# ---- sequence_buffer ----
sequence_buffer/placement_by_type.png
Fill, decap, tap and diode cells in gray.
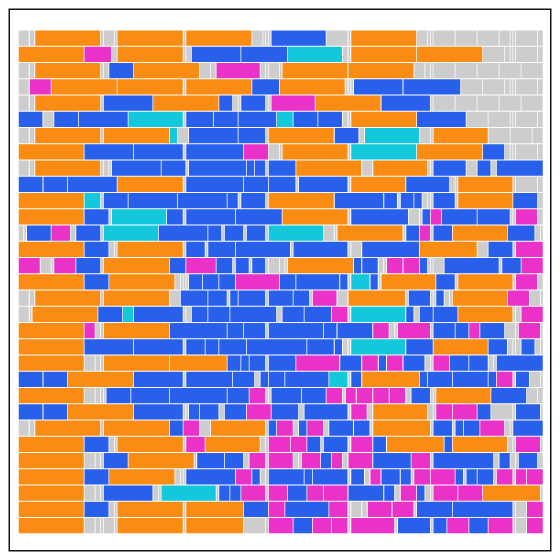
sequence_buffer/clocks.png
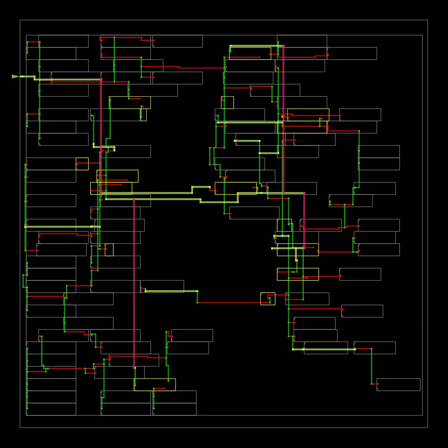
`src/rtl/sequence_buffer.sv`:
```
// rtl/sequence_buffer.sv - Simon sequence memory: append, valid/ready replay, random-access check port
module sequence_buffer #(
    parameter int DEPTH = 32,
    parameter int AW    = 5,
    parameter int DW    = 2
) (
    input  logic          clk,
    input  logic          rst_n,
    input  logic          clear,
    input  logic          append_valid,
    input  logic [DW-1:0] append_data,
    output logic          append_ready,
    output logic [AW:0]   length,
    output logic          full,
    output logic          empty,
    input  logic          play_start,
    output logic          play_busy,
    output logic          play_valid,
    output logic [DW-1:0] play_data,
    output logic          play_last,
    input  logic          play_ready,
    input  logic          chk_en,
    input  logic [AW-1:0] chk_addr,
    output logic          chk_valid,
    output logic [DW-1:0] chk_data,
    output logic          chk_oob
);

    typedef enum logic [1:0] {
        IDLE  = 2'd0,
        FETCH = 2'd1,
        SHOW  = 2'd2
    } state_t;

    localparam logic [AW:0] DEPTH_L = (AW+1)'(DEPTH);

    logic [DW-1:0] mem [DEPTH];

    state_t        state;
    state_t        state_next;
    logic [AW-1:0] idx;
    logic [AW:0]   snap_len;
    logic          append_fire;
    logic          start_fire;
    logic          last_step;
    logic          advance;

    assign full         = (length == DEPTH_L);
    assign empty        = (length == '0);
    assign play_busy    = (state != IDLE);
    assign append_ready = !full && !play_busy && !clear;
    assign append_fire  = append_valid && append_ready;
    assign last_step    = ({1'b0, idx} == (snap_len - (AW+1)'(1)));
    assign play_valid   = (state == SHOW);
    assign play_last    = play_valid && last_step;

    always_comb begin
        state_next = state;
        start_fire = 1'b0;
        advance    = 1'b0;
        case (state)
            IDLE: begin
                if (play_start && !empty) begin
                    start_fire = 1'b1;
                    state_next = FETCH;
                end
            end
            FETCH: state_next = SHOW;
            SHOW: begin
                if (play_ready) begin
                    if (last_step) begin
                        state_next = IDLE;
                    end else begin
                        advance    = 1'b1;
                        state_next = FETCH;
                    end
                end
            end
            default: state_next = IDLE;
        endcase
        // clear overrides everything, including a start or step in the same cycle
        if (clear) begin
            state_next = IDLE;
            start_fire = 1'b0;
            advance    = 1'b0;
        end
    end

    always_ff @(posedge clk or negedge rst_n) begin
        if (!rst_n) begin
            state     <= IDLE;
            length    <= '0;
            idx       <= '0;
            snap_len  <= '0;
            play_data <= '0;
        end else begin
            state <= state_next;
            if (clear) begin
                length <= '0;
            end else if (append_fire) begin
                length <= length + (AW+1)'(1);
            end
            if (start_fire) begin
                snap_len <= length;
                idx      <= '0;
            end else if (advance) begin
                idx <= idx + AW'(1);
            end
            if (state == FETCH) begin
                play_data <= mem[idx];
            end
        end
    end

    // storage is intentionally not reset
    always_ff @(posedge clk) begin
        if (append_fire && (length < DEPTH_L)) begin
            mem[length[AW-1:0]] <= append_data;
        end
    end

    always_ff @(posedge clk or negedge rst_n) begin
        if (!rst_n) begin
            chk_valid <= 1'b0;
            chk_oob   <= 1'b0;
            chk_data  <= '0;
        end else begin
            chk_valid <= chk_en;
            chk_oob   <= chk_en && ({1'b0, chk_addr} >= length);
            if (chk_en) begin
                chk_data <= ({1'b0, chk_addr} < DEPTH_L) ? mem[chk_addr] : '0;
            end
        end
    end

endmodule

```
`config.mk`:
```
export PLATFORM = sky130hd
export DESIGN_NAME = sequence_buffer
export DESIGN_NICKNAME = d
export VERILOG_FILES = /design/src/rtl/sequence_buffer.sv
export SDC_FILE = /design/constraint.sdc
export NUM_CORES = 1
export LEC_CHECK = 0
export ABC_CLOCK_PERIOD_IN_PS = 2200
export CORE_UTILIZATION = 59
export CTS_BUF_LIST = sky130_fd_sc_hd__clkbuf_16
export CTS_CLUSTER_DIAMETER = 30
export DETAILED_ROUTE_END_ITERATION = 6
export GPL_TIMING_DRIVEN = 0
export PLACE_DENSITY = 0.86
export SETUP_SLACK_MARGIN = 0.5
export SLEW_MARGIN = 0
export SYNTH_ARGS = -nofsm -noshare
export SYNTH_HDL_FRONTEND = slang
export SYNTH_SLANG_ARGS = --single-unit
export TNS_END_PERCENT = 100
```
`constraint.sdc`:
```
create_clock -name clk -period 2.2 [get_ports clk]
set_input_delay 0.44 -clock clk [delete_from_list [all_inputs] [get_ports clk]]
set_output_delay 0.44 -clock clk [all_outputs]
set_load 0.01 [all_outputs]
```
==> flow report <==
TIMING
---------------------------------------------------------------------------------
Final tally of setup violations ....................................            1
Total Neg Setup Slack ..............................................      -264 ps
Transition time at the pin with the least slew margin ..............      1170 ps
RSZ-0062 raised after global routing ...............................         true
Minimum hold slack .................................................       515 ps
Peak clock frequency supported by timing ...........................      406 MHz
Final worst-path setup slack .......................................      -264 ps

OUTCOME
---------------------------------------------------------------------------------
Status ............................................................. complete, but fails checks
Violated checks .................................................... setup timing

CLOCKING
---------------------------------------------------------------------------------
TritonCTS sink count ...............................................           89
Source-to-sink clock delay at the later pin of the worst-skew pair .       350 ps
CTS hold repair buffers ............................................            0
Postcts setup bufs .................................................           24
# resized after CTS ................................................          163

FLOORPLANNING
---------------------------------------------------------------------------------
Number of top-level pins ...........................................           32
Horizontal die size ................................................ 90.4 microns
Standard-cell row count ............................................           31
Chip area .......................................................... 0.00817 sq mm
Die Height ......................................................... 90.4 microns

SETUP PATH
---------------------------------------------------------------------------------
Startpoint of the lowest-slack register-to-register path ........... snap_len[1]$_DFFE_PN0P_
Worst-path fanout max ..............................................            3
Path depth of the worst reg2reg path ...............................            8
R2R Setup Slk ......................................................        20 ps
Slowest-stage cell, CP .............................................      dfrtp_2
Number of buffer and inverter instances along the worst setup path .            1
Required time reported for the critical path endpoint ..............      1760 ps
Startpoint-to-endpoint class of the critical path ..................      reg2out

PLACED DESIGN
---------------------------------------------------------------------------------
Placed cell areas .................................................. 0.00507 sq mm

HOLD PATH
---------------------------------------------------------------------------------
Worst hold path endpoint ........................................... play_data[0]$_DFFE_PN0N_
Cells on Worst Hold Path ...........................................            1
Hold WC Path Type ..................................................      reg2reg

FINAL LAYOUT
---------------------------------------------------------------------------------
Layout non-clock buf frac ..........................................        0.120
Antenna diode instance count .......................................            0
Flop count .........................................................           89
Non-Clock Inverter Count ...........................................           11
Comb area .......................................................... 0.00274 sq mm
Post-layout util ...................................................        0.886

LOGIC SYNTHESIS
---------------------------------------------------------------------------------
Mean Syn Cell Area .................................................   13.9 sq um
Post-synthesis instance area ....................................... 0.00461 sq mm
Gate count after technology mapping ................................          331
Top cells, area .................................................... edfxtp_1 42%, dfrtp_1 14%, mux4_2 9.8%, mux4_1 6.8%, nor2_1 3.3%
Post-synth tally of flip-flops with integrated enable ..............           64
Share of synthesized area spent on multiplexers ....................        0.187

GRT
---------------------------------------------------------------------------------
Met2 demand-to-capacity share in global routing ....................        0.588
Global routing usage on met1 .......................................        0.430

ROUTING
---------------------------------------------------------------------------------
DRT antenna net count ..............................................            0
Met1 wire length ................................................... 5230 microns

## Picture notes: sequence_buffer/placement_by_type.png
sequential cells -> orange  # cells 89
remaining buffers and delay cells -> magenta  # cells 83
combinational and other logic -> blue  # cells 228
clock drivers and dummy loads -> cyan  # cells 16

## Picture notes: sequence_buffer/clocks.png
P_clk: 1570 uW
number of clock buffers inserted by TritonCTS: 9
Post-Route Skew: 11.1 ps

==> where the power goes <==
group / internal (uW) / switching [uW] / leakage (uW)
Sequential: 1860 / 61.2 / 0.000894
Clock: 879 / 690 / 0.000139
Combinational: 652 / 646 / 0.00123
==> cells in the final DEF (no fill, tap or decap), drive strengths merged, types with 5 or more instances in the layout <==
cell           count
buf               56
clkbuf            14
clkdlybuf4s50     11
clkinvlp           5
dfrtp             25
dlygate4sd2        7
edfxtp            64
ha                11
inv                8
mux2               5
mux4              32
nand2             21
nand3             14
nand3b             8
nor2              41
nor3               5
o21ai             14
o22ai             16
xnor2              7

# ---- dmx_receiver ----
[config.mk]
export PLATFORM = sky130hd
export DESIGN_NAME = dmx_receiver
export DESIGN_NICKNAME = d
export VERILOG_FILES = /design/src/rtl/dmx_receiver.sv
export SDC_FILE = /design/constraint.sdc
export NUM_CORES = 1
export LEC_CHECK = 0
export ABC_AREA = 1
export CAP_MARGIN = 20
export CELL_PAD_IN_SITES_DETAIL_PLACEMENT = 0
export CELL_PAD_IN_SITES_GLOBAL_PLACEMENT = 1
export CORE_MARGIN = 1
export CORE_UTILIZATION = 47
export CTS_CLUSTER_DIAMETER = 80
export CTS_CLUSTER_SIZE = 20
export DETAILED_ROUTE_END_ITERATION = 10
export PLACE_DENSITY = 0.92
export SYNTH_ARGS = -nofsm -noshare
export SYNTH_HDL_FRONTEND = slang
export SYNTH_SLANG_ARGS = --single-unit
[constraint.sdc]
create_clock -name CLK12 -period 4.1 [get_ports CLK12]
set_input_delay 0.615 -clock CLK12 [delete_from_list [all_inputs] [get_ports CLK12]]
set_output_delay 0.615 -clock CLK12 [all_outputs]
set_load 0.05 [all_outputs]
[src/rtl/dmx_receiver.sv]
`default_nettype none
// ============================================================================
//  Module      : dmx_receiver
//  Description : DMX512 receiver. Synchronizes the raw RS-485 line onto
//                CLK12, detects BREAK and MAB, deframes 8N2 slots and strobes
//                each slot (start code = index 0) with its index and byte.
//                Optional macro START_CODE_FILTER_EN suppresses data-slot
//                strobes for packets whose start code is non-zero.
//  Revision    : 1.0 - initial release
// ============================================================================
module dmx_receiver #(
    parameter int CLKS_PER_BIT   = 48,
    parameter int BREAK_MIN_CLKS = 1056,
    parameter int MAB_MIN_CLKS   = 96,
    parameter int MAX_SLOTS      = 512
) (
    input  logic       CLK12,
    input  logic       RESET,
    input  logic       dmx_rx,
    output logic       slot_valid,
    output logic [9:0] slot_index,
    output logic [7:0] slot_data,
    output logic       packet_end,
    output logic [9:0] slot_total,
    output logic       frame_error
);

    localparam int c_LOW_W = $clog2(BREAK_MIN_CLKS + 1);
    localparam int c_MAB_W = $clog2(MAB_MIN_CLKS + 1);
    localparam int c_TMR_W = $clog2(CLKS_PER_BIT + 1);

    localparam logic [c_LOW_W-1:0] c_BREAK_CNT = c_LOW_W'(BREAK_MIN_CLKS);
    localparam logic [c_MAB_W-1:0] c_MAB_CNT   = c_MAB_W'(MAB_MIN_CLKS);
    localparam logic [c_TMR_W-1:0] c_HALF_LAST = c_TMR_W'(CLKS_PER_BIT / 2 - 1);
    localparam logic [c_TMR_W-1:0] c_BIT_LAST  = c_TMR_W'(CLKS_PER_BIT - 1);
    localparam logic [9:0]         c_SLOT_MAX  = 10'(MAX_SLOTS);
    localparam logic [9:0]         c_SLOT_SAT  = 10'(MAX_SLOTS + 1);

    localparam logic [2:0] S_WAIT_BREAK = 3'd0;
    localparam logic [2:0] S_BREAK      = 3'd1;
    localparam logic [2:0] S_MAB        = 3'd2;
    localparam logic [2:0] S_MARK       = 3'd3;
    localparam logic [2:0] S_START      = 3'd4;
    localparam logic [2:0] S_DATA       = 3'd5;
    localparam logic [2:0] S_STOP       = 3'd6;

    logic               r_rx_meta;
    logic               r_rx_s;
    logic [c_LOW_W-1:0] r_low_cnt;
    logic [c_MAB_W-1:0] r_mab_cnt;
    logic [c_TMR_W-1:0] r_timer;
    logic [2:0]         r_state;
    logic [2:0]         r_bit_idx;
    logic [7:0]         r_shift;
    logic [9:0]         r_slot_cnt;
    logic               w_break;
    logic               w_tick;
    logic               w_slot_allow;

    // Two-flop synchronizer; idles high so reset never looks like a BREAK
    always_ff @(posedge CLK12 or posedge RESET) begin
        if (RESET) begin
            r_rx_meta <= 1'b1;
            r_rx_s    <= 1'b1;
        end else begin
            r_rx_meta <= dmx_rx;
            r_rx_s    <= r_rx_meta;
        end
    end

    // Saturating count of consecutive low cycles, independent of FSM state
    always_ff @(posedge CLK12 or posedge RESET) begin
        if (RESET) begin
            r_low_cnt <= '0;
        end else if (r_rx_s) begin
            r_low_cnt <= '0;
        end else if (r_low_cnt != c_BREAK_CNT) begin
            r_low_cnt <= r_low_cnt + 1'b1;
        end
    end

    // Qualify with the live line level so the first high cycle after a
    // BREAK is already seen by S_BREAK rather than by the override
    assign w_break = !r_rx_s && (r_low_cnt == c_BREAK_CNT);
    assign w_tick  = (r_timer == c_BIT_LAST);

`ifdef START_CODE_FILTER_EN
    logic r_sc_bad;

    // Remember whether the current packet carries a non-zero start code
    always_ff @(posedge CLK12 or posedge RESET) begin
        if (RESET) begin
            r_sc_bad <= 1'b0;
        end else if (w_break) begin
            r_sc_bad <= 1'b0;
        end else if (r_state == S_STOP && w_tick && r_rx_s && r_slot_cnt == 10'd0) begin
            r_sc_bad <= (r_shift != 8'h00);
        end
    end

    assign w_slot_allow = (r_slot_cnt == 10'd0) || !r_sc_bad;
`else
    assign w_slot_allow = 1'b1;
`endif

    // Framing FSM; the BREAK override has priority over every state
    always_ff @(posedge CLK12 or posedge RESET) begin
        if (RESET) begin
            r_state     <= S_WAIT_BREAK;
            r_timer     <= '0;
            r_bit_idx   <= '0;
            r_shift     <= '0;
            r_mab_cnt   <= '0;
            r_slot_cnt  <= '0;
            slot_valid  <= 1'b0;
            slot_index  <= '0;
            slot_data   <= '0;
            packet_end  <= 1'b0;
            slot_total  <= '0;
            frame_error <= 1'b0;
        end else begin
            slot_valid  <= 1'b0;
            packet_end  <= 1'b0;
            frame_error <= 1'b0;
            if (w_break) begin
                r_state <= S_BREAK;
                if (r_slot_cnt != 10'd0) begin
                    packet_end <= 1'b1;
                    slot_total <= r_slot_cnt;
                end
                r_slot_cnt <= '0;
            end else begin
                case (r_state)
                    S_WAIT_BREAK: r_state <= S_WAIT_BREAK;
                    S_BREAK: begin
                        if (r_rx_s) begin
                            r_state   <= S_MAB;
                            r_mab_cnt <= '0;
                        end
                    end
                    S_MAB: begin
                        if (r_rx_s) begin
                            if (r_mab_cnt != c_MAB_CNT) begin
                                r_mab_cnt <= r_mab_cnt + 1'b1;
                            end
                        end else if (r_mab_cnt == c_MAB_CNT) begin
                            r_state    <= S_START;
                            r_timer    <= '0;
                            r_slot_cnt <= '0;
                        end else begin
                            frame_error <= 1'b1;
                            r_state     <= S_WAIT_BREAK;
                        end
                    end
                    S_MARK: begin
                        if (!r_rx_s) begin
                            r_state <= S_START;
                            r_timer <= '0;
                        end
                    end
                    S_START: begin
                        if (r_timer == c_HALF_LAST) begin
                            r_timer   <= '0;
                            r_bit_idx <= '0;
                            if (r_rx_s) begin
                                // Glitch: return to wherever the low edge came from
                                r_state <= (r_slot_cnt == 10'd0) ? S_MAB : S_MARK;
                            end else begin
                                r_state <= S_DATA;
                            end
                        end else begin
                            r_timer <= r_timer + 1'b1;
                        end
                    end
                    S_DATA: begin
                        if (w_tick) begin
                            r_timer   <= '0;
                            r_shift   <= {r_rx_s, r_shift[7:1]};
                            r_bit_idx <= r_bit_idx + 1'b1;
                            if (r_bit_idx == 3'd7) begin
                                r_state <= S_STOP;
                            end
                        end else begin
                            r_timer <= r_timer + 1'b1;
                        end
                    end
                    S_STOP: begin
                        if (w_tick) begin
                            r_timer <= '0;
                            if (r_rx_s) begin
                                if (r_slot_cnt <= c_SLOT_MAX && w_slot_allow) begin
                                    slot_valid <= 1'b1;
                                    slot_index <= r_slot_cnt;
                                    slot_data  <= r_shift;
                                end
                                if (r_slot_cnt != c_SLOT_SAT) begin
                                    r_slot_cnt <= r_slot_cnt + 1'b1;
                                end
                                r_state <= S_MARK;
                            end else begin
                                frame_error <= 1'b1;
                                r_state     <= S_WAIT_BREAK;
                            end
                        end else begin
                            r_timer <= r_timer + 1'b1;
                        end
                    end
                    default: r_state <= S_WAIT_BREAK;
                endcase
            end
        end
    end

endmodule
`default_nettype wire

==> flow report <==
OUTCOME
--------------------------------------------------------------------
Violated checks .......................................          DRC
Status ................................................ complete, but fails checks

ROUTING
--------------------------------------------------------------------
Post-route DRC ........................................           12
Final wirelength ...................................... 9300 microns
DRT antenna net count .................................            0
Average wire length per cell after detail routing ..... 13.4 microns

POWER
--------------------------------------------------------------------
Proportion of total power due to net switching ........        0.220
Share of total power in the clock network .............        0.409
LEAKAGE ...............................................   0.00247 uW

FINAL LAYOUT
--------------------------------------------------------------------
Synthesis-to-layout area growth .......................        14.0%
Non-Clock Inverter Count ..............................           61

FLOORPLANNING
--------------------------------------------------------------------
CORE AREA ............................................. 0.00881 sq mm
Horizontal die size ................................... 97.9 microns

HOLD PATH
--------------------------------------------------------------------
Cells on Worst Hold Path ..............................            0

LOGIC SYNTHESIS
--------------------------------------------------------------------
Largest area contributor in the synthesized netlist ...      dfrtp_1
Post-synth seq share ..................................        0.470

CLOCKING
--------------------------------------------------------------------
CTS hold repair buffers ...............................            0

TIMING
--------------------------------------------------------------------
Transition time at the pin with the least slew margin .       858 ps

PLACED DESIGN
--------------------------------------------------------------------
Input/output buffers ..................................           33

SETUP PATH
--------------------------------------------------------------------
Critical path endpoint category .......................         flop

-- per-stage QoR --
stage          power, uW  setup WS, ps
2_1_floorplan        845          1410
3_3_place_gp         855          1990
3_5_place_dp         857          1880
4_1_cts             1440          1870
5_1_grt             1470          1620
6_report            1420          1850
-- kinds of logic after synthesis --
family	synth area share
adders and majority gates	0.0290
AOI/OAI and AO/OA	0.0661
DFF	0.470
buffers and inverters	0.0695
xor gates and xnor gates	0.0142
and+or+nand+nor	0.351
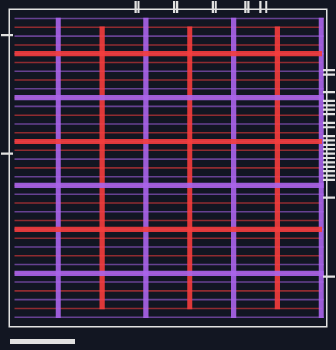
dmx_receiver/power_grid.png
Scale bar: 20 microns. Pins as bars on the die edge.
VDD -> red
VSS -> purple
signal pins = 34
met4 straps = 7
met1 rails = 35


# ---- inc_pulse_gen ----
inc_pulse_gen/clk_routes.png
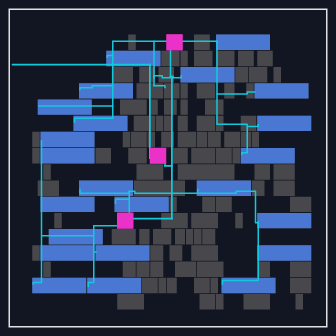
inc_pulse_gen/placement_by_type.png
Fill, decap, tap and diode cells in gray.
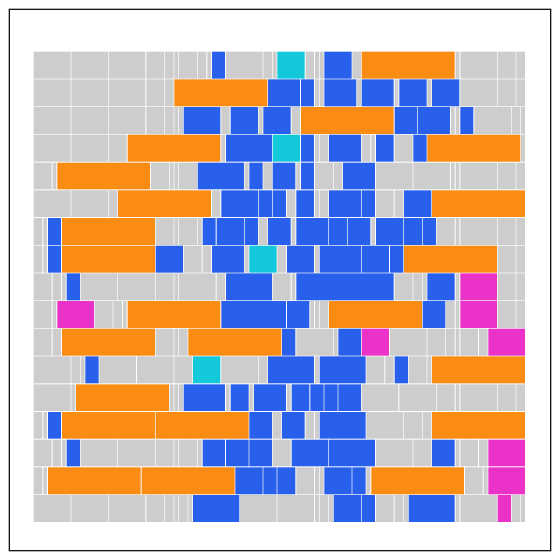
`src/rtl/inc_pulse_gen.sv`:
```
// Button-to-increment pulse generator: synchronizes and debounces a bouncy press
// input, emits one registered inc pulse per accepted press, plus optional auto-repeat.
module inc_pulse_gen #(
  parameter int SYNC_STAGES     = 2,
  parameter int DEBOUNCE_CYCLES = 4,
  parameter int REPEAT_DELAY    = 8,
  parameter int REPEAT_PERIOD   = 4
) (
  input  logic clk,
  input  logic async_reset,
  input  logic btn_raw,
  input  logic enable,
  input  logic repeat_en,
  output logic inc,
  output logic held
);

  localparam logic [1:0] ST_IDLE       = 2'd0;
  localparam logic [1:0] ST_PRESS_DB   = 2'd1;
  localparam logic [1:0] ST_HELD       = 2'd2;
  localparam logic [1:0] ST_RELEASE_DB = 2'd3;

  localparam logic [7:0] DB_LAST   = 8'(DEBOUNCE_CYCLES - 1);
  localparam logic [7:0] DELAY_LD  = 8'(REPEAT_DELAY);
  localparam logic [7:0] PERIOD_LD = 8'(REPEAT_PERIOD);
  localparam bit         DB_ONE    = (DEBOUNCE_CYCLES == 1);

  logic [SYNC_STAGES-1:0] sync_q;
  logic                   btn_s;
  logic [1:0]             state_q, state_d;
  logic [7:0]             db_cnt_q, db_cnt_d;
  logic [7:0]             rpt_q, rpt_d;
  logic                   req_q, req_d;
  logic                   inc_q, held_q;

  assign btn_s = sync_q[SYNC_STAGES-1];
  assign inc   = inc_q;
  assign held  = held_q;

  // Next-state logic; req_d marks the cycle a pulse is generated, inc follows one cycle later.
  always_comb begin
    state_d  = state_q;
    db_cnt_d = db_cnt_q;
    rpt_d    = rpt_q;
    req_d    = 1'b0;
    case (state_q)
      ST_IDLE: begin
        if (btn_s) begin
          if (DB_ONE) begin
            state_d  = ST_HELD;
            db_cnt_d = 8'd0;
            rpt_d    = DELAY_LD;
            req_d    = 1'b1;
          end else begin
            state_d  = ST_PRESS_DB;
            db_cnt_d = 8'd1;
          end
        end else begin
          db_cnt_d = 8'd0;
        end
      end
      ST_PRESS_DB: begin
        if (!btn_s) begin
          state_d  = ST_IDLE;
          db_cnt_d = 8'd0;
        end else if (db_cnt_q >= DB_LAST) begin
          state_d  = ST_HELD;
          db_cnt_d = 8'd0;
          rpt_d    = DELAY_LD;
          req_d    = 1'b1;
        end else begin
          db_cnt_d = db_cnt_q + 8'd1;
        end
      end
      ST_HELD: begin
        // Expiry waits one cycle if a pulse is still pending, keeping inc pulses non-adjacent.
        if (repeat_en) begin
          if (rpt_q <= 8'd1 && !req_q) begin
            rpt_d = PERIOD_LD;
            req_d = 1'b1;
          end else if (rpt_q > 8'd1) begin
            rpt_d = rpt_q - 8'd1;
          end else begin
            rpt_d = rpt_q;
          end
        end else begin
          rpt_d = rpt_q;
        end
        if (!btn_s) begin
          if (DB_ONE) begin
            state_d  = ST_IDLE;
            db_cnt_d = 8'd0;
          end else begin
            state_d  = ST_RELEASE_DB;
            db_cnt_d = 8'd1;
          end
        end else begin
          db_cnt_d = 8'd0;
        end
      end
      ST_RELEASE_DB: begin
        if (btn_s) begin
          state_d  = ST_HELD;
          db_cnt_d = 8'd0;
        end else if (db_cnt_q >= DB_LAST) begin
          state_d  = ST_IDLE;
          db_cnt_d = 8'd0;
        end else begin
          db_cnt_d = db_cnt_q + 8'd1;
        end
      end
      default: begin
        state_d  = ST_IDLE;
        db_cnt_d = 8'd0;
        rpt_d    = 8'd0;
      end
    endcase
  end

  // State, synchronizer and output registers.
  always_ff @(posedge clk or negedge async_reset) begin
    if (!async_reset) begin
      sync_q   <= '0;
      state_q  <= ST_IDLE;
      db_cnt_q <= 8'd0;
      rpt_q    <= 8'd0;
      req_q    <= 1'b0;
      inc_q    <= 1'b0;
      held_q   <= 1'b0;
    end else begin
      sync_q   <= {sync_q[SYNC_STAGES-2:0], btn_raw};
      state_q  <= state_d;
      db_cnt_q <= db_cnt_d;
      rpt_q    <= rpt_d;
      req_q    <= req_d;
      inc_q    <= req_q & enable;
      held_q   <= (state_q == ST_HELD) || (state_q == ST_RELEASE_DB);
    end
  end

endmodule

```
`config.mk`:
```
export PLATFORM = sky130hd
export DESIGN_NAME = inc_pulse_gen
export DESIGN_NICKNAME = d
export VERILOG_FILES = /design/src/rtl/inc_pulse_gen.sv
export SDC_FILE = /design/constraint.sdc
export NUM_CORES = 1
export LEC_CHECK = 0
export ABC_AREA = 0
export CORE_MARGIN = 2
export CORE_UTILIZATION = 50
export CTS_CLUSTER_DIAMETER = 30
export DETAILED_ROUTE_END_ITERATION = 8
export PLACE_DENSITY_LB_ADDON = 0.2
export RECOVER_POWER = 50
export SLEW_MARGIN = 30
export SYNTH_ARGS = -nofsm -noshare
export SYNTH_HDL_FRONTEND = slang
export SYNTH_SLANG_ARGS = --single-unit
```
`constraint.sdc`:
```
create_clock -name clk -period 2.35 [get_ports clk]
set_input_delay 0.47 -clock clk [delete_from_list [all_inputs] [get_ports clk]]
set_output_delay 0.47 -clock clk [all_outputs]
set_load 0.005 [all_outputs]
```
==> flow report <==
OUTCOME
--------------------------------------------------------------------
Status ................................................ finished, final reports clean

ROUTING
--------------------------------------------------------------------
DRT antenna net count .................................            0
Highest routed metal layer ............................         met4

GRT
--------------------------------------------------------------------
Total gr overflow .....................................            0
First-pass GRT wire length ............................ 4020 microns
Met2 demand-to-capacity share in global routing .......        0.300

LOGIC SYNTHESIS
--------------------------------------------------------------------
Top post-synthesis cells by count ..................... 23 x dfrtp_1, 12 x inv_1, 8 x ha_1
Number of cells in Yosys stat .........................          108
Compound-gate portion of the synthesized area .........        0.217

HOLD PATH
--------------------------------------------------------------------
Worst hold path endpoint .............................. sync_q[1]$_DFF_PN0_
Hold WC Path Type .....................................      reg2reg

CLOCKING
--------------------------------------------------------------------
Number of clock buffers inserted by TritonCTS .........            3

FINAL LAYOUT
--------------------------------------------------------------------
Synthesis-to-layout area growth .......................        12.0%
Ratio of cells with drive above 1 in the final layout .        0.129

POWER
--------------------------------------------------------------------
P_clk .................................................       198 uW

SETUP PATH
--------------------------------------------------------------------
Critical path startpoint .............................. db_cnt_q[0]$_DFF_PN0_

About inc_pulse_gen/clk_routes.png:
clock wires -> cyan  # length 300 microns
flip-flops -> blue  # count 23
clock drivers -> magenta  # count 3
routed clock nets = 4
flops lie = all over the die

About inc_pulse_gen/placement_by_type.png:
clock drivers and dummy loads -> cyan  # cells 4
sequential cells -> orange  # cells 23
remaining buffers and delay cells -> magenta  # cells 8
combinational and other logic -> blue  # cells 89

==> stage by stage <==
step / std cells / total power (uW) / setup WS (ps) / utilization
finish: 152 / 1510 / 388 / 0.602
detailed placement: 148 / 1310 / 431 / 0.590
CTS: 152 / 1510 / 398 / 0.604
floorplan: 113 / 1140 / 579 / -
global route: 152 / 1660 / 301 / 0.602
global placement: 148 / 1280 / 475 / 0.590
==> state kept, by name, indices dropped and copies added (netlist names), named ones only <==
signal,cells
rpt_q,8
state_q,1
sync_q,2
req_q,1
held,1
inc,1
db_cnt_q,8

# ---- rat_timer_io ----
rat_timer_io/power_grid.png
Scale bar: 20 microns. Pins as bars on the die edge.
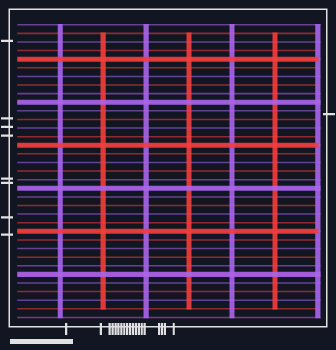
==> config.mk <==
export PLATFORM = sky130hd
export DESIGN_NAME = rat_timer_io
export DESIGN_NICKNAME = d
export VERILOG_FILES = /design/src/rtl/rat_io_pkg.sv /design/src/rtl/timer_prescaler.sv /design/src/rtl/rat_timer_io.sv
export SDC_FILE = /design/constraint.sdc
export NUM_CORES = 1
export LEC_CHECK = 0
export CAP_MARGIN = 20
export CORE_MARGIN = 2
export CORE_UTILIZATION = 40
export CTS_CLUSTER_DIAMETER = 30
export CTS_CLUSTER_SIZE = 30
export DETAILED_ROUTE_END_ITERATION = 12
export MAX_ROUTING_LAYER = met4
export PLACE_DENSITY = 0.63
export SYNTH_ARGS = -nofsm -noshare
export SYNTH_HDL_FRONTEND = slang
export SYNTH_SLANG_ARGS = --single-unit
==> constraint.sdc <==
create_clock -name CLK -period 5.1 [get_ports CLK]
set_input_delay 1.53 -clock CLK [delete_from_list [all_inputs] [get_ports CLK]]
set_output_delay 1.53 -clock CLK [all_outputs]
set_load 0.05 [all_outputs]
==> src/rtl/rat_io_pkg.sv <==
// Shared definitions for RAT MCU port-mapped I/O peripherals.
// Contents: register offsets, CTRL/STATUS bit positions, timer FSM states.
package rat_io_pkg;

  localparam logic [2:0] OFS_CTRL      = 3'd0;
  localparam logic [2:0] OFS_RELOAD_LO = 3'd1;
  localparam logic [2:0] OFS_RELOAD_HI = 3'd2;
  localparam logic [2:0] OFS_STATUS    = 3'd3;
  localparam logic [2:0] OFS_SNAP_LO   = 3'd4;
  localparam logic [2:0] OFS_SNAP_HI   = 3'd5;
  localparam logic [2:0] OFS_PRESCALE  = 3'd6;

  // Number of mapped offsets starting at the base ID
  localparam logic [7:0] NUM_OFS = 8'd7;

  localparam int CTRL_EN     = 0;
  localparam int CTRL_AUTO   = 1;
  localparam int CTRL_IRQ_EN = 2;

  localparam int STAT_PEND    = 0;
  localparam int STAT_RUNNING = 1;

  typedef enum logic [1:0] {
    ST_IDLE = 2'd0,
    ST_LOAD = 2'd1,
    ST_RUN  = 2'd2,
    ST_DONE = 2'd3
  } timer_state_t;

endpackage

==> src/rtl/timer_prescaler.sv <==
// Prescale divider for rat_timer_io.
// Ports:
//   clk_i  - clock
//   rst_i  - synchronous active-high reset
//   load_i - timer is in its load cycle: pre <= P
//   run_i  - timer is counting
//   p_i    - prescale value P
//   tick_o - one-cycle pulse when pre==0 while running (count step / expiry test)
module timer_prescaler (
  input  logic       clk_i,
  input  logic       rst_i,
  input  logic       load_i,
  input  logic       run_i,
  input  logic [7:0] p_i,
  output logic       tick_o
);

  logic [7:0] pre_q, pre_d;

  always_comb begin
    pre_d = pre_q;
    if (load_i)
      pre_d = p_i;
    else if (run_i)
      pre_d = (pre_q == 8'd0) ? p_i : pre_q - 8'd1;
  end

  assign tick_o = run_i && (pre_q == 8'd0);

  always_ff @(posedge clk_i) begin
    if (rst_i) pre_q <= 8'd0;
    else       pre_q <= pre_d;
  end

endmodule

==> src/rtl/rat_timer_io.sv <==
// Port-mapped 16-bit interval timer on the RAT MCU IN/OUT bus.
// Ports:
//   CLK      - clock
//   RESET    - synchronous active-high reset
//   PORT_ID  - I/O port address from CPU
//   OUT_PORT - write data from CPU
//   IO_STRB  - one-cycle write strobe
//   IN_PORT  - combinational read data, 0 for unmapped IDs
//   INT      - interrupt request (PEND & IRQ_EN), level-held
module rat_timer_io
  import rat_io_pkg::*;
#(
  parameter logic [7:0] BASE_ID = 8'hB0
) (
  input  logic       CLK,
  input  logic       RESET,
  input  logic [7:0] PORT_ID,
  input  logic [7:0] OUT_PORT,
  input  logic       IO_STRB,
  output logic [7:0] IN_PORT,
  output logic       INT
);

  timer_state_t state_q, state_d;
  logic [2:0]   ctrl_q, ctrl_d;
  logic [15:0]  reload_q, reload_d;
  logic [7:0]   presc_q, presc_d;
  logic         pend_q, pend_d;
  logic [15:0]  snap_q, snap_d;
  logic [15:0]  count_q, count_d;

  logic is_load, is_run, running, tick, expire;

  // Address decode; the 8-bit difference also rejects IDs below the base
  logic [7:0] ofs_full;
  logic       hit;
  logic [2:0] ofs;
  assign ofs_full = PORT_ID - BASE_ID;
  assign hit      = ofs_full < NUM_OFS;
  assign ofs      = ofs_full[2:0];

  logic wr, wr_ctrl;
  assign wr      = IO_STRB && hit;
  assign wr_ctrl = wr && (ofs == OFS_CTRL);

  timer_prescaler u_presc (
    .clk_i  (CLK),
    .rst_i  (RESET),
    .load_i (is_load),
    .run_i  (is_run),
    .p_i    (presc_q),
    .tick_o (tick)
  );

  // No decrement at zero: a tick at count 0 is the expiry itself
  assign expire = tick && (count_q == 16'd0);

  // FSM: state register
  always_ff @(posedge CLK) begin
    if (RESET) state_q <= ST_IDLE;
    else       state_q <= state_d;
  end

  // FSM: next state
  always_comb begin
    state_d = state_q;
    unique case (state_q)
      ST_IDLE, ST_DONE: if (wr_ctrl && OUT_PORT[CTRL_EN]) state_d = ST_LOAD;
      ST_LOAD:          state_d = ST_RUN;
      ST_RUN:           if (expire) state_d = ctrl_q[CTRL_AUTO] ? ST_LOAD : ST_DONE;
      default:          state_d = ST_IDLE;
    endcase
    // Disable beats everything, including a same-cycle expiry
    if (wr_ctrl && !OUT_PORT[CTRL_EN]) state_d = ST_IDLE;
  end

  // FSM: outputs
  always_comb begin
    is_load = (state_q == ST_LOAD);
    is_run  = (state_q == ST_RUN);
    running = is_load || is_run;
  end

  // Register file and counter next state
  always_comb begin
    ctrl_d   = ctrl_q;
    reload_d = reload_q;
    presc_d  = presc_q;
    snap_d   = snap_q;
    pend_d   = pend_q;
    count_d  = count_q;

    if (wr) begin
      unique case (ofs)
        OFS_CTRL:      ctrl_d          = OUT_PORT[2:0];
        OFS_RELOAD_LO: reload_d[7:0]   = OUT_PORT;
        OFS_RELOAD_HI: reload_d[15:8]  = OUT_PORT;
        OFS_SNAP_LO:   snap_d          = count_q;
        OFS_PRESCALE:  presc_d         = OUT_PORT;
        default: ;
      endcase
    end

    // Expiry set has priority over write-1-to-clear
    if (expire)
      pend_d = 1'b1;
    else if (wr && (ofs == OFS_STATUS) && OUT_PORT[STAT_PEND])
      pend_d = 1'b0;

    if (is_load)
      count_d = reload_q;
    else if (tick && (count_q != 16'd0))
      count_d = count_q - 16'd1;
  end

  always_ff @(posedge CLK) begin
    if (RESET) begin
      ctrl_q   <= 3'd0;
      reload_q <= 16'd0;
      presc_q  <= 8'd0;
      snap_q   <= 16'd0;
      pend_q   <= 1'b0;
      count_q  <= 16'd0;
    end else begin
      ctrl_q   <= ctrl_d;
      reload_q <= reload_d;
      presc_q  <= presc_d;
      snap_q   <= snap_d;
      pend_q   <= pend_d;
      count_q  <= count_d;
    end
  end

  // Read mux, zero latency
  always_comb begin
    IN_PORT = 8'h00;
    if (hit) begin
      unique case (ofs)
        OFS_CTRL:      IN_PORT = {5'd0, ctrl_q};
        OFS_RELOAD_LO: IN_PORT = reload_q[7:0];
        OFS_RELOAD_HI: IN_PORT = reload_q[15:8];
        OFS_STATUS:    IN_PORT = {6'd0, running, pend_q};
        OFS_SNAP_LO:   IN_PORT = snap_q[7:0];
        OFS_SNAP_HI:   IN_PORT = snap_q[15:8];
        OFS_PRESCALE:  IN_PORT = presc_q;
        default:       IN_PORT = 8'h00;
      endcase
    end
  end

  assign INT = pend_q && ctrl_q[CTRL_IRQ_EN];

endmodule

==> flow report <==
PLACED DESIGN
------------------------------------------------------------------------------------------
Dpl cells ...................................................................          546
Final weighted congestion in routability-driven placement ...................        0.893
Input/output buffers ........................................................           27
HPWL after DPL .............................................................. 7480 microns
Worst slack at placement ....................................................       212 ps

GRT
------------------------------------------------------------------------------------------
Number of antenna violations at the first check in global routing ...........            0
Met3 usage ..................................................................       0.0376
All-Layer GR Usage ..........................................................        0.223
Busiest layer in global routing .............................................         met2

FINAL LAYOUT
------------------------------------------------------------------------------------------
Combinational fraction of the cell area .....................................        0.481
Finished Layout Cells .......................................................          562
Post-layout util ............................................................        0.500
Clock Buffer Count ..........................................................           11
Non-Clock Buffer Count ......................................................           39
Number of combinational gates with multiple inputs ..........................          314
Register Area ............................................................... 0.00140 sq mm
Non-Clock Inverter Count ....................................................           15
Filler Cell Count ...........................................................          806
Synthesis-to-layout area growth .............................................        19.8%
Most common logic cells in the final layout ................................. 70 x nor2_1, 70 x dfxtp_1, 52 x mux2i_1, 30 x a21oi_1, 18 x clkdlybuf4s50_1

LOGIC SYNTHESIS
------------------------------------------------------------------------------------------
Synth Register Bits .........................................................           70
Xor and xnor area share after synthesis .....................................       0.0167
Dominant register cell in the synthesized netlist ...........................      dfxtp_1
Top cells, area ............................................................. dfxtp_1 38%, mux2i_1 14%, nor2_1 7.1%, a21oi_1 4.1%, a211oi_1 2.7%
Post-synth tally of flip-flops with integrated enable .......................            0
Distinct lib cells ..........................................................           57

CLOCKING
------------------------------------------------------------------------------------------
TritonCTS sink count ........................................................           70
H-tree lvl count ............................................................            3
CTS hold repair buffers .....................................................            0
Clock edge transition at the registers on the reported setup and hold paths .        80 ps
CTS tree ....................................................................          yes
Source-to-sink clock delay at the later pin of the worst-skew pair ..........       350 ps

SETUP PATH
------------------------------------------------------------------------------------------
Dominant delay contributor by cell family on the critical path .............. buffers and inverters
Number of stages on the worst setup path ....................................            5
Critical path endpoint category .............................................  output port
CP startpoint kind ..........................................................    input pin
Worst-path fanout max .......................................................           10
Startpoint of the lowest-slack register-to-register path .................... count_q[7]$_SDFFE_PP0P_
Slowest-stage cell, CP ...................................................... clkdlybuf4s50_1

FLOORPLANNING
------------------------------------------------------------------------------------------
CORE AREA ................................................................... 0.00881 sq mm

POWER
------------------------------------------------------------------------------------------
Ratio of total power to cell area ...........................................  466 mW/mm^2
LEAKAGE .....................................................................   0.00164 uW
Flop pwr share ..............................................................        0.335
Maximum resistive drop on vdd ...............................................   0.000224 V

ROUTING
------------------------------------------------------------------------------------------
Detailed-router iteration count before antenna repair .......................            4
Met2 layer wire length in the routed design ................................. 4960 microns
Avg Vias per Cell ...........................................................         5.72

OUTCOME
------------------------------------------------------------------------------------------
Status ...................................................................... finished, final reports clean

TIMING
------------------------------------------------------------------------------------------
Count of final max-slew check failures ......................................            0
Transition time at the pin with the least slew margin .......................      1090 ps
Minimum hold slack ..........................................................       478 ps
Number of hold violations in the final report ...............................            0

HOLD PATH
------------------------------------------------------------------------------------------
Hold WC Path Type ...........................................................      reg2reg
Worst hold path endpoint .................................................... u_presc.pre_q[6]$_SDFFE_PP0P_

JOB
------------------------------------------------------------------------------------------
Max cap viols ...............................................................            0

## Picture notes: rat_timer_io/power_grid.png
VDD -> red
VSS -> purple
signal pins = 28
met5 straps = 6
met4 straps = 7
met1 rails = 35

==> sequential cells by signal (all words and copies together) (netlist names) <==
register / count
count_q: 16
presc_q: 8
pend_q: 1
snap_q: 16
reload_q: 16
ctrl_q: 3
state_q: 2
u_presc.pre_q: 8
==> power by group through the flow <==
stage | registers, uW | clock network, uW | logic (uW)
2_1_floorplan | 673 | 0 | 617
3_3_place_gp | 695 | 0 | 753
3_5_place_dp | 696 | 0 | 776
4_1_cts | 684 | 587 | 781
5_1_grt | 695 | 609 | 877
6_report | 687 | 574 | 790

# ---- key_frame_sender ----
key_frame_sender/power_grid.png
Scale bar: 50 microns. Pins as bars on the die edge.
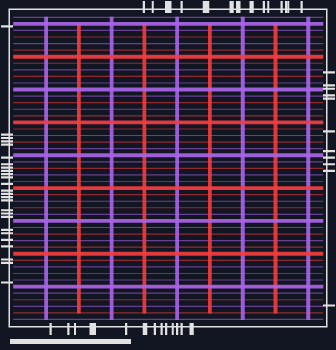
key_frame_sender/placement_by_type.png
Fill, decap, tap and diode cells in gray.
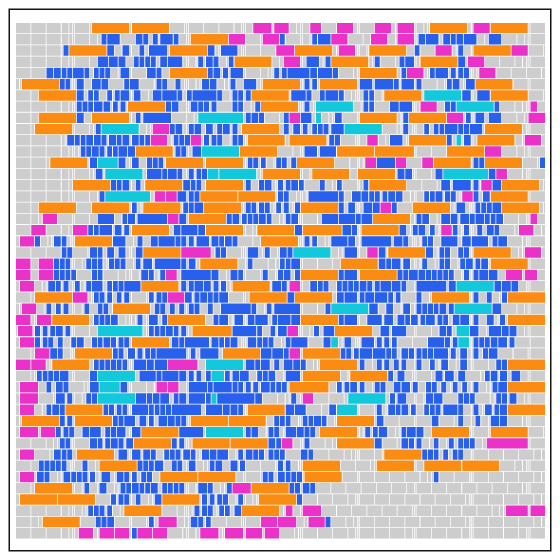
### src/rtl/key_frame_sender.sv
// Frames key_down as SYNC, length, data bytes (LSB byte first) toward the uart.
// Define KEY_CHECKSUM_EN to append an XOR checksum byte.
module key_frame_sender #(
  parameter int unsigned KEY_COUNT = 40,
  parameter int unsigned PERIOD    = 2400000,
  parameter int unsigned TIMEOUT   = 65535,
  parameter logic [7:0]  SYNC_BYTE = 8'hA5
) (
  input  logic                 clk,
  input  logic                 rst,
  input  logic [KEY_COUNT-1:0] key_down,
  input  logic                 force_req,
  output logic                 uart_send,
  output logic [7:0]           uart_send_data,
  input  logic                 uart_send_done,
  output logic                 busy,
  output logic                 err,
  output logic [15:0]          frame_cnt,
  output logic [3:0]           sta
);

  localparam int unsigned NBYTES = (KEY_COUNT + 7) / 8;
  localparam int unsigned NPAD   = NBYTES * 8;
`ifdef KEY_CHECKSUM_EN
  localparam int unsigned NFRAME = NBYTES + 3;
`else
  localparam int unsigned NFRAME = NBYTES + 2;
`endif
  localparam logic [7:0]  LAST_IDX = 8'(NFRAME - 1);
  localparam logic [7:0]  LEN_BYTE = 8'(NBYTES);
  localparam bit          PER_EN   = (PERIOD != 0);
  localparam logic [31:0] PER_M1   =
    (PERIOD == 0) ? 32'd0 : 32'(PERIOD - 1);
  localparam logic [31:0] TMO_M1   =
    (TIMEOUT == 0) ? 32'd0 : 32'(TIMEOUT - 1);

  typedef enum logic [1:0] {
    S_IDLE = 2'd0,
    S_LOAD = 2'd1,
    S_WAIT = 2'd2,
    S_DONE = 2'd3
  } state_t;

  state_t state_q, state_d;

  logic [NPAD-1:0]      snap_q, snap_d;
  logic [KEY_COUNT-1:0] last_q, last_d;
  logic                 pend_q, pend_d;
  logic [31:0]          pcnt_q, pcnt_d;
  logic [31:0]          tcnt_q, tcnt_d;
  logic [7:0]           idx_q, idx_d;
  logic                 send_q, send_d;
  logic [7:0]           data_q, data_d;
  logic                 busy_q, busy_d;
  logic                 err_q, err_d;
  logic [15:0]          fcnt_q, fcnt_d;

  logic [NPAD-1:0] key_pad;
  logic [7:0]      cur_byte;
  logic            trig;
  logic            tmo;
  logic            last_byte;

  assign key_pad   = NPAD'(key_down);
  assign tmo       = (tcnt_q == TMO_M1);
  assign last_byte = (idx_q == LAST_IDX);
  assign trig      = (key_down != last_q) | force_req | pend_q |
                     (PER_EN && (pcnt_q == PER_M1));

`ifdef KEY_CHECKSUM_EN
  logic [7:0] csum;

  always_comb begin
    csum = LEN_BYTE;
    for (int b = 0; b < int'(NBYTES); b++) begin
      csum = csum ^ snap_q[b*8 +: 8];
    end
  end
`endif

  always_comb begin
    cur_byte = SYNC_BYTE;
    if (idx_q == 8'd1) cur_byte = LEN_BYTE;
    for (int b = 0; b < int'(NBYTES); b++) begin
      if (idx_q == 8'(b + 2)) cur_byte = snap_q[b*8 +: 8];
    end
`ifdef KEY_CHECKSUM_EN
    if (idx_q == 8'(NBYTES + 2)) cur_byte = csum;
`endif
  end

  always_ff @(posedge clk or negedge rst) begin
    if (!rst) begin
      state_q <= S_IDLE;
      snap_q  <= '0;
      last_q  <= '0;
      pend_q  <= 1'b0;
      pcnt_q  <= 32'd0;
      tcnt_q  <= 32'd0;
      idx_q   <= 8'd0;
      send_q  <= 1'b0;
      data_q  <= 8'd0;
      busy_q  <= 1'b0;
      err_q   <= 1'b0;
      fcnt_q  <= 16'd0;
    end else begin
      state_q <= state_d;
      snap_q  <= snap_d;
      last_q  <= last_d;
      pend_q  <= pend_d;
      pcnt_q  <= pcnt_d;
      tcnt_q  <= tcnt_d;
      idx_q   <= idx_d;
      send_q  <= send_d;
      data_q  <= data_d;
      busy_q  <= busy_d;
      err_q   <= err_d;
      fcnt_q  <= fcnt_d;
    end
  end

  always_comb begin
    state_d = state_q;
    unique case (state_q)
      S_IDLE: if (trig) state_d = S_LOAD;
      S_LOAD: state_d = S_WAIT;
      S_WAIT: begin
        if (uart_send_done) begin
          state_d = last_byte ? S_DONE : S_LOAD;
        end else if (tmo) begin
          state_d = S_IDLE;
        end
      end
      S_DONE: state_d = S_IDLE;
      default: state_d = S_IDLE;
    endcase
  end

  always_comb begin
    snap_d = snap_q;
    last_d = last_q;
    pend_d = pend_q;
    pcnt_d = 32'd0;
    tcnt_d = tcnt_q;
    idx_d  = idx_q;
    send_d = 1'b0;
    data_d = data_q;
    busy_d = busy_q;
    err_d  = err_q;
    fcnt_d = fcnt_q;
    // snapshot stays frozen; later changes are replayed after DONE
    if (state_q != S_IDLE) begin
      if (force_req || (key_pad != snap_q)) pend_d = 1'b1;
    end
    unique case (state_q)
      S_IDLE: begin
        pcnt_d = pcnt_q + 32'd1;
        if (trig) begin
          snap_d = key_pad;
          last_d = key_down;
          pcnt_d = 32'd0;
          pend_d = 1'b0;
          idx_d  = 8'd0;
          busy_d = 1'b1;
        end
      end
      S_LOAD: begin
        send_d = 1'b1;
        data_d = cur_byte;
        tcnt_d = 32'd0;
      end
      S_WAIT: begin
        if (uart_send_done) begin
          if (!last_byte) idx_d = idx_q + 8'd1;
        end else if (tmo) begin
          err_d  = 1'b1;
          busy_d = 1'b0;
        end else begin
          tcnt_d = tcnt_q + 32'd1;
        end
      end
      S_DONE: begin
        fcnt_d = fcnt_q + 16'd1;
        busy_d = 1'b0;
      end
      default: ;
    endcase
  end

  always_comb begin
    uart_send      = send_q;
    uart_send_data = data_q;
    busy           = busy_q;
    err            = err_q;
    frame_cnt      = fcnt_q;
    sta            = {2'b00, state_q};
  end

endmodule

### config.mk
export PLATFORM = sky130hd
export DESIGN_NAME = key_frame_sender
export DESIGN_NICKNAME = d
export VERILOG_FILES = /design/src/rtl/key_frame_sender.sv
export SDC_FILE = /design/constraint.sdc
export NUM_CORES = 1
export LEC_CHECK = 0
export ABC_AREA = 1
export ABC_CLOCK_PERIOD_IN_PS = 2000
export CAP_MARGIN = 5
export CORE_UTILIZATION = 50
export DETAILED_ROUTE_END_ITERATION = 8
export GPL_TIMING_DRIVEN = 0
export PLACE_DENSITY_LB_ADDON = 0.25
export REMOVE_ABC_BUFFERS = 1
export SLEW_MARGIN = 20
export SYNTH_ARGS = -nofsm -noshare
export SYNTH_HDL_FRONTEND = slang
export SYNTH_SLANG_ARGS = --single-unit
### constraint.sdc
create_clock -name clk -period 2 [get_ports clk]
set_input_delay 0.4 -clock clk [delete_from_list [all_inputs] [get_ports clk]]
set_output_delay 0.4 -clock clk [all_outputs]
set_load 0.1 [all_outputs]
==> flow report <==
SETUP PATH
------------------------------------------------------------------------------------------
CP startpoint kind ..........................................................    input pin
Worst-path fanout max .......................................................            8
Cell chain of the critical path ............................................. clkdlybuf4s50_1 -> inv_1 -> nand2_1 -> nand2_1 -> nor2_2 -> nand2_1 -> nor2_2 -> nand2_2 -> nor2_4 -> nand3_4 -> buf_12 -> nand2_8 -> nand2_8 -> nand2_2 -> nand2_2
R2r endpoint ................................................................ tcnt_q[1]$_DFFE_PN0P_
Capturing element of the worst setup path ................................... idx_q[5]$_DFFE_PN0P_
R2R Setup Slk ...............................................................        40 ps
Critical path startpoint ....................................................  key_down[9]
Slowest-stage cell, CP ...................................................... clkdlybuf4s50_1

LOGIC SYNTHESIS
------------------------------------------------------------------------------------------
Post-synth tally of flip-flops with integrated enable .......................            0
Yosys warnings ..............................................................            0
Synth Register Bits .........................................................          142
Top post-synthesis cells by count ........................................... 358 x nand2_1, 167 x inv_1, 142 x dfrtp_1
Gate count after technology mapping .........................................         1183
Post-synth seq share ........................................................        0.428
Simple-gate portion of the synthesized area .................................        0.345

CLOCKING
------------------------------------------------------------------------------------------
# resized after CTS .........................................................          118
Clock edge transition at the registers on the reported setup and hold paths .        60 ps
Source-to-sink clock delay at the later pin of the worst-skew pair ..........       420 ps
CTS hold repair buffers .....................................................            1
TritonCTS sink count ........................................................          142
Number of clock buffers inserted by TritonCTS ...............................           17

TIMING
------------------------------------------------------------------------------------------
Transition time at the pin with the least slew margin .......................       560 ps
Final tally of setup violations .............................................            9
Final worst-path setup slack ................................................     -19.9 ps
Period utilisation layout ...................................................         1.01

POWER
------------------------------------------------------------------------------------------
LEAKAGE .....................................................................   0.00493 uW
Ratio of total power to cell area ........................................... 1190 mW/mm^2

FINAL LAYOUT
------------------------------------------------------------------------------------------
Non-Clock Buffer Count ......................................................          103
Final Net Count .............................................................         1341
Ratio of cells with drive above 1 in the final layout .......................        0.146
Number of combinational gates with multiple inputs ..........................          845
Synthesis-to-layout area growth .............................................        27.7%
Layout non-clock buf frac ...................................................        0.100
Finished Layout Cells .......................................................         1518
Combinational fraction of the cell area .....................................        0.414
Filler Cell Count ...........................................................         1276

GRT
------------------------------------------------------------------------------------------
Met3 usage ..................................................................       0.0517
Number of global-route vias before repair ...................................         7339

PLACED DESIGN
------------------------------------------------------------------------------------------
Placed cell areas ........................................................... 0.00921 sq mm

FLOORPLANNING
------------------------------------------------------------------------------------------
Number of top-level pins ....................................................           75
Horizontal die size .........................................................  131 microns
Initial core utilization ....................................................        0.517

ROUTING
------------------------------------------------------------------------------------------
DRT antenna net count .......................................................            0

OUTCOME
------------------------------------------------------------------------------------------
Violated checks ............................................................. setup timing
Status ...................................................................... complete, but fails checks

HOLD PATH
------------------------------------------------------------------------------------------
Cells on Worst Hold Path ....................................................            3

Notes on key_frame_sender/power_grid.png above:
VSS -> purple
VDD -> red
rows = 46
met4 straps = 9

Notes on key_frame_sender/placement_by_type.png above:
sequential cells -> orange  # cells 142
combinational and other logic -> blue  # cells 1025
clock drivers and dummy loads -> cyan  # cells 32
remaining buffers and delay cells -> magenta  # cells 103

[flip-flops by register name (all words and copies together) (netlist names)]
| register | cells |
|---|---|
| busy | 1 |
| err | 1 |
| frame_cnt | 16 |
| idx_q | 8 |
| last_q | 40 |
| pcnt_q | 32 |
| pend_q | 1 |
| state_q | 2 |
| tcnt_q | 32 |
| uart_send | 1 |
| uart_send_data | 8 |
[where the power goes]
part	total [uW]	internal, uW	switching, uW	leakage, uW
clock	3440	2190	1250	0.000304
combinational	5050	1430	3620	0.00274
sequential	4090	3480	608	0.00188

# ---- apb4_mst ----
apb4_mst/placement_by_type.png
Fill, decap, tap and diode cells in gray.
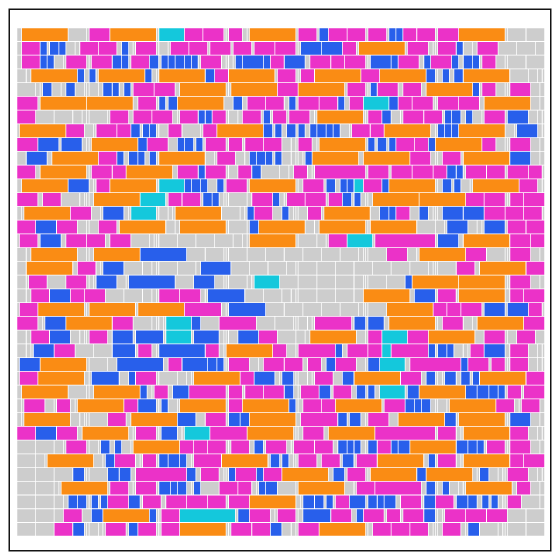
`config.mk`:
```
export PLATFORM = sky130hd
export DESIGN_NAME = apb4_mst
export DESIGN_NICKNAME = d
export VERILOG_FILES = /design/src/rtl/apb4_mst.sv
export SDC_FILE = /design/constraint.sdc
export NUM_CORES = 1
export LEC_CHECK = 0
export CAP_MARGIN = 10
export CORE_UTILIZATION = 40
export CTS_CLUSTER_DIAMETER = 60
export DETAILED_ROUTE_END_ITERATION = 6
export GPL_ROUTABILITY_DRIVEN = 0
export HOLD_SLACK_MARGIN = 0.08
export PLACE_DENSITY = 0.8
export SETUP_SLACK_MARGIN = 0.5
export SLEW_MARGIN = 20
export SYNTH_ARGS = -nofsm -noshare
export SYNTH_HDL_FRONTEND = slang
export SYNTH_SLANG_ARGS = --single-unit
```
`constraint.sdc`:
```
create_clock -name clk_i -period 1.74 [get_ports clk_i]
set_input_delay 0.348 -clock clk_i [delete_from_list [all_inputs] [get_ports clk_i]]
set_output_delay 0.348 -clock clk_i [all_outputs]
set_load 0.02 [all_outputs]
```
`src/rtl/apb4_mst.sv`:
```
// apb4_mst: APB4 requester turning a valid/ready request into one SETUP/ACCESS transfer.
// Latency: accept at cycle 0, SETUP 1, ACCESS 2 (+ wait states), response valid from cycle 3.
// Backpressure: one transfer outstanding; req_ready_o only in IDLE; response held until rsp_ready_i.
//
// Ports:
//   clk_i, rst_n_i                     clock, asynchronous active-low reset
//   req_valid_i/req_ready_o            request handshake; req_write_i, req_addr_i, req_wdata_i,
//                                      req_strb_i, req_prot_i sampled only on the accept cycle
//   rsp_valid_o/rsp_ready_i            response handshake; rsp_rdata_o (0 for writes), rsp_err_o
//   psel_o, penable_o, pwrite_o, paddr_o, pprot_o, pwdata_o, pstrb_o   APB4 requester outputs
//   pready_i, prdata_i, pslverr_i      APB4 completer inputs
//
// Optional build macro APB4_MST_TIMEOUT_EN: abort an ACCESS phase after TMO_CYCLES wait cycles
// and return rsp_err_o=1 with rsp_rdata_o=0. Without it ACCESS waits indefinitely.

module apb4_mst #(
  parameter int ADDR_WIDTH = 32,
  parameter int DATA_WIDTH = 32,
  parameter int TMO_CYCLES = 256
) (
  input  logic                    clk_i,
  input  logic                    rst_n_i,

  input  logic                    req_valid_i,
  output logic                    req_ready_o,
  input  logic                    req_write_i,
  input  logic [ADDR_WIDTH-1:0]   req_addr_i,
  input  logic [DATA_WIDTH-1:0]   req_wdata_i,
  input  logic [DATA_WIDTH/8-1:0] req_strb_i,
  input  logic [2:0]              req_prot_i,

  output logic                    rsp_valid_o,
  input  logic                    rsp_ready_i,
  output logic [DATA_WIDTH-1:0]   rsp_rdata_o,
  output logic                    rsp_err_o,

  output logic                    psel_o,
  output logic                    penable_o,
  output logic                    pwrite_o,
  output logic [ADDR_WIDTH-1:0]   paddr_o,
  output logic [2:0]              pprot_o,
  output logic [DATA_WIDTH-1:0]   pwdata_o,
  output logic [DATA_WIDTH/8-1:0] pstrb_o,
  input  logic                    pready_i,
  input  logic [DATA_WIDTH-1:0]   prdata_i,
  input  logic                    pslverr_i
);

  localparam int STRB_WIDTH = DATA_WIDTH / 8;

  // Reject configurations the datapath was not built for.
  if ((DATA_WIDTH != 8 && DATA_WIDTH != 16 && DATA_WIDTH != 32) || (TMO_CYCLES < 2)) begin : g_bad_cfg
    $error("apb4_mst: DATA_WIDTH must be 8/16/32 and TMO_CYCLES >= 2");
  end

  localparam logic [1:0] ST_IDLE   = 2'd0;
  localparam logic [1:0] ST_SETUP  = 2'd1;
  localparam logic [1:0] ST_ACCESS = 2'd2;
  localparam logic [1:0] ST_RESP   = 2'd3;

  logic [1:0]            state_q,     state_d;
  logic                  psel_q,      psel_d;
  logic                  penable_q,   penable_d;
  logic                  pwrite_q,    pwrite_d;
  logic [ADDR_WIDTH-1:0] paddr_q,     paddr_d;
  logic [2:0]            pprot_q,     pprot_d;
  logic [DATA_WIDTH-1:0] pwdata_q,    pwdata_d;
  logic [STRB_WIDTH-1:0] pstrb_q,     pstrb_d;
  logic                  rsp_valid_q, rsp_valid_d;
  logic [DATA_WIDTH-1:0] rsp_rdata_q, rsp_rdata_d;
  logic                  rsp_err_q,   rsp_err_d;

  // High when the ACCESS phase has used up its wait-state allowance this cycle.
  logic                  tmo_hit;

`ifdef APB4_MST_TIMEOUT_EN
  localparam int              TMO_W    = (TMO_CYCLES > 2) ? $clog2(TMO_CYCLES) : 1;
  localparam logic [TMO_W-1:0] TMO_LAST = TMO_W'(TMO_CYCLES - 1);

  logic [TMO_W-1:0] tmo_cnt_q, tmo_cnt_d;

  // Cleared while in SETUP so it reads zero on the first ACCESS cycle; counts wait cycles only.
  always_comb begin
    tmo_cnt_d = tmo_cnt_q;
    if (state_q == ST_SETUP) begin
      tmo_cnt_d = '0;
    end else if (state_q == ST_ACCESS && !pready_i) begin
      tmo_cnt_d = tmo_cnt_q + 1'b1;
    end
  end

  always_ff @(posedge clk_i or negedge rst_n_i) begin
    if (!rst_n_i) begin
      tmo_cnt_q <= '0;
    end else begin
      tmo_cnt_q <= tmo_cnt_d;
    end
  end

  assign tmo_hit = (tmo_cnt_q == TMO_LAST);
`else
  assign tmo_hit = 1'b0;
`endif

  // Next-state and output-register logic. APB outputs are registered so they never glitch,
  // and the address/control/data registers are only written on accept so they hold between
  // transfers.
  always_comb begin
    state_d     = state_q;
    psel_d      = psel_q;
    penable_d   = penable_q;
    pwrite_d    = pwrite_q;
    paddr_d     = paddr_q;
    pprot_d     = pprot_q;
    pwdata_d    = pwdata_q;
    pstrb_d     = pstrb_q;
    rsp_valid_d = rsp_valid_q;
    rsp_rdata_d = rsp_rdata_q;
    rsp_err_d   = rsp_err_q;

    case (state_q)
      ST_IDLE: begin
        if (req_valid_i) begin
          state_d   = ST_SETUP;
          psel_d    = 1'b1;
          penable_d = 1'b0;
          pwrite_d  = req_write_i;
          paddr_d   = req_addr_i;
          pprot_d   = req_prot_i;
          // Reads carry no write data or strobes on the bus.
          pwdata_d  = req_write_i ? req_wdata_i : '0;
          pstrb_d   = req_write_i ? req_strb_i  : '0;
        end
      end

      ST_SETUP: begin
        state_d   = ST_ACCESS;
        penable_d = 1'b1;
      end

      ST_ACCESS: begin
        // pready_i wins over a timeout reached in the same cycle.
        if (pready_i) begin
          state_d     = ST_RESP;
          psel_d      = 1'b0;
          penable_d   = 1'b0;
          rsp_valid_d = 1'b1;
          rsp_rdata_d = pwrite_q ? '0 : prdata_i;
          rsp_err_d   = pslverr_i;
        end else if (tmo_hit) begin
          state_d     = ST_RESP;
          psel_d      = 1'b0;
          penable_d   = 1'b0;
          rsp_valid_d = 1'b1;
          rsp_rdata_d = '0;
          rsp_err_d   = 1'b1;
        end
      end

      ST_RESP: begin
        if (rsp_ready_i) begin
          state_d     = ST_IDLE;
          rsp_valid_d = 1'b0;
        end
      end

      default: begin
        state_d     = ST_IDLE;
        psel_d      = 1'b0;
        penable_d   = 1'b0;
        rsp_valid_d = 1'b0;
      end
    endcase
  end

  always_ff @(posedge clk_i or negedge rst_n_i) begin
    if (!rst_n_i) begin
      state_q     <= ST_IDLE;
      psel_q      <= 1'b0;
      penable_q   <= 1'b0;
      pwrite_q    <= 1'b0;
      paddr_q     <= '0;
      pprot_q     <= '0;
      pwdata_q    <= '0;
      pstrb_q     <= '0;
      rsp_valid_q <= 1'b0;
      rsp_rdata_q <= '0;
      rsp_err_q   <= 1'b0;
    end else begin
      state_q     <= state_d;
      psel_q      <= psel_d;
      penable_q   <= penable_d;
      pwrite_q    <= pwrite_d;
      paddr_q     <= paddr_d;
      pprot_q     <= pprot_d;
      pwdata_q    <= pwdata_d;
      pstrb_q     <= pstrb_d;
      rsp_valid_q <= rsp_valid_d;
      rsp_rdata_q <= rsp_rdata_d;
      rsp_err_q   <= rsp_err_d;
    end
  end

  assign req_ready_o = (state_q == ST_IDLE);

  assign rsp_valid_o = rsp_valid_q;
  assign rsp_rdata_o = rsp_rdata_q;
  assign rsp_err_o   = rsp_err_q;

  assign psel_o      = psel_q;
  assign penable_o   = penable_q;
  assign pwrite_o    = pwrite_q;
  assign paddr_o     = paddr_q;
  assign pprot_o     = pprot_q;
  assign pwdata_o    = pwdata_q;
  assign pstrb_o     = pstrb_q;

endmodule

```
==> flow report <==
TIMING
------------------------------------------------------------------------------------------
Post-Route Skew .............................................................      7.80 ps
Period utilisation layout ...................................................        0.903
RSZ-0062 raised after global routing ........................................         true
Total Neg Setup Slack .......................................................         0 ps
Minimum hold slack ..........................................................       412 ps

FLOORPLANNING
------------------------------------------------------------------------------------------
Initial core utilization ....................................................        0.419
Die Height ..................................................................  107 microns
Horizontal die size .........................................................  107 microns

LOGIC SYNTHESIS
------------------------------------------------------------------------------------------
Share of synthesized area spent on multiplexers .............................        0.104
Number of cells in Yosys stat ...............................................          400
Largest area contributor in the synthesized netlist .........................      dfrtp_1
Dominant register cell in the synthesized netlist ...........................      dfrtp_1
Post-synth seq share ........................................................        0.626
Simple-gate portion of the synthesized area .................................        0.141
Proportion of register bits with asynchronous set or reset after synthesis ..         1.00
Yosys warnings ..............................................................            0
Gate count after technology mapping .........................................          400
Fraction of synthesized cell area taken by the top area cell type ...........        0.626

CLOCKING
------------------------------------------------------------------------------------------
Number of clock buffers inserted by TritonCTS ...............................            9
CTS tree ....................................................................          yes
Clk Tree Root Cell ..........................................................     clkbuf_8
TritonCTS sink count ........................................................          110
Clock edge transition at the registers on the reported setup and hold paths .       100 ps
H-tree lvl count ............................................................            3

ROUTING
------------------------------------------------------------------------------------------
Post-route DRC ..............................................................            0
Met2 layer wire length in the routed design ................................. 7680 microns
Met1 wire length ............................................................ 5170 microns
Met3 WL post-DR .............................................................  605 microns

FINAL LAYOUT
------------------------------------------------------------------------------------------
Ratio of cells with drive above 1 in the final layout .......................        0.332
Most common logic cells in the final layout ................................. 115 x buf_6, 110 x dfrtp_1, 108 x clkdlybuf4s50_1, 103 x nand2_1, 66 x buf_4
Most used logic cell in the final layout ....................................        buf_6

SETUP PATH
------------------------------------------------------------------------------------------
R2r endpoint ................................................................ state_q[1]$_DFFE_PN0P_
Path depth of the worst reg2reg path ........................................            5
Slowest cell delay on critical path .........................................       420 ps
Critical path startpoint .................................................... state_q[1]$_DFFE_PN0P_
Worst-path fanout max .......................................................            3
Required time reported for the critical path endpoint .......................      2010 ps
Cell chain of the critical path ............................................. buf_6 -> ha_4 -> nor2b_4 -> a211oi_4 -> mux2_4

GRT
------------------------------------------------------------------------------------------
Met3 usage ..................................................................       0.0505
Global routing usage on met1 ................................................        0.264
First-pass GRT wire length .................................................. 20500 microns
Number of global-route vias before repair ...................................         3928

PLACED DESIGN
------------------------------------------------------------------------------------------
Dpl cells ...................................................................          742
HPWL after DPL .............................................................. 8540 microns
Placed cell areas ........................................................... 0.00684 sq mm
Worst slack at placement ....................................................     -82.0 ps

JOB
------------------------------------------------------------------------------------------
Count of warning messages emitted by the tools ..............................           33

OUTCOME
------------------------------------------------------------------------------------------
Status ...................................................................... finished, final reports clean

## Picture notes: apb4_mst/placement_by_type.png
remaining buffers and delay cells -> magenta  # cells 305
combinational and other logic -> blue  # cells 265
sequential cells -> orange  # cells 110
clock drivers and dummy loads -> cyan  # cells 16

repair_timing:
action,in CTS,in global routing
gates resized,673,24
gates cloned,5,1
endpoints found under the setup margin,206,219
hold buffers,1,0
buffers inserted,36,31
pin swaps,4,4
hold endpoints to repair,19,0
final cells by class:
cell class	instances	area, sq um
clock inverter	3	40.0
multi-input combinational	261	1650
tap	136	170
inverter	4	15.0
clock buffer	13	179
sequential	110	2750
timing repair buffer	305	3230
fill	678	2470
report_power, final:
part,internal (uW),switching (uW)
logic,4590,3750
clock network,820,854
registers,3730,836
total,9130,5440

# ---- udp_tx ----
udp_tx/power_grid.png
Scale bar: 20 microns. Pins as bars on the die edge.
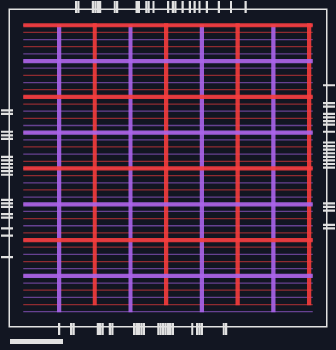
udp_tx/placement_by_type.png
Fill, decap, tap and diode cells in gray.
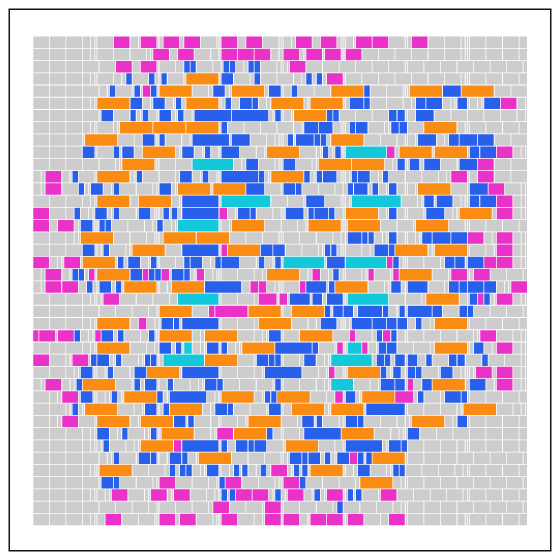
### src/rtl/udp_tx.sv
// UDP transmit encapsulator: prepends the 8-byte UDP header (MSB first) to an
// AXI-Stream payload. The output is a registered stage with a one-entry skid
// buffer, so s_tx_axis_trdy never depends combinationally on m_tx_axis_trdy.
// Build option: define UDP_TX_ZERO_CSUM_EN to force the checksum bytes to 0x0000.
module udp_tx #(
   parameter int AXI_DATA_WIDTH = 8
) (
   input  logic                      i_clk,
   input  logic                      i_reset_n,
   input  logic                      s_udp_hdr_tvalid,
   output logic                      s_udp_hdr_trdy,
   input  logic [15:0]               s_udp_src_port,
   input  logic [15:0]               s_udp_dst_port,
   input  logic [15:0]               s_udp_length,
   input  logic [15:0]               s_udp_hdr_checksum,
   input  logic [AXI_DATA_WIDTH-1:0] s_tx_axis_tdata,
   input  logic                      s_tx_axis_tvalid,
   input  logic                      s_tx_axis_tlast,
   output logic                      s_tx_axis_trdy,
   output logic [AXI_DATA_WIDTH-1:0] m_tx_axis_tdata,
   output logic                      m_tx_axis_tvalid,
   output logic                      m_tx_axis_tlast,
   input  logic                      m_tx_axis_trdy
);

   typedef enum logic [1:0] {IDLE, HDR, PAYLOAD} state_t;

   state_t                    state, state_n;
   logic [63:0]               hdr, hdr_n;
   logic [2:0]                cnt, cnt_n;
   logic [AXI_DATA_WIDTH-1:0] out_data, out_data_n, skid_data, skid_data_n;
   logic                      out_valid, out_valid_n, out_last, out_last_n;
   logic                      skid_valid, skid_valid_n, skid_last, skid_last_n;
   logic                      last_seen, last_seen_n;
   logic                      in_trdy, in_trdy_n, hdr_trdy, hdr_trdy_n;
   logic                      m_hs, in_hs, hdr_hs, out_free, pass_en;
   logic [15:0]               csum_in;

`ifdef UDP_TX_ZERO_CSUM_EN
   logic                      unused_csum;
   assign unused_csum = ^s_udp_hdr_checksum;
   assign csum_in     = 16'h0000;
`else
   assign csum_in     = s_udp_hdr_checksum;
`endif

   // Header byte i of the latched header, byte 0 being src[15:8].
   function automatic logic [7:0] hdr_byte(input logic [63:0] h, input logic [2:0] i);
      logic [63:0] sh;
      sh = h << {i, 3'b000};
      return sh[63:56];
   endfunction

   assign m_hs     = out_valid & m_tx_axis_trdy;
   assign in_hs    = s_tx_axis_tvalid & in_trdy;
   assign hdr_hs   = s_udp_hdr_tvalid & hdr_trdy;
   assign out_free = ~out_valid | m_tx_axis_trdy;
   // Payload path is live while header byte 7 sits in the output register and throughout PAYLOAD.
   assign pass_en  = ((state == HDR) && (cnt == 3'd7)) || (state == PAYLOAD);

   assign s_udp_hdr_trdy   = hdr_trdy;
   assign s_tx_axis_trdy   = in_trdy;
   assign m_tx_axis_tdata  = out_data;
   assign m_tx_axis_tvalid = out_valid;
   assign m_tx_axis_tlast  = out_last;

   // State and datapath registers, synchronous active-low reset.
   always_ff @(posedge i_clk) begin
      if (!i_reset_n) begin
         state      <= IDLE;
         hdr        <= '0;
         cnt        <= '0;
         out_data   <= '0;
         out_valid  <= 1'b0;
         out_last   <= 1'b0;
         skid_data  <= '0;
         skid_valid <= 1'b0;
         skid_last  <= 1'b0;
         last_seen  <= 1'b0;
         in_trdy    <= 1'b0;
         hdr_trdy   <= 1'b0;
      end else begin
         state      <= state_n;
         hdr        <= hdr_n;
         cnt        <= cnt_n;
         out_data   <= out_data_n;
         out_valid  <= out_valid_n;
         out_last   <= out_last_n;
         skid_data  <= skid_data_n;
         skid_valid <= skid_valid_n;
         skid_last  <= skid_last_n;
         last_seen  <= last_seen_n;
         in_trdy    <= in_trdy_n;
         hdr_trdy   <= hdr_trdy_n;
      end
   end

   // Next-state, header sequencing, output stage / skid buffer and ready generation.
   always_comb begin
      state_n      = state;
      hdr_n        = hdr;
      cnt_n        = cnt;
      out_data_n   = out_data;
      out_valid_n  = out_valid;
      out_last_n   = out_last;
      skid_data_n  = skid_data;
      skid_valid_n = skid_valid;
      skid_last_n  = skid_last;
      last_seen_n  = last_seen;

      case (state)
         IDLE: begin
            if (hdr_hs) begin
               hdr_n       = {s_udp_src_port, s_udp_dst_port, s_udp_length, csum_in};
               cnt_n       = 3'd0;
               out_data_n  = s_udp_src_port[15:8];
               out_valid_n = 1'b1;
               out_last_n  = 1'b0;
               last_seen_n = 1'b0;
               state_n     = HDR;
            end
         end
         HDR: begin
            if (m_hs) begin
               if (cnt != 3'd7) begin
                  cnt_n      = cnt + 3'd1;
                  out_data_n = hdr_byte(hdr, cnt + 3'd1);
               end else begin
                  cnt_n   = 3'd0;
                  state_n = PAYLOAD;
               end
            end
         end
         PAYLOAD: begin
            if (m_hs && out_last) state_n = IDLE;
         end
         default: state_n = IDLE;
      endcase

      // Skid buffer: only accept upstream when the skid is empty (in_trdy), so at
      // most one byte is ever parked while the output register is stalled.
      if (pass_en) begin
         if (out_free) begin
            if (skid_valid) begin
               out_data_n   = skid_data;
               out_last_n   = skid_last;
               out_valid_n  = 1'b1;
               skid_valid_n = 1'b0;
            end else if (in_hs) begin
               out_data_n  = s_tx_axis_tdata;
               out_last_n  = s_tx_axis_tlast;
               out_valid_n = 1'b1;
            end else begin
               out_valid_n = 1'b0;
               out_last_n  = 1'b0;
            end
         end else if (in_hs) begin
            skid_data_n  = s_tx_axis_tdata;
            skid_last_n  = s_tx_axis_tlast;
            skid_valid_n = 1'b1;
         end
         if (in_hs && s_tx_axis_tlast) last_seen_n = 1'b1;
      end

      in_trdy_n  = (((state_n == HDR) && (cnt_n == 3'd7)) || (state_n == PAYLOAD))
                   && !skid_valid_n && !last_seen_n;
      hdr_trdy_n = (state_n == IDLE);
   end

endmodule
### config.mk
export PLATFORM = sky130hd
export DESIGN_NAME = udp_tx
export DESIGN_NICKNAME = d
export VERILOG_FILES = /design/src/rtl/udp_tx.sv
export SDC_FILE = /design/constraint.sdc
export NUM_CORES = 1
export LEC_CHECK = 0
export CAP_MARGIN = 20
export CORE_MARGIN = 5
export CORE_UTILIZATION = 35
export DETAILED_ROUTE_END_ITERATION = 12
export GPL_TIMING_DRIVEN = 0
export HOLD_SLACK_MARGIN = 0.06
export PLACE_DENSITY = 0.55
export SYNTH_ARGS = -nofsm -noshare
export SYNTH_HDL_FRONTEND = slang
export SYNTH_SLANG_ARGS = --single-unit
export TNS_END_PERCENT = 50
### constraint.sdc
create_clock -name i_clk -period 2.6 [get_ports i_clk]
set_input_delay 0.39 -clock i_clk [delete_from_list [all_inputs] [get_ports i_clk]]
set_output_delay 0.39 -clock i_clk [all_outputs]
set_load 0.02 [all_outputs]
==> flow report <==
SETUP PATH
------------------------------------------------------------------------------------------
Worst-path fanout max .......................................................           10
Critical path endpoint category .............................................         flop
Number of buffer and inverter instances along the worst setup path ..........            1
Required time reported for the critical path endpoint .......................      2800 ps
Slowest cell delay on critical path .........................................       360 ps
Startpoint of the lowest-slack register-to-register path .................... cnt[0]$_SDFF_PN0_

OUTCOME
------------------------------------------------------------------------------------------
Status ...................................................................... finished, final reports clean

ROUTING
------------------------------------------------------------------------------------------
Detailed-router iteration count before antenna repair .......................            4
Met2 layer wire length in the routed design ................................. 5460 microns
Met3 WL post-DR .............................................................  499 microns
Total number of vias ........................................................         3511
Starting DRT DRC Count ......................................................          205
Average wire length per cell after detail routing ........................... 16.2 microns
Met1 wire length ............................................................ 5400 microns

FINAL LAYOUT
------------------------------------------------------------------------------------------
Synthesis-to-layout area growth .............................................        32.5%
Number of combinational gates with multiple inputs ..........................          330
Final Net Count .............................................................          637
Non-Clock Inverter Count ....................................................            2
Combinational fraction of the cell area .....................................        0.393

GRT
------------------------------------------------------------------------------------------
Met2 demand-to-capacity share in global routing .............................        0.268
All-Layer GR Usage ..........................................................        0.164

POWER
------------------------------------------------------------------------------------------
Flop pwr share ..............................................................        0.457
Maximum resistive drop on vdd ...............................................   0.000322 V
Internal power ..............................................................      2550 uW
Sw Pwr ......................................................................       748 uW
Seq pwr .....................................................................      1510 uW
LEAKAGE .....................................................................   0.00202 uW
P_clk .......................................................................      1390 uW
Ratio of total power to cell area ...........................................  587 mW/mm^2

LOGIC SYNTHESIS
------------------------------------------------------------------------------------------
Post-synth seq share ........................................................        0.435
Xor and xnor area share after synthesis .....................................            0
Synth Register Bits .........................................................           92
Post-synth tally of flip-flops with integrated enable .......................            0
Biggest combinational cell group after synthesis ............................ simple AND/OR/NAND/NOR gates
Total nets after synthesis ..................................................          538
Fraction of synthesized cell area taken by the top area cell type ...........        0.435
Top cells, area ............................................................. dfxtp_1 43%, nand2_1 14%, a21boi_1 11%, mux4_2 8.5%, mux2_2 4.3%

CLOCKING
------------------------------------------------------------------------------------------
Clock Path Buffers ..........................................................            2
Postcts setup bufs ..........................................................            0
Clock edge transition at the registers on the reported setup and hold paths .        60 ps
CTS tree ....................................................................          yes
Clk Tree Root Cell ..........................................................    clkbuf_16

FLOORPLANNING
------------------------------------------------------------------------------------------
Standard-cell row count .....................................................           40
Inserted tap cell count .....................................................          147
Chip area ................................................................... 0.0144 sq mm

TIMING
------------------------------------------------------------------------------------------
Final tally of setup violations .............................................            0

HOLD PATH
------------------------------------------------------------------------------------------
Hold Crit Start ............................................................. hdr[3]$_SDFFE_PN0P_

Notes on udp_tx/power_grid.png above:
VSS -> purple
VDD -> red
rows = 40
signal pins = 90
met4 straps = 8

Notes on udp_tx/placement_by_type.png above:
remaining buffers and delay cells -> magenta  # cells 122
combinational and other logic -> blue  # cells 332
sequential cells -> orange  # cells 92
clock drivers and dummy loads -> cyan  # cells 14

## flip-flops by register name, indices dropped and copies added, names as in the netlist
register          flops
skid_last             1
skid_data             8
s_udp_hdr_trdy        1
cnt                   3
m_tx_axis_tdata       8
hdr                  64
last_seen             1
state                 2
s_tx_axis_trdy        1
m_tx_axis_tlast       1
m_tx_axis_tvalid      1
skid_valid            1
## metrics by stage
step	setup slack, ps	cells	utilization	hold slack, ps
final	354	707	0.469	448
after global routing	99.1	707	0.469	471
after CTS	331	707	0.469	452
after detailed placement	331	693	0.443	444
after global placement	313	693	0.443	441
after floorplan	685	458	-	432

# ---- instruction_fetch_unit ----
instruction_fetch_unit/clk_routes.png
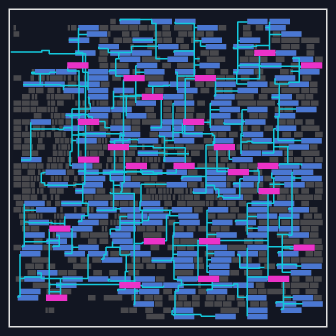
$ cat config.mk
export PLATFORM = sky130hd
export DESIGN_NAME = instruction_fetch_unit
export DESIGN_NICKNAME = d
export VERILOG_FILES = /design/src/rtl/instruction_fetch_unit.sv
export SDC_FILE = /design/constraint.sdc
export NUM_CORES = 1
export LEC_CHECK = 0
export CORE_UTILIZATION = 56
export DETAILED_ROUTE_END_ITERATION = 12
export GPL_ROUTABILITY_DRIVEN = 0
export GPL_TIMING_DRIVEN = 0
export PLACE_DENSITY = 0.8
export SLEW_MARGIN = 20
export SYNTH_ARGS = -nofsm -noshare
export SYNTH_HDL_FRONTEND = slang
export SYNTH_SLANG_ARGS = --single-unit
$ cat constraint.sdc
create_clock -name clk -period 2.85 [get_ports clk]
set_input_delay 0.4275 -clock clk [delete_from_list [all_inputs] [get_ports clk]]
set_output_delay 0.4275 -clock clk [all_outputs]
set_load 0.01 [all_outputs]
$ cat src/rtl/instruction_fetch_unit.sv
// rtl/instruction_fetch_unit.sv - PC owner, one-outstanding word fetcher and in-order instruction queue
//
// Ports:
//   clk, rst            clock, asynchronous active-low reset
//   chip_enabled        gates issue of new fetch requests only
//   mem_req_*           fetch request toward instruction memory (valid/ready, word address)
//   mem_resp_*          single-cycle response pulse with fetched word
//   inst_*/instruction  queue head toward the decoder (valid/ready, word + its PC)
//   redirect_*          branch/jump redirect pulse with new target PC
module instruction_fetch_unit #(
    parameter int                    ADDR_WIDTH = 17,
    parameter int                    LEN        = 32,
    parameter int                    IQ_DEPTH   = 4,
    parameter logic [ADDR_WIDTH-1:0] RESET_PC   = '0
) (
    input  logic                  clk,
    input  logic                  rst,
    input  logic                  chip_enabled,
    output logic                  mem_req_valid,
    input  logic                  mem_req_ready,
    output logic [ADDR_WIDTH-1:0] mem_req_addr,
    input  logic                  mem_resp_valid,
    input  logic [LEN-1:0]        mem_resp_data,
    output logic                  inst_valid,
    input  logic                  inst_ready,
    output logic [LEN-1:0]        instruction,
    output logic [ADDR_WIDTH-1:0] inst_pc,
    input  logic                  redirect_valid,
    input  logic [ADDR_WIDTH-1:0] redirect_target
);

    localparam int PW = $clog2(IQ_DEPTH);
    localparam int CW = PW + 1;
    localparam logic [CW-1:0]         DEPTH_C = CW'(IQ_DEPTH);
    localparam logic [CW-1:0]         ONE_C   = CW'(1);
    localparam logic [PW-1:0]         ONE_P   = PW'(1);
    localparam logic [ADDR_WIDTH-1:0] WORD_C  = ADDR_WIDTH'(4);

    typedef enum logic [1:0] {
        S_IDLE    = 2'd0,
        S_WAIT    = 2'd1,
        S_DISCARD = 2'd2
    } state_t;

    state_t                state_q, state_d;
    logic [ADDR_WIDTH-1:0] fetch_pc_q, fetch_pc_d;
    logic [ADDR_WIDTH-1:0] req_pc_q, req_pc_d;
    logic [CW-1:0]         count_q, count_d;
    logic [PW-1:0]         head_q, head_d;
    logic [PW-1:0]         tail_q, tail_d;
    logic [LEN-1:0]        iq_inst_q [IQ_DEPTH];
    logic [ADDR_WIDTH-1:0] iq_pc_q   [IQ_DEPTH];

    logic                  req_fire;
    logic                  push;
    logic                  pop;
    logic [ADDR_WIDTH-1:0] target_pc;
    logic                  unused_tgt_bits;

    assign target_pc       = {redirect_target[ADDR_WIDTH-1:2], 2'b00};
    assign unused_tgt_bits = ^redirect_target[1:0];

    assign mem_req_addr = fetch_pc_q;
    assign inst_valid   = (count_q != '0);
    assign instruction  = iq_inst_q[head_q];
    assign inst_pc      = iq_pc_q[head_q];

    always_comb begin
        // A redirect cycle never issues, so no request can carry the stale PC.
        mem_req_valid = rst && (state_q == S_IDLE) && chip_enabled
                        && (count_q < DEPTH_C) && !redirect_valid;
        req_fire      = mem_req_valid && mem_req_ready;
        push          = (state_q == S_WAIT) && mem_resp_valid && !redirect_valid;
        pop           = inst_valid && inst_ready && !redirect_valid;

        state_d    = state_q;
        fetch_pc_d = fetch_pc_q;
        req_pc_d   = req_pc_q;
        count_d    = count_q;
        head_d     = head_q;
        tail_d     = tail_q;

        if (req_fire) begin
            req_pc_d   = fetch_pc_q;
            fetch_pc_d = fetch_pc_q + WORD_C;
        end

        case (state_q)
            S_IDLE:    if (req_fire) state_d = S_WAIT;
            // Response wins over redirect: with the response in hand nothing
            // remains in flight, so the discard state is not needed.
            S_WAIT:    if (mem_resp_valid) state_d = S_IDLE;
                       else if (redirect_valid) state_d = S_DISCARD;
            S_DISCARD: if (mem_resp_valid) state_d = S_IDLE;
            default:   state_d = S_IDLE;
        endcase

        if (push) tail_d = tail_q + ONE_P;
        if (pop)  head_d = head_q + ONE_P;
        case ({push, pop})
            2'b10:   count_d = count_q + ONE_C;
            2'b01:   count_d = count_q - ONE_C;
            default: count_d = count_q;
        endcase

        if (redirect_valid) begin
            fetch_pc_d = target_pc;
            count_d    = '0;
            head_d     = '0;
            tail_d     = '0;
        end
    end

    always_ff @(posedge clk or negedge rst) begin
        if (!rst) begin
            state_q    <= S_IDLE;
            fetch_pc_q <= RESET_PC;
            req_pc_q   <= '0;
            count_q    <= '0;
            head_q     <= '0;
            tail_q     <= '0;
            for (int i = 0; i < IQ_DEPTH; i++) begin
                iq_inst_q[i] <= '0;
                iq_pc_q[i]   <= '0;
            end
        end else begin
            state_q    <= state_d;
            fetch_pc_q <= fetch_pc_d;
            req_pc_q   <= req_pc_d;
            count_q    <= count_d;
            head_q     <= head_d;
            tail_q     <= tail_d;
            if (push) begin
                iq_inst_q[tail_q] <= mem_resp_data;
                iq_pc_q[tail_q]   <= req_pc_q;
            end
        end
    end

endmodule

==> flow report <==
POWER
--------------------------------------------------------------
Maximum resistive drop on vdd ...................   0.000588 V
Combinational Power .............................      2170 uW
Internal power ..................................      6740 uW
Logic pwr share .................................        0.238
P_clk ...........................................      3090 uW

FLOORPLANNING
--------------------------------------------------------------
CORE AREA ....................................... 0.0175 sq mm
Chip area ....................................... 0.0187 sq mm

ROUTING
--------------------------------------------------------------
Total number of vias ............................         6148

FINAL LAYOUT
--------------------------------------------------------------
Layout non-clock buf frac .......................        0.125
Area of all placed cells without fillers ........ 0.0126 sq mm
Fraction of area in registers ...................        0.453
Flop count ......................................          227
Antenna diode instance count ....................            0

LOGIC SYNTHESIS
--------------------------------------------------------------
Number of cells in Yosys stat ...................          677
Compound-gate portion of the synthesized area ...       0.0230
Top post-synthesis cells by count ............... 227 x dfrtp_1, 161 x mux2_2, 61 x nand2_1
Yosys stat chip area ............................ 0.0102 sq mm
Share of synthesized area spent on multiplexers .        0.318

TIMING
--------------------------------------------------------------
Minimum hold slack ..............................     -79.2 ps
Number of hold violations in the final report ...           82

SETUP PATH
--------------------------------------------------------------
Critical path startpoint ........................ head_q[1]$_DFFE_PN0P_

CLOCKING
--------------------------------------------------------------
# resized after CTS .............................           13

OUTCOME
--------------------------------------------------------------
Violated checks .................................  hold timing
Status .......................................... complete, but fails checks

GRT
--------------------------------------------------------------
All-Layer GR Usage ..............................        0.237

Notes on instruction_fetch_unit/clk_routes.png above:
flip-flops -> blue  # count 227
clock drivers -> magenta  # count 24
clock wires -> cyan  # length 2580 microns
routed clock nets = 25

==> flip-flops by register name, summed over array words and instances, names as in the netlist <==
signal / flops
iq_pc_q: 60
tail_q: 2
state_q: 2
req_pc_q: 15
iq_inst_q: 128
head_q: 2
count_q: 3
mem_req_addr: 15
==> through the flow <==
step	util	setup slack (ps)	hold WS (ps)	std cells
2_1_floorplan	-	478	132	680
3_3_place_gp	0.664	-8740	468	1021
3_5_place_dp	0.668	-22.2	469	1023
4_1_cts	0.716	15.8	-62.0	1067
5_1_grt	0.716	48.0	-35.9	1067
6_report	0.716	136	-79.2	1067

# ---- axis_pkt_fifo_flat ----
axis_pkt_fifo_flat/power_grid.png
Scale bar: 200 microns. Pins as bars on the die edge.
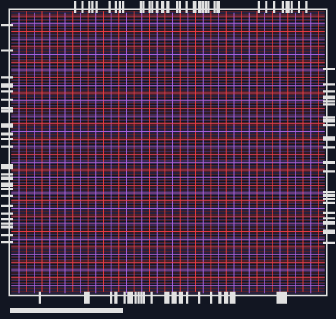
`config.mk`:
```
export PLATFORM = sky130hd
export DESIGN_NAME = axis_pkt_fifo_flat
export DESIGN_NICKNAME = d
export VERILOG_FILES = /design/src/rtl/axis_pkg.sv /design/src/rtl/axis_pkt_fifo_if.sv /design/src/rtl/axis_fifo_ram.sv /design/src/rtl/axis_pkt_fifo.sv /design/src/flat_wrapper.sv
export SDC_FILE = /design/constraint.sdc
export NUM_CORES = 2
export LEC_CHECK = 0
export CAP_MARGIN = 5
export CELL_PAD_IN_SITES_DETAIL_PLACEMENT = 0
export CELL_PAD_IN_SITES_GLOBAL_PLACEMENT = 1
export CORE_ASPECT_RATIO = 0.9
export CORE_MARGIN = 2
export CORE_UTILIZATION = 35
export CTS_CLUSTER_SIZE = 25
export DETAILED_ROUTE_END_ITERATION = 6
export PLACE_DENSITY_LB_ADDON = 0.08
export SLEW_MARGIN = 20
export SYNTH_ARGS = -nofsm -noshare
export SYNTH_HDL_FRONTEND = slang
export SYNTH_HIERARCHICAL = 1
export SYNTH_SLANG_ARGS = --single-unit
```
`constraint.sdc`:
```
create_clock -name aclk -period 5.8 [get_ports aclk]
set_clock_uncertainty 0.05 [all_clocks]
set_input_delay 1.16 -clock aclk [delete_from_list [all_inputs] [get_ports aclk]]
set_output_delay 1.16 -clock aclk [all_outputs]
set_load 0.005 [all_outputs]
```
`src/rtl/axis_pkg.sv`:
```
// Shared definitions for the AXI-Stream packet FIFO: write-side state and
// pointer sizing.
package axis_pkg;

    typedef enum logic [1:0] {
        ST_IDLE  = 2'd0,
        ST_FRAME = 2'd1,
        ST_DROP  = 2'd2
    } wr_state_e;

    // One extra MSB above the address bits separates full from empty.
    function automatic int ptr_width(input int depth);
        return $clog2(depth) + 1;
    endfunction

endpackage

```
`src/rtl/axis_pkt_fifo_if.sv`:
```
// AXI-Stream bundle; master drives the payload, slave drives tready.
interface axis_pkt_fifo_if #(
    parameter int DATA_WIDTH = 64,
    parameter int KEEP_WIDTH = (DATA_WIDTH + 7) / 8,
    parameter int USER_WIDTH = 1
);
    logic [DATA_WIDTH-1:0] tdata;
    logic [KEEP_WIDTH-1:0] tkeep;
    logic                  tvalid;
    logic                  tready;
    logic                  tlast;
    logic [USER_WIDTH-1:0] tuser;

    modport master (output tdata, tkeep, tvalid, tlast, tuser, input tready);
    modport slave  (input tdata, tkeep, tvalid, tlast, tuser, output tready);
endinterface

```
`src/rtl/axis_fifo_ram.sv`:
```
// Simple dual-port RAM, single clock, registered read port that holds its
// last value while rd_en is low.
module axis_fifo_ram #(
    parameter int WIDTH = 8,
    parameter int AW    = 5
) (
    input  logic             clk,
    input  logic             wr_en,
    input  logic [AW-1:0]    wr_addr,
    input  logic [WIDTH-1:0] wr_data,
    input  logic             rd_en,
    input  logic [AW-1:0]    rd_addr,
    output logic [WIDTH-1:0] rd_data
);
    logic [WIDTH-1:0] mem_q [0:(1<<AW)-1];
    logic [WIDTH-1:0] rd_data_q;
    logic [WIDTH-1:0] rd_data_d;

    // Read register only reloads when a read is issued.
    always_comb begin
        rd_data_d = rd_en ? mem_q[rd_addr] : rd_data_q;
    end

    // Storage array and read register.
    always_ff @(posedge clk) begin
        if (wr_en) begin
            mem_q[wr_addr] <= wr_data;
        end
        rd_data_q <= rd_data_d;
    end

    assign rd_data = rd_data_q;
endmodule

```
`src/rtl/axis_pkt_fifo.sv`:
```
// Single-clock AXI-Stream FIFO with optional store-and-forward frame mode,
// overflow and bad-frame dropping, and registered status outputs.
module axis_pkt_fifo
    import axis_pkg::*;
#(
    parameter int DATA_WIDTH     = 64,
    parameter int KEEP_WIDTH     = (DATA_WIDTH + 7) / 8,
    parameter int USER_WIDTH     = 1,
    parameter int DEPTH          = 32,
    parameter int FRAME_FIFO     = 1,
    parameter int DROP_WHEN_FULL = 1,
    parameter int DROP_BAD_FRAME = 1
) (
    input  logic                  aclk,
    input  logic                  aresetn,
    axis_pkt_fifo_if.slave        s_axis,
    axis_pkt_fifo_if.master       m_axis,
    output logic [$clog2(DEPTH):0] status_depth,
    output logic                  status_overflow,
    output logic                  status_bad_frame,
    output logic                  status_good_frame
);
    localparam int PW = ptr_width(DEPTH);
    localparam int AW = PW - 1;
    localparam int RW = DATA_WIDTH + KEEP_WIDTH + USER_WIDTH + 1;
    localparam logic [PW-1:0] DEPTH_PTR = PW'(DEPTH);
    localparam logic [PW-1:0] PTR_ONE   = {{(PW-1){1'b0}}, 1'b1};
    localparam bit FRAME_MODE = (FRAME_FIFO != 0);
    localparam bit DROP_FULL  = FRAME_MODE && (DROP_WHEN_FULL != 0);
    localparam bit DROP_BAD   = FRAME_MODE && (DROP_BAD_FRAME != 0);

    logic [PW-1:0] wr_ptr_cur_q, wr_ptr_cur_d;
    logic [PW-1:0] wr_ptr_commit_q, wr_ptr_commit_d;
    logic [PW-1:0] rd_ptr_q, rd_ptr_d;
    logic [PW-1:0] depth_q, depth_d;
    wr_state_e     state_q, state_d;
    logic          rdy_en_q, rdy_en_d;
    logic          ram_vld_q, ram_vld_d;
    logic          out_vld_q, out_vld_d;
    logic [RW-1:0] out_word_q, out_word_d;
    logic          ovf_q, ovf_d, bad_q, bad_d, good_q, good_d;

    logic          full_cur_s, empty_s, s_ready_s, accept_s;
    logic          wr_en_s, rd_en_s, load_out_s;
    logic [RW-1:0] wr_word_s, ram_rdata_s;

    assign full_cur_s = (wr_ptr_cur_q - rd_ptr_q) == DEPTH_PTR;
    assign empty_s    = (rd_ptr_q == wr_ptr_commit_q);
    assign s_ready_s  = rdy_en_q & (DROP_FULL | ~full_cur_s);
    assign accept_s   = s_axis.tvalid & s_ready_s;
    assign wr_word_s  = {s_axis.tlast, s_axis.tuser, s_axis.tkeep, s_axis.tdata};

    // Write side: pointer advance, commit, frame drop and status pulses.
    always_comb begin
        wr_ptr_cur_d    = wr_ptr_cur_q;
        wr_ptr_commit_d = wr_ptr_commit_q;
        state_d         = state_q;
        wr_en_s         = 1'b0;
        ovf_d           = 1'b0;
        bad_d           = 1'b0;
        good_d          = 1'b0;
        if (accept_s) begin
            if (!FRAME_MODE) begin
                wr_en_s         = 1'b1;
                wr_ptr_cur_d    = wr_ptr_cur_q + PTR_ONE;
                wr_ptr_commit_d = wr_ptr_cur_q + PTR_ONE;
                good_d          = s_axis.tlast;
            end else if ((state_q == ST_DROP) || full_cur_s) begin
                // Overflow: discard the partial frame and swallow the rest of it.
                wr_ptr_cur_d = wr_ptr_commit_q;
                state_d      = s_axis.tlast ? ST_IDLE : ST_DROP;
                ovf_d        = s_axis.tlast;
            end else if (s_axis.tlast && DROP_BAD && s_axis.tuser[0]) begin
                wr_ptr_cur_d = wr_ptr_commit_q;
                state_d      = ST_IDLE;
                bad_d        = 1'b1;
            end else if (s_axis.tlast) begin
                wr_en_s         = 1'b1;
                wr_ptr_cur_d    = wr_ptr_cur_q + PTR_ONE;
                wr_ptr_commit_d = wr_ptr_cur_q + PTR_ONE;
                state_d         = ST_IDLE;
                good_d          = 1'b1;
            end else begin
                wr_en_s      = 1'b1;
                wr_ptr_cur_d = wr_ptr_cur_q + PTR_ONE;
                state_d      = ST_FRAME;
            end
        end else begin
            wr_en_s = 1'b0;
        end
    end

    // Read side: RAM read register acts as a prefetch stage ahead of the output register.
    always_comb begin
        load_out_s = ram_vld_q & (~out_vld_q | m_axis.tready);
        rd_en_s    = ~empty_s & (~ram_vld_q | load_out_s);
        rd_ptr_d   = rd_en_s ? (rd_ptr_q + PTR_ONE) : rd_ptr_q;
        ram_vld_d  = rd_en_s ? 1'b1 : (load_out_s ? 1'b0 : ram_vld_q);
        out_vld_d  = load_out_s ? 1'b1 : (m_axis.tready ? 1'b0 : out_vld_q);
        out_word_d = load_out_s ? ram_rdata_s : out_word_q;
        depth_d    = wr_ptr_commit_q - rd_ptr_q;
        rdy_en_d   = 1'b1;
    end

    // State registers; reset flushes both sides of the FIFO.
    always_ff @(posedge aclk or negedge aresetn) begin
        if (!aresetn) begin
            wr_ptr_cur_q    <= '0;
            wr_ptr_commit_q <= '0;
            rd_ptr_q        <= '0;
            depth_q         <= '0;
            state_q         <= ST_IDLE;
            rdy_en_q        <= 1'b0;
            ram_vld_q       <= 1'b0;
            out_vld_q       <= 1'b0;
            out_word_q      <= '0;
            ovf_q           <= 1'b0;
            bad_q           <= 1'b0;
            good_q          <= 1'b0;
        end else begin
            wr_ptr_cur_q    <= wr_ptr_cur_d;
            wr_ptr_commit_q <= wr_ptr_commit_d;
            rd_ptr_q        <= rd_ptr_d;
            depth_q         <= depth_d;
            state_q         <= state_d;
            rdy_en_q        <= rdy_en_d;
            ram_vld_q       <= ram_vld_d;
            out_vld_q       <= out_vld_d;
            out_word_q      <= out_word_d;
            ovf_q           <= ovf_d;
            bad_q           <= bad_d;
            good_q          <= good_d;
        end
    end

    axis_fifo_ram #(
        .WIDTH (RW),
        .AW    (AW)
    ) u_ram (
        .clk     (aclk),
        .wr_en   (wr_en_s),
        .wr_addr (wr_ptr_cur_q[AW-1:0]),
        .wr_data (wr_word_s),
        .rd_en   (rd_en_s),
        .rd_addr (rd_ptr_q[AW-1:0]),
        .rd_data (ram_rdata_s)
    );

    assign s_axis.tready     = s_ready_s;
    assign m_axis.tvalid     = out_vld_q;
    assign m_axis.tdata      = out_word_q[DATA_WIDTH-1:0];
    assign m_axis.tkeep      = out_word_q[DATA_WIDTH+KEEP_WIDTH-1:DATA_WIDTH];
    assign m_axis.tuser      = out_word_q[RW-2:DATA_WIDTH+KEEP_WIDTH];
    assign m_axis.tlast      = out_word_q[RW-1];
    assign status_depth      = depth_q;
    assign status_overflow   = ovf_q;
    assign status_bad_frame  = bad_q;
    assign status_good_frame = good_q;
endmodule

```
`src/flat_wrapper.sv`:
```
// flat-port wrapper written by rule: the top's interface ports become plain ports
module axis_pkt_fifo_flat import axis_pkg::*;
#(
    parameter int DATA_WIDTH     = 64,
    parameter int KEEP_WIDTH     = (DATA_WIDTH + 7) / 8,
    parameter int USER_WIDTH     = 1,
    parameter int DEPTH          = 32,
    parameter int FRAME_FIFO     = 1,
    parameter int DROP_WHEN_FULL = 1,
    parameter int DROP_BAD_FRAME = 1
)
  (aclk, aresetn, status_depth, status_overflow, status_bad_frame, status_good_frame, s_axis_tdata, s_axis_tkeep, s_axis_tvalid, s_axis_tlast, s_axis_tuser, s_axis_tready, m_axis_tdata, m_axis_tkeep, m_axis_tvalid, m_axis_tlast, m_axis_tuser, m_axis_tready);
  axis_pkt_fifo_if #(.DATA_WIDTH(DATA_WIDTH), .KEEP_WIDTH(KEEP_WIDTH), .USER_WIDTH(USER_WIDTH)) s_axis_i ();
  axis_pkt_fifo_if #(.DATA_WIDTH(DATA_WIDTH), .KEEP_WIDTH(KEEP_WIDTH), .USER_WIDTH(USER_WIDTH)) m_axis_i ();
  input  logic aclk;
  input  logic aresetn;
  output logic [$clog2(DEPTH):0] status_depth;
  output logic status_overflow;
  output logic status_bad_frame;
  output logic status_good_frame;
  input wire logic [$bits(s_axis_i.tdata)-1:0] s_axis_tdata;
  input wire logic [$bits(s_axis_i.tkeep)-1:0] s_axis_tkeep;
  input wire logic [$bits(s_axis_i.tvalid)-1:0] s_axis_tvalid;
  input wire logic [$bits(s_axis_i.tlast)-1:0] s_axis_tlast;
  input wire logic [$bits(s_axis_i.tuser)-1:0] s_axis_tuser;
  output wire logic [$bits(s_axis_i.tready)-1:0] s_axis_tready;
  output wire logic [$bits(m_axis_i.tdata)-1:0] m_axis_tdata;
  output wire logic [$bits(m_axis_i.tkeep)-1:0] m_axis_tkeep;
  output wire logic [$bits(m_axis_i.tvalid)-1:0] m_axis_tvalid;
  output wire logic [$bits(m_axis_i.tlast)-1:0] m_axis_tlast;
  output wire logic [$bits(m_axis_i.tuser)-1:0] m_axis_tuser;
  input wire logic [$bits(m_axis_i.tready)-1:0] m_axis_tready;
  assign s_axis_i.tdata = s_axis_tdata;
  assign s_axis_i.tkeep = s_axis_tkeep;
  assign s_axis_i.tvalid = s_axis_tvalid;
  assign s_axis_i.tlast = s_axis_tlast;
  assign s_axis_i.tuser = s_axis_tuser;
  assign s_axis_tready = s_axis_i.tready;
  assign m_axis_tdata = m_axis_i.tdata;
  assign m_axis_tkeep = m_axis_i.tkeep;
  assign m_axis_tvalid = m_axis_i.tvalid;
  assign m_axis_tlast = m_axis_i.tlast;
  assign m_axis_tuser = m_axis_i.tuser;
  assign m_axis_i.tready = m_axis_tready;
  axis_pkt_fifo #(.DATA_WIDTH(DATA_WIDTH), .KEEP_WIDTH(KEEP_WIDTH), .USER_WIDTH(USER_WIDTH), .DEPTH(DEPTH), .FRAME_FIFO(FRAME_FIFO), .DROP_WHEN_FULL(DROP_WHEN_FULL), .DROP_BAD_FRAME(DROP_BAD_FRAME)) u_core (.aclk(aclk), .aresetn(aresetn), .s_axis(s_axis_i), .m_axis(m_axis_i), .status_depth(status_depth), .status_overflow(status_overflow), .status_bad_frame(status_bad_frame), .status_good_frame(status_good_frame));
endmodule
```
==> flow report <==
LOGIC SYNTHESIS
-----------------------------------------------------------------------------------------
Post-synth tally of flip-flops with integrated enable ......................         2442
Top cells, area ............................................................ edfxtp_1 76%, mux4_2 7.1%, mux2i_1 6.0%, a22oi_1 2.8%, dfrtp_1 2.7%
Total nets after synthesis .................................................         4761
Number of cells in Yosys stat ..............................................         4670
Proportion of register bits with asynchronous set or reset after synthesis .       0.0416

CLOCKING
-----------------------------------------------------------------------------------------
CTS tree ...................................................................          yes
H-tree lvl count ...........................................................            5

SETUP PATH
-----------------------------------------------------------------------------------------
Critical path startpoint ................................................... u_core/wr_ptr_cur_q[2]$_DFFE_PN0P_
Critical path endpoint category ............................................         flop
Slowest-stage cell, CP .....................................................       or3b_2
Slowest cell delay on critical path ........................................       740 ps
Required time reported for the critical path endpoint ......................      6200 ps
R2R Setup Slk ..............................................................      1150 ps
Startpoint of the lowest-slack register-to-register path ................... u_core/wr_ptr_cur_q[2]$_DFFE_PN0P_

FINAL LAYOUT
-----------------------------------------------------------------------------------------
Non-Clock Buffer Count .....................................................          332
Flop count .................................................................         2548
Clock tree cell share of total cell area ...................................       0.0778
Ratio of cells with drive above 1 in the final layout ......................        0.197
Layout non-clock buf frac ..................................................       0.0297

JOB
-----------------------------------------------------------------------------------------
Count of warning messages emitted by the tools .............................           34
Max cap viols ..............................................................            0

POWER
-----------------------------------------------------------------------------------------
Main power group ........................................................... sequential cells
Share of total power in the clock network ..................................        0.323
Maximum resistive drop on vdd ..............................................   0.000347 V
Flop pwr share .............................................................        0.411
Sw Pwr .....................................................................     16300 uW

PLACED DESIGN
-----------------------------------------------------------------------------------------
Worst slack at placement ...................................................      1110 ps
Dpl cells ..................................................................         8442
Placed cell areas ..........................................................  0.104 sq mm
Input/output buffers .......................................................          162
HPWL after DPL ............................................................. 148000 microns

ROUTING
-----------------------------------------------------------------------------------------
Post-route DRC .............................................................            0
Detailed-router iteration count before antenna repair ......................            5
Average wire length per cell after detail routing .......................... 31.1 microns
DRT antenna net count ......................................................            0
Total number of vias .......................................................        47.7k

GRT
-----------------------------------------------------------------------------------------
Number of antenna violations at the first check in global routing ..........           14
Total gr overflow ..........................................................            0

FLOORPLANNING
-----------------------------------------------------------------------------------------
Initial core utilization ...................................................        0.351
Chip area ..................................................................  0.281 sq mm
Inserted tap cell count ....................................................         3700

OUTCOME
-----------------------------------------------------------------------------------------
Status ..................................................................... finished, final reports clean

Notes on axis_pkt_fifo_flat/power_grid.png above:
VSS -> purple
VDD -> red
met1 rails = 184
signal pins = 163

==> metal layers <==
| metal | routed length [microns] | GRT usage |
|---|---|---|
| met5 | 59 | 0 |
| met4 | 6200 | 0.0461 |
| met2 | 134000 | 0.320 |
| met1 | 128000 | 0.281 |
| met3 | 10000 | 0.0245 |
==> kinds of logic after synthesis <==
kind of cell	Yosys count	synth area share
other cells	1	0.0000387
buf+inv	274	0.0147
compound gates	529	0.0407
simple gates	328	0.0173
fa+ha+maj	13	0.00176
flops	2548	0.784
mux	961	0.140
xor+xnor	16	0.00145

# ---- alu_issue_ctrl_flat ----
## src/rtl/alu_pkg.sv

```systemverilog
`default_nettype none
// ============================================================================
// Module      : alu_pkg
// Description : Shared widths, opcode constants, reserved-opcode mask and the
//               issue-controller state encoding for the ALU sharing logic.
// Revision    : 1.0 - initial release
// ============================================================================
package alu_pkg;

    localparam int W   = 16;
    localparam int OPW = 6;

    // bit n set = opcode n reserved; opcodes 32..63 are reserved regardless
    localparam logic [31:0] RSV_MASK = 32'h000C_0808;

    localparam logic [OPW-1:0] c_op_add  = 6'd0;
    localparam logic [OPW-1:0] c_op_last = 6'd31;

    localparam logic [1:0] c_idle = 2'd0;
    localparam logic [1:0] c_exec = 2'd1;
    localparam logic [1:0] c_done = 2'd2;

    function automatic logic is_reserved(input logic [OPW-1:0] op);
        return (|op[OPW-1:5]) | RSV_MASK[op[4:0]];
    endfunction

endpackage
`default_nettype wire

```

## src/rtl/alu_issue_ctrl_if.sv

```systemverilog
`default_nettype none
// ============================================================================
// Module      : alu_issue_ctrl_if
// Description : Requester, ALU and response bundle around the issue controller.
//               master = environment side, slave = controller side.
// Revision    : 1.0 - initial release
// ============================================================================
interface alu_issue_ctrl_if;
    import alu_pkg::*;

    logic           req0_valid;
    logic           req0_ready;
    logic [OPW-1:0] req0_op;
    logic [W-1:0]   req0_a;
    logic [W-1:0]   req0_b;
    logic [W-1:0]   req0_din;

    logic           req1_valid;
    logic           req1_ready;
    logic [OPW-1:0] req1_op;
    logic [W-1:0]   req1_a;
    logic [W-1:0]   req1_b;
    logic [W-1:0]   req1_din;

    logic [OPW-1:0] alu_op;
    logic [W-1:0]   alu_a;
    logic [W-1:0]   alu_b;
    logic [W-1:0]   alu_din;
    logic [W-1:0]   alu_ans;
    logic [W-1:0]   alu_dout;
    logic [W-1:0]   alu_dm;
    logic [1:0]     alu_flag;

    logic           rsp_valid;
    logic           rsp_ready;
    logic           rsp_id;
    logic [W-1:0]   rsp_ans;
    logic [W-1:0]   rsp_dout;
    logic [W-1:0]   rsp_dm;
    logic [1:0]     rsp_flag;
    logic           rsp_err;

    modport master (
        output req0_valid, req0_op, req0_a, req0_b, req0_din,
        input  req0_ready,
        output req1_valid, req1_op, req1_a, req1_b, req1_din,
        input  req1_ready,
        input  alu_op, alu_a, alu_b, alu_din,
        output alu_ans, alu_dout, alu_dm, alu_flag,
        input  rsp_valid, rsp_id, rsp_ans, rsp_dout, rsp_dm, rsp_flag, rsp_err,
        output rsp_ready
    );

    modport slave (
        input  req0_valid, req0_op, req0_a, req0_b, req0_din,
        output req0_ready,
        input  req1_valid, req1_op, req1_a, req1_b, req1_din,
        output req1_ready,
        output alu_op, alu_a, alu_b, alu_din,
        input  alu_ans, alu_dout, alu_dm, alu_flag,
        output rsp_valid, rsp_id, rsp_ans, rsp_dout, rsp_dm, rsp_flag, rsp_err,
        input  rsp_ready
    );

endinterface
`default_nettype wire

```

## src/rtl/alu_issue_ctrl_rr_arb2.sv

```systemverilog
`default_nettype none
// ============================================================================
// Module      : rr_arb2
// Description : Two-way round-robin arbiter; on contention the port not
//               granted last wins. Pointer resets to favour port 0.
// Revision    : 1.0 - initial release
// ============================================================================
module rr_arb2 (
    input  logic       clk,
    input  logic       rst_n,
    input  logic       i_en,
    input  logic [1:0] i_valid,
    output logic [1:0] o_grant
);

    logic r_last;   // 1 = port 1 was granted last

    always_comb begin
        o_grant = 2'b00;
        if (i_en) begin
            case (i_valid)
                2'b01:   o_grant = 2'b01;
                2'b10:   o_grant = 2'b10;
                2'b11:   o_grant = r_last ? 2'b01 : 2'b10;
                default: o_grant = 2'b00;
            endcase
        end
    end

    always_ff @(posedge clk or negedge rst_n) begin
        if (!rst_n) begin
            r_last <= 1'b1;
        end else if (|o_grant) begin
            r_last <= o_grant[1];
        end
    end

endmodule
`default_nettype wire

```

## src/rtl/alu_issue_ctrl.sv

```systemverilog
`default_nettype none
// ============================================================================
// Module      : alu_issue_ctrl
// Description : Shares one ALU between decode (port 0) and debug (port 1);
//               issues, waits ALU_LAT edges and holds a tagged response.
// Revision    : 1.0 - initial release
// ============================================================================
module alu_issue_ctrl
    import alu_pkg::*;
#(
    parameter int unsigned ALU_LAT = 1
) (
    input  logic            clk,
    input  logic            reset,
    alu_issue_ctrl_if.slave bus,
    output logic            busy,
    output logic [15:0]     op_count
);

    localparam logic [2:0] c_lat_last = 3'(ALU_LAT - 1);

    logic [1:0]     r_state;
    logic [1:0]     w_state_nxt;
    logic [2:0]     r_lat_cnt;
    logic [1:0]     w_valid;
    logic [1:0]     w_grant;
    logic           w_arb_en;
    logic           w_take;
    logic           w_gid;
    logic           w_rsv;
    logic           w_lat_done;
    logic           w_accept;
    logic [OPW-1:0] w_g_op;
    logic [W-1:0]   w_g_a;
    logic [W-1:0]   w_g_b;
    logic [W-1:0]   w_g_din;

    logic           r_gid;
    logic [OPW-1:0] r_alu_op;
    logic [W-1:0]   r_alu_a;
    logic [W-1:0]   r_alu_b;
    logic [W-1:0]   r_alu_din;
    logic           r_rsp_valid;
    logic           r_rsp_id;
    logic           r_rsp_err;
    logic [W-1:0]   r_rsp_ans;
    logic [W-1:0]   r_rsp_dout;
    logic [W-1:0]   r_rsp_dm;
    logic [1:0]     r_rsp_flag;
    logic [15:0]    r_op_count;

    // Gating with reset keeps ready low while reset is asserted
    assign w_valid  = {bus.req1_valid, bus.req0_valid};
    assign w_arb_en = reset && (r_state == c_idle);

    rr_arb2 u_arb (
        .clk     (clk),
        .rst_n   (reset),
        .i_en    (w_arb_en),
        .i_valid (w_valid),
        .o_grant (w_grant)
    );

    assign w_take     = |w_grant;
    assign w_gid      = w_grant[1];
    assign w_g_op     = w_gid ? bus.req1_op  : bus.req0_op;
    assign w_g_a      = w_gid ? bus.req1_a   : bus.req0_a;
    assign w_g_b      = w_gid ? bus.req1_b   : bus.req0_b;
    assign w_g_din    = w_gid ? bus.req1_din : bus.req0_din;
    assign w_rsv      = is_reserved(w_g_op);
    assign w_lat_done = (r_state == c_exec) && (r_lat_cnt == c_lat_last);
    assign w_accept   = (r_state == c_done) && bus.rsp_ready;

    always_ff @(posedge clk or negedge reset) begin
        if (!reset) begin
            r_state <= c_idle;
        end else begin
            r_state <= w_state_nxt;
        end
    end

    always_comb begin
        w_state_nxt = r_state;
        case (r_state)
            c_idle:  if (w_take)     w_state_nxt = w_rsv ? c_done : c_exec;
            c_exec:  if (w_lat_done) w_state_nxt = c_done;
            c_done:  if (w_accept)   w_state_nxt = c_idle;
            default: w_state_nxt = c_idle;
        endcase
    end

    always_comb begin
        bus.req0_ready = w_grant[0];
        bus.req1_ready = w_grant[1];
        busy           = (r_state != c_idle);
    end

    // ALU operand registers only move on a legal grant; completion never clears them
    always_ff @(posedge clk or negedge reset) begin
        if (!reset) begin
            r_alu_op  <= '0;
            r_alu_a   <= '0;
            r_alu_b   <= '0;
            r_alu_din <= '0;
            r_gid     <= 1'b0;
            r_lat_cnt <= '0;
        end else begin
            if (w_take) begin
                r_gid     <= w_gid;
                r_lat_cnt <= '0;
                if (!w_rsv) begin
                    r_alu_op  <= w_g_op;
                    r_alu_a   <= w_g_a;
                    r_alu_b   <= w_g_b;
                    r_alu_din <= w_g_din;
                end
            end else if (r_state == c_exec) begin
                r_lat_cnt <= r_lat_cnt + 3'd1;
            end
        end
    end

    always_ff @(posedge clk or negedge reset) begin
        if (!reset) begin
            r_rsp_valid <= 1'b0;
            r_rsp_id    <= 1'b0;
            r_rsp_err   <= 1'b0;
            r_rsp_ans   <= '0;
            r_rsp_dout  <= '0;
            r_rsp_dm    <= '0;
            r_rsp_flag  <= '0;
            r_op_count  <= '0;
        end else begin
            if (w_take && w_rsv) begin
                r_rsp_valid <= 1'b1;
                r_rsp_id    <= w_gid;
                r_rsp_err   <= 1'b1;
                r_rsp_ans   <= '0;
                r_rsp_dout  <= '0;
                r_rsp_dm    <= '0;
                r_rsp_flag  <= '0;
            end else if (w_lat_done) begin
                r_rsp_valid <= 1'b1;
                r_rsp_id    <= r_gid;
                r_rsp_err   <= 1'b0;
                r_rsp_ans   <= bus.alu_ans;
                r_rsp_dout  <= bus.alu_dout;
                r_rsp_dm    <= bus.alu_dm;
                r_rsp_flag  <= bus.alu_flag;
            end else if (w_accept) begin
                r_rsp_valid <= 1'b0;
                r_op_count  <= r_op_count + 16'd1;
            end
        end
    end

    assign bus.alu_op    = r_alu_op;
    assign bus.alu_a     = r_alu_a;
    assign bus.alu_b     = r_alu_b;
    assign bus.alu_din   = r_alu_din;
    assign bus.rsp_valid = r_rsp_valid;
    assign bus.rsp_id    = r_rsp_id;
    assign bus.rsp_err   = r_rsp_err;
    assign bus.rsp_ans   = r_rsp_ans;
    assign bus.rsp_dout  = r_rsp_dout;
    assign bus.rsp_dm    = r_rsp_dm;
    assign bus.rsp_flag  = r_rsp_flag;
    assign op_count      = r_op_count;

endmodule
`default_nettype wire

```

## src/flat_wrapper.sv

```systemverilog
// flat-port wrapper written by rule: the top's interface ports become plain ports
module alu_issue_ctrl_flat import alu_pkg::*;
#(
    parameter int unsigned ALU_LAT = 1
)
  (clk, reset, busy, op_count, bus_req0_valid, bus_req0_op, bus_req0_a, bus_req0_b, bus_req0_din, bus_req0_ready, bus_req1_valid, bus_req1_op, bus_req1_a, bus_req1_b, bus_req1_din, bus_req1_ready, bus_alu_op, bus_alu_a, bus_alu_b, bus_alu_din, bus_alu_ans, bus_alu_dout, bus_alu_dm, bus_alu_flag, bus_rsp_valid, bus_rsp_id, bus_rsp_ans, bus_rsp_dout, bus_rsp_dm, bus_rsp_flag, bus_rsp_err, bus_rsp_ready);
  alu_issue_ctrl_if bus_i ();
  input  logic clk;
  input  logic reset;
  output logic busy;
  output logic [15:0] op_count;
  input wire logic [$bits(bus_i.req0_valid)-1:0] bus_req0_valid;
  input wire logic [$bits(bus_i.req0_op)-1:0] bus_req0_op;
  input wire logic [$bits(bus_i.req0_a)-1:0] bus_req0_a;
  input wire logic [$bits(bus_i.req0_b)-1:0] bus_req0_b;
  input wire logic [$bits(bus_i.req0_din)-1:0] bus_req0_din;
  output wire logic [$bits(bus_i.req0_ready)-1:0] bus_req0_ready;
  input wire logic [$bits(bus_i.req1_valid)-1:0] bus_req1_valid;
  input wire logic [$bits(bus_i.req1_op)-1:0] bus_req1_op;
  input wire logic [$bits(bus_i.req1_a)-1:0] bus_req1_a;
  input wire logic [$bits(bus_i.req1_b)-1:0] bus_req1_b;
  input wire logic [$bits(bus_i.req1_din)-1:0] bus_req1_din;
  output wire logic [$bits(bus_i.req1_ready)-1:0] bus_req1_ready;
  output wire logic [$bits(bus_i.alu_op)-1:0] bus_alu_op;
  output wire logic [$bits(bus_i.alu_a)-1:0] bus_alu_a;
  output wire logic [$bits(bus_i.alu_b)-1:0] bus_alu_b;
  output wire logic [$bits(bus_i.alu_din)-1:0] bus_alu_din;
  input wire logic [$bits(bus_i.alu_ans)-1:0] bus_alu_ans;
  input wire logic [$bits(bus_i.alu_dout)-1:0] bus_alu_dout;
  input wire logic [$bits(bus_i.alu_dm)-1:0] bus_alu_dm;
  input wire logic [$bits(bus_i.alu_flag)-1:0] bus_alu_flag;
  output wire logic [$bits(bus_i.rsp_valid)-1:0] bus_rsp_valid;
  output wire logic [$bits(bus_i.rsp_id)-1:0] bus_rsp_id;
  output wire logic [$bits(bus_i.rsp_ans)-1:0] bus_rsp_ans;
  output wire logic [$bits(bus_i.rsp_dout)-1:0] bus_rsp_dout;
  output wire logic [$bits(bus_i.rsp_dm)-1:0] bus_rsp_dm;
  output wire logic [$bits(bus_i.rsp_flag)-1:0] bus_rsp_flag;
  output wire logic [$bits(bus_i.rsp_err)-1:0] bus_rsp_err;
  input wire logic [$bits(bus_i.rsp_ready)-1:0] bus_rsp_ready;
  assign bus_i.req0_valid = bus_req0_valid;
  assign bus_i.req0_op = bus_req0_op;
  assign bus_i.req0_a = bus_req0_a;
  assign bus_i.req0_b = bus_req0_b;
  assign bus_i.req0_din = bus_req0_din;
  assign bus_req0_ready = bus_i.req0_ready;
  assign bus_i.req1_valid = bus_req1_valid;
  assign bus_i.req1_op = bus_req1_op;
  assign bus_i.req1_a = bus_req1_a;
  assign bus_i.req1_b = bus_req1_b;
  assign bus_i.req1_din = bus_req1_din;
  assign bus_req1_ready = bus_i.req1_ready;
  assign bus_alu_op = bus_i.alu_op;
  assign bus_alu_a = bus_i.alu_a;
  assign bus_alu_b = bus_i.alu_b;
  assign bus_alu_din = bus_i.alu_din;
  assign bus_i.alu_ans = bus_alu_ans;
  assign bus_i.alu_dout = bus_alu_dout;
  assign bus_i.alu_dm = bus_alu_dm;
  assign bus_i.alu_flag = bus_alu_flag;
  assign bus_rsp_valid = bus_i.rsp_valid;
  assign bus_rsp_id = bus_i.rsp_id;
  assign bus_rsp_ans = bus_i.rsp_ans;
  assign bus_rsp_dout = bus_i.rsp_dout;
  assign bus_rsp_dm = bus_i.rsp_dm;
  assign bus_rsp_flag = bus_i.rsp_flag;
  assign bus_rsp_err = bus_i.rsp_err;
  assign bus_i.rsp_ready = bus_rsp_ready;
  alu_issue_ctrl #(.ALU_LAT(ALU_LAT)) u_core (.clk(clk), .reset(reset), .bus(bus_i), .busy(busy), .op_count(op_count));
endmodule
```

## config.mk

```make
export PLATFORM = sky130hd
export DESIGN_NAME = alu_issue_ctrl_flat
export DESIGN_NICKNAME = d
export VERILOG_FILES = /design/src/rtl/alu_pkg.sv /design/src/rtl/alu_issue_ctrl_if.sv /design/src/rtl/alu_issue_ctrl_rr_arb2.sv /design/src/rtl/alu_issue_ctrl.sv /design/src/flat_wrapper.sv
export SDC_FILE = /design/constraint.sdc
export NUM_CORES = 1
export LEC_CHECK = 0
export ABC_AREA = 1
export CAP_MARGIN = 20
export CORE_MARGIN = 2
export CORE_UTILIZATION = 37
export CTS_CLUSTER_SIZE = 40
export DETAILED_ROUTE_END_ITERATION = 6
export PLACE_DENSITY_LB_ADDON = 0.1
export SYNTH_ARGS = -nofsm -noshare
export SYNTH_HDL_FRONTEND = slang
export SYNTH_SLANG_ARGS = --single-unit
```

## constraint.sdc

```tcl
create_clock -name clk -period 1.7 [get_ports clk]
set_input_delay 0.17 -clock clk [delete_from_list [all_inputs] [get_ports clk]]
set_output_delay 0.17 -clock clk [all_outputs]
set_load 0.03 [all_outputs]
```

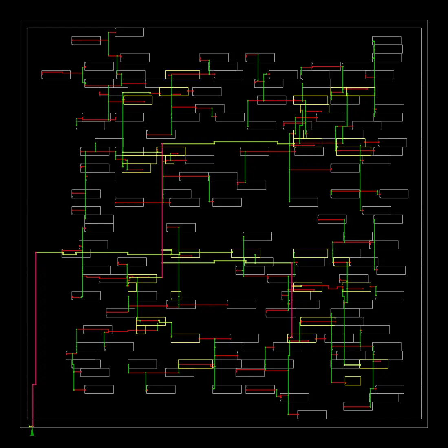
alu_issue_ctrl_flat/clocks.png
source-to-sink clock delay at the later pin of the worst-skew pair: 420 ps
flop count: 130
P_clk: 4380 uW
Post-Route Skew: 8.35 ps
number of clock buffers inserted by TritonCTS: 17

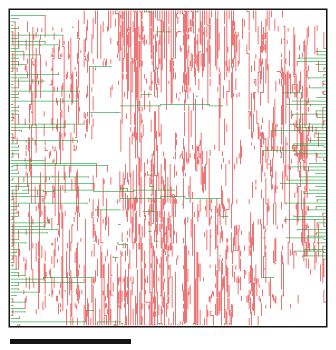
alu_issue_ctrl_flat/wires.png
Scale bar: 50 microns. Only two layers are drawn.
metal 3 -> green  # wire length 1550 microns
metal 2 -> red  # wire length 9150 microns

==> flow report <==
TIMING
--------------------------------------------------------------------------------
Final worst-path setup slack ......................................      -293 ps
Headroom to the max-slew limit ....................................        0.536
Final tally of setup violations ...................................          111

LOGIC SYNTHESIS
--------------------------------------------------------------------------------
Distinct lib cells ................................................           27
Top cells, area ................................................... dfrtp_1 55%, nand2_1 28%, nand3_1 5.0%, xnor2_1 1.6%, inv_1 1.3%
Post-synth tally of flip-flops with integrated enable .............            0
Top post-synthesis cells by count ................................. 445 x nand2_1, 129 x dfrtp_1, 59 x nand3_1
Yosys stat chip area .............................................. 0.00591 sq mm
Dominant register cell in the synthesized netlist .................      dfrtp_1
Compound-gate portion of the synthesized area .....................      0.00847
Biggest combinational cell group after synthesis .................. simple AND/OR/NAND/NOR gates
Mean Syn Cell Area ................................................   7.78 sq um
Synth Register Bits ...............................................          130

OUTCOME
--------------------------------------------------------------------------------
Violated checks ................................................... setup timing
Status ............................................................ complete, but fails checks

GRT
--------------------------------------------------------------------------------
Number of antenna violations at the first check in global routing .            0
Busiest layer in global routing ...................................         met2
Global routing usage on met1 ......................................        0.263
Number of global-route vias before repair .........................         5627

FINAL LAYOUT
--------------------------------------------------------------------------------
Clock Buffer Count ................................................           20
Most common logic cells in the final layout ....................... 429 x nand2_1, 259 x clkdlybuf4s50_1, 127 x dfrtp_1, 30 x nand3_2, 29 x nand3_1
Non-Clock Inverter Count ..........................................           25
Synthesis-to-layout area growth ...................................        78.2%
Combinational fraction of the cell area ...........................        0.252
Layout non-clock buf frac .........................................        0.335
Finished Layout Cells .............................................         1308

POWER
--------------------------------------------------------------------------------
Total Power Consumption ...........................................     16800 uW
Ratio of total power to cell area ................................. 1600 mW/mm^2
Seq pwr ...........................................................      4800 uW
Maximum resistive drop on vdd .....................................   0.000885 V

SETUP PATH
--------------------------------------------------------------------------------
R2r endpoint ...................................................... u_core.bus.rsp_dm[0]$_DFFE_PN0P_
Cell chain of the critical path ................................... nor2_1 -> nand2_2 -> buf_6 -> o21bai_1 -> nand2_1 -> nand2_2 -> nand3_2 -> nand2_4 -> nand2_8 -> buf_4 -> buf_12 -> nand3_1 -> nand2_1
CP Data Arrival Time ..............................................      2290 ps
Worst-path fanout max .............................................            8

CLOCKING
--------------------------------------------------------------------------------
CTS tree ..........................................................          yes
Postcts setup bufs ................................................            6
CTS hold repair buffers ...........................................            1

ROUTING
--------------------------------------------------------------------------------
Final wirelength .................................................. 18800 microns
Highest routed metal layer ........................................         met4
Met3 WL post-DR ................................................... 1550 microns

HOLD PATH
--------------------------------------------------------------------------------
Hold WC Path Type .................................................     in2async

PLACED DESIGN
--------------------------------------------------------------------------------
HPWL after DPL .................................................... 12900 microns
Final weighted congestion in routability-driven placement .........        0.845

FLOORPLANNING
--------------------------------------------------------------------------------
Initial core utilization ..........................................        0.375
Chip area ......................................................... 0.0170 sq mm

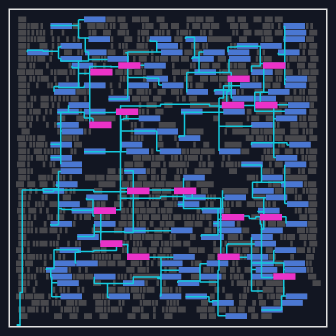
alu_issue_ctrl_flat/clk_routes.png
clock wires -> cyan  # length 1720 microns
clock drivers -> magenta  # count 17
flip-flops -> blue  # count 130
flops lie = all over the die

worst max-delay path, delay by kind of cell (launching register included):
family / cells / cell delay, ps
and+or+nand+nor: 9 / 890
buffers and inverters: 3 / 450
DFF: 1 / 390
AOI/OAI and AO/OA: 1 / 140
logic make-up after synthesis:
family                   count (synthesis)
multiplexers                             1
AND-OR/OR-AND                            9
XOR/XNOR                                16
adder cells (fa/ha/maj)                  3
AND/OR/NAND/NOR                        538
buffers and inverters                   62
flip-flops                             130

# ---- srt4_ctrl ----
srt4_ctrl/power_grid.png
Scale bar: 20 microns. Pins as bars on the die edge.
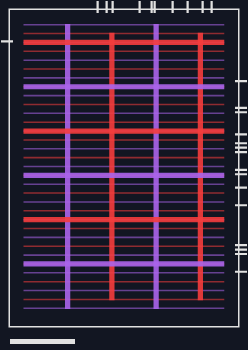
## src/rtl/srt4_ctrl.sv

```systemverilog
// Control sequencer for the radix-4 SRT divider datapath: emits registered,
// single-cycle strobes c0..c14 separated by idle gap cycles.
module srt4_ctrl #(
    parameter int N_BITS = 8,
    parameter int CNT_W  = 3
) (
    input  logic        clk,
    input  logic        rst_b,
    input  logic        start,
    input  logic        b_msb,
    input  logic [2:0]  p_top,
    input  logic        p_sign,
    output logic [14:0] c,
    output logic        busy,
    output logic        done,
    output logic        div_by_zero
);

    localparam int ITER_W = $clog2(N_BITS / 2 + 1);
    localparam logic [CNT_W-1:0]  K_MAX = CNT_W'(N_BITS - 1);
    localparam logic [ITER_W-1:0] ITERS = ITER_W'(N_BITS / 2);

    localparam logic [3:0] IDLE       = 4'd0;
    localparam logic [3:0] LOAD       = 4'd1;
    localparam logic [3:0] GAP        = 4'd2;
    localparam logic [3:0] NORM_CHK   = 4'd3;
    localparam logic [3:0] NORM_SHIFT = 4'd4;
    localparam logic [3:0] SEL        = 4'd5;
    localparam logic [3:0] SHIFT      = 4'd6;
    localparam logic [3:0] UPDATE     = 4'd7;
    localparam logic [3:0] ITER_CHK   = 4'd8;
    localparam logic [3:0] CORR_CHK   = 4'd9;
    localparam logic [3:0] CORR       = 4'd10;
    localparam logic [3:0] QFORM1     = 4'd11;
    localparam logic [3:0] QFORM2     = 4'd12;
    localparam logic [3:0] DENORM     = 4'd13;
    localparam logic [3:0] ERR        = 4'd14;
    localparam logic [3:0] DONE_ST    = 4'd15;

    logic [3:0]         state, nxt;
    logic [3:0]         ret, nxt_ret;
    logic [CNT_W-1:0]   k;
    logic [ITER_W-1:0]  iter;
    logic signed [2:0]  digit, digit_nxt;
    logic [14:0]        c_nxt;

    // Quotient digit from the top three bits of the partial remainder.
    function automatic logic signed [2:0] sel_digit(input logic [2:0] pt);
        case (pt)
            3'b001:         return 3'sd1;
            3'b010, 3'b011: return 3'sd2;
            3'b110:         return -3'sd1;
            3'b100, 3'b101: return -3'sd2;
            default:        return 3'sd0;
        endcase
    endfunction

    function automatic logic [14:0] strobes(input logic [3:0] st, input logic signed [2:0] d);
        logic [14:0] s;
        s = '0;
        case (st)
            LOAD:       s[1:0] = 2'b11;
            NORM_SHIFT: s[2] = 1'b1;
            SHIFT: begin
                s[3] = 1'b1;
                if (d == 3'sd1)       s[4] = 1'b1;
                else if (d == 3'sd2)  s[7] = 1'b1;
                else if (d == -3'sd1) s[5] = 1'b1;
                else if (d == -3'sd2) s[6] = 1'b1;
            end
            UPDATE: begin
                s[8]  = 1'b1;
                s[9]  = (d > 3'sd0);
                s[10] = (d == 3'sd2) || (d == -3'sd2);
            end
            CORR:    s[11] = 1'b1;
            QFORM1:  s[12] = 1'b1;
            QFORM2:  s[13] = 1'b1;
            DENORM:  s[14] = 1'b1;
            default: s = '0;
        endcase
        return s;
    endfunction

    // Pulse states always detour through GAP; ret holds where GAP goes next.
    always_comb begin
        nxt     = state;
        nxt_ret = ret;
        case (state)
            IDLE:       if (start) nxt = LOAD;
            LOAD:       begin nxt = GAP; nxt_ret = NORM_CHK; end
            GAP:        nxt = ret;
            NORM_CHK: begin
                if (b_msb)         nxt = SEL;
                else if (k < K_MAX) nxt = NORM_SHIFT;
                else               nxt = ERR;
            end
            NORM_SHIFT: begin nxt = GAP; nxt_ret = NORM_CHK; end
            SEL:        nxt = SHIFT;
            SHIFT: begin
                nxt     = GAP;
                nxt_ret = (digit == 3'sd0) ? ITER_CHK : UPDATE;
            end
            UPDATE:     begin nxt = GAP; nxt_ret = ITER_CHK; end
            ITER_CHK:   nxt = (iter == ITERS) ? CORR_CHK : SEL;
            CORR_CHK:   nxt = p_sign ? CORR : QFORM1;
            CORR:       begin nxt = GAP; nxt_ret = QFORM1; end
            QFORM1:     begin nxt = GAP; nxt_ret = QFORM2; end
            QFORM2: begin
                nxt     = GAP;
                nxt_ret = (k == '0) ? DONE_ST : DENORM;
            end
            DENORM: begin
                nxt     = GAP;
                nxt_ret = (k > CNT_W'(1)) ? DENORM : DONE_ST;
            end
            ERR:        nxt = DONE_ST;
            DONE_ST:    nxt = IDLE;
            default:    nxt = IDLE;
        endcase
    end

    // The digit picked in SEL must already drive the SHIFT strobes it launches.
    always_comb begin
        digit_nxt = (state == SEL) ? sel_digit(p_top) : digit;
        c_nxt     = strobes(nxt, digit_nxt);
    end

    always_ff @(posedge clk or negedge rst_b) begin
        if (!rst_b) begin
            state       <= IDLE;
            ret         <= IDLE;
            c           <= '0;
            busy        <= 1'b0;
            done        <= 1'b0;
            div_by_zero <= 1'b0;
            k           <= '0;
            iter        <= '0;
            digit       <= 3'sd0;
        end else begin
            state <= nxt;
            ret   <= nxt_ret;
            c     <= c_nxt;
            digit <= digit_nxt;
            done  <= (nxt == DONE_ST);
            case (state)
                IDLE: if (start) begin
                    busy        <= 1'b1;
                    div_by_zero <= 1'b0;
                    k           <= '0;
                    iter        <= '0;
                end
                NORM_SHIFT: if (k < K_MAX) k <= k + 1'b1;
                SHIFT:      if (iter != ITERS) iter <= iter + 1'b1;
                DENORM:     if (k != '0) k <= k - 1'b1;
                ERR:        div_by_zero <= 1'b1;
                DONE_ST:    busy <= 1'b0;
                default:    ;
            endcase
        end
    end

endmodule

```

## config.mk

```make
export PLATFORM = sky130hd
export DESIGN_NAME = srt4_ctrl
export DESIGN_NICKNAME = d
export VERILOG_FILES = /design/src/rtl/srt4_ctrl.sv
export SDC_FILE = /design/constraint.sdc
export NUM_CORES = 1
export LEC_CHECK = 0
export ABC_AREA = 0
export CAP_MARGIN = 10
export CORE_AREA = 4 4 66 93
export CTS_CLUSTER_DIAMETER = 200
export DETAILED_ROUTE_END_ITERATION = 6
export DIE_AREA = 0 0 70 97
export GPL_TIMING_DRIVEN = 0
export HOLD_SLACK_MARGIN = 0.15
export PLACE_DENSITY_LB_ADDON = 0.15
export SYNTH_ARGS = -nofsm -noshare
export SYNTH_HDL_FRONTEND = slang
export SYNTH_SLANG_ARGS = --single-unit
```

## constraint.sdc

```tcl
create_clock -name clk -period 2.1 [get_ports clk]
set_clock_uncertainty 0.2 [all_clocks]
set_input_delay 0.42 -clock clk [delete_from_list [all_inputs] [get_ports clk]]
set_output_delay 0.42 -clock clk [all_outputs]
set_load 0.005 [all_outputs]
```

==> flow report <==
ROUTING
----------------------------------------------------------------------------------
Met3 WL post-DR .....................................................  222 microns
Avg Vias per Cell ...................................................         5.60
Met1 wire length .................................................... 2230 microns

CLOCKING
----------------------------------------------------------------------------------
TritonCTS sink count ................................................           34
Clk Tree Root Cell ..................................................     clkbuf_8
Number of clock buffers inserted by TritonCTS .......................            5

PLACED DESIGN
----------------------------------------------------------------------------------
Placed cell areas ................................................... 0.00250 sq mm
HPWL after DPL ...................................................... 3640 microns

SETUP PATH
----------------------------------------------------------------------------------
Number of stages on the worst setup path ............................            7
Cell chain of the critical path ..................................... buf_6 -> buf_4 -> nand3_1 -> a21oi_1 -> or4_1 -> buf_4 -> nor4_2

OUTCOME
----------------------------------------------------------------------------------
Status .............................................................. finished, final reports clean

FLOORPLANNING
----------------------------------------------------------------------------------
Die Height ..........................................................   97 microns
Number of top-level pins ............................................           26
Horizontal die size .................................................   70 microns

GRT
----------------------------------------------------------------------------------
Busiest layer in global routing .....................................         met2

TIMING
----------------------------------------------------------------------------------
Minimum period implied by the final worst setup slack ...............      2070 ps

POWER
----------------------------------------------------------------------------------
Maximum resistive drop on vdd .......................................   0.000614 V

FINAL LAYOUT
----------------------------------------------------------------------------------
Flip-flop count of the largest register, all copies and words added .           14
Filler Cell Count ...................................................          499

Notes on srt4_ctrl/power_grid.png above:
VDD -> red
VSS -> purple
signal pins = 26
met4 straps = 4
met5 straps = 6

[power groups by stage]
stage          clock [uW]  sequential, uW  combinational, uW
2_1_floorplan           0             946               1510
6_report              743             984               2680
3_5_place_dp            0             975               1990
3_3_place_gp            0             972               1990
4_1_cts               753             964               2050
5_1_grt               782            1010               2870
[cells by family (layout without fill, tap and decap cells)]
family          Yosys count  after routing  synth area share
compound gates           46             46             0.157
xor+xnor                  3              3            0.0121
fa+ha+maj                 6              6            0.0346
buf+inv                  28             79            0.0720
flops                    34             34             0.392
mux                       5              5            0.0259
simple gates             96             96             0.306

# ---- seq_alu ----
seq_alu/power_grid.png
Scale bar: 50 microns. Pins as bars on the die edge.
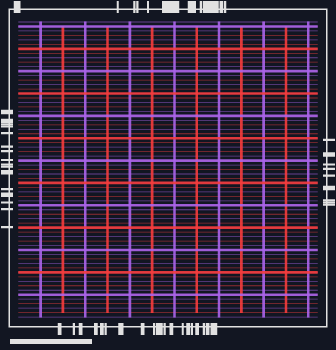
$ cat src/rtl/seq_alu_pkg.sv
// Shared types and helpers for the sequential ALU: opcode map, FSM states
// and the width of the MOD iteration counter.
package seq_alu_pkg;

  typedef enum logic [2:0] {
    OP_AND = 3'b000,
    OP_OR  = 3'b001,
    OP_XOR = 3'b010,
    OP_NOR = 3'b011,
    OP_SLT = 3'b100,
    OP_ADD = 3'b101,
    OP_SUB = 3'b110,
    OP_MOD = 3'b111
  } op_e;

  typedef enum logic {
    IDLE = 1'b0,
    RUN  = 1'b1
  } state_e;

  // Counter must hold the value WIDTH itself, hence WIDTH+1 codes.
  function automatic int cnt_w(input int width);
    return $clog2(width + 1);
  endfunction

endpackage

$ cat src/rtl/seq_mod_unit.sv
// Restoring-remainder engine for unsigned A mod B, one quotient bit per step.
// The remainder output is the value after the current step, so the top can
// capture the final remainder on the same edge that performs the last step.
module seq_mod_unit
  import seq_alu_pkg::*;
#(
  parameter int WIDTH = 32
) (
  input  logic             clk,
  input  logic             reset,
  input  logic             load,
  input  logic             step,
  input  logic [WIDTH-1:0] dividend,
  input  logic [WIDTH-1:0] divisor,
  output logic [WIDTH-1:0] remainder,
  output logic             last
);

  localparam int CW = cnt_w(WIDTH);

  logic [WIDTH-1:0] r_rem;
  logic [WIDTH-1:0] r_dvd;
  logic [WIDTH-1:0] r_div;
  logic [CW-1:0]    r_cnt;

  logic [WIDTH:0]   w_shift;
  logic             w_ge;
  logic [WIDTH-1:0] w_diff;
  logic [WIDTH-1:0] w_rem_next;

  // The partial remainder is always < divisor, so the difference fits in WIDTH bits.
  assign w_shift    = {r_rem, r_dvd[WIDTH-1]};
  assign w_ge       = (w_shift >= {1'b0, r_div});
  assign w_diff     = w_shift[WIDTH-1:0] - r_div;
  assign w_rem_next = w_ge ? w_diff : w_shift[WIDTH-1:0];

  assign remainder  = w_rem_next;
  assign last       = (r_cnt == CW'(1));

  always_ff @(posedge clk or posedge reset) begin
    if (reset) begin
      r_rem <= '0;
      r_dvd <= '0;
      r_div <= '0;
      r_cnt <= '0;
    end else if (load) begin
      r_rem <= '0;
      r_dvd <= dividend;
      r_div <= divisor;
      r_cnt <= CW'(WIDTH);
    end else if (step) begin
      r_rem <= w_rem_next;
      r_dvd <= {r_dvd[WIDTH-2:0], 1'b0};
      r_cnt <= r_cnt - CW'(1);
    end else begin
      r_rem <= r_rem;
      r_dvd <= r_dvd;
      r_div <= r_div;
      r_cnt <= r_cnt;
    end
  end

endmodule

$ cat src/rtl/seq_alu.sv
// Registered 8-op ALU with a multi-cycle unsigned MOD and start/busy/done
// handshake. Define SEQ_ALU_OVERFLOW_EN to add the signed-overflow output.
module seq_alu
  import seq_alu_pkg::*;
#(
  parameter int WIDTH = 32
) (
  input  logic             clk,
  input  logic             reset,
  input  logic             start,
  input  logic [2:0]       alu_ctr,
  input  logic [WIDTH-1:0] alu_src1,
  input  logic [WIDTH-1:0] alu_src2,
  output logic [WIDTH-1:0] alu_result,
  output logic             zero_bit,
  output logic             busy,
  output logic             done
`ifdef SEQ_ALU_OVERFLOW_EN
  ,
  output logic             overflow
`endif
);

  state_e           r_state;
  logic [WIDTH-1:0] r_result;
  logic             r_zero;
  logic             r_done;

  op_e              w_op;
  logic [WIDTH-1:0] w_sum;
  logic [WIDTH-1:0] w_dif;
  logic [WIDTH-1:0] w_res;
  logic             w_mod_load;
  logic             w_mod_step;
  logic [WIDTH-1:0] w_rem;
  logic             w_last;

  assign w_op  = op_e'(alu_ctr);
  assign w_sum = alu_src1 + alu_src2;
  assign w_dif = alu_src1 - alu_src2;

  assign w_mod_load = (r_state == IDLE) && start && (w_op == OP_MOD)
                      && (alu_src2 != {WIDTH{1'b0}});
  assign w_mod_step = (r_state == RUN);

  // Single-cycle result mux; MOD here covers only the divide-by-zero case.
  always_comb begin
    w_res = '0;
    case (w_op)
      OP_AND:  w_res = alu_src1 & alu_src2;
      OP_OR:   w_res = alu_src1 | alu_src2;
      OP_XOR:  w_res = alu_src1 ^ alu_src2;
      OP_NOR:  w_res = ~(alu_src1 | alu_src2);
      OP_SLT:  w_res = {{(WIDTH-1){1'b0}}, ($signed(alu_src1) < $signed(alu_src2))};
      OP_ADD:  w_res = w_sum;
      OP_SUB:  w_res = w_dif;
      OP_MOD:  w_res = alu_src1;
      default: w_res = '0;
    endcase
  end

`ifdef SEQ_ALU_OVERFLOW_EN
  logic w_ovf;
  logic r_ovf;

  // Signed overflow for ADD/SUB only; every other op reports 0.
  always_comb begin
    w_ovf = 1'b0;
    case (w_op)
      OP_ADD:  w_ovf = (alu_src1[WIDTH-1] == alu_src2[WIDTH-1])
                       && (w_sum[WIDTH-1] != alu_src1[WIDTH-1]);
      OP_SUB:  w_ovf = (alu_src1[WIDTH-1] != alu_src2[WIDTH-1])
                       && (w_dif[WIDTH-1] != alu_src1[WIDTH-1]);
      default: w_ovf = 1'b0;
    endcase
  end

  assign overflow = r_ovf;
`endif

  seq_mod_unit #(.WIDTH(WIDTH)) u_mod (
    .clk       (clk),
    .reset     (reset),
    .load      (w_mod_load),
    .step      (w_mod_step),
    .dividend  (alu_src1),
    .divisor   (alu_src2),
    .remainder (w_rem),
    .last      (w_last)
  );

  // Control FSM and output registers; outputs only move on a done cycle.
  always_ff @(posedge clk or posedge reset) begin
    if (reset) begin
      r_state  <= IDLE;
      r_result <= '0;
      r_zero   <= 1'b1;
      r_done   <= 1'b0;
`ifdef SEQ_ALU_OVERFLOW_EN
      r_ovf    <= 1'b0;
`endif
    end else begin
      r_done <= 1'b0;
      case (r_state)
        IDLE: begin
          if (start && w_mod_load) begin
            r_state <= RUN;
          end else if (start) begin
            r_result <= w_res;
            r_zero   <= (w_res == {WIDTH{1'b0}});
            r_done   <= 1'b1;
`ifdef SEQ_ALU_OVERFLOW_EN
            r_ovf    <= w_ovf;
`endif
          end else begin
            r_state <= IDLE;
          end
        end
        RUN: begin
          if (w_last) begin
            r_state  <= IDLE;
            r_result <= w_rem;
            r_zero   <= (w_rem == {WIDTH{1'b0}});
            r_done   <= 1'b1;
`ifdef SEQ_ALU_OVERFLOW_EN
            r_ovf    <= 1'b0;
`endif
          end else begin
            r_state <= RUN;
          end
        end
        default: r_state <= IDLE;
      endcase
    end
  end

  assign alu_result = r_result;
  assign zero_bit   = r_zero;
  assign done       = r_done;
  assign busy       = (r_state == RUN);

endmodule

$ cat config.mk
export PLATFORM = sky130hd
export DESIGN_NAME = seq_alu
export DESIGN_NICKNAME = d
export VERILOG_FILES = /design/src/rtl/seq_alu_pkg.sv /design/src/rtl/seq_mod_unit.sv /design/src/rtl/seq_alu.sv
export SDC_FILE = /design/constraint.sdc
export NUM_CORES = 1
export LEC_CHECK = 0
export ABC_AREA = 0
export CORE_MARGIN = 5
export CORE_UTILIZATION = 46
export CTS_CLUSTER_DIAMETER = 60
export DETAILED_ROUTE_END_ITERATION = 6
export SETUP_SLACK_MARGIN = 0.1
export SLEW_MARGIN = 25
export SYNTH_ARGS = -nofsm -noshare
export SYNTH_HDL_FRONTEND = slang
export SYNTH_HIERARCHICAL = 1
export SYNTH_SLANG_ARGS = --single-unit
$ cat constraint.sdc
create_clock -name clk -period 4.8 [get_ports clk]
set_input_delay 0.72 -clock clk [delete_from_list [all_inputs] [get_ports clk]]
set_output_delay 0.72 -clock clk [all_outputs]
set_load 0.1 [all_outputs]
==> flow report <==
OUTCOME
-----------------------------------------------------------------------------------------
Status ..................................................................... finished, final reports clean

FINAL LAYOUT
-----------------------------------------------------------------------------------------
Comb area .................................................................. 0.0108 sq mm
Antenna diode instance count ...............................................            0
Largest cell class ......................................................... combinational gates
Filler Cell Count ..........................................................         3068
Non-Clock Buffer Count .....................................................          435
Most used logic cell in the final layout ...................................        buf_4
Most common logic cells in the final layout ................................ 330 x buf_4, 215 x nand2_1, 170 x nor2_1, 170 x o21ai_0, 141 x ha_1
Fraction of area in registers ..............................................        0.176

TIMING
-----------------------------------------------------------------------------------------
Count of final max-slew check failures .....................................            0
Minimum period implied by the final worst setup slack ......................      4510 ps

ROUTING
-----------------------------------------------------------------------------------------
Final wirelength ........................................................... 61900 microns
DRT antenna net count ......................................................            0

SETUP PATH
-----------------------------------------------------------------------------------------
Worst path most repeated cell ..............................................        or4_1
CP Data Arrival Time .......................................................      4860 ps
Dominant delay contributor by cell family on the critical path ............. simple AND/OR/NAND/NOR gates
Slowest cell delay on critical path ........................................       570 ps
Required time reported for the critical path endpoint ......................      5140 ps
R2R Setup Slk ..............................................................       470 ps

LOGIC SYNTHESIS
-----------------------------------------------------------------------------------------
Post-synth tally of flip-flops with integrated enable ......................            0
Proportion of register bits with asynchronous set or reset after synthesis .         1.00
Distinct lib cells .........................................................           97
Yosys stat chip area ....................................................... 0.0153 sq mm
Top cells, area ............................................................ dfrtp_1 22%, ha_1 12%, o21ai_0 5.7%, nand2_1 5.3%, mux2i_1 4.8%
Post-synth seq share .......................................................        0.224
Post-synthesis instance area ............................................... 0.0153 sq mm
Number of cells in Yosys stat ..............................................         1981
Yosys warnings .............................................................            6

CLOCKING
-----------------------------------------------------------------------------------------
Number of clock buffers inserted by TritonCTS ..............................           17
# resized after CTS ........................................................            6
TritonCTS sink count .......................................................          137

PLACED DESIGN
-----------------------------------------------------------------------------------------
Worst slack at placement ...................................................      -559 ps
Dpl cells ..................................................................         2729

POWER
-----------------------------------------------------------------------------------------
LEAKAGE ....................................................................   0.00911 uW
Ratio of total power to cell area ..........................................  556 mW/mm^2
Maximum resistive drop on vdd ..............................................   0.000400 V

HOLD PATH
-----------------------------------------------------------------------------------------
Cells on Worst Hold Path ...................................................            2

GRT
-----------------------------------------------------------------------------------------
Number of antenna violations at the first check in global routing ..........            0

FLOORPLANNING
-----------------------------------------------------------------------------------------
Initial core utilization ...................................................        0.467
Inserted tap cell count ....................................................          442

## Picture notes: seq_alu/power_grid.png
VDD -> red
VSS -> purple
met4 straps = 13
met5 straps = 13

-- report_power, final --
group          switching, uW  internal [uW]
Sequential               398           1680
Clock                    623            727
Combinational           4680           2710
-- cell families (layout without fill, tap and decap cells) --
group           after synthesis  after routing
compound gates              664            664
simple gates                641            641
buf+inv                     269            609
fa+ha+maj                   145            145
flops                       137            137
mux                          80             80
xor+xnor                     45             45
-- per-layer routing --
metal,global-route usage,vias to the layer above,part of all wire
met5,0,-,0
met4,0.108,0,0.034
met3,0.0563,128,0.062
met2,0.553,633,0.47
met1,0.444,8023,0.44
li1,-,7869,-

# ---- io_link_pattern_tester ----
$ cat src/rtl/io_link_pattern_tester.sv
// io_link_pattern_tester
// Transmit-pattern generator and receive checker for one inter-FPGA IO link.
// The generator cycles the 7-word test sequence onto tx_data. The checker
// registers rx_data, hunts for the first sequence word, then compares every
// word and keeps error pulses, a sticky error-bit mask and saturating counters.
`timescale 1ns/1ps
module io_link_pattern_tester #(
    parameter int WIDTH       = 71,
    parameter int CNT_W       = 16,
    parameter int LOSS_THRESH = 4,
    parameter int LOST_W      = 8
) (
    input  logic              CLK,
    input  logic              RST_N,
    input  logic              en,
    input  logic              clr,
    output logic [WIDTH-1:0]  tx_data,
    input  logic [WIDTH-1:0]  rx_data,
    output logic              locked,
    output logic              err_pulse,
    output logic [CNT_W-1:0]  err_cnt,
    output logic [WIDTH-1:0]  err_bits,
    output logic [LOST_W-1:0] lost_cnt
);

    typedef enum logic {
        HUNT   = 1'b0,
        LOCKED = 1'b1
    } state_e;

    localparam logic [15:0] PAT6_WORD = 16'hF5A0;
    localparam logic [7:0]  LOSS_LIM  = 8'(LOSS_THRESH);

    // Sequence word k: bytes AA,55,0F,F0,00,FF replicated LSB-first, then F5A0.
    function automatic logic [WIDTH-1:0] pat(input logic [2:0] k);
        logic [7:0]       b;
        logic [WIDTH-1:0] w;
        case (k)
            3'd0:    b = 8'hAA;
            3'd1:    b = 8'h55;
            3'd2:    b = 8'h0F;
            3'd3:    b = 8'hF0;
            3'd4:    b = 8'h00;
            3'd5:    b = 8'hFF;
            default: b = 8'h00;
        endcase
        for (int i = 0; i < WIDTH; i++) begin
            w[i] = (k == 3'd6) ? PAT6_WORD[i % 16] : b[i % 8];
        end
        return w;
    endfunction

    function automatic logic [2:0] next_idx(input logic [2:0] k);
        return (k == 3'd6) ? 3'd0 : k + 3'd1;
    endfunction

    logic [WIDTH-1:0]  tx_data_q, tx_data_d;
    logic [2:0]        tx_idx_q, tx_idx_d;
    logic [WIDTH-1:0]  rx_q;
    state_e            state_q, state_d;
    logic [2:0]        exp_idx_q, exp_idx_d;
    logic [7:0]        miss_run_q, miss_run_d;
    logic              err_pulse_q, err_pulse_d;
    logic [CNT_W-1:0]  err_cnt_q, err_cnt_d;
    logic [WIDTH-1:0]  err_bits_q, err_bits_d;
    logic [LOST_W-1:0] lost_cnt_q, lost_cnt_d;
    logic [WIDTH-1:0]  diff;

    // Generator next state: advance through the sequence only while enabled.
    always_comb begin
        tx_data_d = tx_data_q;
        tx_idx_d  = tx_idx_q;
        if (en) begin
            tx_data_d = pat(tx_idx_q);
            tx_idx_d  = next_idx(tx_idx_q);
        end
    end

    // Checker next state: hunt for the first word, then check every word.
    always_comb begin
        // NOTE: every output of this block gets a default first, so no path
        // leaves a variable unassigned and no latch is inferred.
        state_d     = state_q;
        exp_idx_d   = exp_idx_q;
        miss_run_d  = miss_run_q;
        err_pulse_d = 1'b0;
        err_cnt_d   = err_cnt_q;
        err_bits_d  = err_bits_q;
        lost_cnt_d  = lost_cnt_q;
        diff        = rx_q ^ pat(exp_idx_q);

        case (state_q)
            HUNT: begin
                if (rx_q == pat(3'd0)) begin
                    state_d    = LOCKED;
                    exp_idx_d  = 3'd1;
                    miss_run_d = 8'd0;
                end
            end
            LOCKED: begin
                exp_idx_d = next_idx(exp_idx_q);
                if (diff != '0) begin
                    err_pulse_d = 1'b1;
                    if (!(&err_cnt_q)) err_cnt_d = err_cnt_q + CNT_W'(1);
                    err_bits_d = err_bits_q | diff;
                    miss_run_d = miss_run_q + 8'd1;
                    if (miss_run_q + 8'd1 == LOSS_LIM) begin
                        state_d = HUNT;
                        if (!(&lost_cnt_q)) lost_cnt_d = lost_cnt_q + LOST_W'(1);
                    end
                end else begin
                    miss_run_d = 8'd0;
                end
            end
            default: state_d = HUNT;
        endcase

        // clr wins over any same-cycle count update; checker state is untouched.
        if (clr) begin
            err_cnt_d  = '0;
            err_bits_d = '0;
            lost_cnt_d = '0;
        end
    end

    // State registers with synchronous active-low reset.
    always_ff @(posedge CLK) begin
        // NOTE: sequential state uses non-blocking assignments so every register
        // samples the pre-edge values, independent of statement order.
        if (!RST_N) begin
            tx_data_q   <= '0;
            tx_idx_q    <= '0;
            rx_q        <= '0;
            state_q     <= HUNT;
            exp_idx_q   <= '0;
            miss_run_q  <= '0;
            err_pulse_q <= 1'b0;
            err_cnt_q   <= '0;
            err_bits_q  <= '0;
            lost_cnt_q  <= '0;
        end else begin
            tx_data_q   <= tx_data_d;
            tx_idx_q    <= tx_idx_d;
            rx_q        <= rx_data;
            state_q     <= state_d;
            exp_idx_q   <= exp_idx_d;
            miss_run_q  <= miss_run_d;
            err_pulse_q <= err_pulse_d;
            err_cnt_q   <= err_cnt_d;
            err_bits_q  <= err_bits_d;
            lost_cnt_q  <= lost_cnt_d;
        end
    end

    assign tx_data   = tx_data_q;
    assign locked    = (state_q == LOCKED);
    assign err_pulse = err_pulse_q;
    assign err_cnt   = err_cnt_q;
    assign err_bits  = err_bits_q;
    assign lost_cnt  = lost_cnt_q;

endmodule

$ cat config.mk
export PLATFORM = sky130hd
export DESIGN_NAME = io_link_pattern_tester
export DESIGN_NICKNAME = d
export VERILOG_FILES = /design/src/rtl/io_link_pattern_tester.sv
export SDC_FILE = /design/constraint.sdc
export NUM_CORES = 1
export LEC_CHECK = 0
export CORE_MARGIN = 4
export CORE_UTILIZATION = 50
export DETAILED_ROUTE_END_ITERATION = 6
export PLACE_DENSITY_LB_ADDON = 0.1
export REMOVE_ABC_BUFFERS = 1
export SLEW_MARGIN = 25
export SYNTH_ARGS = -nofsm -noshare
export SYNTH_HDL_FRONTEND = slang
export SYNTH_SLANG_ARGS = --single-unit
$ cat constraint.sdc
create_clock -name CLK -period 6.6 [get_ports CLK]
set_input_delay 1.32 -clock CLK [delete_from_list [all_inputs] [get_ports CLK]]
set_output_delay 1.32 -clock CLK [all_outputs]
set_load 0.05 [all_outputs]
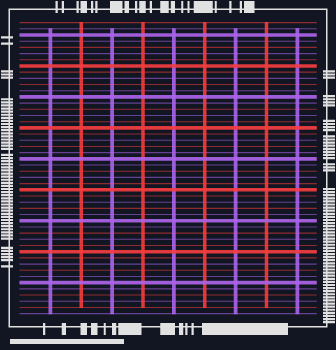
io_link_pattern_tester/power_grid.png
Scale bar: 50 microns. Pins as bars on the die edge.
VDD -> red
VSS -> purple
signal pins = 243
rows = 47
met5 straps = 9
met1 rails = 48
met4 straps = 9

==> flow report <==
LOGIC SYNTHESIS
------------------------------------------------------------------------------------------
Mean Syn Cell Area ..........................................................   8.84 sq um
Compound-gate portion of the synthesized area ...............................        0.141
Count leader, synth .........................................................      dfxtp_1
Xor and xnor area share after synthesis .....................................       0.0827
Top post-synthesis cells by count ........................................... 187 x dfxtp_1, 98 x nor2_1, 95 x a21oi_1
Fraction of the mapped netlist area in adder cells ..........................       0.0146
Yosys warnings ..............................................................            0
Top cells, area ............................................................. dfxtp_1 44%, buf_4 5.9%, a21oi_1 5.6%, and2_1 5.4%, xor2_1 4.6%
Yosys stat chip area ........................................................ 0.00856 sq mm
Fraction of synthesized cell area taken by the top area cell type ...........        0.437
Post-synth tally of flip-flops with integrated enable .......................            0

POWER
------------------------------------------------------------------------------------------
LEAKAGE .....................................................................   0.00393 uW
P_clk .......................................................................       949 uW
Sw Pwr ......................................................................       672 uW
Ratio of total power to cell area ...........................................  219 mW/mm^2
Maximum resistive drop on vdd ...............................................   0.000173 V

GRT
------------------------------------------------------------------------------------------
Met3 usage ..................................................................       0.0590
Pin count of the biggest net entering global routing ........................           59
Busiest layer in global routing .............................................         met2
Met2 demand-to-capacity share in global routing .............................        0.351

PLACED DESIGN
------------------------------------------------------------------------------------------
Input/output buffers ........................................................          242
Dpl cells ...................................................................         1317
Final weighted congestion in routability-driven placement ...................        0.910

TIMING
------------------------------------------------------------------------------------------
Headroom to the max-slew limit ..............................................        0.486
Minimum hold slack ..........................................................       469 ps
Transition time at the pin with the least slew margin .......................       771 ps
Number of hold violations in the final report ...............................            0
Period utilisation layout ...................................................        0.619
Final tally of setup violations .............................................            0
Count of final max-slew check failures ......................................            0

SETUP PATH
------------------------------------------------------------------------------------------
R2r endpoint ................................................................ miss_run_q[1]$_SDFFE_PN0P_
Required time reported for the critical path endpoint .......................      6910 ps
Slowest cell delay on critical path .........................................       560 ps
Cell chain of the critical path ............................................. inv_1 -> ha_1 -> nand3b_1 -> a22oi_2 -> buf_4 -> mux2_4 -> a2111oi_4 -> nand4b_2 -> nor2_1 -> or2_1 -> inv_2 -> a22o_1
Startpoint of the lowest-slack register-to-register path .................... exp_idx_q[0]$_SDFFE_PN0P_
Capturing element of the worst setup path ................................... miss_run_q[1]$_SDFFE_PN0P_
Dominant delay contributor by cell family on the critical path .............. simple AND/OR/NAND/NOR gates

FINAL LAYOUT
------------------------------------------------------------------------------------------
Finished Layout Cells .......................................................         1348
Number of combinational gates with multiple inputs ..........................          646
Fraction of area in registers ...............................................        0.336
Most used logic cell in the final layout .................................... clkdlybuf4s50_1
Synthesis-to-layout area growth .............................................        30.1%
Clock Buffer Count ..........................................................           17
Largest cell class .......................................................... combinational gates
Post-layout util ............................................................        0.667
Non-Clock Buffer Count ......................................................          250
Combinational fraction of the cell area .....................................        0.361

ROUTING
------------------------------------------------------------------------------------------
Met3 WL post-DR ............................................................. 1550 microns
Average wire length per cell after detail routing ........................... 15.6 microns

CLOCKING
------------------------------------------------------------------------------------------
TritonCTS sink count ........................................................          187
Clock edge transition at the registers on the reported setup and hold paths .        70 ps
# resized after CTS .........................................................            0
Number of clock buffers inserted by TritonCTS ...............................           17
CTS tree ....................................................................          yes
Clk Tree Root Cell ..........................................................    clkbuf_16
Clock Path Buffers ..........................................................            2

FLOORPLANNING
------------------------------------------------------------------------------------------
Die Height ..................................................................  139 microns
Chip area ................................................................... 0.0193 sq mm

OUTCOME
------------------------------------------------------------------------------------------
Status ...................................................................... finished, final reports clean

HOLD PATH
------------------------------------------------------------------------------------------
Worst hold path endpoint .................................................... err_bits[54]$_SDFFE_PP0P_

JOB
------------------------------------------------------------------------------------------
Max cap viols ...............................................................            0

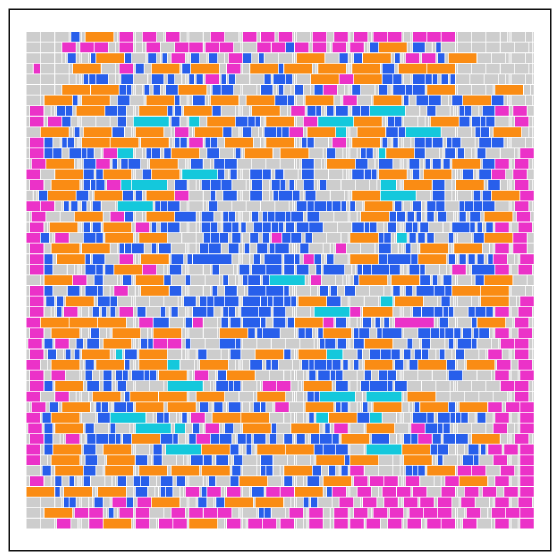
io_link_pattern_tester/placement_by_type.png
Fill, decap, tap and diode cells in gray.
remaining buffers and delay cells -> magenta  # cells 250
sequential cells -> orange  # cells 187
clock drivers and dummy loads -> cyan  # cells 31
combinational and other logic -> blue  # cells 660

-- per-stage QoR --
step / total power (uW) / setup slack, ps / area (sq um)
5_1_grt: 2530 / 2200 / 11100
3_5_place_dp: 1520 / 2580 / 10600
4_1_cts: 2460 / 2550 / 11100
6_report: 2440 / 2510 / 11100
3_3_place_gp: 1520 / 2500 / 10600
2_1_floorplan: 1390 / -794 / 7790
-- sequential cells by signal, indices dropped and copies added (netlist names) --
signal / flops
tx_idx_q: 2
err_pulse: 1
miss_run_q: 8
lost_cnt: 8
locked: 1
err_cnt: 16
tx_data: 6
rx_q: 71
err_bits: 71
exp_idx_q: 3

# ---- uart_imem_loader_flat ----
===== src/rtl/uart_imem_loader_pkg.sv =====
// uart_imem_loader_pkg: shared state encoding, frame constants and address helper for the image loader
package uart_imem_loader_pkg;

    typedef enum logic [2:0] {IDLE, CNT_LO, CNT_HI, DATA, RUN} state_t;

    localparam logic [7:0] SYNC_BYTE_DEF = 8'hA5;
    localparam int         CNT_W         = 16;

    function automatic logic [31:0] word_addr(input logic [31:0] base, input logic [CNT_W-1:0] idx);
        return base + {14'b0, idx, 2'b00};
    endfunction

endpackage


===== src/rtl/uart_imem_loader_if.sv =====
// uart_imem_loader_if: UART byte input, instruction-memory write port and core control of the loader
interface uart_imem_loader_if #(parameter int XLEN = 32);

    logic [7:0]      rx_data;
    logic            rx_valid;
    logic            imem_we;
    logic [XLEN-1:0] imem_addr;
    logic [XLEN-1:0] imem_wdata;
    logic            cpu_hold;
    logic            load_done;
    logic            load_err;
    logic [15:0]     words_loaded;

    modport master (
        input  rx_data, rx_valid,
        output imem_we, imem_addr, imem_wdata, cpu_hold, load_done, load_err, words_loaded
    );

    modport slave (
        output rx_data, rx_valid,
        input  imem_we, imem_addr, imem_wdata, cpu_hold, load_done, load_err, words_loaded
    );

endinterface


===== src/rtl/uart_imem_loader_assembler.sv =====
// loader_word_assembler: packs little-endian bytes into 32-bit words, flagging the word on its 4th byte
module loader_word_assembler (
    input  logic        clk,
    input  logic        reset,
    input  logic        clr,
    input  logic        byte_valid,
    input  logic [7:0]  byte_data,
    output logic        word_valid,
    output logic [31:0] word
);

    logic [1:0]  byte_idx;
    logic [23:0] lanes;

    // The top byte is never stored: the word is presented combinationally as it arrives.
    assign word_valid = byte_valid && byte_idx == 2'd3;
    assign word       = {byte_data, lanes};

    always_ff @(posedge clk) begin
        if (reset || clr) begin
            byte_idx <= '0;
            lanes    <= '0;
        end else if (byte_valid) begin
            byte_idx <= byte_idx + 2'd1;
            if (byte_idx != 2'd3)
                lanes[8*byte_idx +: 8] <= byte_data;
        end
    end

endmodule


===== src/rtl/uart_imem_loader.sv =====
// uart_imem_loader: loads a framed UART program image into instruction memory while holding the core in reset
module uart_imem_loader
    import uart_imem_loader_pkg::*;
#(
    parameter int          XLEN           = 32,
    parameter int          MEM_WORDS      = 256,
    parameter logic [7:0]  SYNC_BYTE      = SYNC_BYTE_DEF,
    parameter logic [31:0] BASE_ADDR      = 32'h0000_0000,
    parameter int          TIMEOUT_CYCLES = 1000000,
    parameter int          TO_W           = 20
) (
    input logic                 clk,
    input logic                 reset,
    uart_imem_loader_if.master  bus
);

    state_t             state, state_nx;
    logic [TO_W-1:0]    to_cnt;
    logic [CNT_W-1:0]   n;
    logic [CNT_W-1:0]   word_idx;
    logic               last_q;
    logic               imem_we;
    logic [XLEN-1:0]    imem_addr;
    logic [XLEN-1:0]    imem_wdata;
    logic               load_err;
    logic [15:0]        words_loaded;
    logic               word_valid;
    logic [31:0]        word;
    logic               active, sync, timeout, frame_start, consume, last, in_range;

    assign active      = state == CNT_LO || state == CNT_HI || state == DATA;
    assign sync        = bus.rx_valid && bus.rx_data == SYNC_BYTE;
    assign timeout     = active && !last_q && !bus.rx_valid && to_cnt == TO_W'(TIMEOUT_CYCLES - 1);
    assign frame_start = sync && (state == IDLE || state == RUN);
    // Once the final word is captured, trailing bytes are ignored until RUN.
    assign consume     = bus.rx_valid && state == DATA && !last_q;
    assign last        = word_idx == n - 16'd1;
    assign in_range    = int'(word_idx) < MEM_WORDS;

    loader_word_assembler u_asm (
        .clk        (clk),
        .reset      (reset),
        .clr        (state != DATA),
        .byte_valid (consume),
        .byte_data  (bus.rx_data),
        .word_valid (word_valid),
        .word       (word)
    );

    always_comb begin
        state_nx = state;
        case (state)
            IDLE:    state_nx = sync ? CNT_LO : IDLE;
            CNT_LO:  state_nx = timeout ? IDLE : bus.rx_valid ? CNT_HI : CNT_LO;
            CNT_HI:  state_nx = timeout ? IDLE : !bus.rx_valid ? CNT_HI :
                                ({bus.rx_data, n[7:0]} == 16'd0) ? RUN : DATA;
            // RUN is entered one cycle after the last write pulse is issued.
            DATA:    state_nx = last_q ? RUN : timeout ? IDLE : DATA;
            RUN:     state_nx = sync ? CNT_LO : RUN;
            default: state_nx = IDLE;
        endcase
    end

    always_ff @(posedge clk) begin
        if (reset) begin
            state        <= IDLE;
            to_cnt       <= '0;
            n            <= '0;
            word_idx     <= '0;
            last_q       <= 1'b0;
            imem_we      <= 1'b0;
            imem_addr    <= BASE_ADDR;
            imem_wdata   <= '0;
            load_err     <= 1'b0;
            words_loaded <= '0;
        end else begin
            state   <= state_nx;
            to_cnt  <= (active && !bus.rx_valid && !timeout) ? to_cnt + 1'b1 : '0;
            imem_we <= word_valid && in_range;
            if (state == CNT_LO && bus.rx_valid)
                n[7:0] <= bus.rx_data;
            if (state == CNT_HI && bus.rx_valid)
                n[15:8] <= bus.rx_data;
            if (word_valid) begin
                word_idx <= word_idx + 1'b1;
                last_q   <= last;
                if (in_range) begin
                    imem_addr    <= word_addr(BASE_ADDR, word_idx);
                    imem_wdata   <= word;
                    words_loaded <= words_loaded + 1'b1;
                end else begin
                    load_err <= 1'b1;
                end
            end
            if (timeout)
                load_err <= 1'b1;
            if (frame_start) begin
                load_err     <= 1'b0;
                words_loaded <= '0;
                word_idx     <= '0;
                last_q       <= 1'b0;
            end
        end
    end

    assign bus.imem_we      = imem_we;
    assign bus.imem_addr    = imem_addr;
    assign bus.imem_wdata   = imem_wdata;
    assign bus.cpu_hold     = state != RUN;
    assign bus.load_done    = state == RUN;
    assign bus.load_err     = load_err;
    assign bus.words_loaded = words_loaded;

endmodule


===== src/flat_wrapper.sv =====
// flat-port wrapper written by rule: the top's interface ports become plain ports
module uart_imem_loader_flat import uart_imem_loader_pkg::*;
#(
    parameter int          XLEN           = 32,
    parameter int          MEM_WORDS      = 256,
    parameter logic [7:0]  SYNC_BYTE      = SYNC_BYTE_DEF,
    parameter logic [31:0] BASE_ADDR      = 32'h0000_0000,
    parameter int          TIMEOUT_CYCLES = 1000000,
    parameter int          TO_W           = 20
)
  (clk, reset, bus_rx_data, bus_rx_valid, bus_imem_we, bus_imem_addr, bus_imem_wdata, bus_cpu_hold, bus_load_done, bus_load_err, bus_words_loaded);
  uart_imem_loader_if #(.XLEN(XLEN)) bus_i ();
  input logic clk;
  input logic reset;
  input wire logic [$bits(bus_i.rx_data)-1:0] bus_rx_data;
  input wire logic [$bits(bus_i.rx_valid)-1:0] bus_rx_valid;
  output wire logic [$bits(bus_i.imem_we)-1:0] bus_imem_we;
  output wire logic [$bits(bus_i.imem_addr)-1:0] bus_imem_addr;
  output wire logic [$bits(bus_i.imem_wdata)-1:0] bus_imem_wdata;
  output wire logic [$bits(bus_i.cpu_hold)-1:0] bus_cpu_hold;
  output wire logic [$bits(bus_i.load_done)-1:0] bus_load_done;
  output wire logic [$bits(bus_i.load_err)-1:0] bus_load_err;
  output wire logic [$bits(bus_i.words_loaded)-1:0] bus_words_loaded;
  assign bus_i.rx_data = bus_rx_data;
  assign bus_i.rx_valid = bus_rx_valid;
  assign bus_imem_we = bus_i.imem_we;
  assign bus_imem_addr = bus_i.imem_addr;
  assign bus_imem_wdata = bus_i.imem_wdata;
  assign bus_cpu_hold = bus_i.cpu_hold;
  assign bus_load_done = bus_i.load_done;
  assign bus_load_err = bus_i.load_err;
  assign bus_words_loaded = bus_i.words_loaded;
  uart_imem_loader #(.XLEN(XLEN), .MEM_WORDS(MEM_WORDS), .SYNC_BYTE(SYNC_BYTE), .BASE_ADDR(BASE_ADDR), .TIMEOUT_CYCLES(TIMEOUT_CYCLES), .TO_W(TO_W)) u_core (.clk(clk), .reset(reset), .bus(bus_i));
endmodule

===== config.mk =====
export PLATFORM = sky130hd
export DESIGN_NAME = uart_imem_loader_flat
export DESIGN_NICKNAME = d
export VERILOG_FILES = /design/src/rtl/uart_imem_loader_pkg.sv /design/src/rtl/uart_imem_loader_if.sv /design/src/rtl/uart_imem_loader_assembler.sv /design/src/rtl/uart_imem_loader.sv /design/src/flat_wrapper.sv
export SDC_FILE = /design/constraint.sdc
export NUM_CORES = 1
export LEC_CHECK = 0
export ABC_CLOCK_PERIOD_IN_PS = 1900
export CAP_MARGIN = 10
export CORE_MARGIN = 1.5
export CORE_UTILIZATION = 49
export DETAILED_ROUTE_END_ITERATION = 8
export PLACE_DENSITY = 0.79
export RECOVER_POWER = 50
export SYNTH_ARGS = -nofsm -noshare
export SYNTH_HDL_FRONTEND = slang
export SYNTH_SLANG_ARGS = --single-unit

===== constraint.sdc =====
create_clock -name clk -period 1.9 [get_ports clk]
set_clock_uncertainty 0.15 [all_clocks]
set_input_delay 0.38 -clock clk [delete_from_list [all_inputs] [get_ports clk]]
set_output_delay 0.38 -clock clk [all_outputs]
set_load 0.01 [all_outputs]

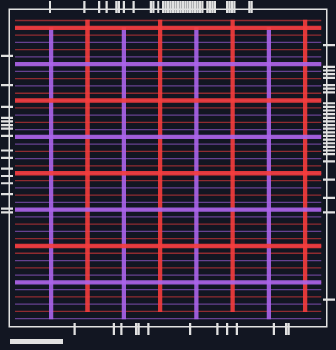
uart_imem_loader_flat/power_grid.png
Scale bar: 20 microns. Pins as bars on the die edge.
VDD -> red
VSS -> purple
signal pins = 95
met1 rails = 42
met4 straps = 8

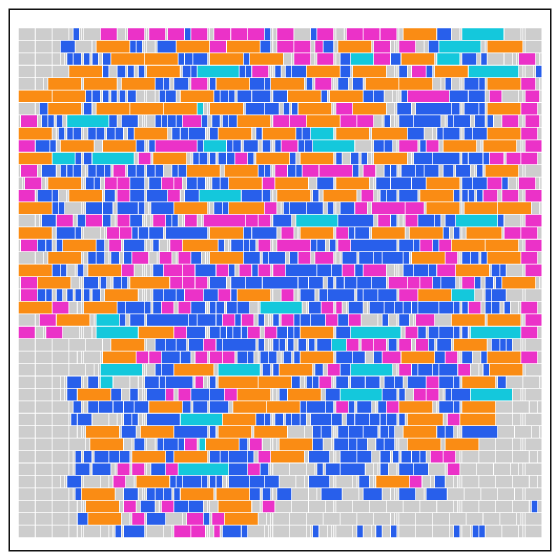
uart_imem_loader_flat/placement_by_type.png
Fill, decap, tap and diode cells in gray.
sequential cells -> orange  # cells 148
remaining buffers and delay cells -> magenta  # cells 206
clock drivers and dummy loads -> cyan  # cells 32
combinational and other logic -> blue  # cells 601

==> flow report <==
OUTCOME
------------------------------------------------------------------------------------------
Status ...................................................................... complete, but fails checks
Violated checks ............................................................. setup timing

FLOORPLANNING
------------------------------------------------------------------------------------------
Horizontal die size .........................................................  118 microns
CORE AREA ................................................................... 0.0128 sq mm
Die Height ..................................................................  118 microns

TIMING
------------------------------------------------------------------------------------------
Minimum hold slack ..........................................................       261 ps
Final worst-path setup slack ................................................      -128 ps
Number of hold violations in the final report ...............................            0
Transition time at the pin with the least slew margin .......................       534 ps
Total Neg Setup Slack .......................................................     -3480 ps
Headroom to the max-slew limit ..............................................        0.644
Final tally of setup violations .............................................           75

CLOCKING
------------------------------------------------------------------------------------------
Number of clock buffers inserted by TritonCTS ...............................           17
# resized after CTS .........................................................           36
CTS hold repair buffers .....................................................            0
Clock Path Buffers ..........................................................            2
TritonCTS sink count ........................................................          148
Clock edge transition at the registers on the reported setup and hold paths .        60 ps
Source-to-sink clock delay at the later pin of the worst-skew pair ..........       430 ps

PLACED DESIGN
------------------------------------------------------------------------------------------
Final weighted congestion in routability-driven placement ...................        0.863
HPWL after DPL .............................................................. 11400 microns
Worst slack at placement ....................................................      -632 ps

FINAL LAYOUT
------------------------------------------------------------------------------------------
Register Area ............................................................... 0.00298 sq mm
Largest cell class .......................................................... combinational gates
Flop count ..................................................................          148
Non-Clock Buffer Count ......................................................          206
Top reg by flops ............................................................ u_core.bus.imem_wdata
Clock tree cell share of total cell area ....................................       0.0698
Clock Buffer Count ..........................................................           26
Most used logic cell in the final layout ....................................      dfxtp_1
Combinational fraction of the cell area .....................................        0.397
Non-Clock Inverter Count ....................................................           11
Area of all placed cells without fillers .................................... 0.00954 sq mm

JOB
------------------------------------------------------------------------------------------
Count of warning messages emitted by the tools ..............................           34

GRT
------------------------------------------------------------------------------------------
Number of antenna violations at the first check in global routing ...........            0
Pin count of the biggest net entering global routing ........................           34
All-Layer GR Usage ..........................................................        0.245
Total gr overflow ...........................................................            0

LOGIC SYNTHESIS
------------------------------------------------------------------------------------------
Fraction of synthesized cell area taken by the top area cell type ...........        0.456
Simple-gate portion of the synthesized area .................................        0.281
Mean Syn Cell Area ..........................................................   8.22 sq um
Synth Register Bits .........................................................          148
Top cells, area ............................................................. dfxtp_1 46%, nand2_1 8.6%, a21oi_1 7.0%, xor2_1 5.1%, nor2_1 4.6%
Post-synth seq share ........................................................        0.456
Distinct lib cells ..........................................................           52
Post-synthesis instance area ................................................ 0.00650 sq mm
Proportion of register bits with asynchronous set or reset after synthesis ..            0
Post-synth tally of flip-flops with integrated enable .......................            0
Xor and xnor area share after synthesis .....................................       0.0863
Top post-synthesis cells by count ........................................... 149 x nand2_1, 148 x dfxtp_1, 91 x a21oi_1
Biggest combinational cell group after synthesis ............................ simple AND/OR/NAND/NOR gates

SETUP PATH
------------------------------------------------------------------------------------------
Slowest-stage cell, CP ......................................................        or3_4
Required time reported for the critical path endpoint .......................      2110 ps
Startpoint of the lowest-slack register-to-register path .................... u_core.u_asm.byte_idx[1]$_SDFFE_PP0P_
Startpoint-to-endpoint class of the critical path ...........................      reg2reg
Dominant delay contributor by cell family on the critical path .............. simple AND/OR/NAND/NOR gates
Critical path endpoint category .............................................         flop

HOLD PATH
------------------------------------------------------------------------------------------
Hold WC Path Type ...........................................................       in2reg
Hold Crit Start .............................................................        reset

POWER
------------------------------------------------------------------------------------------
LEAKAGE .....................................................................   0.00361 uW
Internal power ..............................................................      5600 uW
P_clk .......................................................................      3720 uW
Sw Pwr ......................................................................      1380 uW
Seq pwr .....................................................................      3100 uW
Maximum resistive drop on vdd ...............................................   0.000634 V
Main power group ............................................................        clock

ROUTING
------------------------------------------------------------------------------------------
Average wire length per cell after detail routing ........................... 16.7 microns
Starting DRT DRC Count ......................................................          546
Avg Vias per Cell ...........................................................         5.44
DRT antenna net count .......................................................            0

path summary, 6_finish.rpt:
kind	slack, ps	endpoint	cells after the start
setup / recovery	-130	u_core.word_idx[14]$_SDFFE_PP0P_	7
hold / removal	260	u_core.bus.imem_addr[3]$_SDFFE_PP0P_	3
setup reg to reg	-130	u_core.word_idx[14]$_SDFFE_PP0P_	7
hold reg to reg	300	u_core.bus.imem_addr[6]$_SDFFE_PP0P_	2
layer usage:
layer	up-vias	global-route usage	share of wire
li1	3004	-	-
met1	3031	0.288	0.40
met2	215	0.432	0.51
met3	59	0.0569	0.054
met4	0	0.0945	0.034
met5	-	0	0

# ---- keccak_gather ----
keccak_gather/power_grid.png
Scale bar: 100 microns. Pins as bars on the die edge.
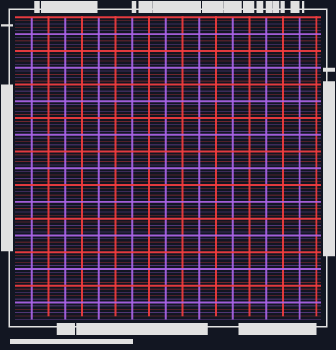
keccak_gather/placement_by_type.png
Fill, decap, tap and diode cells in gray.
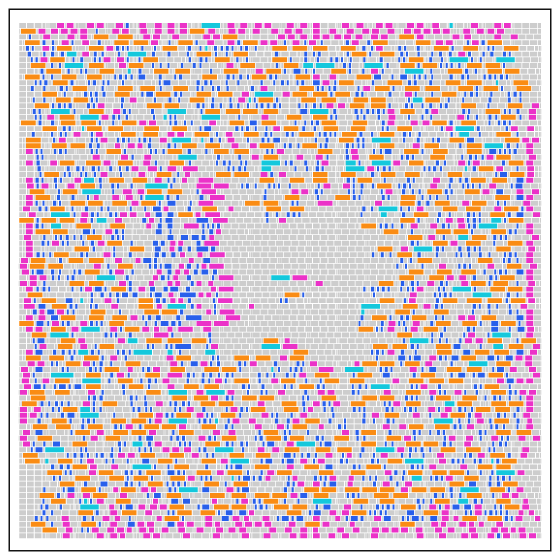
$ cat config.mk
export PLATFORM = sky130hd
export DESIGN_NAME = keccak_gather
export DESIGN_NICKNAME = d
export VERILOG_FILES = /design/src/rtl/keccak_pkg.sv /design/src/rtl/keccak_gather_mask.sv /design/src/rtl/keccak_gather.sv
export SDC_FILE = /design/constraint.sdc
export NUM_CORES = 1
export LEC_CHECK = 0
export CAP_MARGIN = 20
export CELL_PAD_IN_SITES_DETAIL_PLACEMENT = 1
export CELL_PAD_IN_SITES_GLOBAL_PLACEMENT = 1
export CORE_MARGIN = 4
export CORE_UTILIZATION = 30
export CTS_CLUSTER_DIAMETER = 200
export DETAILED_ROUTE_END_ITERATION = 10
export HOLD_SLACK_MARGIN = 0.02
export MAX_ROUTING_LAYER = met4
export PLACE_DENSITY_LB_ADDON = 0.1
export SLEW_MARGIN = 0
export SYNTH_ARGS = -nofsm -noshare
export SYNTH_HDL_FRONTEND = slang
export SYNTH_SLANG_ARGS = --single-unit
$ cat constraint.sdc
create_clock -name clk -period 2 [get_ports clk]
set_input_delay 0.3 -clock clk [delete_from_list [all_inputs] [get_ports clk]]
set_output_delay 0.3 -clock clk [all_outputs]
set_load 0.005 [all_outputs]
$ cat src/rtl/keccak_pkg.sv
// Shared sizing constants and state encoding for the Keccak block gatherer.
package keccak_pkg;

  localparam int KECCAK_WORD_W  = 32;
  localparam int KECCAK_WORDS   = 16;
  localparam int KECCAK_BLOCK_W = KECCAK_WORD_W * KECCAK_WORDS;
  localparam int KECCAK_NUM_W   = 6;

  localparam logic [KECCAK_NUM_W-1:0] KECCAK_NUM_AUTO = 6'd63;

  localparam logic [0:0] ST_FILL = 1'b0;
  localparam logic [0:0] ST_HOLD = 1'b1;

endpackage

$ cat src/rtl/keccak_gather_mask.sv
// Fill-mask tracking, write acceptance, completion detect and optional auto-increment
// pointer (enabled by KECCAK_GATHER_AUTOINC_EN).
module keccak_gather_mask
  import keccak_pkg::*;
#(
  parameter int WORDS = KECCAK_WORDS,
  parameter int NUM_W = KECCAK_NUM_W,
  parameter int IDX_W = $clog2(WORDS)
) (
  input  logic             clk,
  input  logic             reset,
  input  logic             clear,
  input  logic             handshake,
  input  logic             wr_req,
  input  logic [NUM_W-1:0] num,
  output logic             wr_ok,
  output logic [IDX_W-1:0] wr_idx,
  output logic             full,
  output logic [WORDS-1:0] fill_mask
);

  logic [WORDS-1:0] mask_reg;
  logic [WORDS-1:0] mask_next;

`ifdef KECCAK_GATHER_AUTOINC_EN
  logic [IDX_W-1:0] wp_reg;
  logic             auto_wr;

  always_comb begin
    wr_ok   = 1'b0;
    auto_wr = 1'b0;
    wr_idx  = num[IDX_W-1:0];
    if (wr_req) begin
      if (num < NUM_W'(WORDS)) begin
        wr_ok = 1'b1;
      end else if (num == KECCAK_NUM_AUTO) begin
        wr_ok   = 1'b1;
        auto_wr = 1'b1;
        wr_idx  = wp_reg;
      end
    end
  end

  // Pointer wraps naturally at the slot count.
  always_ff @(posedge clk) begin
    if (reset || clear || handshake) begin
      wp_reg <= '0;
    end else if (auto_wr) begin
      wp_reg <= wp_reg + 1'b1;
    end
  end
`else
  always_comb begin
    wr_ok  = wr_req && (num < NUM_W'(WORDS));
    wr_idx = num[IDX_W-1:0];
  end
`endif

  always_comb begin
    mask_next = mask_reg;
    if (wr_ok) begin
      mask_next[wr_idx] = 1'b1;
    end
  end

  // Completion is only raised by an accepted write, so HOLD is entered on that edge.
  assign full = wr_ok && (&mask_next);

  always_ff @(posedge clk) begin
    if (reset || clear || handshake) begin
      mask_reg <= '0;
    end else begin
      mask_reg <= mask_next;
    end
  end

  assign fill_mask = mask_reg;

endmodule

$ cat src/rtl/keccak_gather.sv
// Assembles a 512-bit Keccak block from 32-bit words and hands it off with valid/ready.
// Optional KECCAK_GATHER_AUTOINC_EN adds num==63 auto-increment slot addressing.
module keccak_gather
  import keccak_pkg::*;
#(
  parameter int WORD_W = KECCAK_WORD_W,
  parameter int WORDS  = KECCAK_WORDS,
  parameter int NUM_W  = KECCAK_NUM_W
) (
  input  logic                    clk,
  input  logic                    reset,
  input  logic                    en,
  input  logic [NUM_W-1:0]        num,
  input  logic [WORD_W-1:0]       in32,
  input  logic                    clear,
  output logic [WORD_W*WORDS-1:0] out512,
  output logic                    out_valid,
  input  logic                    out_ready,
  output logic [WORDS-1:0]        fill_mask,
  output logic                    wr_err
);

  localparam int IDX_W = $clog2(WORDS);

  logic [0:0]       state_reg;
  logic             wr_req;
  logic             wr_ok;
  logic [IDX_W-1:0] wr_idx;
  logic             full;
  logic             handshake;
  logic             err_reg;

  assign wr_req    = en && (state_reg == ST_FILL) && !clear;
  assign handshake = (state_reg == ST_HOLD) && out_ready && !clear;

  keccak_gather_mask #(
    .WORDS (WORDS),
    .NUM_W (NUM_W),
    .IDX_W (IDX_W)
  ) u_mask (
    .clk       (clk),
    .reset     (reset),
    .clear     (clear),
    .handshake (handshake),
    .wr_req    (wr_req),
    .num       (num),
    .wr_ok     (wr_ok),
    .wr_idx    (wr_idx),
    .full      (full),
    .fill_mask (fill_mask)
  );

  always_ff @(posedge clk) begin
    if (reset || clear) begin
      state_reg <= ST_FILL;
    end else if (state_reg == ST_FILL) begin
      if (full) begin
        state_reg <= ST_HOLD;
      end
    end else if (out_ready) begin
      state_reg <= ST_FILL;
    end
  end

  // Any strobe that does not land in a slot is a rejected write, including writes in HOLD.
  always_ff @(posedge clk) begin
    if (reset || clear) begin
      err_reg <= 1'b0;
    end else if (en && !wr_ok) begin
      err_reg <= 1'b1;
    end
  end

  assign out_valid = (state_reg == ST_HOLD);
  assign wr_err    = err_reg;

  // Slots keep stale data across handshakes; only reset zeroes them.
  for (genvar gi = 0; gi < WORDS; gi++) begin : g_slot
    logic [WORD_W-1:0] slot_reg;

    always_ff @(posedge clk) begin
      if (reset) begin
        slot_reg <= '0;
      end else if (wr_ok && (wr_idx == IDX_W'(gi))) begin
        slot_reg <= in32;
      end
    end

    assign out512[gi*WORD_W +: WORD_W] = slot_reg;
  end

endmodule

==> flow report <==
GRT
------------------------------------------------------------------------------------------
Global routing usage on met1 ................................................        0.272
Number of antenna violations at the first check in global routing ...........            3

FLOORPLANNING
------------------------------------------------------------------------------------------
Inserted tap cell count .....................................................          782
CORE AREA ................................................................... 0.0607 sq mm
Chip area ................................................................... 0.0656 sq mm
Number of top-level pins ....................................................          573

ROUTING
------------------------------------------------------------------------------------------
DRT antenna net count .......................................................            0
Met1 wire length ............................................................ 32700 microns
Detailed-router iteration count before antenna repair .......................            5
Total number of vias ........................................................        17.9k

POWER
------------------------------------------------------------------------------------------
Proportion of total power due to net switching ..............................        0.224
Share of total power in the clock network ...................................        0.488

SETUP PATH
------------------------------------------------------------------------------------------
Slowest cell delay on critical path .........................................       630 ps
Required time reported for the critical path endpoint .......................      1700 ps

LOGIC SYNTHESIS
------------------------------------------------------------------------------------------
Compound-gate portion of the synthesized area ...............................        0.120
Dominant register cell in the synthesized netlist ...........................      dfxtp_1
Share of synthesized area spent on multiplexers .............................       0.0538
Post-synth seq share ........................................................        0.574
Largest area contributor in the synthesized netlist .........................      dfxtp_1
Xor and xnor area share after synthesis .....................................            0

FINAL LAYOUT
------------------------------------------------------------------------------------------
Final Net Count .............................................................         2866
Number of combinational gates with multiple inputs ..........................         1545
Flip-flop count of the largest register, all copies and words added .........          512
Largest cell class .......................................................... flip-flops and latches
Combinational fraction of the cell area .....................................        0.261

OUTCOME
------------------------------------------------------------------------------------------
Status ...................................................................... finished, final reports clean

TIMING
------------------------------------------------------------------------------------------
Peak clock frequency supported by timing ....................................      516 MHz
Count of final max-slew check failures ......................................            0
Final worst-path setup slack ................................................      60.5 ps
Total Neg Setup Slack .......................................................         0 ps

JOB
------------------------------------------------------------------------------------------
Max cap viols ...............................................................            0

CLOCKING
------------------------------------------------------------------------------------------
Clock Path Buffers ..........................................................            3
Clk Tree Root Cell ..........................................................    clkbuf_16
Clock edge transition at the registers on the reported setup and hold paths .        60 ps

About keccak_gather/power_grid.png:
VDD -> red
VSS -> purple
met1 rails = 91
met4 straps = 18

About keccak_gather/placement_by_type.png:
sequential cells -> orange  # cells 530
clock drivers and dummy loads -> cyan  # cells 102
remaining buffers and delay cells -> magenta  # cells 682
combinational and other logic -> blue  # cells 1551

-- cell usage after synthesis, drive strengths merged, types with 3 or more instances --
cell    number
nor2b        4
clkbuf     173
dfxtp      530
mux2i       97
inv          6
a21oi      426
nand2      852
nor2       117
or3          3
buf         14
nor3        11
nor4         3
nand2b       4
-- what timing repair did --
item	4_1_cts	5_1_grt
hold endpoints to repair	0	0
setup endpoints to repair	137	45
resized	3	8

# ---- regfile_wb_arbiter ----
regfile_wb_arbiter/power_grid.png
Scale bar: 20 microns. Pins as bars on the die edge.
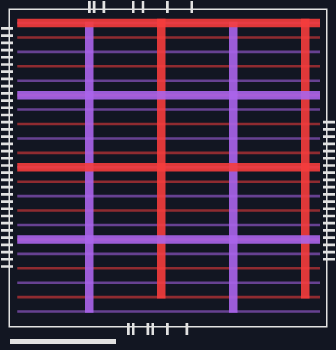
regfile_wb_arbiter/placement_by_type.png
Fill, decap, tap and diode cells in gray.
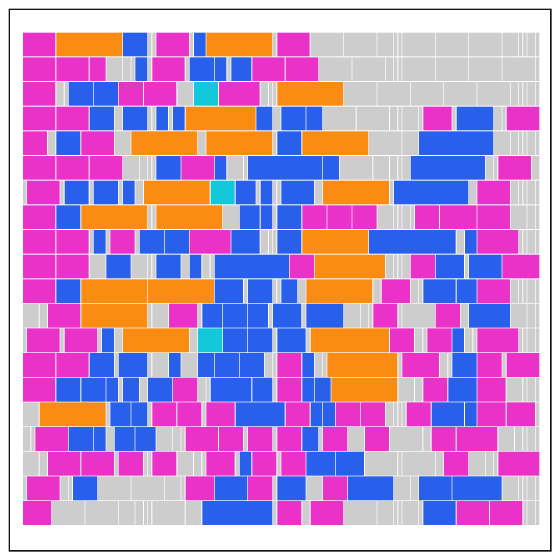
regfile_wb_arbiter/clk_routes.png
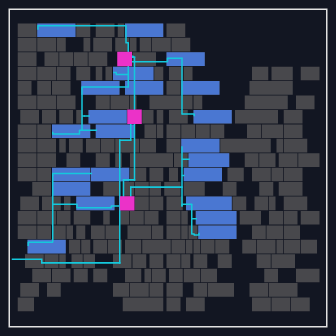
==> src/rtl/regfile_wb_arbiter.sv <==
// Writeback arbiter for the single register-file write port, with a pending-write
// scoreboard that raises STALL on read-after-write hazards.
module regfile_wb_arbiter #(
  parameter int DATA_W = 8,
  parameter int ADDR_W = 3,
  parameter int NREG   = 2**ADDR_W
) (
  input  logic              clk,
  input  logic              rst,
  input  logic              A_VALID,
  input  logic [ADDR_W-1:0] A_ADDR,
  input  logic [DATA_W-1:0] A_DATA,
  output logic              A_READY,
  input  logic              B_VALID,
  input  logic [ADDR_W-1:0] B_ADDR,
  input  logic [DATA_W-1:0] B_DATA,
  output logic              B_READY,
  input  logic              ISSUE_VALID,
  input  logic [ADDR_W-1:0] ISSUE_ADDR,
  output logic              ISSUE_READY,
  input  logic [ADDR_W-1:0] R1_ADDR,
  input  logic [ADDR_W-1:0] R2_ADDR,
  input  logic [ADDR_W-1:0] RD_ADDR,
  input  logic              R1_USE,
  input  logic              R2_USE,
  input  logic              RD_USE,
  output logic              STALL,
  output logic              W_ENABLE,
  output logic [ADDR_W-1:0] W_ADDR,
  output logic [DATA_W-1:0] W_DATA,
  output logic [NREG-1:0]   PENDING,
  output logic              ORPHAN_ERR
);

  typedef struct packed {
    logic [ADDR_W-1:0] addr;
    logic [DATA_W-1:0] data;
  } wr_req_t;

  logic            last_b;
  logic            grant;
  wr_req_t         req_sel;
  logic [NREG-1:0] pending_nxt;

  // last_b=1 means B had the most recent grant, so A wins the next tie.
  assign A_READY     = rst & A_VALID & (~B_VALID | last_b);
  assign B_READY     = rst & B_VALID & (~A_VALID | ~last_b);
  assign grant       = A_READY | B_READY;
  assign req_sel     = A_READY ? '{addr: A_ADDR, data: A_DATA}
                               : '{addr: B_ADDR, data: B_DATA};
  assign ISSUE_READY = rst & ISSUE_VALID & ~PENDING[ISSUE_ADDR];

  assign STALL = (R1_USE & PENDING[R1_ADDR]) |
                 (R2_USE & PENDING[R2_ADDR]) |
                 (RD_USE & PENDING[RD_ADDR]);

  // Clear first, then set, so a same-edge reservation survives the commit.
  always_comb begin
    pending_nxt = PENDING;
    if (W_ENABLE)    pending_nxt[W_ADDR]     = 1'b0;
    if (ISSUE_READY) pending_nxt[ISSUE_ADDR] = 1'b1;
  end

  always_ff @(posedge clk) begin
    if (!rst) begin
      W_ENABLE   <= 1'b0;
      W_ADDR     <= '0;
      W_DATA     <= '0;
      PENDING    <= '0;
      ORPHAN_ERR <= 1'b0;
      last_b     <= 1'b1;
    end else begin
      W_ENABLE <= grant;
      if (grant) begin
        W_ADDR <= req_sel.addr;
        W_DATA <= req_sel.data;
        last_b <= B_READY;
      end
      PENDING <= pending_nxt;
      // Commit with no reservation is flagged but still written.
      if (W_ENABLE && !PENDING[W_ADDR]) ORPHAN_ERR <= 1'b1;
    end
  end

endmodule

==> config.mk <==
export PLATFORM = sky130hd
export DESIGN_NAME = regfile_wb_arbiter
export DESIGN_NICKNAME = d
export VERILOG_FILES = /design/src/rtl/regfile_wb_arbiter.sv
export SDC_FILE = /design/constraint.sdc
export NUM_CORES = 1
export LEC_CHECK = 0
export CORE_UTILIZATION = 39
export CTS_CLUSTER_DIAMETER = 80
export DETAILED_ROUTE_END_ITERATION = 7
export GPL_ROUTABILITY_DRIVEN = 0
export PLACE_DENSITY = 0.89
export SETUP_SLACK_MARGIN = 0.15
export SLEW_MARGIN = 20
export SYNTH_ARGS = -nofsm -noshare
export SYNTH_HDL_FRONTEND = slang
export SYNTH_SLANG_ARGS = --single-unit
==> constraint.sdc <==
create_clock -name clk -period 2.1 [get_ports clk]
set_clock_uncertainty 0.1 [all_clocks]
set_input_delay 0.42 -clock clk [delete_from_list [all_inputs] [get_ports clk]]
set_output_delay 0.42 -clock clk [all_outputs]
set_load 0.02 [all_outputs]
==> flow report <==
OUTCOME
---------------------------------------------------------------------------------
Status ............................................................. complete, but fails checks
Violated checks .................................................... setup timing

POWER
---------------------------------------------------------------------------------
Share of total power in the clock network ..........................        0.191
Sw Pwr .............................................................       279 uW
Total Power Consumption ............................................       970 uW
Main power group ................................................... sequential cells
P_clk ..............................................................       185 uW
Maximum resistive drop on vdd ......................................   0.000298 V
Seq pwr ............................................................       464 uW
Proportion of total power due to net switching .....................        0.288

SETUP PATH
---------------------------------------------------------------------------------
Number of stages on the worst setup path ...........................            5
Number of buffer and inverter instances along the worst setup path .            1
Capturing element of the worst setup path ..........................        STALL
Critical path endpoint category ....................................  output port
Slowest cell delay on critical path ................................       460 ps
Path depth of the worst reg2reg path ...............................            6
Worst-path fanout max ..............................................            4

CLOCKING
---------------------------------------------------------------------------------
CTS hold repair buffers ............................................            0
Clock Path Buffers .................................................            2
TritonCTS sink count ...............................................           22
CTS tree ...........................................................          yes

HOLD PATH
---------------------------------------------------------------------------------
Cells on Worst Hold Path ...........................................            2
Hold WC Path Type ..................................................      reg2reg
Hold Crit Start .................................................... W_DATA[7]$_SDFFE_PN0P_
Worst hold path endpoint ........................................... W_DATA[7]$_SDFFE_PN0P_

LOGIC SYNTHESIS
---------------------------------------------------------------------------------
Gate count after technology mapping ................................          139
Xor and xnor area share after synthesis ............................            0
Yosys warnings .....................................................            0
Compound-gate portion of the synthesized area ......................        0.263
Total nets after synthesis .........................................          181
Share of synthesized area spent on multiplexers ....................        0.174
Post-synthesis instance area ....................................... 0.00129 sq mm

FLOORPLANNING
---------------------------------------------------------------------------------
Horizontal die size ................................................ 59.6 microns
Inserted tap cell count ............................................           44
CORE AREA .......................................................... 0.00310 sq mm

FINAL LAYOUT
---------------------------------------------------------------------------------
Finished Layout Cells ..............................................          277
Synthesis-to-layout area growth ....................................        78.2%
Final Net Count ....................................................          277
Filler Cell Count ..................................................          240
Number of combinational gates with multiple inputs .................          104
Fraction of area in registers ......................................        0.194
Leading registers by flop count .................................... PENDING: 8 flops, W_DATA: 8 flops, W_ADDR: 3 flops
Most used logic cell in the final layout ........................... clkdlybuf4s50_1

TIMING
---------------------------------------------------------------------------------
Final worst-path setup slack .......................................      -118 ps
Minimum period implied by the final worst setup slack ..............      2220 ps
Final tally of setup violations ....................................            2
Period utilisation layout ..........................................         1.06

GRT
---------------------------------------------------------------------------------
First-pass GRT wire length ......................................... 6620 microns

ROUTING
---------------------------------------------------------------------------------
Average wire length per cell after detail routing .................. 15.3 microns
Avg Vias per Cell ..................................................         5.61
Total number of vias ...............................................         1554

JOB
---------------------------------------------------------------------------------
Count of warning messages emitted by the tools .....................           28
Max cap viols ......................................................            0

## Picture notes: regfile_wb_arbiter/power_grid.png
VDD -> red
VSS -> purple
signal pins = 67
met1 rails = 21
met5 straps = 4

## Picture notes: regfile_wb_arbiter/placement_by_type.png
combinational and other logic -> blue  # cells 106
remaining buffers and delay cells -> magenta  # cells 102
clock drivers -> cyan  # cells 3
sequential cells -> orange  # cells 22

## Picture notes: regfile_wb_arbiter/clk_routes.png
clock drivers -> magenta  # count 3
flip-flops -> blue  # count 22
clock wires -> cyan  # length 244 microns
routed clock nets = 4

==> synthesized netlist by cell type, types with 3 or more instances <==
cell type	instances
nand2b_1	5
o31ai_1	3
mux4_2	4
clkbuf_1	5
o21ai_0	4
a21oi_1	3
a21boi_1	10
a22oi_1	11
dfxtp_1	22
o211ai_1	6
buf_2	5
and3b_1	3
nand2_1	19
nand3_1	4
mux2i_1	6
==> per-layer routing <==
metal | part of all wire | GRT usage | vias to the layer above
met5 | 0 | 0 | -
met4 | 0.031 | 0.113 | 0
met2 | 0.53 | 0.493 | 94
li1 | - | - | 728
met1 | 0.35 | 0.256 | 719
met3 | 0.087 | 0.0459 | 13

# ---- muldiv_sequencer ----
muldiv_sequencer/wires.png
Scale bar: 50 microns. Only two layers are drawn.
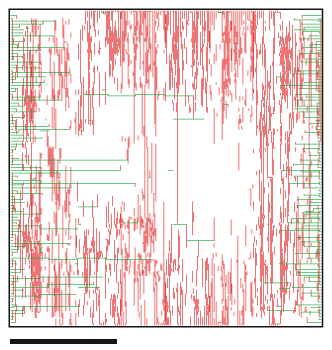
muldiv_sequencer/clocks.png
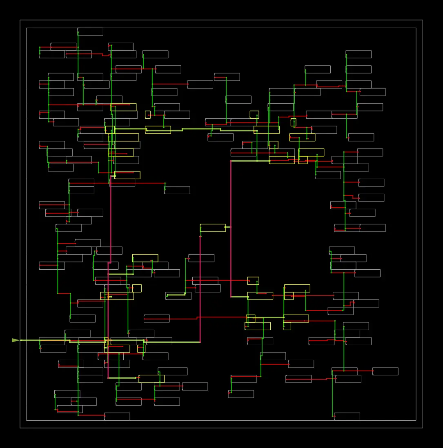
--- config.mk ---
export PLATFORM = sky130hd
export DESIGN_NAME = muldiv_sequencer
export DESIGN_NICKNAME = d
export VERILOG_FILES = /design/src/rtl/muldiv_sequencer.sv
export SDC_FILE = /design/constraint.sdc
export NUM_CORES = 1
export LEC_CHECK = 0
export CAP_MARGIN = 20
export CORE_AREA = 2 2 143 145
export CTS_CLUSTER_DIAMETER = 100
export DETAILED_ROUTE_END_ITERATION = 6
export DIE_AREA = 0 0 145 147
export PLACE_DENSITY = 0.76
export REMOVE_ABC_BUFFERS = 1
export SYNTH_ARGS = -nofsm -noshare
export SYNTH_HDL_FRONTEND = slang
export SYNTH_SLANG_ARGS = --single-unit
--- constraint.sdc ---
create_clock -name clock -period 2.2 [get_ports clock]
set_input_delay 0.33 -clock clock [delete_from_list [all_inputs] [get_ports clock]]
set_output_delay 0.33 -clock clock [all_outputs]
set_load 0.05 [all_outputs]
--- src/rtl/muldiv_sequencer.sv ---
// Sequences the external multiplier/divider on behalf of the main control FSM,
// owns the HI/LO register pair and reports divide-by-zero and watchdog faults.
module muldiv_sequencer #(
  parameter int TIMEOUT = 40,
  parameter int CNT_W   = 6
) (
  input  logic        clock,
  input  logic        reset,
  input  logic        mult_req,
  input  logic        div_req,
  input  logic [31:0] op_a,
  input  logic [31:0] op_b,
  input  logic        hi_wr,
  input  logic        lo_wr,
  input  logic [31:0] wdata,
  input  logic        mult_done,
  input  logic [31:0] mult_hi,
  input  logic [31:0] mult_lo,
  input  logic        div_done,
  input  logic        div0,
  input  logic [31:0] div_quot,
  input  logic [31:0] div_rem,
  output logic        mult_start,
  output logic        div_start,
  output logic [31:0] unit_a,
  output logic [31:0] unit_b,
  output logic [31:0] hi,
  output logic [31:0] lo,
  output logic        busy,
  output logic        done,
  output logic        div0_exc,
  output logic        timeout_err
);

  typedef enum logic [2:0] {
    S_IDLE      = 3'd0,
    S_LAUNCH    = 3'd1,
    S_WAIT_MULT = 3'd2,
    S_WAIT_DIV  = 3'd3,
    S_COMMIT    = 3'd4,
    S_FAULT     = 3'd5
  } state_t;

  typedef enum logic {
    OP_MULT = 1'b0,
    OP_DIV  = 1'b1
  } op_t;

  typedef enum logic {
    CAUSE_DIV0    = 1'b0,
    CAUSE_TIMEOUT = 1'b1
  } cause_t;

  localparam logic [CNT_W-1:0] CNT_LAST = CNT_W'(TIMEOUT - 1);

  state_t            state_r, state_s;
  op_t               op_r, op_s;
  cause_t            cause_r, cause_s;
  logic [CNT_W-1:0]  cnt_r, cnt_s;
  logic [31:0]       unit_a_r, unit_a_s;
  logic [31:0]       unit_b_r, unit_b_s;
  logic [31:0]       hi_r, hi_s;
  logic [31:0]       lo_r, lo_s;

  // Next-state and next-register computation for the sequencer FSM
  always_comb begin
    state_s  = state_r;
    op_s     = op_r;
    cause_s  = cause_r;
    cnt_s    = cnt_r;
    unit_a_s = unit_a_r;
    unit_b_s = unit_b_r;
    hi_s     = hi_r;
    lo_s     = lo_r;
    case (state_r)
      S_IDLE: begin
        // mthi/mtlo land even when a request is accepted; a later commit overwrites
        if (hi_wr) begin
          hi_s = wdata;
        end else begin
          hi_s = hi_r;
        end
        if (lo_wr) begin
          lo_s = wdata;
        end else begin
          lo_s = lo_r;
        end
        if (mult_req) begin
          unit_a_s = op_a;
          unit_b_s = op_b;
          op_s     = OP_MULT;
          state_s  = S_LAUNCH;
        end else if (div_req) begin
          if (op_b != 32'd0) begin
            unit_a_s = op_a;
            unit_b_s = op_b;
            op_s     = OP_DIV;
            state_s  = S_LAUNCH;
          end else begin
            cause_s = CAUSE_DIV0;
            state_s = S_FAULT;
          end
        end else begin
          state_s = S_IDLE;
        end
      end
      S_LAUNCH: begin
        cnt_s = {CNT_W{1'b0}};
        if (op_r == OP_DIV) begin
          state_s = S_WAIT_DIV;
        end else begin
          state_s = S_WAIT_MULT;
        end
      end
      S_WAIT_MULT: begin
        if (mult_done) begin
          hi_s    = mult_hi;
          lo_s    = mult_lo;
          state_s = S_COMMIT;
        end else if (cnt_r == CNT_LAST) begin
          cause_s = CAUSE_TIMEOUT;
          state_s = S_FAULT;
        end else begin
          cnt_s = cnt_r + {{(CNT_W-1){1'b0}}, 1'b1};
        end
      end
      S_WAIT_DIV: begin
        // a zero-divisor report outranks a simultaneous done
        if (div0) begin
          cause_s = CAUSE_DIV0;
          state_s = S_FAULT;
        end else if (div_done) begin
          lo_s    = div_quot;
          hi_s    = div_rem;
          state_s = S_COMMIT;
        end else if (cnt_r == CNT_LAST) begin
          cause_s = CAUSE_TIMEOUT;
          state_s = S_FAULT;
        end else begin
          cnt_s = cnt_r + {{(CNT_W-1){1'b0}}, 1'b1};
        end
      end
      S_COMMIT: begin
        state_s = S_IDLE;
      end
      S_FAULT: begin
        state_s = S_IDLE;
      end
      default: begin
        state_s = S_IDLE;
      end
    endcase
  end

  // State, operand latches, watchdog counter and HI/LO registers
  always_ff @(posedge clock or negedge reset) begin
    if (!reset) begin
      state_r  <= S_IDLE;
      op_r     <= OP_MULT;
      cause_r  <= CAUSE_DIV0;
      cnt_r    <= {CNT_W{1'b0}};
      unit_a_r <= 32'd0;
      unit_b_r <= 32'd0;
      hi_r     <= 32'd0;
      lo_r     <= 32'd0;
    end else begin
      state_r  <= state_s;
      op_r     <= op_s;
      cause_r  <= cause_s;
      cnt_r    <= cnt_s;
      unit_a_r <= unit_a_s;
      unit_b_r <= unit_b_s;
      hi_r     <= hi_s;
      lo_r     <= lo_s;
    end
  end

  // Control outputs decode the state register only, so reset clears them at once
  assign mult_start  = (state_r == S_LAUNCH) && (op_r == OP_MULT);
  assign div_start   = (state_r == S_LAUNCH) && (op_r == OP_DIV);
  assign busy        = (state_r != S_IDLE);
  assign done        = (state_r == S_COMMIT);
  assign div0_exc    = (state_r == S_FAULT) && (cause_r == CAUSE_DIV0);
  assign timeout_err = (state_r == S_FAULT) && (cause_r == CAUSE_TIMEOUT);
  assign unit_a      = unit_a_r;
  assign unit_b      = unit_b_r;
  assign hi          = hi_r;
  assign lo          = lo_r;

endmodule

==> flow report <==
SETUP PATH
------------------------------------------------------------------------------------------
Number of buffer and inverter instances along the worst setup path ..........            2
Path depth of the worst reg2reg path ........................................            4
Critical path endpoint category .............................................  output port
Worst-path fanout max .......................................................            8
Capturing element of the worst setup path ...................................   mult_start
Dominant delay contributor by cell family on the critical path .............. simple AND/OR/NAND/NOR gates
R2r endpoint ................................................................ unit_b[0]$_DFFE_PN0P_
Slowest-stage cell, CP ......................................................        or3_1

CLOCKING
------------------------------------------------------------------------------------------
Postcts setup bufs ..........................................................            0
Number of clock buffers inserted by TritonCTS ...............................           17
Clock edge transition at the registers on the reported setup and hold paths .        60 ps
Clock Path Buffers ..........................................................            2
H-tree lvl count ............................................................            4
Clk Tree Root Cell ..........................................................    clkbuf_16

PLACED DESIGN
------------------------------------------------------------------------------------------
Input/output buffers ........................................................          366

FINAL LAYOUT
------------------------------------------------------------------------------------------
Finished Layout Cells .......................................................         1225
Synthesis-to-layout area growth .............................................        70.8%
Register Area ............................................................... 0.00348 sq mm
Antenna diode instance count ................................................            0
Most used logic cell in the final layout .................................... clkdlybuf4s50_1

LOGIC SYNTHESIS
------------------------------------------------------------------------------------------
Top cells, area ............................................................. dfrtp_1 50%, mux2_2 13%, mux2_4 11%, mux2i_1 9.4%, a21oi_1 4.9%
Mean Syn Cell Area ..........................................................   12.6 sq um
Post-synthesis instance area ................................................ 0.00690 sq mm
Yosys warnings ..............................................................            0
Count leader, synth .........................................................      dfrtp_1
Compound-gate portion of the synthesized area ...............................       0.0658
Dominant register cell in the synthesized netlist ...........................      dfrtp_1

FLOORPLANNING
------------------------------------------------------------------------------------------
Horizontal die size .........................................................  145 microns
Chip area ................................................................... 0.0213 sq mm
Initial core utilization ....................................................        0.348

GRT
------------------------------------------------------------------------------------------
Pin count of the biggest net entering global routing ........................           57

OUTCOME
------------------------------------------------------------------------------------------
Status ...................................................................... finished, final reports clean

TIMING
------------------------------------------------------------------------------------------
Count of final max-slew check failures ......................................            0
Minimum period implied by the final worst setup slack .......................      2150 ps
Number of hold violations in the final report ...............................            0

POWER
------------------------------------------------------------------------------------------
LEAKAGE .....................................................................   0.00491 uW
P_clk .......................................................................      2750 uW
Ratio of total power to cell area ........................................... 1720 mW/mm^2
Combinational Power .........................................................     12900 uW
Maximum resistive drop on vdd ...............................................    0.00127 V

ROUTING
------------------------------------------------------------------------------------------
Average wire length per cell after detail routing ........................... 17.7 microns
Total number of vias ........................................................         5813

## Picture notes: muldiv_sequencer/wires.png
metal 3 -> green  # wire length 1980 microns
metal 2 -> red  # wire length 11000 microns

## Picture notes: muldiv_sequencer/clocks.png
Post-Route Skew: 8.82 ps
flop count: 139
TritonCTS sink count: 139

[layer usage]
metal / track usage / wire length [microns] / vias to the layer above
met5: 0 / 0 / -
met4: 0.0644 / 400 / 0
met3: 0.0804 / 1980 / 24
met2: 0.357 / 11000 / 256
met1: 0.231 / 8320 / 2764
li1: - / - / 2769
[area by class of cell]
type	instances	area share
Timing Repair Buffer	410	0.352
Sequential cell	139	0.295
Multi-Input combinational cell	366	0.273
Clock buffer	18	0.0364
Tap cell	270	0.0287
Clock inverter	14	0.0115
Inverter	8	0.00255

# ---- core_fetch_ctrl ----
core_fetch_ctrl/power_grid.png
Scale bar: 20 microns. Pins as bars on the die edge.
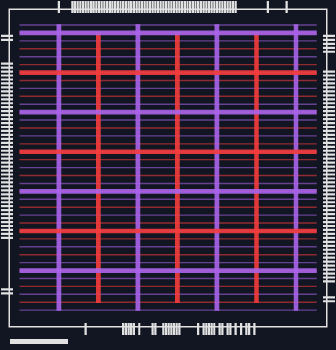
core_fetch_ctrl/placement_by_type.png
Fill, decap, tap and diode cells in gray.
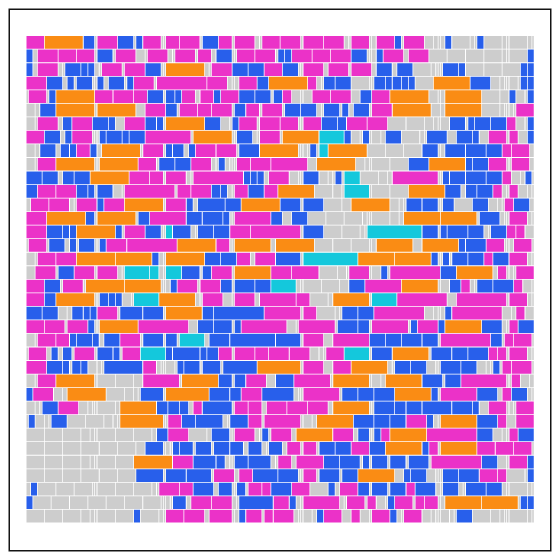
<file path="config.mk">
export PLATFORM = sky130hd
export DESIGN_NAME = core_fetch_ctrl
export DESIGN_NICKNAME = d
export VERILOG_FILES = /design/src/rtl/core_fetch_ctrl.sv
export SDC_FILE = /design/constraint.sdc
export NUM_CORES = 1
export LEC_CHECK = 0
export CORE_MARGIN = 3
export CORE_UTILIZATION = 36
export CTS_BUF_LIST = sky130_fd_sc_hd__clkbuf_8
export DETAILED_ROUTE_END_ITERATION = 16
export PLACE_DENSITY = 0.79
export SETUP_SLACK_MARGIN = 0.5
export SYNTH_ARGS = -nofsm -noshare
export SYNTH_HDL_FRONTEND = slang
export SYNTH_SLANG_ARGS = --single-unit
</file>
<file path="constraint.sdc">
create_clock -name clk -period 1.7 [get_ports clk]
set_clock_uncertainty 0.15 [all_clocks]
set_input_delay 0.34 -clock clk [delete_from_list [all_inputs] [get_ports clk]]
set_output_delay 0.34 -clock clk [all_outputs]
set_load 0.01 [all_outputs]
</file>
<file path="src/rtl/core_fetch_ctrl.sv">
// core_fetch_ctrl: instruction-fetch sequencer for one ring-network core.
// Drives the PC advance enable, runs a single-outstanding I-cache
// request/response handshake, parks one word while decode stalls and
// squashes in-flight fetches on a decode-stage redirect.
// Optional build macro: IF_PERF_CNT_EN adds fetch/bubble performance counters.
//
// Handshakes: an I-cache request is accepted on a cycle with ic_req && ic_gnt;
// a response is consumed on any cycle with ic_rvalid (never back-pressured,
// at most one outstanding); decode consumes a word on if_valid && de_ready
// while redirect is low.
module core_fetch_ctrl #(
    parameter int WAIT_TIMEOUT = 255,
    parameter int CNT_W        = 16
) (
    input  logic             clk,
    input  logic             rst,
    input  logic             fetch_en,
    input  logic [31:0]      pc,
    input  logic             redirect,
    input  logic             de_ready,
    output logic             ic_req,
    output logic [31:0]      ic_addr,
    input  logic             ic_gnt,
    input  logic             ic_rvalid,
    input  logic [31:0]      ic_rdata,
    output logic             pc_go,
    output logic             if_valid,
    output logic [31:0]      if_inst,
    output logic [31:0]      if_pc,
    output logic             ic_err,
    output logic [CNT_W-1:0] fetch_cnt,
    output logic [CNT_W-1:0] bubble_cnt,
    output logic [2:0]       dbg_state
);

    typedef enum logic [2:0] {
        S_IDLE  = 3'd0,
        S_REQ   = 3'd1,
        S_WAIT  = 3'd2,
        S_HOLD  = 3'd3,
        S_DRAIN = 3'd4
    } state_e;

    // Last WAIT cycle index before the fetch is abandoned.
    localparam logic [7:0] TMO_LAST = 8'(WAIT_TIMEOUT - 1);

    state_e      state_q, state_d;
    logic [31:0] if_pc_q, if_pc_d;
    logic [31:0] hold_q, hold_d;
    logic [7:0]  tmo_q, tmo_d;
    logic        ic_err_q, ic_err_d;

    // State register.
    always_ff @(posedge clk) begin
        if (rst) state_q <= S_IDLE;
        else     state_q <= state_d;
    end

    // Datapath registers: fetch address, parked word, wait counter, error flag.
    always_ff @(posedge clk) begin
        if (rst) begin
            if_pc_q  <= '0;
            hold_q   <= '0;
            tmo_q    <= '0;
            ic_err_q <= 1'b0;
        end else begin
            if_pc_q  <= if_pc_d;
            hold_q   <= hold_d;
            tmo_q    <= tmo_d;
            ic_err_q <= ic_err_d;
        end
    end

    // Next-state logic; redirect outranks delivery, delivery outranks timeout.
    always_comb begin
        state_d = state_q;
        case (state_q)
            S_IDLE: begin
                if (fetch_en) state_d = S_REQ;
            end
            S_REQ: begin
                if (ic_gnt)                     state_d = redirect ? S_DRAIN : S_WAIT;
                else if (!redirect && !fetch_en) state_d = S_IDLE;
            end
            S_WAIT: begin
                if (redirect)            state_d = ic_rvalid ? S_REQ : S_DRAIN;
                else if (ic_rvalid)      state_d = de_ready ? (fetch_en ? S_REQ : S_IDLE) : S_HOLD;
                else if (tmo_q == TMO_LAST) state_d = S_IDLE;
            end
            S_HOLD: begin
                if (redirect)      state_d = S_REQ;
                else if (de_ready) state_d = fetch_en ? S_REQ : S_IDLE;
            end
            S_DRAIN: begin
                // A redirect coinciding with the drained response restarts fetch.
                if (ic_rvalid) state_d = (redirect || fetch_en) ? S_REQ : S_IDLE;
            end
            default: state_d = S_IDLE;
        endcase
    end

    // Output and datapath-update logic per state.
    always_comb begin
        ic_req   = 1'b0;
        ic_addr  = '0;
        pc_go    = 1'b0;
        if_valid = 1'b0;
        if_inst  = '0;
        if_pc_d  = if_pc_q;
        hold_d   = hold_q;
        tmo_d    = tmo_q;
        ic_err_d = ic_err_q;
        case (state_q)
            S_REQ: begin
                ic_req  = 1'b1;
                ic_addr = pc;
                pc_go   = redirect;
                if (ic_gnt) begin
                    if_pc_d = pc;
                    tmo_d   = '0;
                end
            end
            S_WAIT: begin
                tmo_d = tmo_q + 8'd1;
                if (redirect) begin
                    pc_go = 1'b1;
                end else if (ic_rvalid) begin
                    if (de_ready) begin
                        if_valid = 1'b1;
                        if_inst  = ic_rdata;
                        pc_go    = 1'b1;
                    end else begin
                        hold_d = ic_rdata;
                    end
                end else if (tmo_q == TMO_LAST) begin
                    ic_err_d = 1'b1;
                end
            end
            S_HOLD: begin
                if_inst = hold_q;
                if (redirect) begin
                    pc_go = 1'b1;
                end else begin
                    if_valid = 1'b1;
                    pc_go    = de_ready;
                end
            end
            S_DRAIN: begin
                pc_go = redirect;
            end
            default: begin
            end
        endcase
    end

    assign if_pc     = if_pc_q;
    assign ic_err    = ic_err_q;
    assign dbg_state = state_q;

`ifdef IF_PERF_CNT_EN
    logic [CNT_W-1:0] fetch_cnt_q, fetch_cnt_d;
    logic [CNT_W-1:0] bubble_cnt_q, bubble_cnt_d;

    // Counter increments: delivered words and fetch-enabled empty cycles.
    always_comb begin
        fetch_cnt_d  = fetch_cnt_q + CNT_W'(if_valid && de_ready && !redirect);
        bubble_cnt_d = bubble_cnt_q + CNT_W'(fetch_en && !if_valid);
    end

    // Performance counter registers; wrap naturally.
    always_ff @(posedge clk) begin
        if (rst) begin
            fetch_cnt_q  <= '0;
            bubble_cnt_q <= '0;
        end else begin
            fetch_cnt_q  <= fetch_cnt_d;
            bubble_cnt_q <= bubble_cnt_d;
        end
    end

    assign fetch_cnt  = fetch_cnt_q;
    assign bubble_cnt = bubble_cnt_q;
`else
    assign fetch_cnt  = '0;
    assign bubble_cnt = '0;
`endif

endmodule

</file>
==> flow report <==
LOGIC SYNTHESIS
------------------------------------------------------------------------------------------
Number of cells in Yosys stat ...............................................          485
Share of synthesized area spent on multiplexers .............................       0.0116
Synth Register Bits .........................................................           76
Distinct lib cells ..........................................................           41
Fraction of the mapped netlist area in adder cells ..........................      0.00661
Simple-gate portion of the synthesized area .................................        0.260

TIMING
------------------------------------------------------------------------------------------
Final tally of setup violations .............................................          142
Final worst-path setup slack ................................................      -491 ps
Peak clock frequency supported by timing ....................................      456 MHz

GRT
------------------------------------------------------------------------------------------
Total gr overflow ...........................................................            0
Pin count of the biggest net entering global routing ........................           43
Number of global-route vias before repair ...................................         4526
Busiest layer in global routing .............................................         met2

FINAL LAYOUT
------------------------------------------------------------------------------------------
Antenna diode instance count ................................................            0
Fraction of area in registers ...............................................        0.201
Filler Cell Count ...........................................................          580
Combinational fraction of the cell area .....................................        0.354

SETUP PATH
------------------------------------------------------------------------------------------
Critical path startpoint .................................................... dbg_state[0]$_SDFFE_PP0P_

ROUTING
------------------------------------------------------------------------------------------
Final wirelength ............................................................ 17400 microns
Detailed-router iteration count before antenna repair .......................            4

FLOORPLANNING
------------------------------------------------------------------------------------------
Die Height ..................................................................  109 microns
Horizontal die size .........................................................  109 microns

OUTCOME
------------------------------------------------------------------------------------------
Status ...................................................................... complete, but fails checks
Violated checks ............................................................. setup timing

POWER
------------------------------------------------------------------------------------------
Ratio of total power to cell area ...........................................  616 mW/mm^2
Flop pwr share ..............................................................        0.387
Proportion of total power due to net switching ..............................        0.279

CLOCKING
------------------------------------------------------------------------------------------
Postcts setup bufs ..........................................................           30
Clock edge transition at the registers on the reported setup and hold paths .        90 ps

PLACED DESIGN
------------------------------------------------------------------------------------------
Input/output buffers ........................................................          173

JOB
------------------------------------------------------------------------------------------
Count of warning messages emitted by the tools ..............................           30

## Picture notes: core_fetch_ctrl/power_grid.png
VSS -> purple
VDD -> red
signal pins = 206
met1 rails = 37
met5 straps = 7

## Picture notes: core_fetch_ctrl/placement_by_type.png
clock drivers and dummy loads -> cyan  # cells 16
combinational and other logic -> blue  # cells 369
remaining buffers and delay cells -> magenta  # cells 277
sequential cells -> orange  # cells 76

[state kept, by name, summed over array words and instances (netlist names)]
register and flops:
tmo_q 8, ic_err 1, hold_q 32, dbg_state 3, if_pc 32
[through the flow]
stage               hold slack, ps  total power, uW  cells  instance area [sq um]  setup WS (ps)
finish                         291             4830    871                   7850           -491
global route                   286             5000    871                   7850           -548
CTS                            254             4640    852                   7110           -502
detailed placement             296             2830    791                   5890           -952
global placement               291             2820    791                   5890           -932
floorplan                      287             2370    516                   4140           -103

# ---- io_fifo_host ----
io_fifo_host/placement_by_type.png
Fill, decap, tap and diode cells in gray.
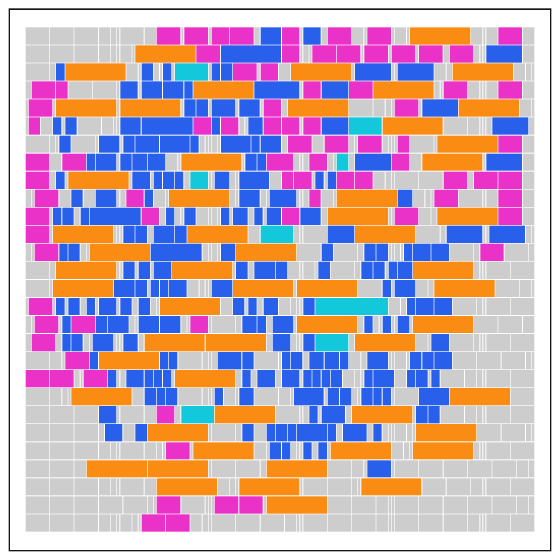
io_fifo_host/wires.png
Scale bar: 20 microns. Only two layers are drawn.
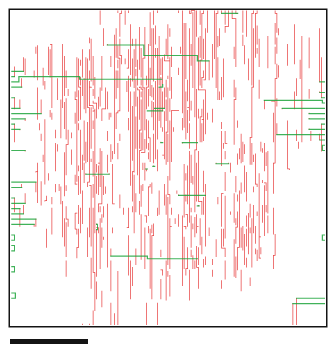
[src/rtl/io_fifo_host.sv]
`default_nettype none
// ============================================================================
// Module      : io_fifo_host
// Description : Host-side command driver for the accelerator pad interface.
//               LOAD streams words into the chip in_fifo, START pulses
//               fsm_start and waits for a synchronised fsm_done edge (with
//               optional timeout), READ pulses send_best_arr and drains the
//               chip out_fifo into a registered rx stream.
// Revision    : 1.0 - initial release
// ============================================================================
module io_fifo_host #(
    parameter int DATA_W  = 11,
    parameter int LEN_W   = 16,
    parameter int TIMEOUT = 65535
) (
    input  logic              clk,
    input  logic              rst_n,
    input  logic              cmd_valid_i,
    output logic              cmd_ready_o,
    input  logic [1:0]        cmd_op_i,
    input  logic [LEN_W-1:0]  cmd_len_i,
    input  logic              tx_valid_i,
    output logic              tx_ready_o,
    input  logic [DATA_W-1:0] tx_data_i,
    output logic              rx_valid_o,
    input  logic              rx_ready_i,
    output logic [DATA_W-1:0] rx_data_o,
    output logic              in_fifo_wenq_o,
    output logic [DATA_W-1:0] in_fifo_wdata_o,
    input  logic              in_fifo_wfull_n_i,
    output logic              out_fifo_deq_o,
    input  logic [DATA_W-1:0] out_fifo_rdata_i,
    input  logic              out_fifo_rempty_n_i,
    output logic              load_kdtree_o,
    output logic              fsm_start_o,
    output logic              send_best_arr_o,
    input  logic              fsm_done_i,
    output logic              busy_o,
    output logic              err_o
);

    localparam logic [1:0] OP_LOAD  = 2'd0;
    localparam logic [1:0] OP_START = 2'd1;
    localparam logic [1:0] OP_READ  = 2'd2;
    localparam logic [1:0] OP_RSVD  = 2'd3;

    localparam logic [2:0] S_IDLE      = 3'd0;
    localparam logic [2:0] S_PULSE     = 3'd1;
    localparam logic [2:0] S_XFER_TX   = 3'd2;
    localparam logic [2:0] S_XFER_RX   = 3'd3;
    localparam logic [2:0] S_WAIT_DONE = 3'd4;

    // Counter only needs to reach TIMEOUT-1; TIMEOUT of 0 disables the check.
    localparam int               CNT_W      = (TIMEOUT > 1) ? $clog2(TIMEOUT) : 1;
    localparam logic [CNT_W-1:0] CNT_LAST   = CNT_W'((TIMEOUT > 0) ? TIMEOUT - 1 : 0);
    localparam bit               TIMEOUT_EN = (TIMEOUT != 0);

    logic [2:0]        state_q, state_d;
    logic [1:0]        op_q;
    logic [LEN_W-1:0]  rem_q;
    logic              err_q;
    logic              rx_valid_q;
    logic [DATA_W-1:0] rx_data_q;
    logic              load_q, start_q, send_q;
    logic [CNT_W-1:0]  cnt_q;
    logic [2:0]        sync_q;

    logic w_accept, w_rem_nz, w_rem_last, w_push, w_pop, w_done_edge, w_timeout;

    assign w_accept    = cmd_valid_i & (state_q == S_IDLE);
    assign w_rem_nz    = (rem_q != '0);
    assign w_rem_last  = (rem_q == LEN_W'(1));
    assign w_push      = (state_q == S_XFER_TX) & tx_valid_i & in_fifo_wfull_n_i & w_rem_nz;
    assign w_pop       = (state_q == S_XFER_RX) & out_fifo_rempty_n_i & w_rem_nz
                         & (~rx_valid_q | rx_ready_i);
    // sync_q[1] is the second synchroniser flop, sync_q[2] its delayed copy.
    assign w_done_edge = sync_q[1] & ~sync_q[2];
    assign w_timeout   = TIMEOUT_EN && (cnt_q == CNT_LAST);

    // State register
    always_ff @(posedge clk or negedge rst_n) begin
        if (!rst_n) state_q <= S_IDLE;
        else        state_q <= state_d;
    end

    // Next-state decode
    always_comb begin
        state_d = state_q;
        case (state_q)
            S_IDLE:      if (cmd_valid_i && (cmd_op_i != OP_RSVD)) state_d = S_PULSE;
            S_PULSE: begin
                case (op_q)
                    OP_LOAD:  state_d = w_rem_nz ? S_XFER_TX : S_IDLE;
                    OP_READ:  state_d = w_rem_nz ? S_XFER_RX : S_IDLE;
                    OP_START: state_d = S_WAIT_DONE;
                    default:  state_d = S_IDLE;
                endcase
            end
            S_XFER_TX:   if (!w_rem_nz || (w_push && w_rem_last)) state_d = S_IDLE;
            S_XFER_RX:   if (!w_rem_nz || (w_pop && w_rem_last))  state_d = S_IDLE;
            S_WAIT_DONE: if (w_done_edge || w_timeout)            state_d = S_IDLE;
            default:     state_d = S_IDLE;
        endcase
    end

    // Output decode; strobes are combinational so reset drops them at once
    always_comb begin
        cmd_ready_o     = (state_q == S_IDLE);
        busy_o          = (state_q != S_IDLE);
        tx_ready_o      = w_push;
        in_fifo_wenq_o  = w_push;
        in_fifo_wdata_o = tx_data_i;
        out_fifo_deq_o  = w_pop;
    end

    // Command latch, remaining-word count and sticky error
    always_ff @(posedge clk or negedge rst_n) begin
        if (!rst_n) begin
            op_q  <= OP_LOAD;
            rem_q <= '0;
            err_q <= 1'b0;
        end else begin
            if (w_accept) begin
                op_q  <= cmd_op_i;
                rem_q <= cmd_len_i;
                err_q <= (cmd_op_i == OP_RSVD);
            end else begin
                if (w_push || w_pop) rem_q <= rem_q - LEN_W'(1);
                if ((state_q == S_WAIT_DONE) && !w_done_edge && w_timeout) err_q <= 1'b1;
            end
        end
    end

    // One-cycle command pulses, high exactly during the PULSE state
    always_ff @(posedge clk or negedge rst_n) begin
        if (!rst_n) begin
            load_q  <= 1'b0;
            start_q <= 1'b0;
            send_q  <= 1'b0;
        end else begin
            load_q  <= w_accept && (cmd_op_i == OP_LOAD);
            start_q <= w_accept && (cmd_op_i == OP_START);
            send_q  <= w_accept && (cmd_op_i == OP_READ);
        end
    end

    // Registered rx stream; a pop in the same cycle as rx_ready refills it
    always_ff @(posedge clk or negedge rst_n) begin
        if (!rst_n) begin
            rx_valid_q <= 1'b0;
            rx_data_q  <= '0;
        end else if (w_pop) begin
            rx_valid_q <= 1'b1;
            rx_data_q  <= out_fifo_rdata_i;
        end else if (rx_ready_i) begin
            rx_valid_q <= 1'b0;
        end
    end

    // WAIT_DONE cycle counter, restarted from 0 on every entry
    always_ff @(posedge clk or negedge rst_n) begin
        if (!rst_n)                       cnt_q <= '0;
        else if (state_q == S_PULSE)      cnt_q <= '0;
        else if (state_q == S_WAIT_DONE)  cnt_q <= cnt_q + CNT_W'(1);
    end

    // fsm_done synchroniser plus delay flop for edge detection
    always_ff @(posedge clk or negedge rst_n) begin
        if (!rst_n) sync_q <= 3'b000;
        else        sync_q <= {sync_q[1:0], fsm_done_i};
    end

    assign rx_valid_o      = rx_valid_q;
    assign rx_data_o       = rx_data_q;
    assign load_kdtree_o   = load_q;
    assign fsm_start_o     = start_q;
    assign send_best_arr_o = send_q;
    assign err_o           = err_q;

endmodule
`default_nettype wire

[config.mk]
export PLATFORM = sky130hd
export DESIGN_NAME = io_fifo_host
export DESIGN_NICKNAME = d
export VERILOG_FILES = /design/src/rtl/io_fifo_host.sv
export SDC_FILE = /design/constraint.sdc
export NUM_CORES = 1
export LEC_CHECK = 0
export CORE_MARGIN = 2
export CORE_UTILIZATION = 48
export CTS_CLUSTER_SIZE = 12
export DETAILED_ROUTE_END_ITERATION = 7
export PLACE_DENSITY = 0.84
export RECOVER_POWER = 25
export SYNTH_ARGS = -nofsm -noshare
export SYNTH_HDL_FRONTEND = slang
export SYNTH_SLANG_ARGS = --single-unit
[constraint.sdc]
create_clock -name clk -period 3 [get_ports clk]
set_clock_uncertainty 0.2 [all_clocks]
set_input_delay 0.9 -clock clk [delete_from_list [all_inputs] [get_ports clk]]
set_output_delay 0.9 -clock clk [all_outputs]
set_load 0.01 [all_outputs]
==> flow report <==
HOLD PATH
------------------------------------------------------------------------------------------
Worst hold path endpoint .................................................... sync_q[1]$_DFF_PN0_
Hold Crit Start ............................................................. sync_q[0]$_DFF_PN0_

SETUP PATH
------------------------------------------------------------------------------------------
Critical path endpoint category .............................................  output port
Required time reported for the critical path endpoint .......................      1900 ps
Cell chain of the critical path ............................................. clkdlybuf4s50_1 -> and3b_1 -> and3_2 -> buf_2
Startpoint-to-endpoint class of the critical path ...........................       in2out
Slowest cell delay on critical path .........................................       480 ps
Number of stages on the worst setup path ....................................            4
Path depth of the worst reg2reg path ........................................            4
Worst-path fanout max .......................................................            2
CP Data Arrival Time ........................................................      1900 ps
Dominant delay contributor by cell family on the critical path .............. buffers and inverters

FINAL LAYOUT
------------------------------------------------------------------------------------------
Register Area ............................................................... 0.00140 sq mm
Synthesis-to-layout area growth .............................................        28.4%
Flop count ..................................................................           56

POWER
------------------------------------------------------------------------------------------
Sw Pwr ......................................................................      1070 uW
Logic pwr share .............................................................        0.431

ROUTING
------------------------------------------------------------------------------------------
Detailed-router iteration count before antenna repair .......................            4
Average wire length per cell after detail routing ........................... 14.7 microns
Met1 wire length ............................................................ 2560 microns

JOB
------------------------------------------------------------------------------------------
Max cap viols ...............................................................            0
Count of warning messages emitted by the tools ..............................           29

CLOCKING
------------------------------------------------------------------------------------------
Source-to-sink clock delay at the later pin of the worst-skew pair ..........       320 ps
Postcts setup bufs ..........................................................            4
Clock Path Buffers ..........................................................            2
Clock edge transition at the registers on the reported setup and hold paths .       100 ps
TritonCTS sink count ........................................................           56

LOGIC SYNTHESIS
------------------------------------------------------------------------------------------
Yosys warnings ..............................................................            0
Post-synth seq share ........................................................        0.487
Proportion of register bits with asynchronous set or reset after synthesis ..         1.00

GRT
------------------------------------------------------------------------------------------
Busiest layer in global routing .............................................         met2

PLACED DESIGN
------------------------------------------------------------------------------------------
Worst slack at placement ....................................................      -406 ps
Placed cell areas ........................................................... 0.00351 sq mm

OUTCOME
------------------------------------------------------------------------------------------
Status ...................................................................... finished, final reports clean

TIMING
------------------------------------------------------------------------------------------
Count of final max-slew check failures ......................................            0
Transition time at the pin with the least slew margin .......................      1370 ps

FLOORPLANNING
------------------------------------------------------------------------------------------
Number of top-level pins ....................................................           80

About io_fifo_host/placement_by_type.png:
remaining buffers and delay cells -> magenta  # cells 80
clock drivers and dummy loads -> cyan  # cells 8
sequential cells -> orange  # cells 56
combinational and other logic -> blue  # cells 204

About io_fifo_host/wires.png:
metal 2 -> red  # wire length 3290 microns
metal 3 -> green  # wire length 273 microns

==> kinds of logic (layout without fill, tap and decap cells) <==
kind of cell	after synthesis	after routing	share of synthesized area
and+or+nand+nor	118	118	0.227
DFF	56	56	0.487
AOI/OAI and AO/OA	47	47	0.102
buffers and inverters	26	94	0.0561
xor gates and xnor gates	15	15	0.0457
muxes	14	14	0.0652
adders and majority gates	4	4	0.0174
==> state kept, by name, indices dropped and copies added (netlist names) <==
signal           flops
rx_data_o           11
load_kdtree_o        1
send_best_arr_o      1
rx_valid_o           1
op_q                 2
err_o                1
rem_q               16
state_q              3
sync_q               3
cnt_q               16
fsm_start_o          1

# ---- pc_redirect_ctl ----
### src/rtl/pc_redirect_ctl.sv
// pc_redirect_ctl
// Funnels every control-flow redirect (trap/xret, jalr, branch mispredict,
// jal, fence.i) into the PC register. It picks one winner per cycle by fixed
// priority, parks stall-sensitive redirects until fetch is free, and runs the
// fence.i I-cache invalidate handshake before restarting fetch.
// All outputs are registered, so a request accepted at edge N shows up after edge N.
module pc_redirect_ctl #(
    parameter int XLEN        = 64,
    parameter int KILL_CYCLES = 2     // 1..7
) (
    input  logic            clk,
    input  logic            rst_n,
    input  logic            t_req,
    input  logic [XLEN-1:0] t_addr,
    input  logic            jalr_req,
    input  logic [XLEN-1:0] jalr_addr,
    input  logic            br_req,
    input  logic [XLEN-1:0] br_addr,
    input  logic            jal_req,
    input  logic [XLEN-1:0] jal_addr,
    input  logic            fi_req,
    input  logic [XLEN-1:0] fi_addr,
    input  logic            stall_if,
    input  logic            icache_inv_ack,
    output logic            redir_valid,
    output logic [XLEN-1:0] redir_addr,
    output logic            kill_if,
    output logic            icache_inv_req,
    output logic            fi_busy
);

    localparam logic [1:0] S_IDLE     = 2'd0;
    localparam logic [1:0] S_HOLD     = 2'd1;
    localparam logic [1:0] S_FI_INV   = 2'd2;
    localparam logic [1:0] S_FI_REDIR = 2'd3;

    logic [1:0]      state, state_n;
    logic [XLEN-1:0] pend_addr, pend_addr_n;
    logic            pend_is_br, pend_is_br_n;
    logic [2:0]      kill_cnt, kill_cnt_n;

    logic            issue;
    logic [XLEN-1:0] issue_addr;

    // Trap/xret and jalr are never held back; branch and jal respect stall_if.
    logic            hi_req, lo_req;
    logic [XLEN-1:0] hi_addr, lo_addr;
    logic [XLEN-1:0] eff_addr;
    logic            eff_br;

    // Collapse the five sources into the two priority classes.
    always_comb begin
        hi_req  = t_req | jalr_req;
        hi_addr = t_req ? t_addr : jalr_addr;
        lo_req  = br_req | jal_req;
        lo_addr = br_req ? br_addr : jal_addr;
    end

    // Next-state logic: choose the winner and decide whether it issues now.
    always_comb begin
        // NOTE: every variable gets a default first so no path can infer a latch.
        state_n      = state;
        pend_addr_n  = pend_addr;
        pend_is_br_n = pend_is_br;
        issue        = 1'b0;
        issue_addr   = pend_addr;
        eff_addr     = pend_addr;
        eff_br       = pend_is_br;

        case (state)
            S_IDLE: begin
                if (hi_req) begin
                    issue      = 1'b1;
                    issue_addr = hi_addr;
                end else if (lo_req) begin
                    if (!stall_if) begin
                        issue      = 1'b1;
                        issue_addr = lo_addr;
                    end else begin
                        pend_addr_n  = lo_addr;
                        pend_is_br_n = br_req;
                        state_n      = S_HOLD;
                    end
                end else if (fi_req) begin
                    pend_addr_n = fi_addr;
                    state_n     = S_FI_INV;
                end
            end

            S_HOLD: begin
                if (hi_req) begin
                    issue      = 1'b1;
                    issue_addr = hi_addr;
                    state_n    = S_IDLE;
                end else begin
                    // An older branch supersedes a parked jal; anything else is younger.
                    if (br_req && !pend_is_br) begin
                        eff_addr = br_addr;
                        eff_br   = 1'b1;
                    end
                    if (!stall_if) begin
                        issue      = 1'b1;
                        issue_addr = eff_addr;
                        state_n    = S_IDLE;
                    end else begin
                        pend_addr_n  = eff_addr;
                        pend_is_br_n = eff_br;
                    end
                end
            end

            S_FI_INV: begin
                if (hi_req) begin
                    pend_addr_n = hi_addr;
                end
                if (icache_inv_ack) begin
                    issue      = 1'b1;
                    issue_addr = hi_req ? hi_addr : pend_addr;
                    state_n    = S_FI_REDIR;
                end
            end

            S_FI_REDIR: begin
                state_n = S_IDLE;
            end

            default: begin
                state_n = S_IDLE;
            end
        endcase

        // Every issued redirect reloads the front-end kill window.
        if (issue) begin
            kill_cnt_n = 3'(KILL_CYCLES);
        end else if (kill_cnt != 3'd0) begin
            kill_cnt_n = kill_cnt - 3'd1;
        end else begin
            kill_cnt_n = 3'd0;
        end
    end

    // State and registered outputs; reset also drops icache_inv_req at once.
    always_ff @(posedge clk or negedge rst_n) begin
        if (!rst_n) begin
            state          <= S_IDLE;
            pend_addr      <= '0;
            pend_is_br     <= 1'b0;
            kill_cnt       <= 3'd0;
            redir_valid    <= 1'b0;
            redir_addr     <= '0;
            kill_if        <= 1'b0;
            icache_inv_req <= 1'b0;
            fi_busy        <= 1'b0;
        end else begin
            // NOTE: non-blocking assignments so all registers update from pre-edge values.
            state          <= state_n;
            pend_addr      <= pend_addr_n;
            pend_is_br     <= pend_is_br_n;
            kill_cnt       <= kill_cnt_n;
            redir_valid    <= issue;
            if (issue) begin
                redir_addr <= {issue_addr[XLEN-1:1], 1'b0};
            end
            kill_if        <= (kill_cnt_n != 3'd0) || (state_n == S_FI_INV);
            icache_inv_req <= (state_n == S_FI_INV);
            fi_busy        <= (state_n == S_FI_INV);
        end
    end

endmodule

### config.mk
export PLATFORM = sky130hd
export DESIGN_NAME = pc_redirect_ctl
export DESIGN_NICKNAME = d
export VERILOG_FILES = /design/src/rtl/pc_redirect_ctl.sv
export SDC_FILE = /design/constraint.sdc
export NUM_CORES = 1
export LEC_CHECK = 0
export CORE_MARGIN = 4
export CORE_UTILIZATION = 45
export DETAILED_ROUTE_END_ITERATION = 6
export GPL_ROUTABILITY_DRIVEN = 0
export PLACE_DENSITY = 0.75
export SKIP_LAST_GASP = 1
export SLEW_MARGIN = 20
export SYNTH_ARGS = -nofsm -noshare
export SYNTH_HDL_FRONTEND = slang
export SYNTH_SLANG_ARGS = --single-unit
### constraint.sdc
create_clock -name clk -period 3 [get_ports clk]
set_input_delay 0.9 -clock clk [delete_from_list [all_inputs] [get_ports clk]]
set_output_delay 0.9 -clock clk [all_outputs]
set_load 0.03 [all_outputs]
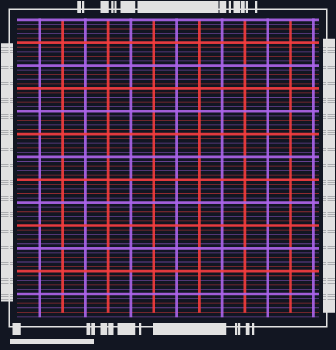
pc_redirect_ctl/power_grid.png
Scale bar: 50 microns. Pins as bars on the die edge.
VSS -> purple
VDD -> red
met1 rails = 66
met5 straps = 13
met4 straps = 13
signal pins = 397

==> flow report <==
SETUP PATH
--------------------------------------------------------------------------------
R2r endpoint ...................................................... redir_addr[6]$_DFFE_PN0P_
Number of stages on the worst setup path ..........................            8
Path depth of the worst reg2reg path ..............................            8
Required time reported for the critical path endpoint .............      3330 ps
Slowest-stage cell, CP ............................................       or4b_1
Startpoint-to-endpoint class of the critical path .................      reg2reg
R2R Setup Slk .....................................................       420 ps

LOGIC SYNTHESIS
--------------------------------------------------------------------------------
Biggest combinational cell group after synthesis .................. AND-OR/OR-AND gates
Fraction of the mapped netlist area in adder cells ................      0.00514
Yosys stat chip area .............................................. 0.0146 sq mm
Top cells, area ................................................... dfrtp_1 23%, o21ai_0 6.5%, nand2_1 6.5%, a21oi_1 6.1%, mux2_1 5.4%
Largest area contributor in the synthesized netlist ...............      dfrtp_1
Post-synth tally of flip-flops with integrated enable .............            0
Number of cells in Yosys stat .....................................         1997
Simple-gate portion of the synthesized area .......................        0.211
Compound-gate portion of the synthesized area .....................        0.370
Fraction of synthesized cell area taken by the top area cell type .        0.231
Mean Syn Cell Area ................................................   7.31 sq um

FINAL LAYOUT
--------------------------------------------------------------------------------
Combinational fraction of the cell area ...........................        0.531
Flop count ........................................................          135
Number of combinational gates with multiple inputs ................         1642
Clock Buffer Count ................................................           20

TIMING
--------------------------------------------------------------------------------
Minimum hold slack ................................................       426 ps

FLOORPLANNING
--------------------------------------------------------------------------------
Die Height ........................................................  188 microns
Inserted tap cell count ...........................................          435
Horizontal die size ...............................................  188 microns

PLACED DESIGN
--------------------------------------------------------------------------------
Worst slack at placement ..........................................       282 ps
Placed cell areas ................................................. 0.0190 sq mm

POWER
--------------------------------------------------------------------------------
Sw Pwr ............................................................      8760 uW
Maximum resistive drop on vdd .....................................   0.000817 V

ROUTING
--------------------------------------------------------------------------------
Average wire length per cell after detail routing ................. 23.6 microns
Detailed-router iteration count before antenna repair .............            6
Final wirelength .................................................. 63800 microns

CLOCKING
--------------------------------------------------------------------------------
CTS hold repair buffers ...........................................            0

HOLD PATH
--------------------------------------------------------------------------------
Hold WC Path Type .................................................     in2async

OUTCOME
--------------------------------------------------------------------------------
Status ............................................................ finished, final reports clean

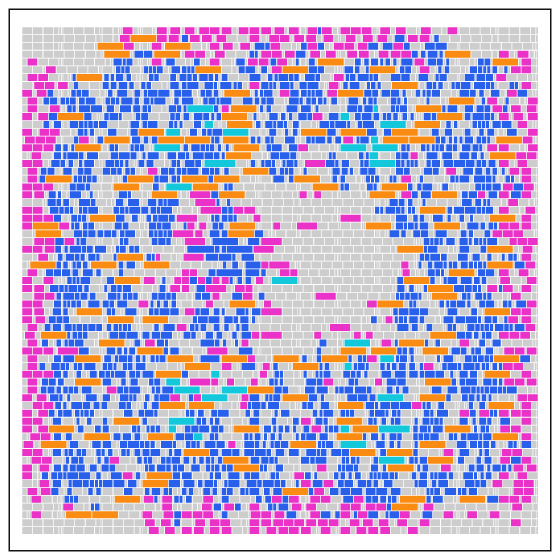
pc_redirect_ctl/placement_by_type.png
Fill, decap, tap and diode cells in gray.
remaining buffers and delay cells -> magenta  # cells 454
combinational and other logic -> blue  # cells 1648
sequential cells -> orange  # cells 135
clock drivers and dummy loads -> cyan  # cells 32

-- sequential cells by signal, indices dropped and copies added, names as in the netlist --
| signal | count |
|---|---|
| pend_addr | 63 |
| redir_addr | 63 |
| kill_cnt | 3 |
| state | 2 |
| fi_busy | 1 |
| kill_if | 1 |
| pend_is_br | 1 |
| redir_valid | 1 |
-- layer usage --
| metal | share of wire | global-route usage | wire length [microns] |
|---|---|---|---|
| met1 | 0.38 | 0.428 | 24000 |
| met2 | 0.46 | 0.561 | 29300 |
| met3 | 0.12 | 0.0741 | 7450 |
| met4 | 0.046 | 0.155 | 2920 |
| met5 | 0.00083 | 0 | 53 |

# ---- nyq_ctrl ----
nyq_ctrl/clk_routes.png
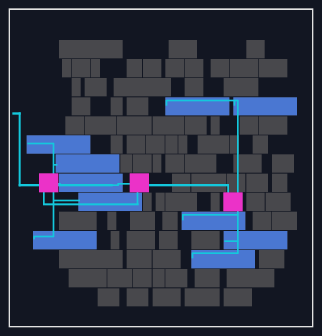
nyq_ctrl/wires.png
Scale bar: 10 microns. Only two layers are drawn.
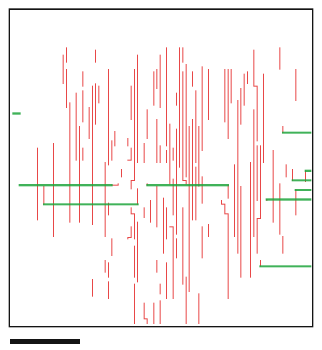
**config.mk**
```make
export PLATFORM = sky130hd
export DESIGN_NAME = nyq_ctrl
export DESIGN_NICKNAME = d
export VERILOG_FILES = /design/src/rtl/nyq_pkg.sv /design/src/rtl/nyq_phase_cnt.sv /design/src/rtl/nyq_ctrl.sv
export SDC_FILE = /design/constraint.sdc
export NUM_CORES = 1
export LEC_CHECK = 0
export CAP_MARGIN = 5
export CORE_AREA = 2 2 41 43
export DETAILED_ROUTE_END_ITERATION = 6
export DIE_AREA = 0 0 43 45
export PLACE_DENSITY = 0.69
export SETUP_SLACK_MARGIN = 0.05
export SYNTH_ARGS = -nofsm -noshare
export SYNTH_HDL_FRONTEND = slang
export SYNTH_SLANG_ARGS = --single-unit
```
**constraint.sdc**
```tcl
create_clock -name Clk_CI -period 1.5 [get_ports Clk_CI]
set_clock_uncertainty 0.2 [all_clocks]
set_input_delay 0.15 -clock Clk_CI [delete_from_list [all_inputs] [get_ports Clk_CI]]
set_output_delay 0.15 -clock Clk_CI [all_outputs]
set_load 0.01 [all_outputs]
```
**src/rtl/nyq_pkg.sv**
```systemverilog
// Shared constants and state encoding for the polyphase Nyquist decimator sequencer.
package nyq_pkg;

  localparam int DECIM_DEF    = 8;
  localparam int NUM_MACS_DEF = 4;

  // FSM state encoding (IDLE, PRIME, RUN)
  localparam logic [1:0] ST_IDLE  = 2'd0;
  localparam logic [1:0] ST_PRIME = 2'd1;
  localparam logic [1:0] ST_RUN   = 2'd2;

  // Frame counter must be able to hold the value num_macs itself.
  function automatic int fcnt_width(input int num_macs);
    return $clog2(num_macs + 1);
  endfunction

endpackage

```
**src/rtl/nyq_phase_cnt.sv**
```systemverilog
// Wrapping polyphase index counter: enable, synchronous clear (priority), terminal-count flag.
module nyq_phase_cnt #(
  parameter  int MOD = 8,
  localparam int W   = $clog2(MOD)
) (
  input  logic         Clk_CI,
  input  logic         Rst_RBI,
  input  logic         En_SI,
  input  logic         Clr_SI,
  output logic [W-1:0] Cnt_DO,
  output logic         Tc_SO
);

  assign Tc_SO = (Cnt_DO == W'(MOD - 1));

  // NOTE: sequential state is updated with <= so every flop samples pre-edge values.
  always_ff @(posedge Clk_CI or negedge Rst_RBI) begin
    if (!Rst_RBI) begin
      Cnt_DO <= '0;
    end else if (Clr_SI) begin
      Cnt_DO <= '0;
    end else if (En_SI) begin
      Cnt_DO <= Tc_SO ? '0 : Cnt_DO + 1'b1;
    end
  end

endmodule

```
**src/rtl/nyq_ctrl.sv**
```systemverilog
// Sequencing controller for the polyphase Nyquist decimation datapath: phase tracking,
// MAC clear/enable, partial-sum shift strobe and decimated output-valid generation.
module nyq_ctrl
  import nyq_pkg::*;
#(
  parameter  int DECIM    = DECIM_DEF,
  parameter  int NUM_MACS = NUM_MACS_DEF,
  localparam int PH_W     = $clog2(DECIM)
) (
  input  logic            Clk_CI,
  input  logic            Rst_RBI,
  input  logic            Run_SI,
  input  logic            In_Valid_SI,
  input  logic            WrEn_SI,
  output logic [PH_W-1:0] Phase_DO,
  output logic            MacEn_SO,
  output logic            MacClr_SO,
  output logic            Shift_SO,
  output logic            Valid_DO,
  output logic            Primed_SO
);

  localparam int FC_W = fcnt_width(NUM_MACS);
  localparam logic [FC_W-1:0] FC_FULL = FC_W'(NUM_MACS);

  logic [1:0]      state_q;
  logic [FC_W-1:0] fcnt_q;
  logic [FC_W-1:0] fcnt_inc;
  logic            shift_q;
  logic            valid_q;
  logic            accepted;
  logic            phase_tc;
  logic            shift_fire;

  // A sample coinciding with a coefficient write is dropped: its coefficients are stale.
  assign accepted   = In_Valid_SI && (state_q != ST_IDLE) && !WrEn_SI;
  assign fcnt_inc   = (fcnt_q == FC_FULL) ? fcnt_q : fcnt_q + 1'b1;

  // Dropping Run_SI cancels a pulse that is already registered, not just future ones.
  assign shift_fire = shift_q && Run_SI;

  nyq_phase_cnt #(
    .MOD (DECIM)
  ) u_phase_cnt (
    .Clk_CI  (Clk_CI),
    .Rst_RBI (Rst_RBI),
    .En_SI   (accepted),
    .Clr_SI  (!Run_SI || WrEn_SI),
    .Cnt_DO  (Phase_DO),
    .Tc_SO   (phase_tc)
  );

  always_ff @(posedge Clk_CI or negedge Rst_RBI) begin
    if (!Rst_RBI) begin
      state_q <= ST_IDLE;
      fcnt_q  <= '0;
      shift_q <= 1'b0;
      valid_q <= 1'b0;
    end else if (!Run_SI) begin
      state_q <= ST_IDLE;
      fcnt_q  <= '0;
      shift_q <= 1'b0;
      valid_q <= 1'b0;
    end else if (state_q == ST_IDLE) begin
      state_q <= ST_PRIME;
      shift_q <= 1'b0;
      valid_q <= 1'b0;
    end else if (WrEn_SI) begin
      // A shift firing this cycle still leaves, but it cannot complete a coherent frame.
      state_q <= ST_PRIME;
      fcnt_q  <= '0;
      shift_q <= 1'b0;
      valid_q <= 1'b0;
    end else begin
      shift_q <= accepted && phase_tc;
      valid_q <= shift_fire && (fcnt_inc == FC_FULL);
      if (shift_fire) begin
        fcnt_q <= fcnt_inc;
        if (fcnt_inc == FC_FULL) state_q <= ST_RUN;
      end
    end
  end

  assign MacEn_SO  = accepted;
  assign MacClr_SO = accepted && (Phase_DO == '0);
  assign Shift_SO  = shift_fire;
  assign Valid_DO  = valid_q && Run_SI;
  assign Primed_SO = (state_q == ST_RUN);

endmodule
```
==> flow report <==
SETUP PATH
---------------------------------------------------------------------------------
R2r endpoint ....................................................... state_q[0]$_DFFE_PN0P_
Number of buffer and inverter instances along the worst setup path .            1
CP startpoint kind .................................................         flop
Startpoint of the lowest-slack register-to-register path ........... fcnt_q[1]$_DFFE_PN0P_

CLOCKING
---------------------------------------------------------------------------------
CTS tree ...........................................................          yes
H-tree lvl count ...................................................            1

OUTCOME
---------------------------------------------------------------------------------
Violated checks .................................................... hold timing, setup timing
Status ............................................................. complete, but fails checks

LOGIC SYNTHESIS
---------------------------------------------------------------------------------
Distinct lib cells .................................................           27
Number of cells in Yosys stat ......................................           59
Compound-gate portion of the synthesized area ......................        0.101
Top post-synthesis cells by count .................................. 10 x dfrtp_1, 5 x ha_1, 5 x inv_1, 5 x nor2_1, 4 x a21oi_1

JOB
---------------------------------------------------------------------------------
Count of warning messages emitted by the tools .....................           31
Max cap viols ......................................................            0

TIMING
---------------------------------------------------------------------------------
Final worst-path setup slack .......................................     -85.1 ps
Number of hold violations in the final report ......................            5
Final tally of setup violations ....................................            4
Minimum hold slack .................................................     -6.34 ps
RSZ-0062 raised after global routing ...............................         true

FINAL LAYOUT
---------------------------------------------------------------------------------
Antenna diode instance count .......................................            0
Most common logic cells in the final layout ........................ 14 x buf_4, 10 x dfrtp_1, 8 x buf_6, 5 x nor2_1, 4 x dlygate4sd2_1
Leading registers by flop count .................................... fcnt_q: 3 flops, u_phase_cnt.Cnt_DO: 3 flops, state_q: 2 flops
Register Area ......................................................    250 sq um
Area of all placed cells without fillers ........................... 0.00103 sq mm
Filler Cell Count ..................................................          118
Synthesis-to-layout area growth ....................................        69.3%

POWER
---------------------------------------------------------------------------------
Total Power Consumption ............................................       537 uW
Flop pwr share .....................................................        0.512
Internal power .....................................................       413 uW
Sw Pwr .............................................................       124 uW
P_clk ..............................................................       176 uW

FLOORPLANNING
---------------------------------------------------------------------------------
Initial core utilization ...........................................        0.413

ROUTING
---------------------------------------------------------------------------------
Starting DRT DRC Count .............................................           18
Avg Vias per Cell ..................................................         4.93

## Picture notes: nyq_ctrl/clk_routes.png
flip-flops -> blue  # count 10
clock drivers -> magenta  # count 3
clock wires -> cyan  # length 135 microns
routed clock nets = 4

## Picture notes: nyq_ctrl/wires.png
metal 3 -> green  # wire length 61.4 microns
metal 2 -> red  # wire length 748 microns

==> layout make-up <==
cell class              instances  area share
repair buffers                 32       0.277
well taps                      16      0.0194
clock buffers                   3      0.0219
inverters                       5      0.0182
multi-input cells              44       0.420
flip-flops and latches         10       0.243
==> layer usage <==
metal	part of all wire	vias to the layer above	GRT usage	routed length (microns)
li1	-	278	-	-
met1	0.42	251	0.177	595
met2	0.53	11	0.297	747
met3	0.043	2	0.0720	61
met4	0.0071	0	0.0364	10
met5	0	-	0	0


## Gallery

The clock network.
picture 1
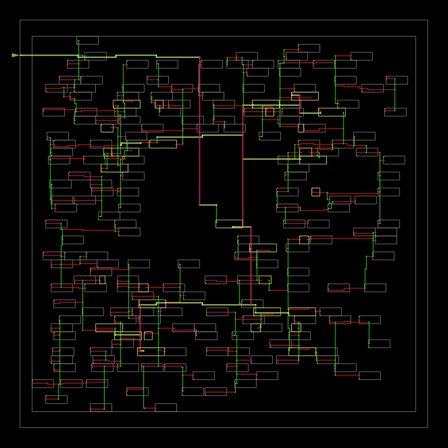
picture 2
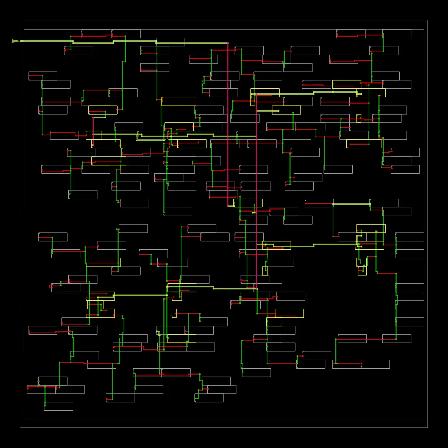
picture 3
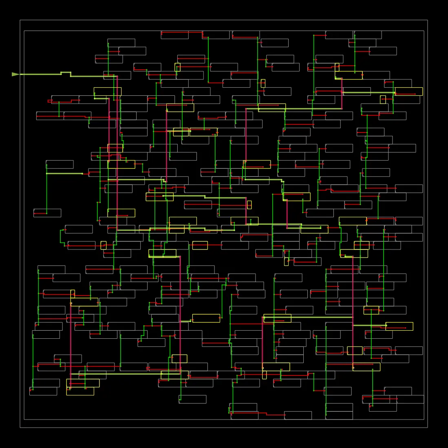
picture 4
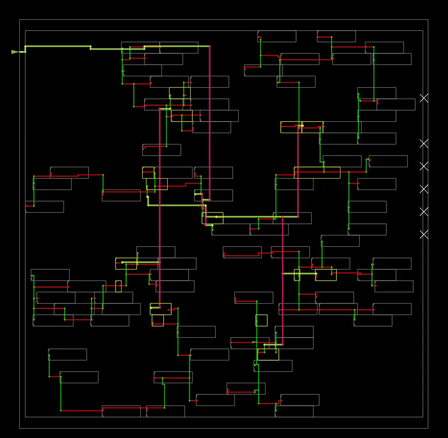
picture 5
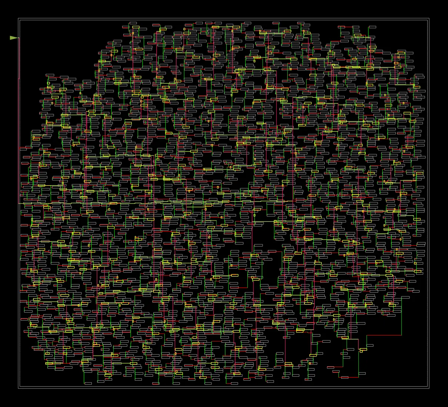
picture 6
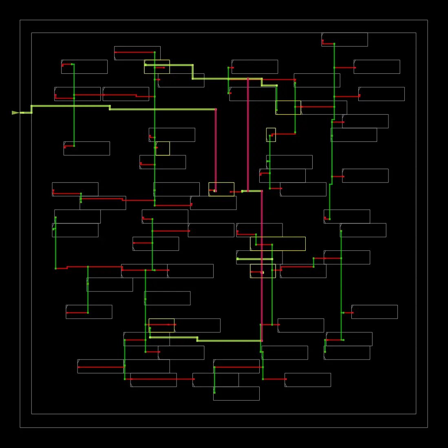
- fewest sequential cells: picture 6
- picture 5 = axis_pkt_fifo_flat
- picture 4 = dmx_receiver
- picture 6 = io_fifo_host
- picture 3 = instruction_fetch_unit
- picture 1 = io_link_pattern_tester
- picture 2 = key_frame_sender


==> notes/layouts.md <==
Pictures saved along the way, in no particular order.

Clock wires, drivers and flops.
image #1
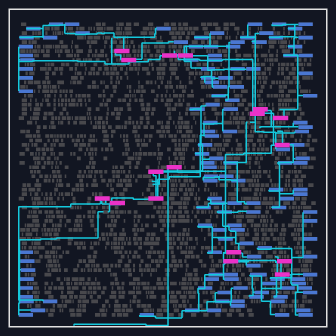
image #2
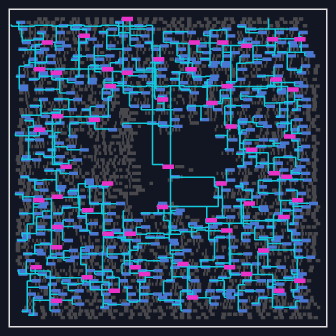
image #3
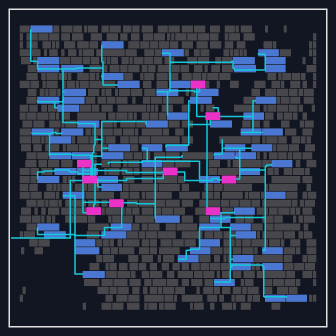
image #4
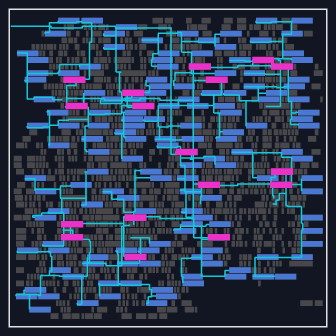
image #5
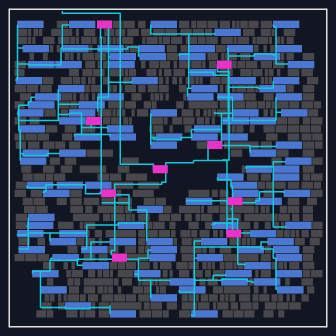
image #6
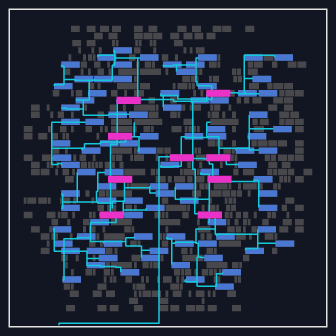
| picture | from |
|---|---|
| image #1 | seq_alu |
| image #3 | core_fetch_ctrl |
| image #4 | key_frame_sender |
| image #2 | keccak_gather |
| image #6 | udp_tx |
| image #5 | apb4_mst |
The one with the fewest sequential cells is image #3.
The one with the most sequential cells is image #2.

Power and IR drop assume default switching activity.
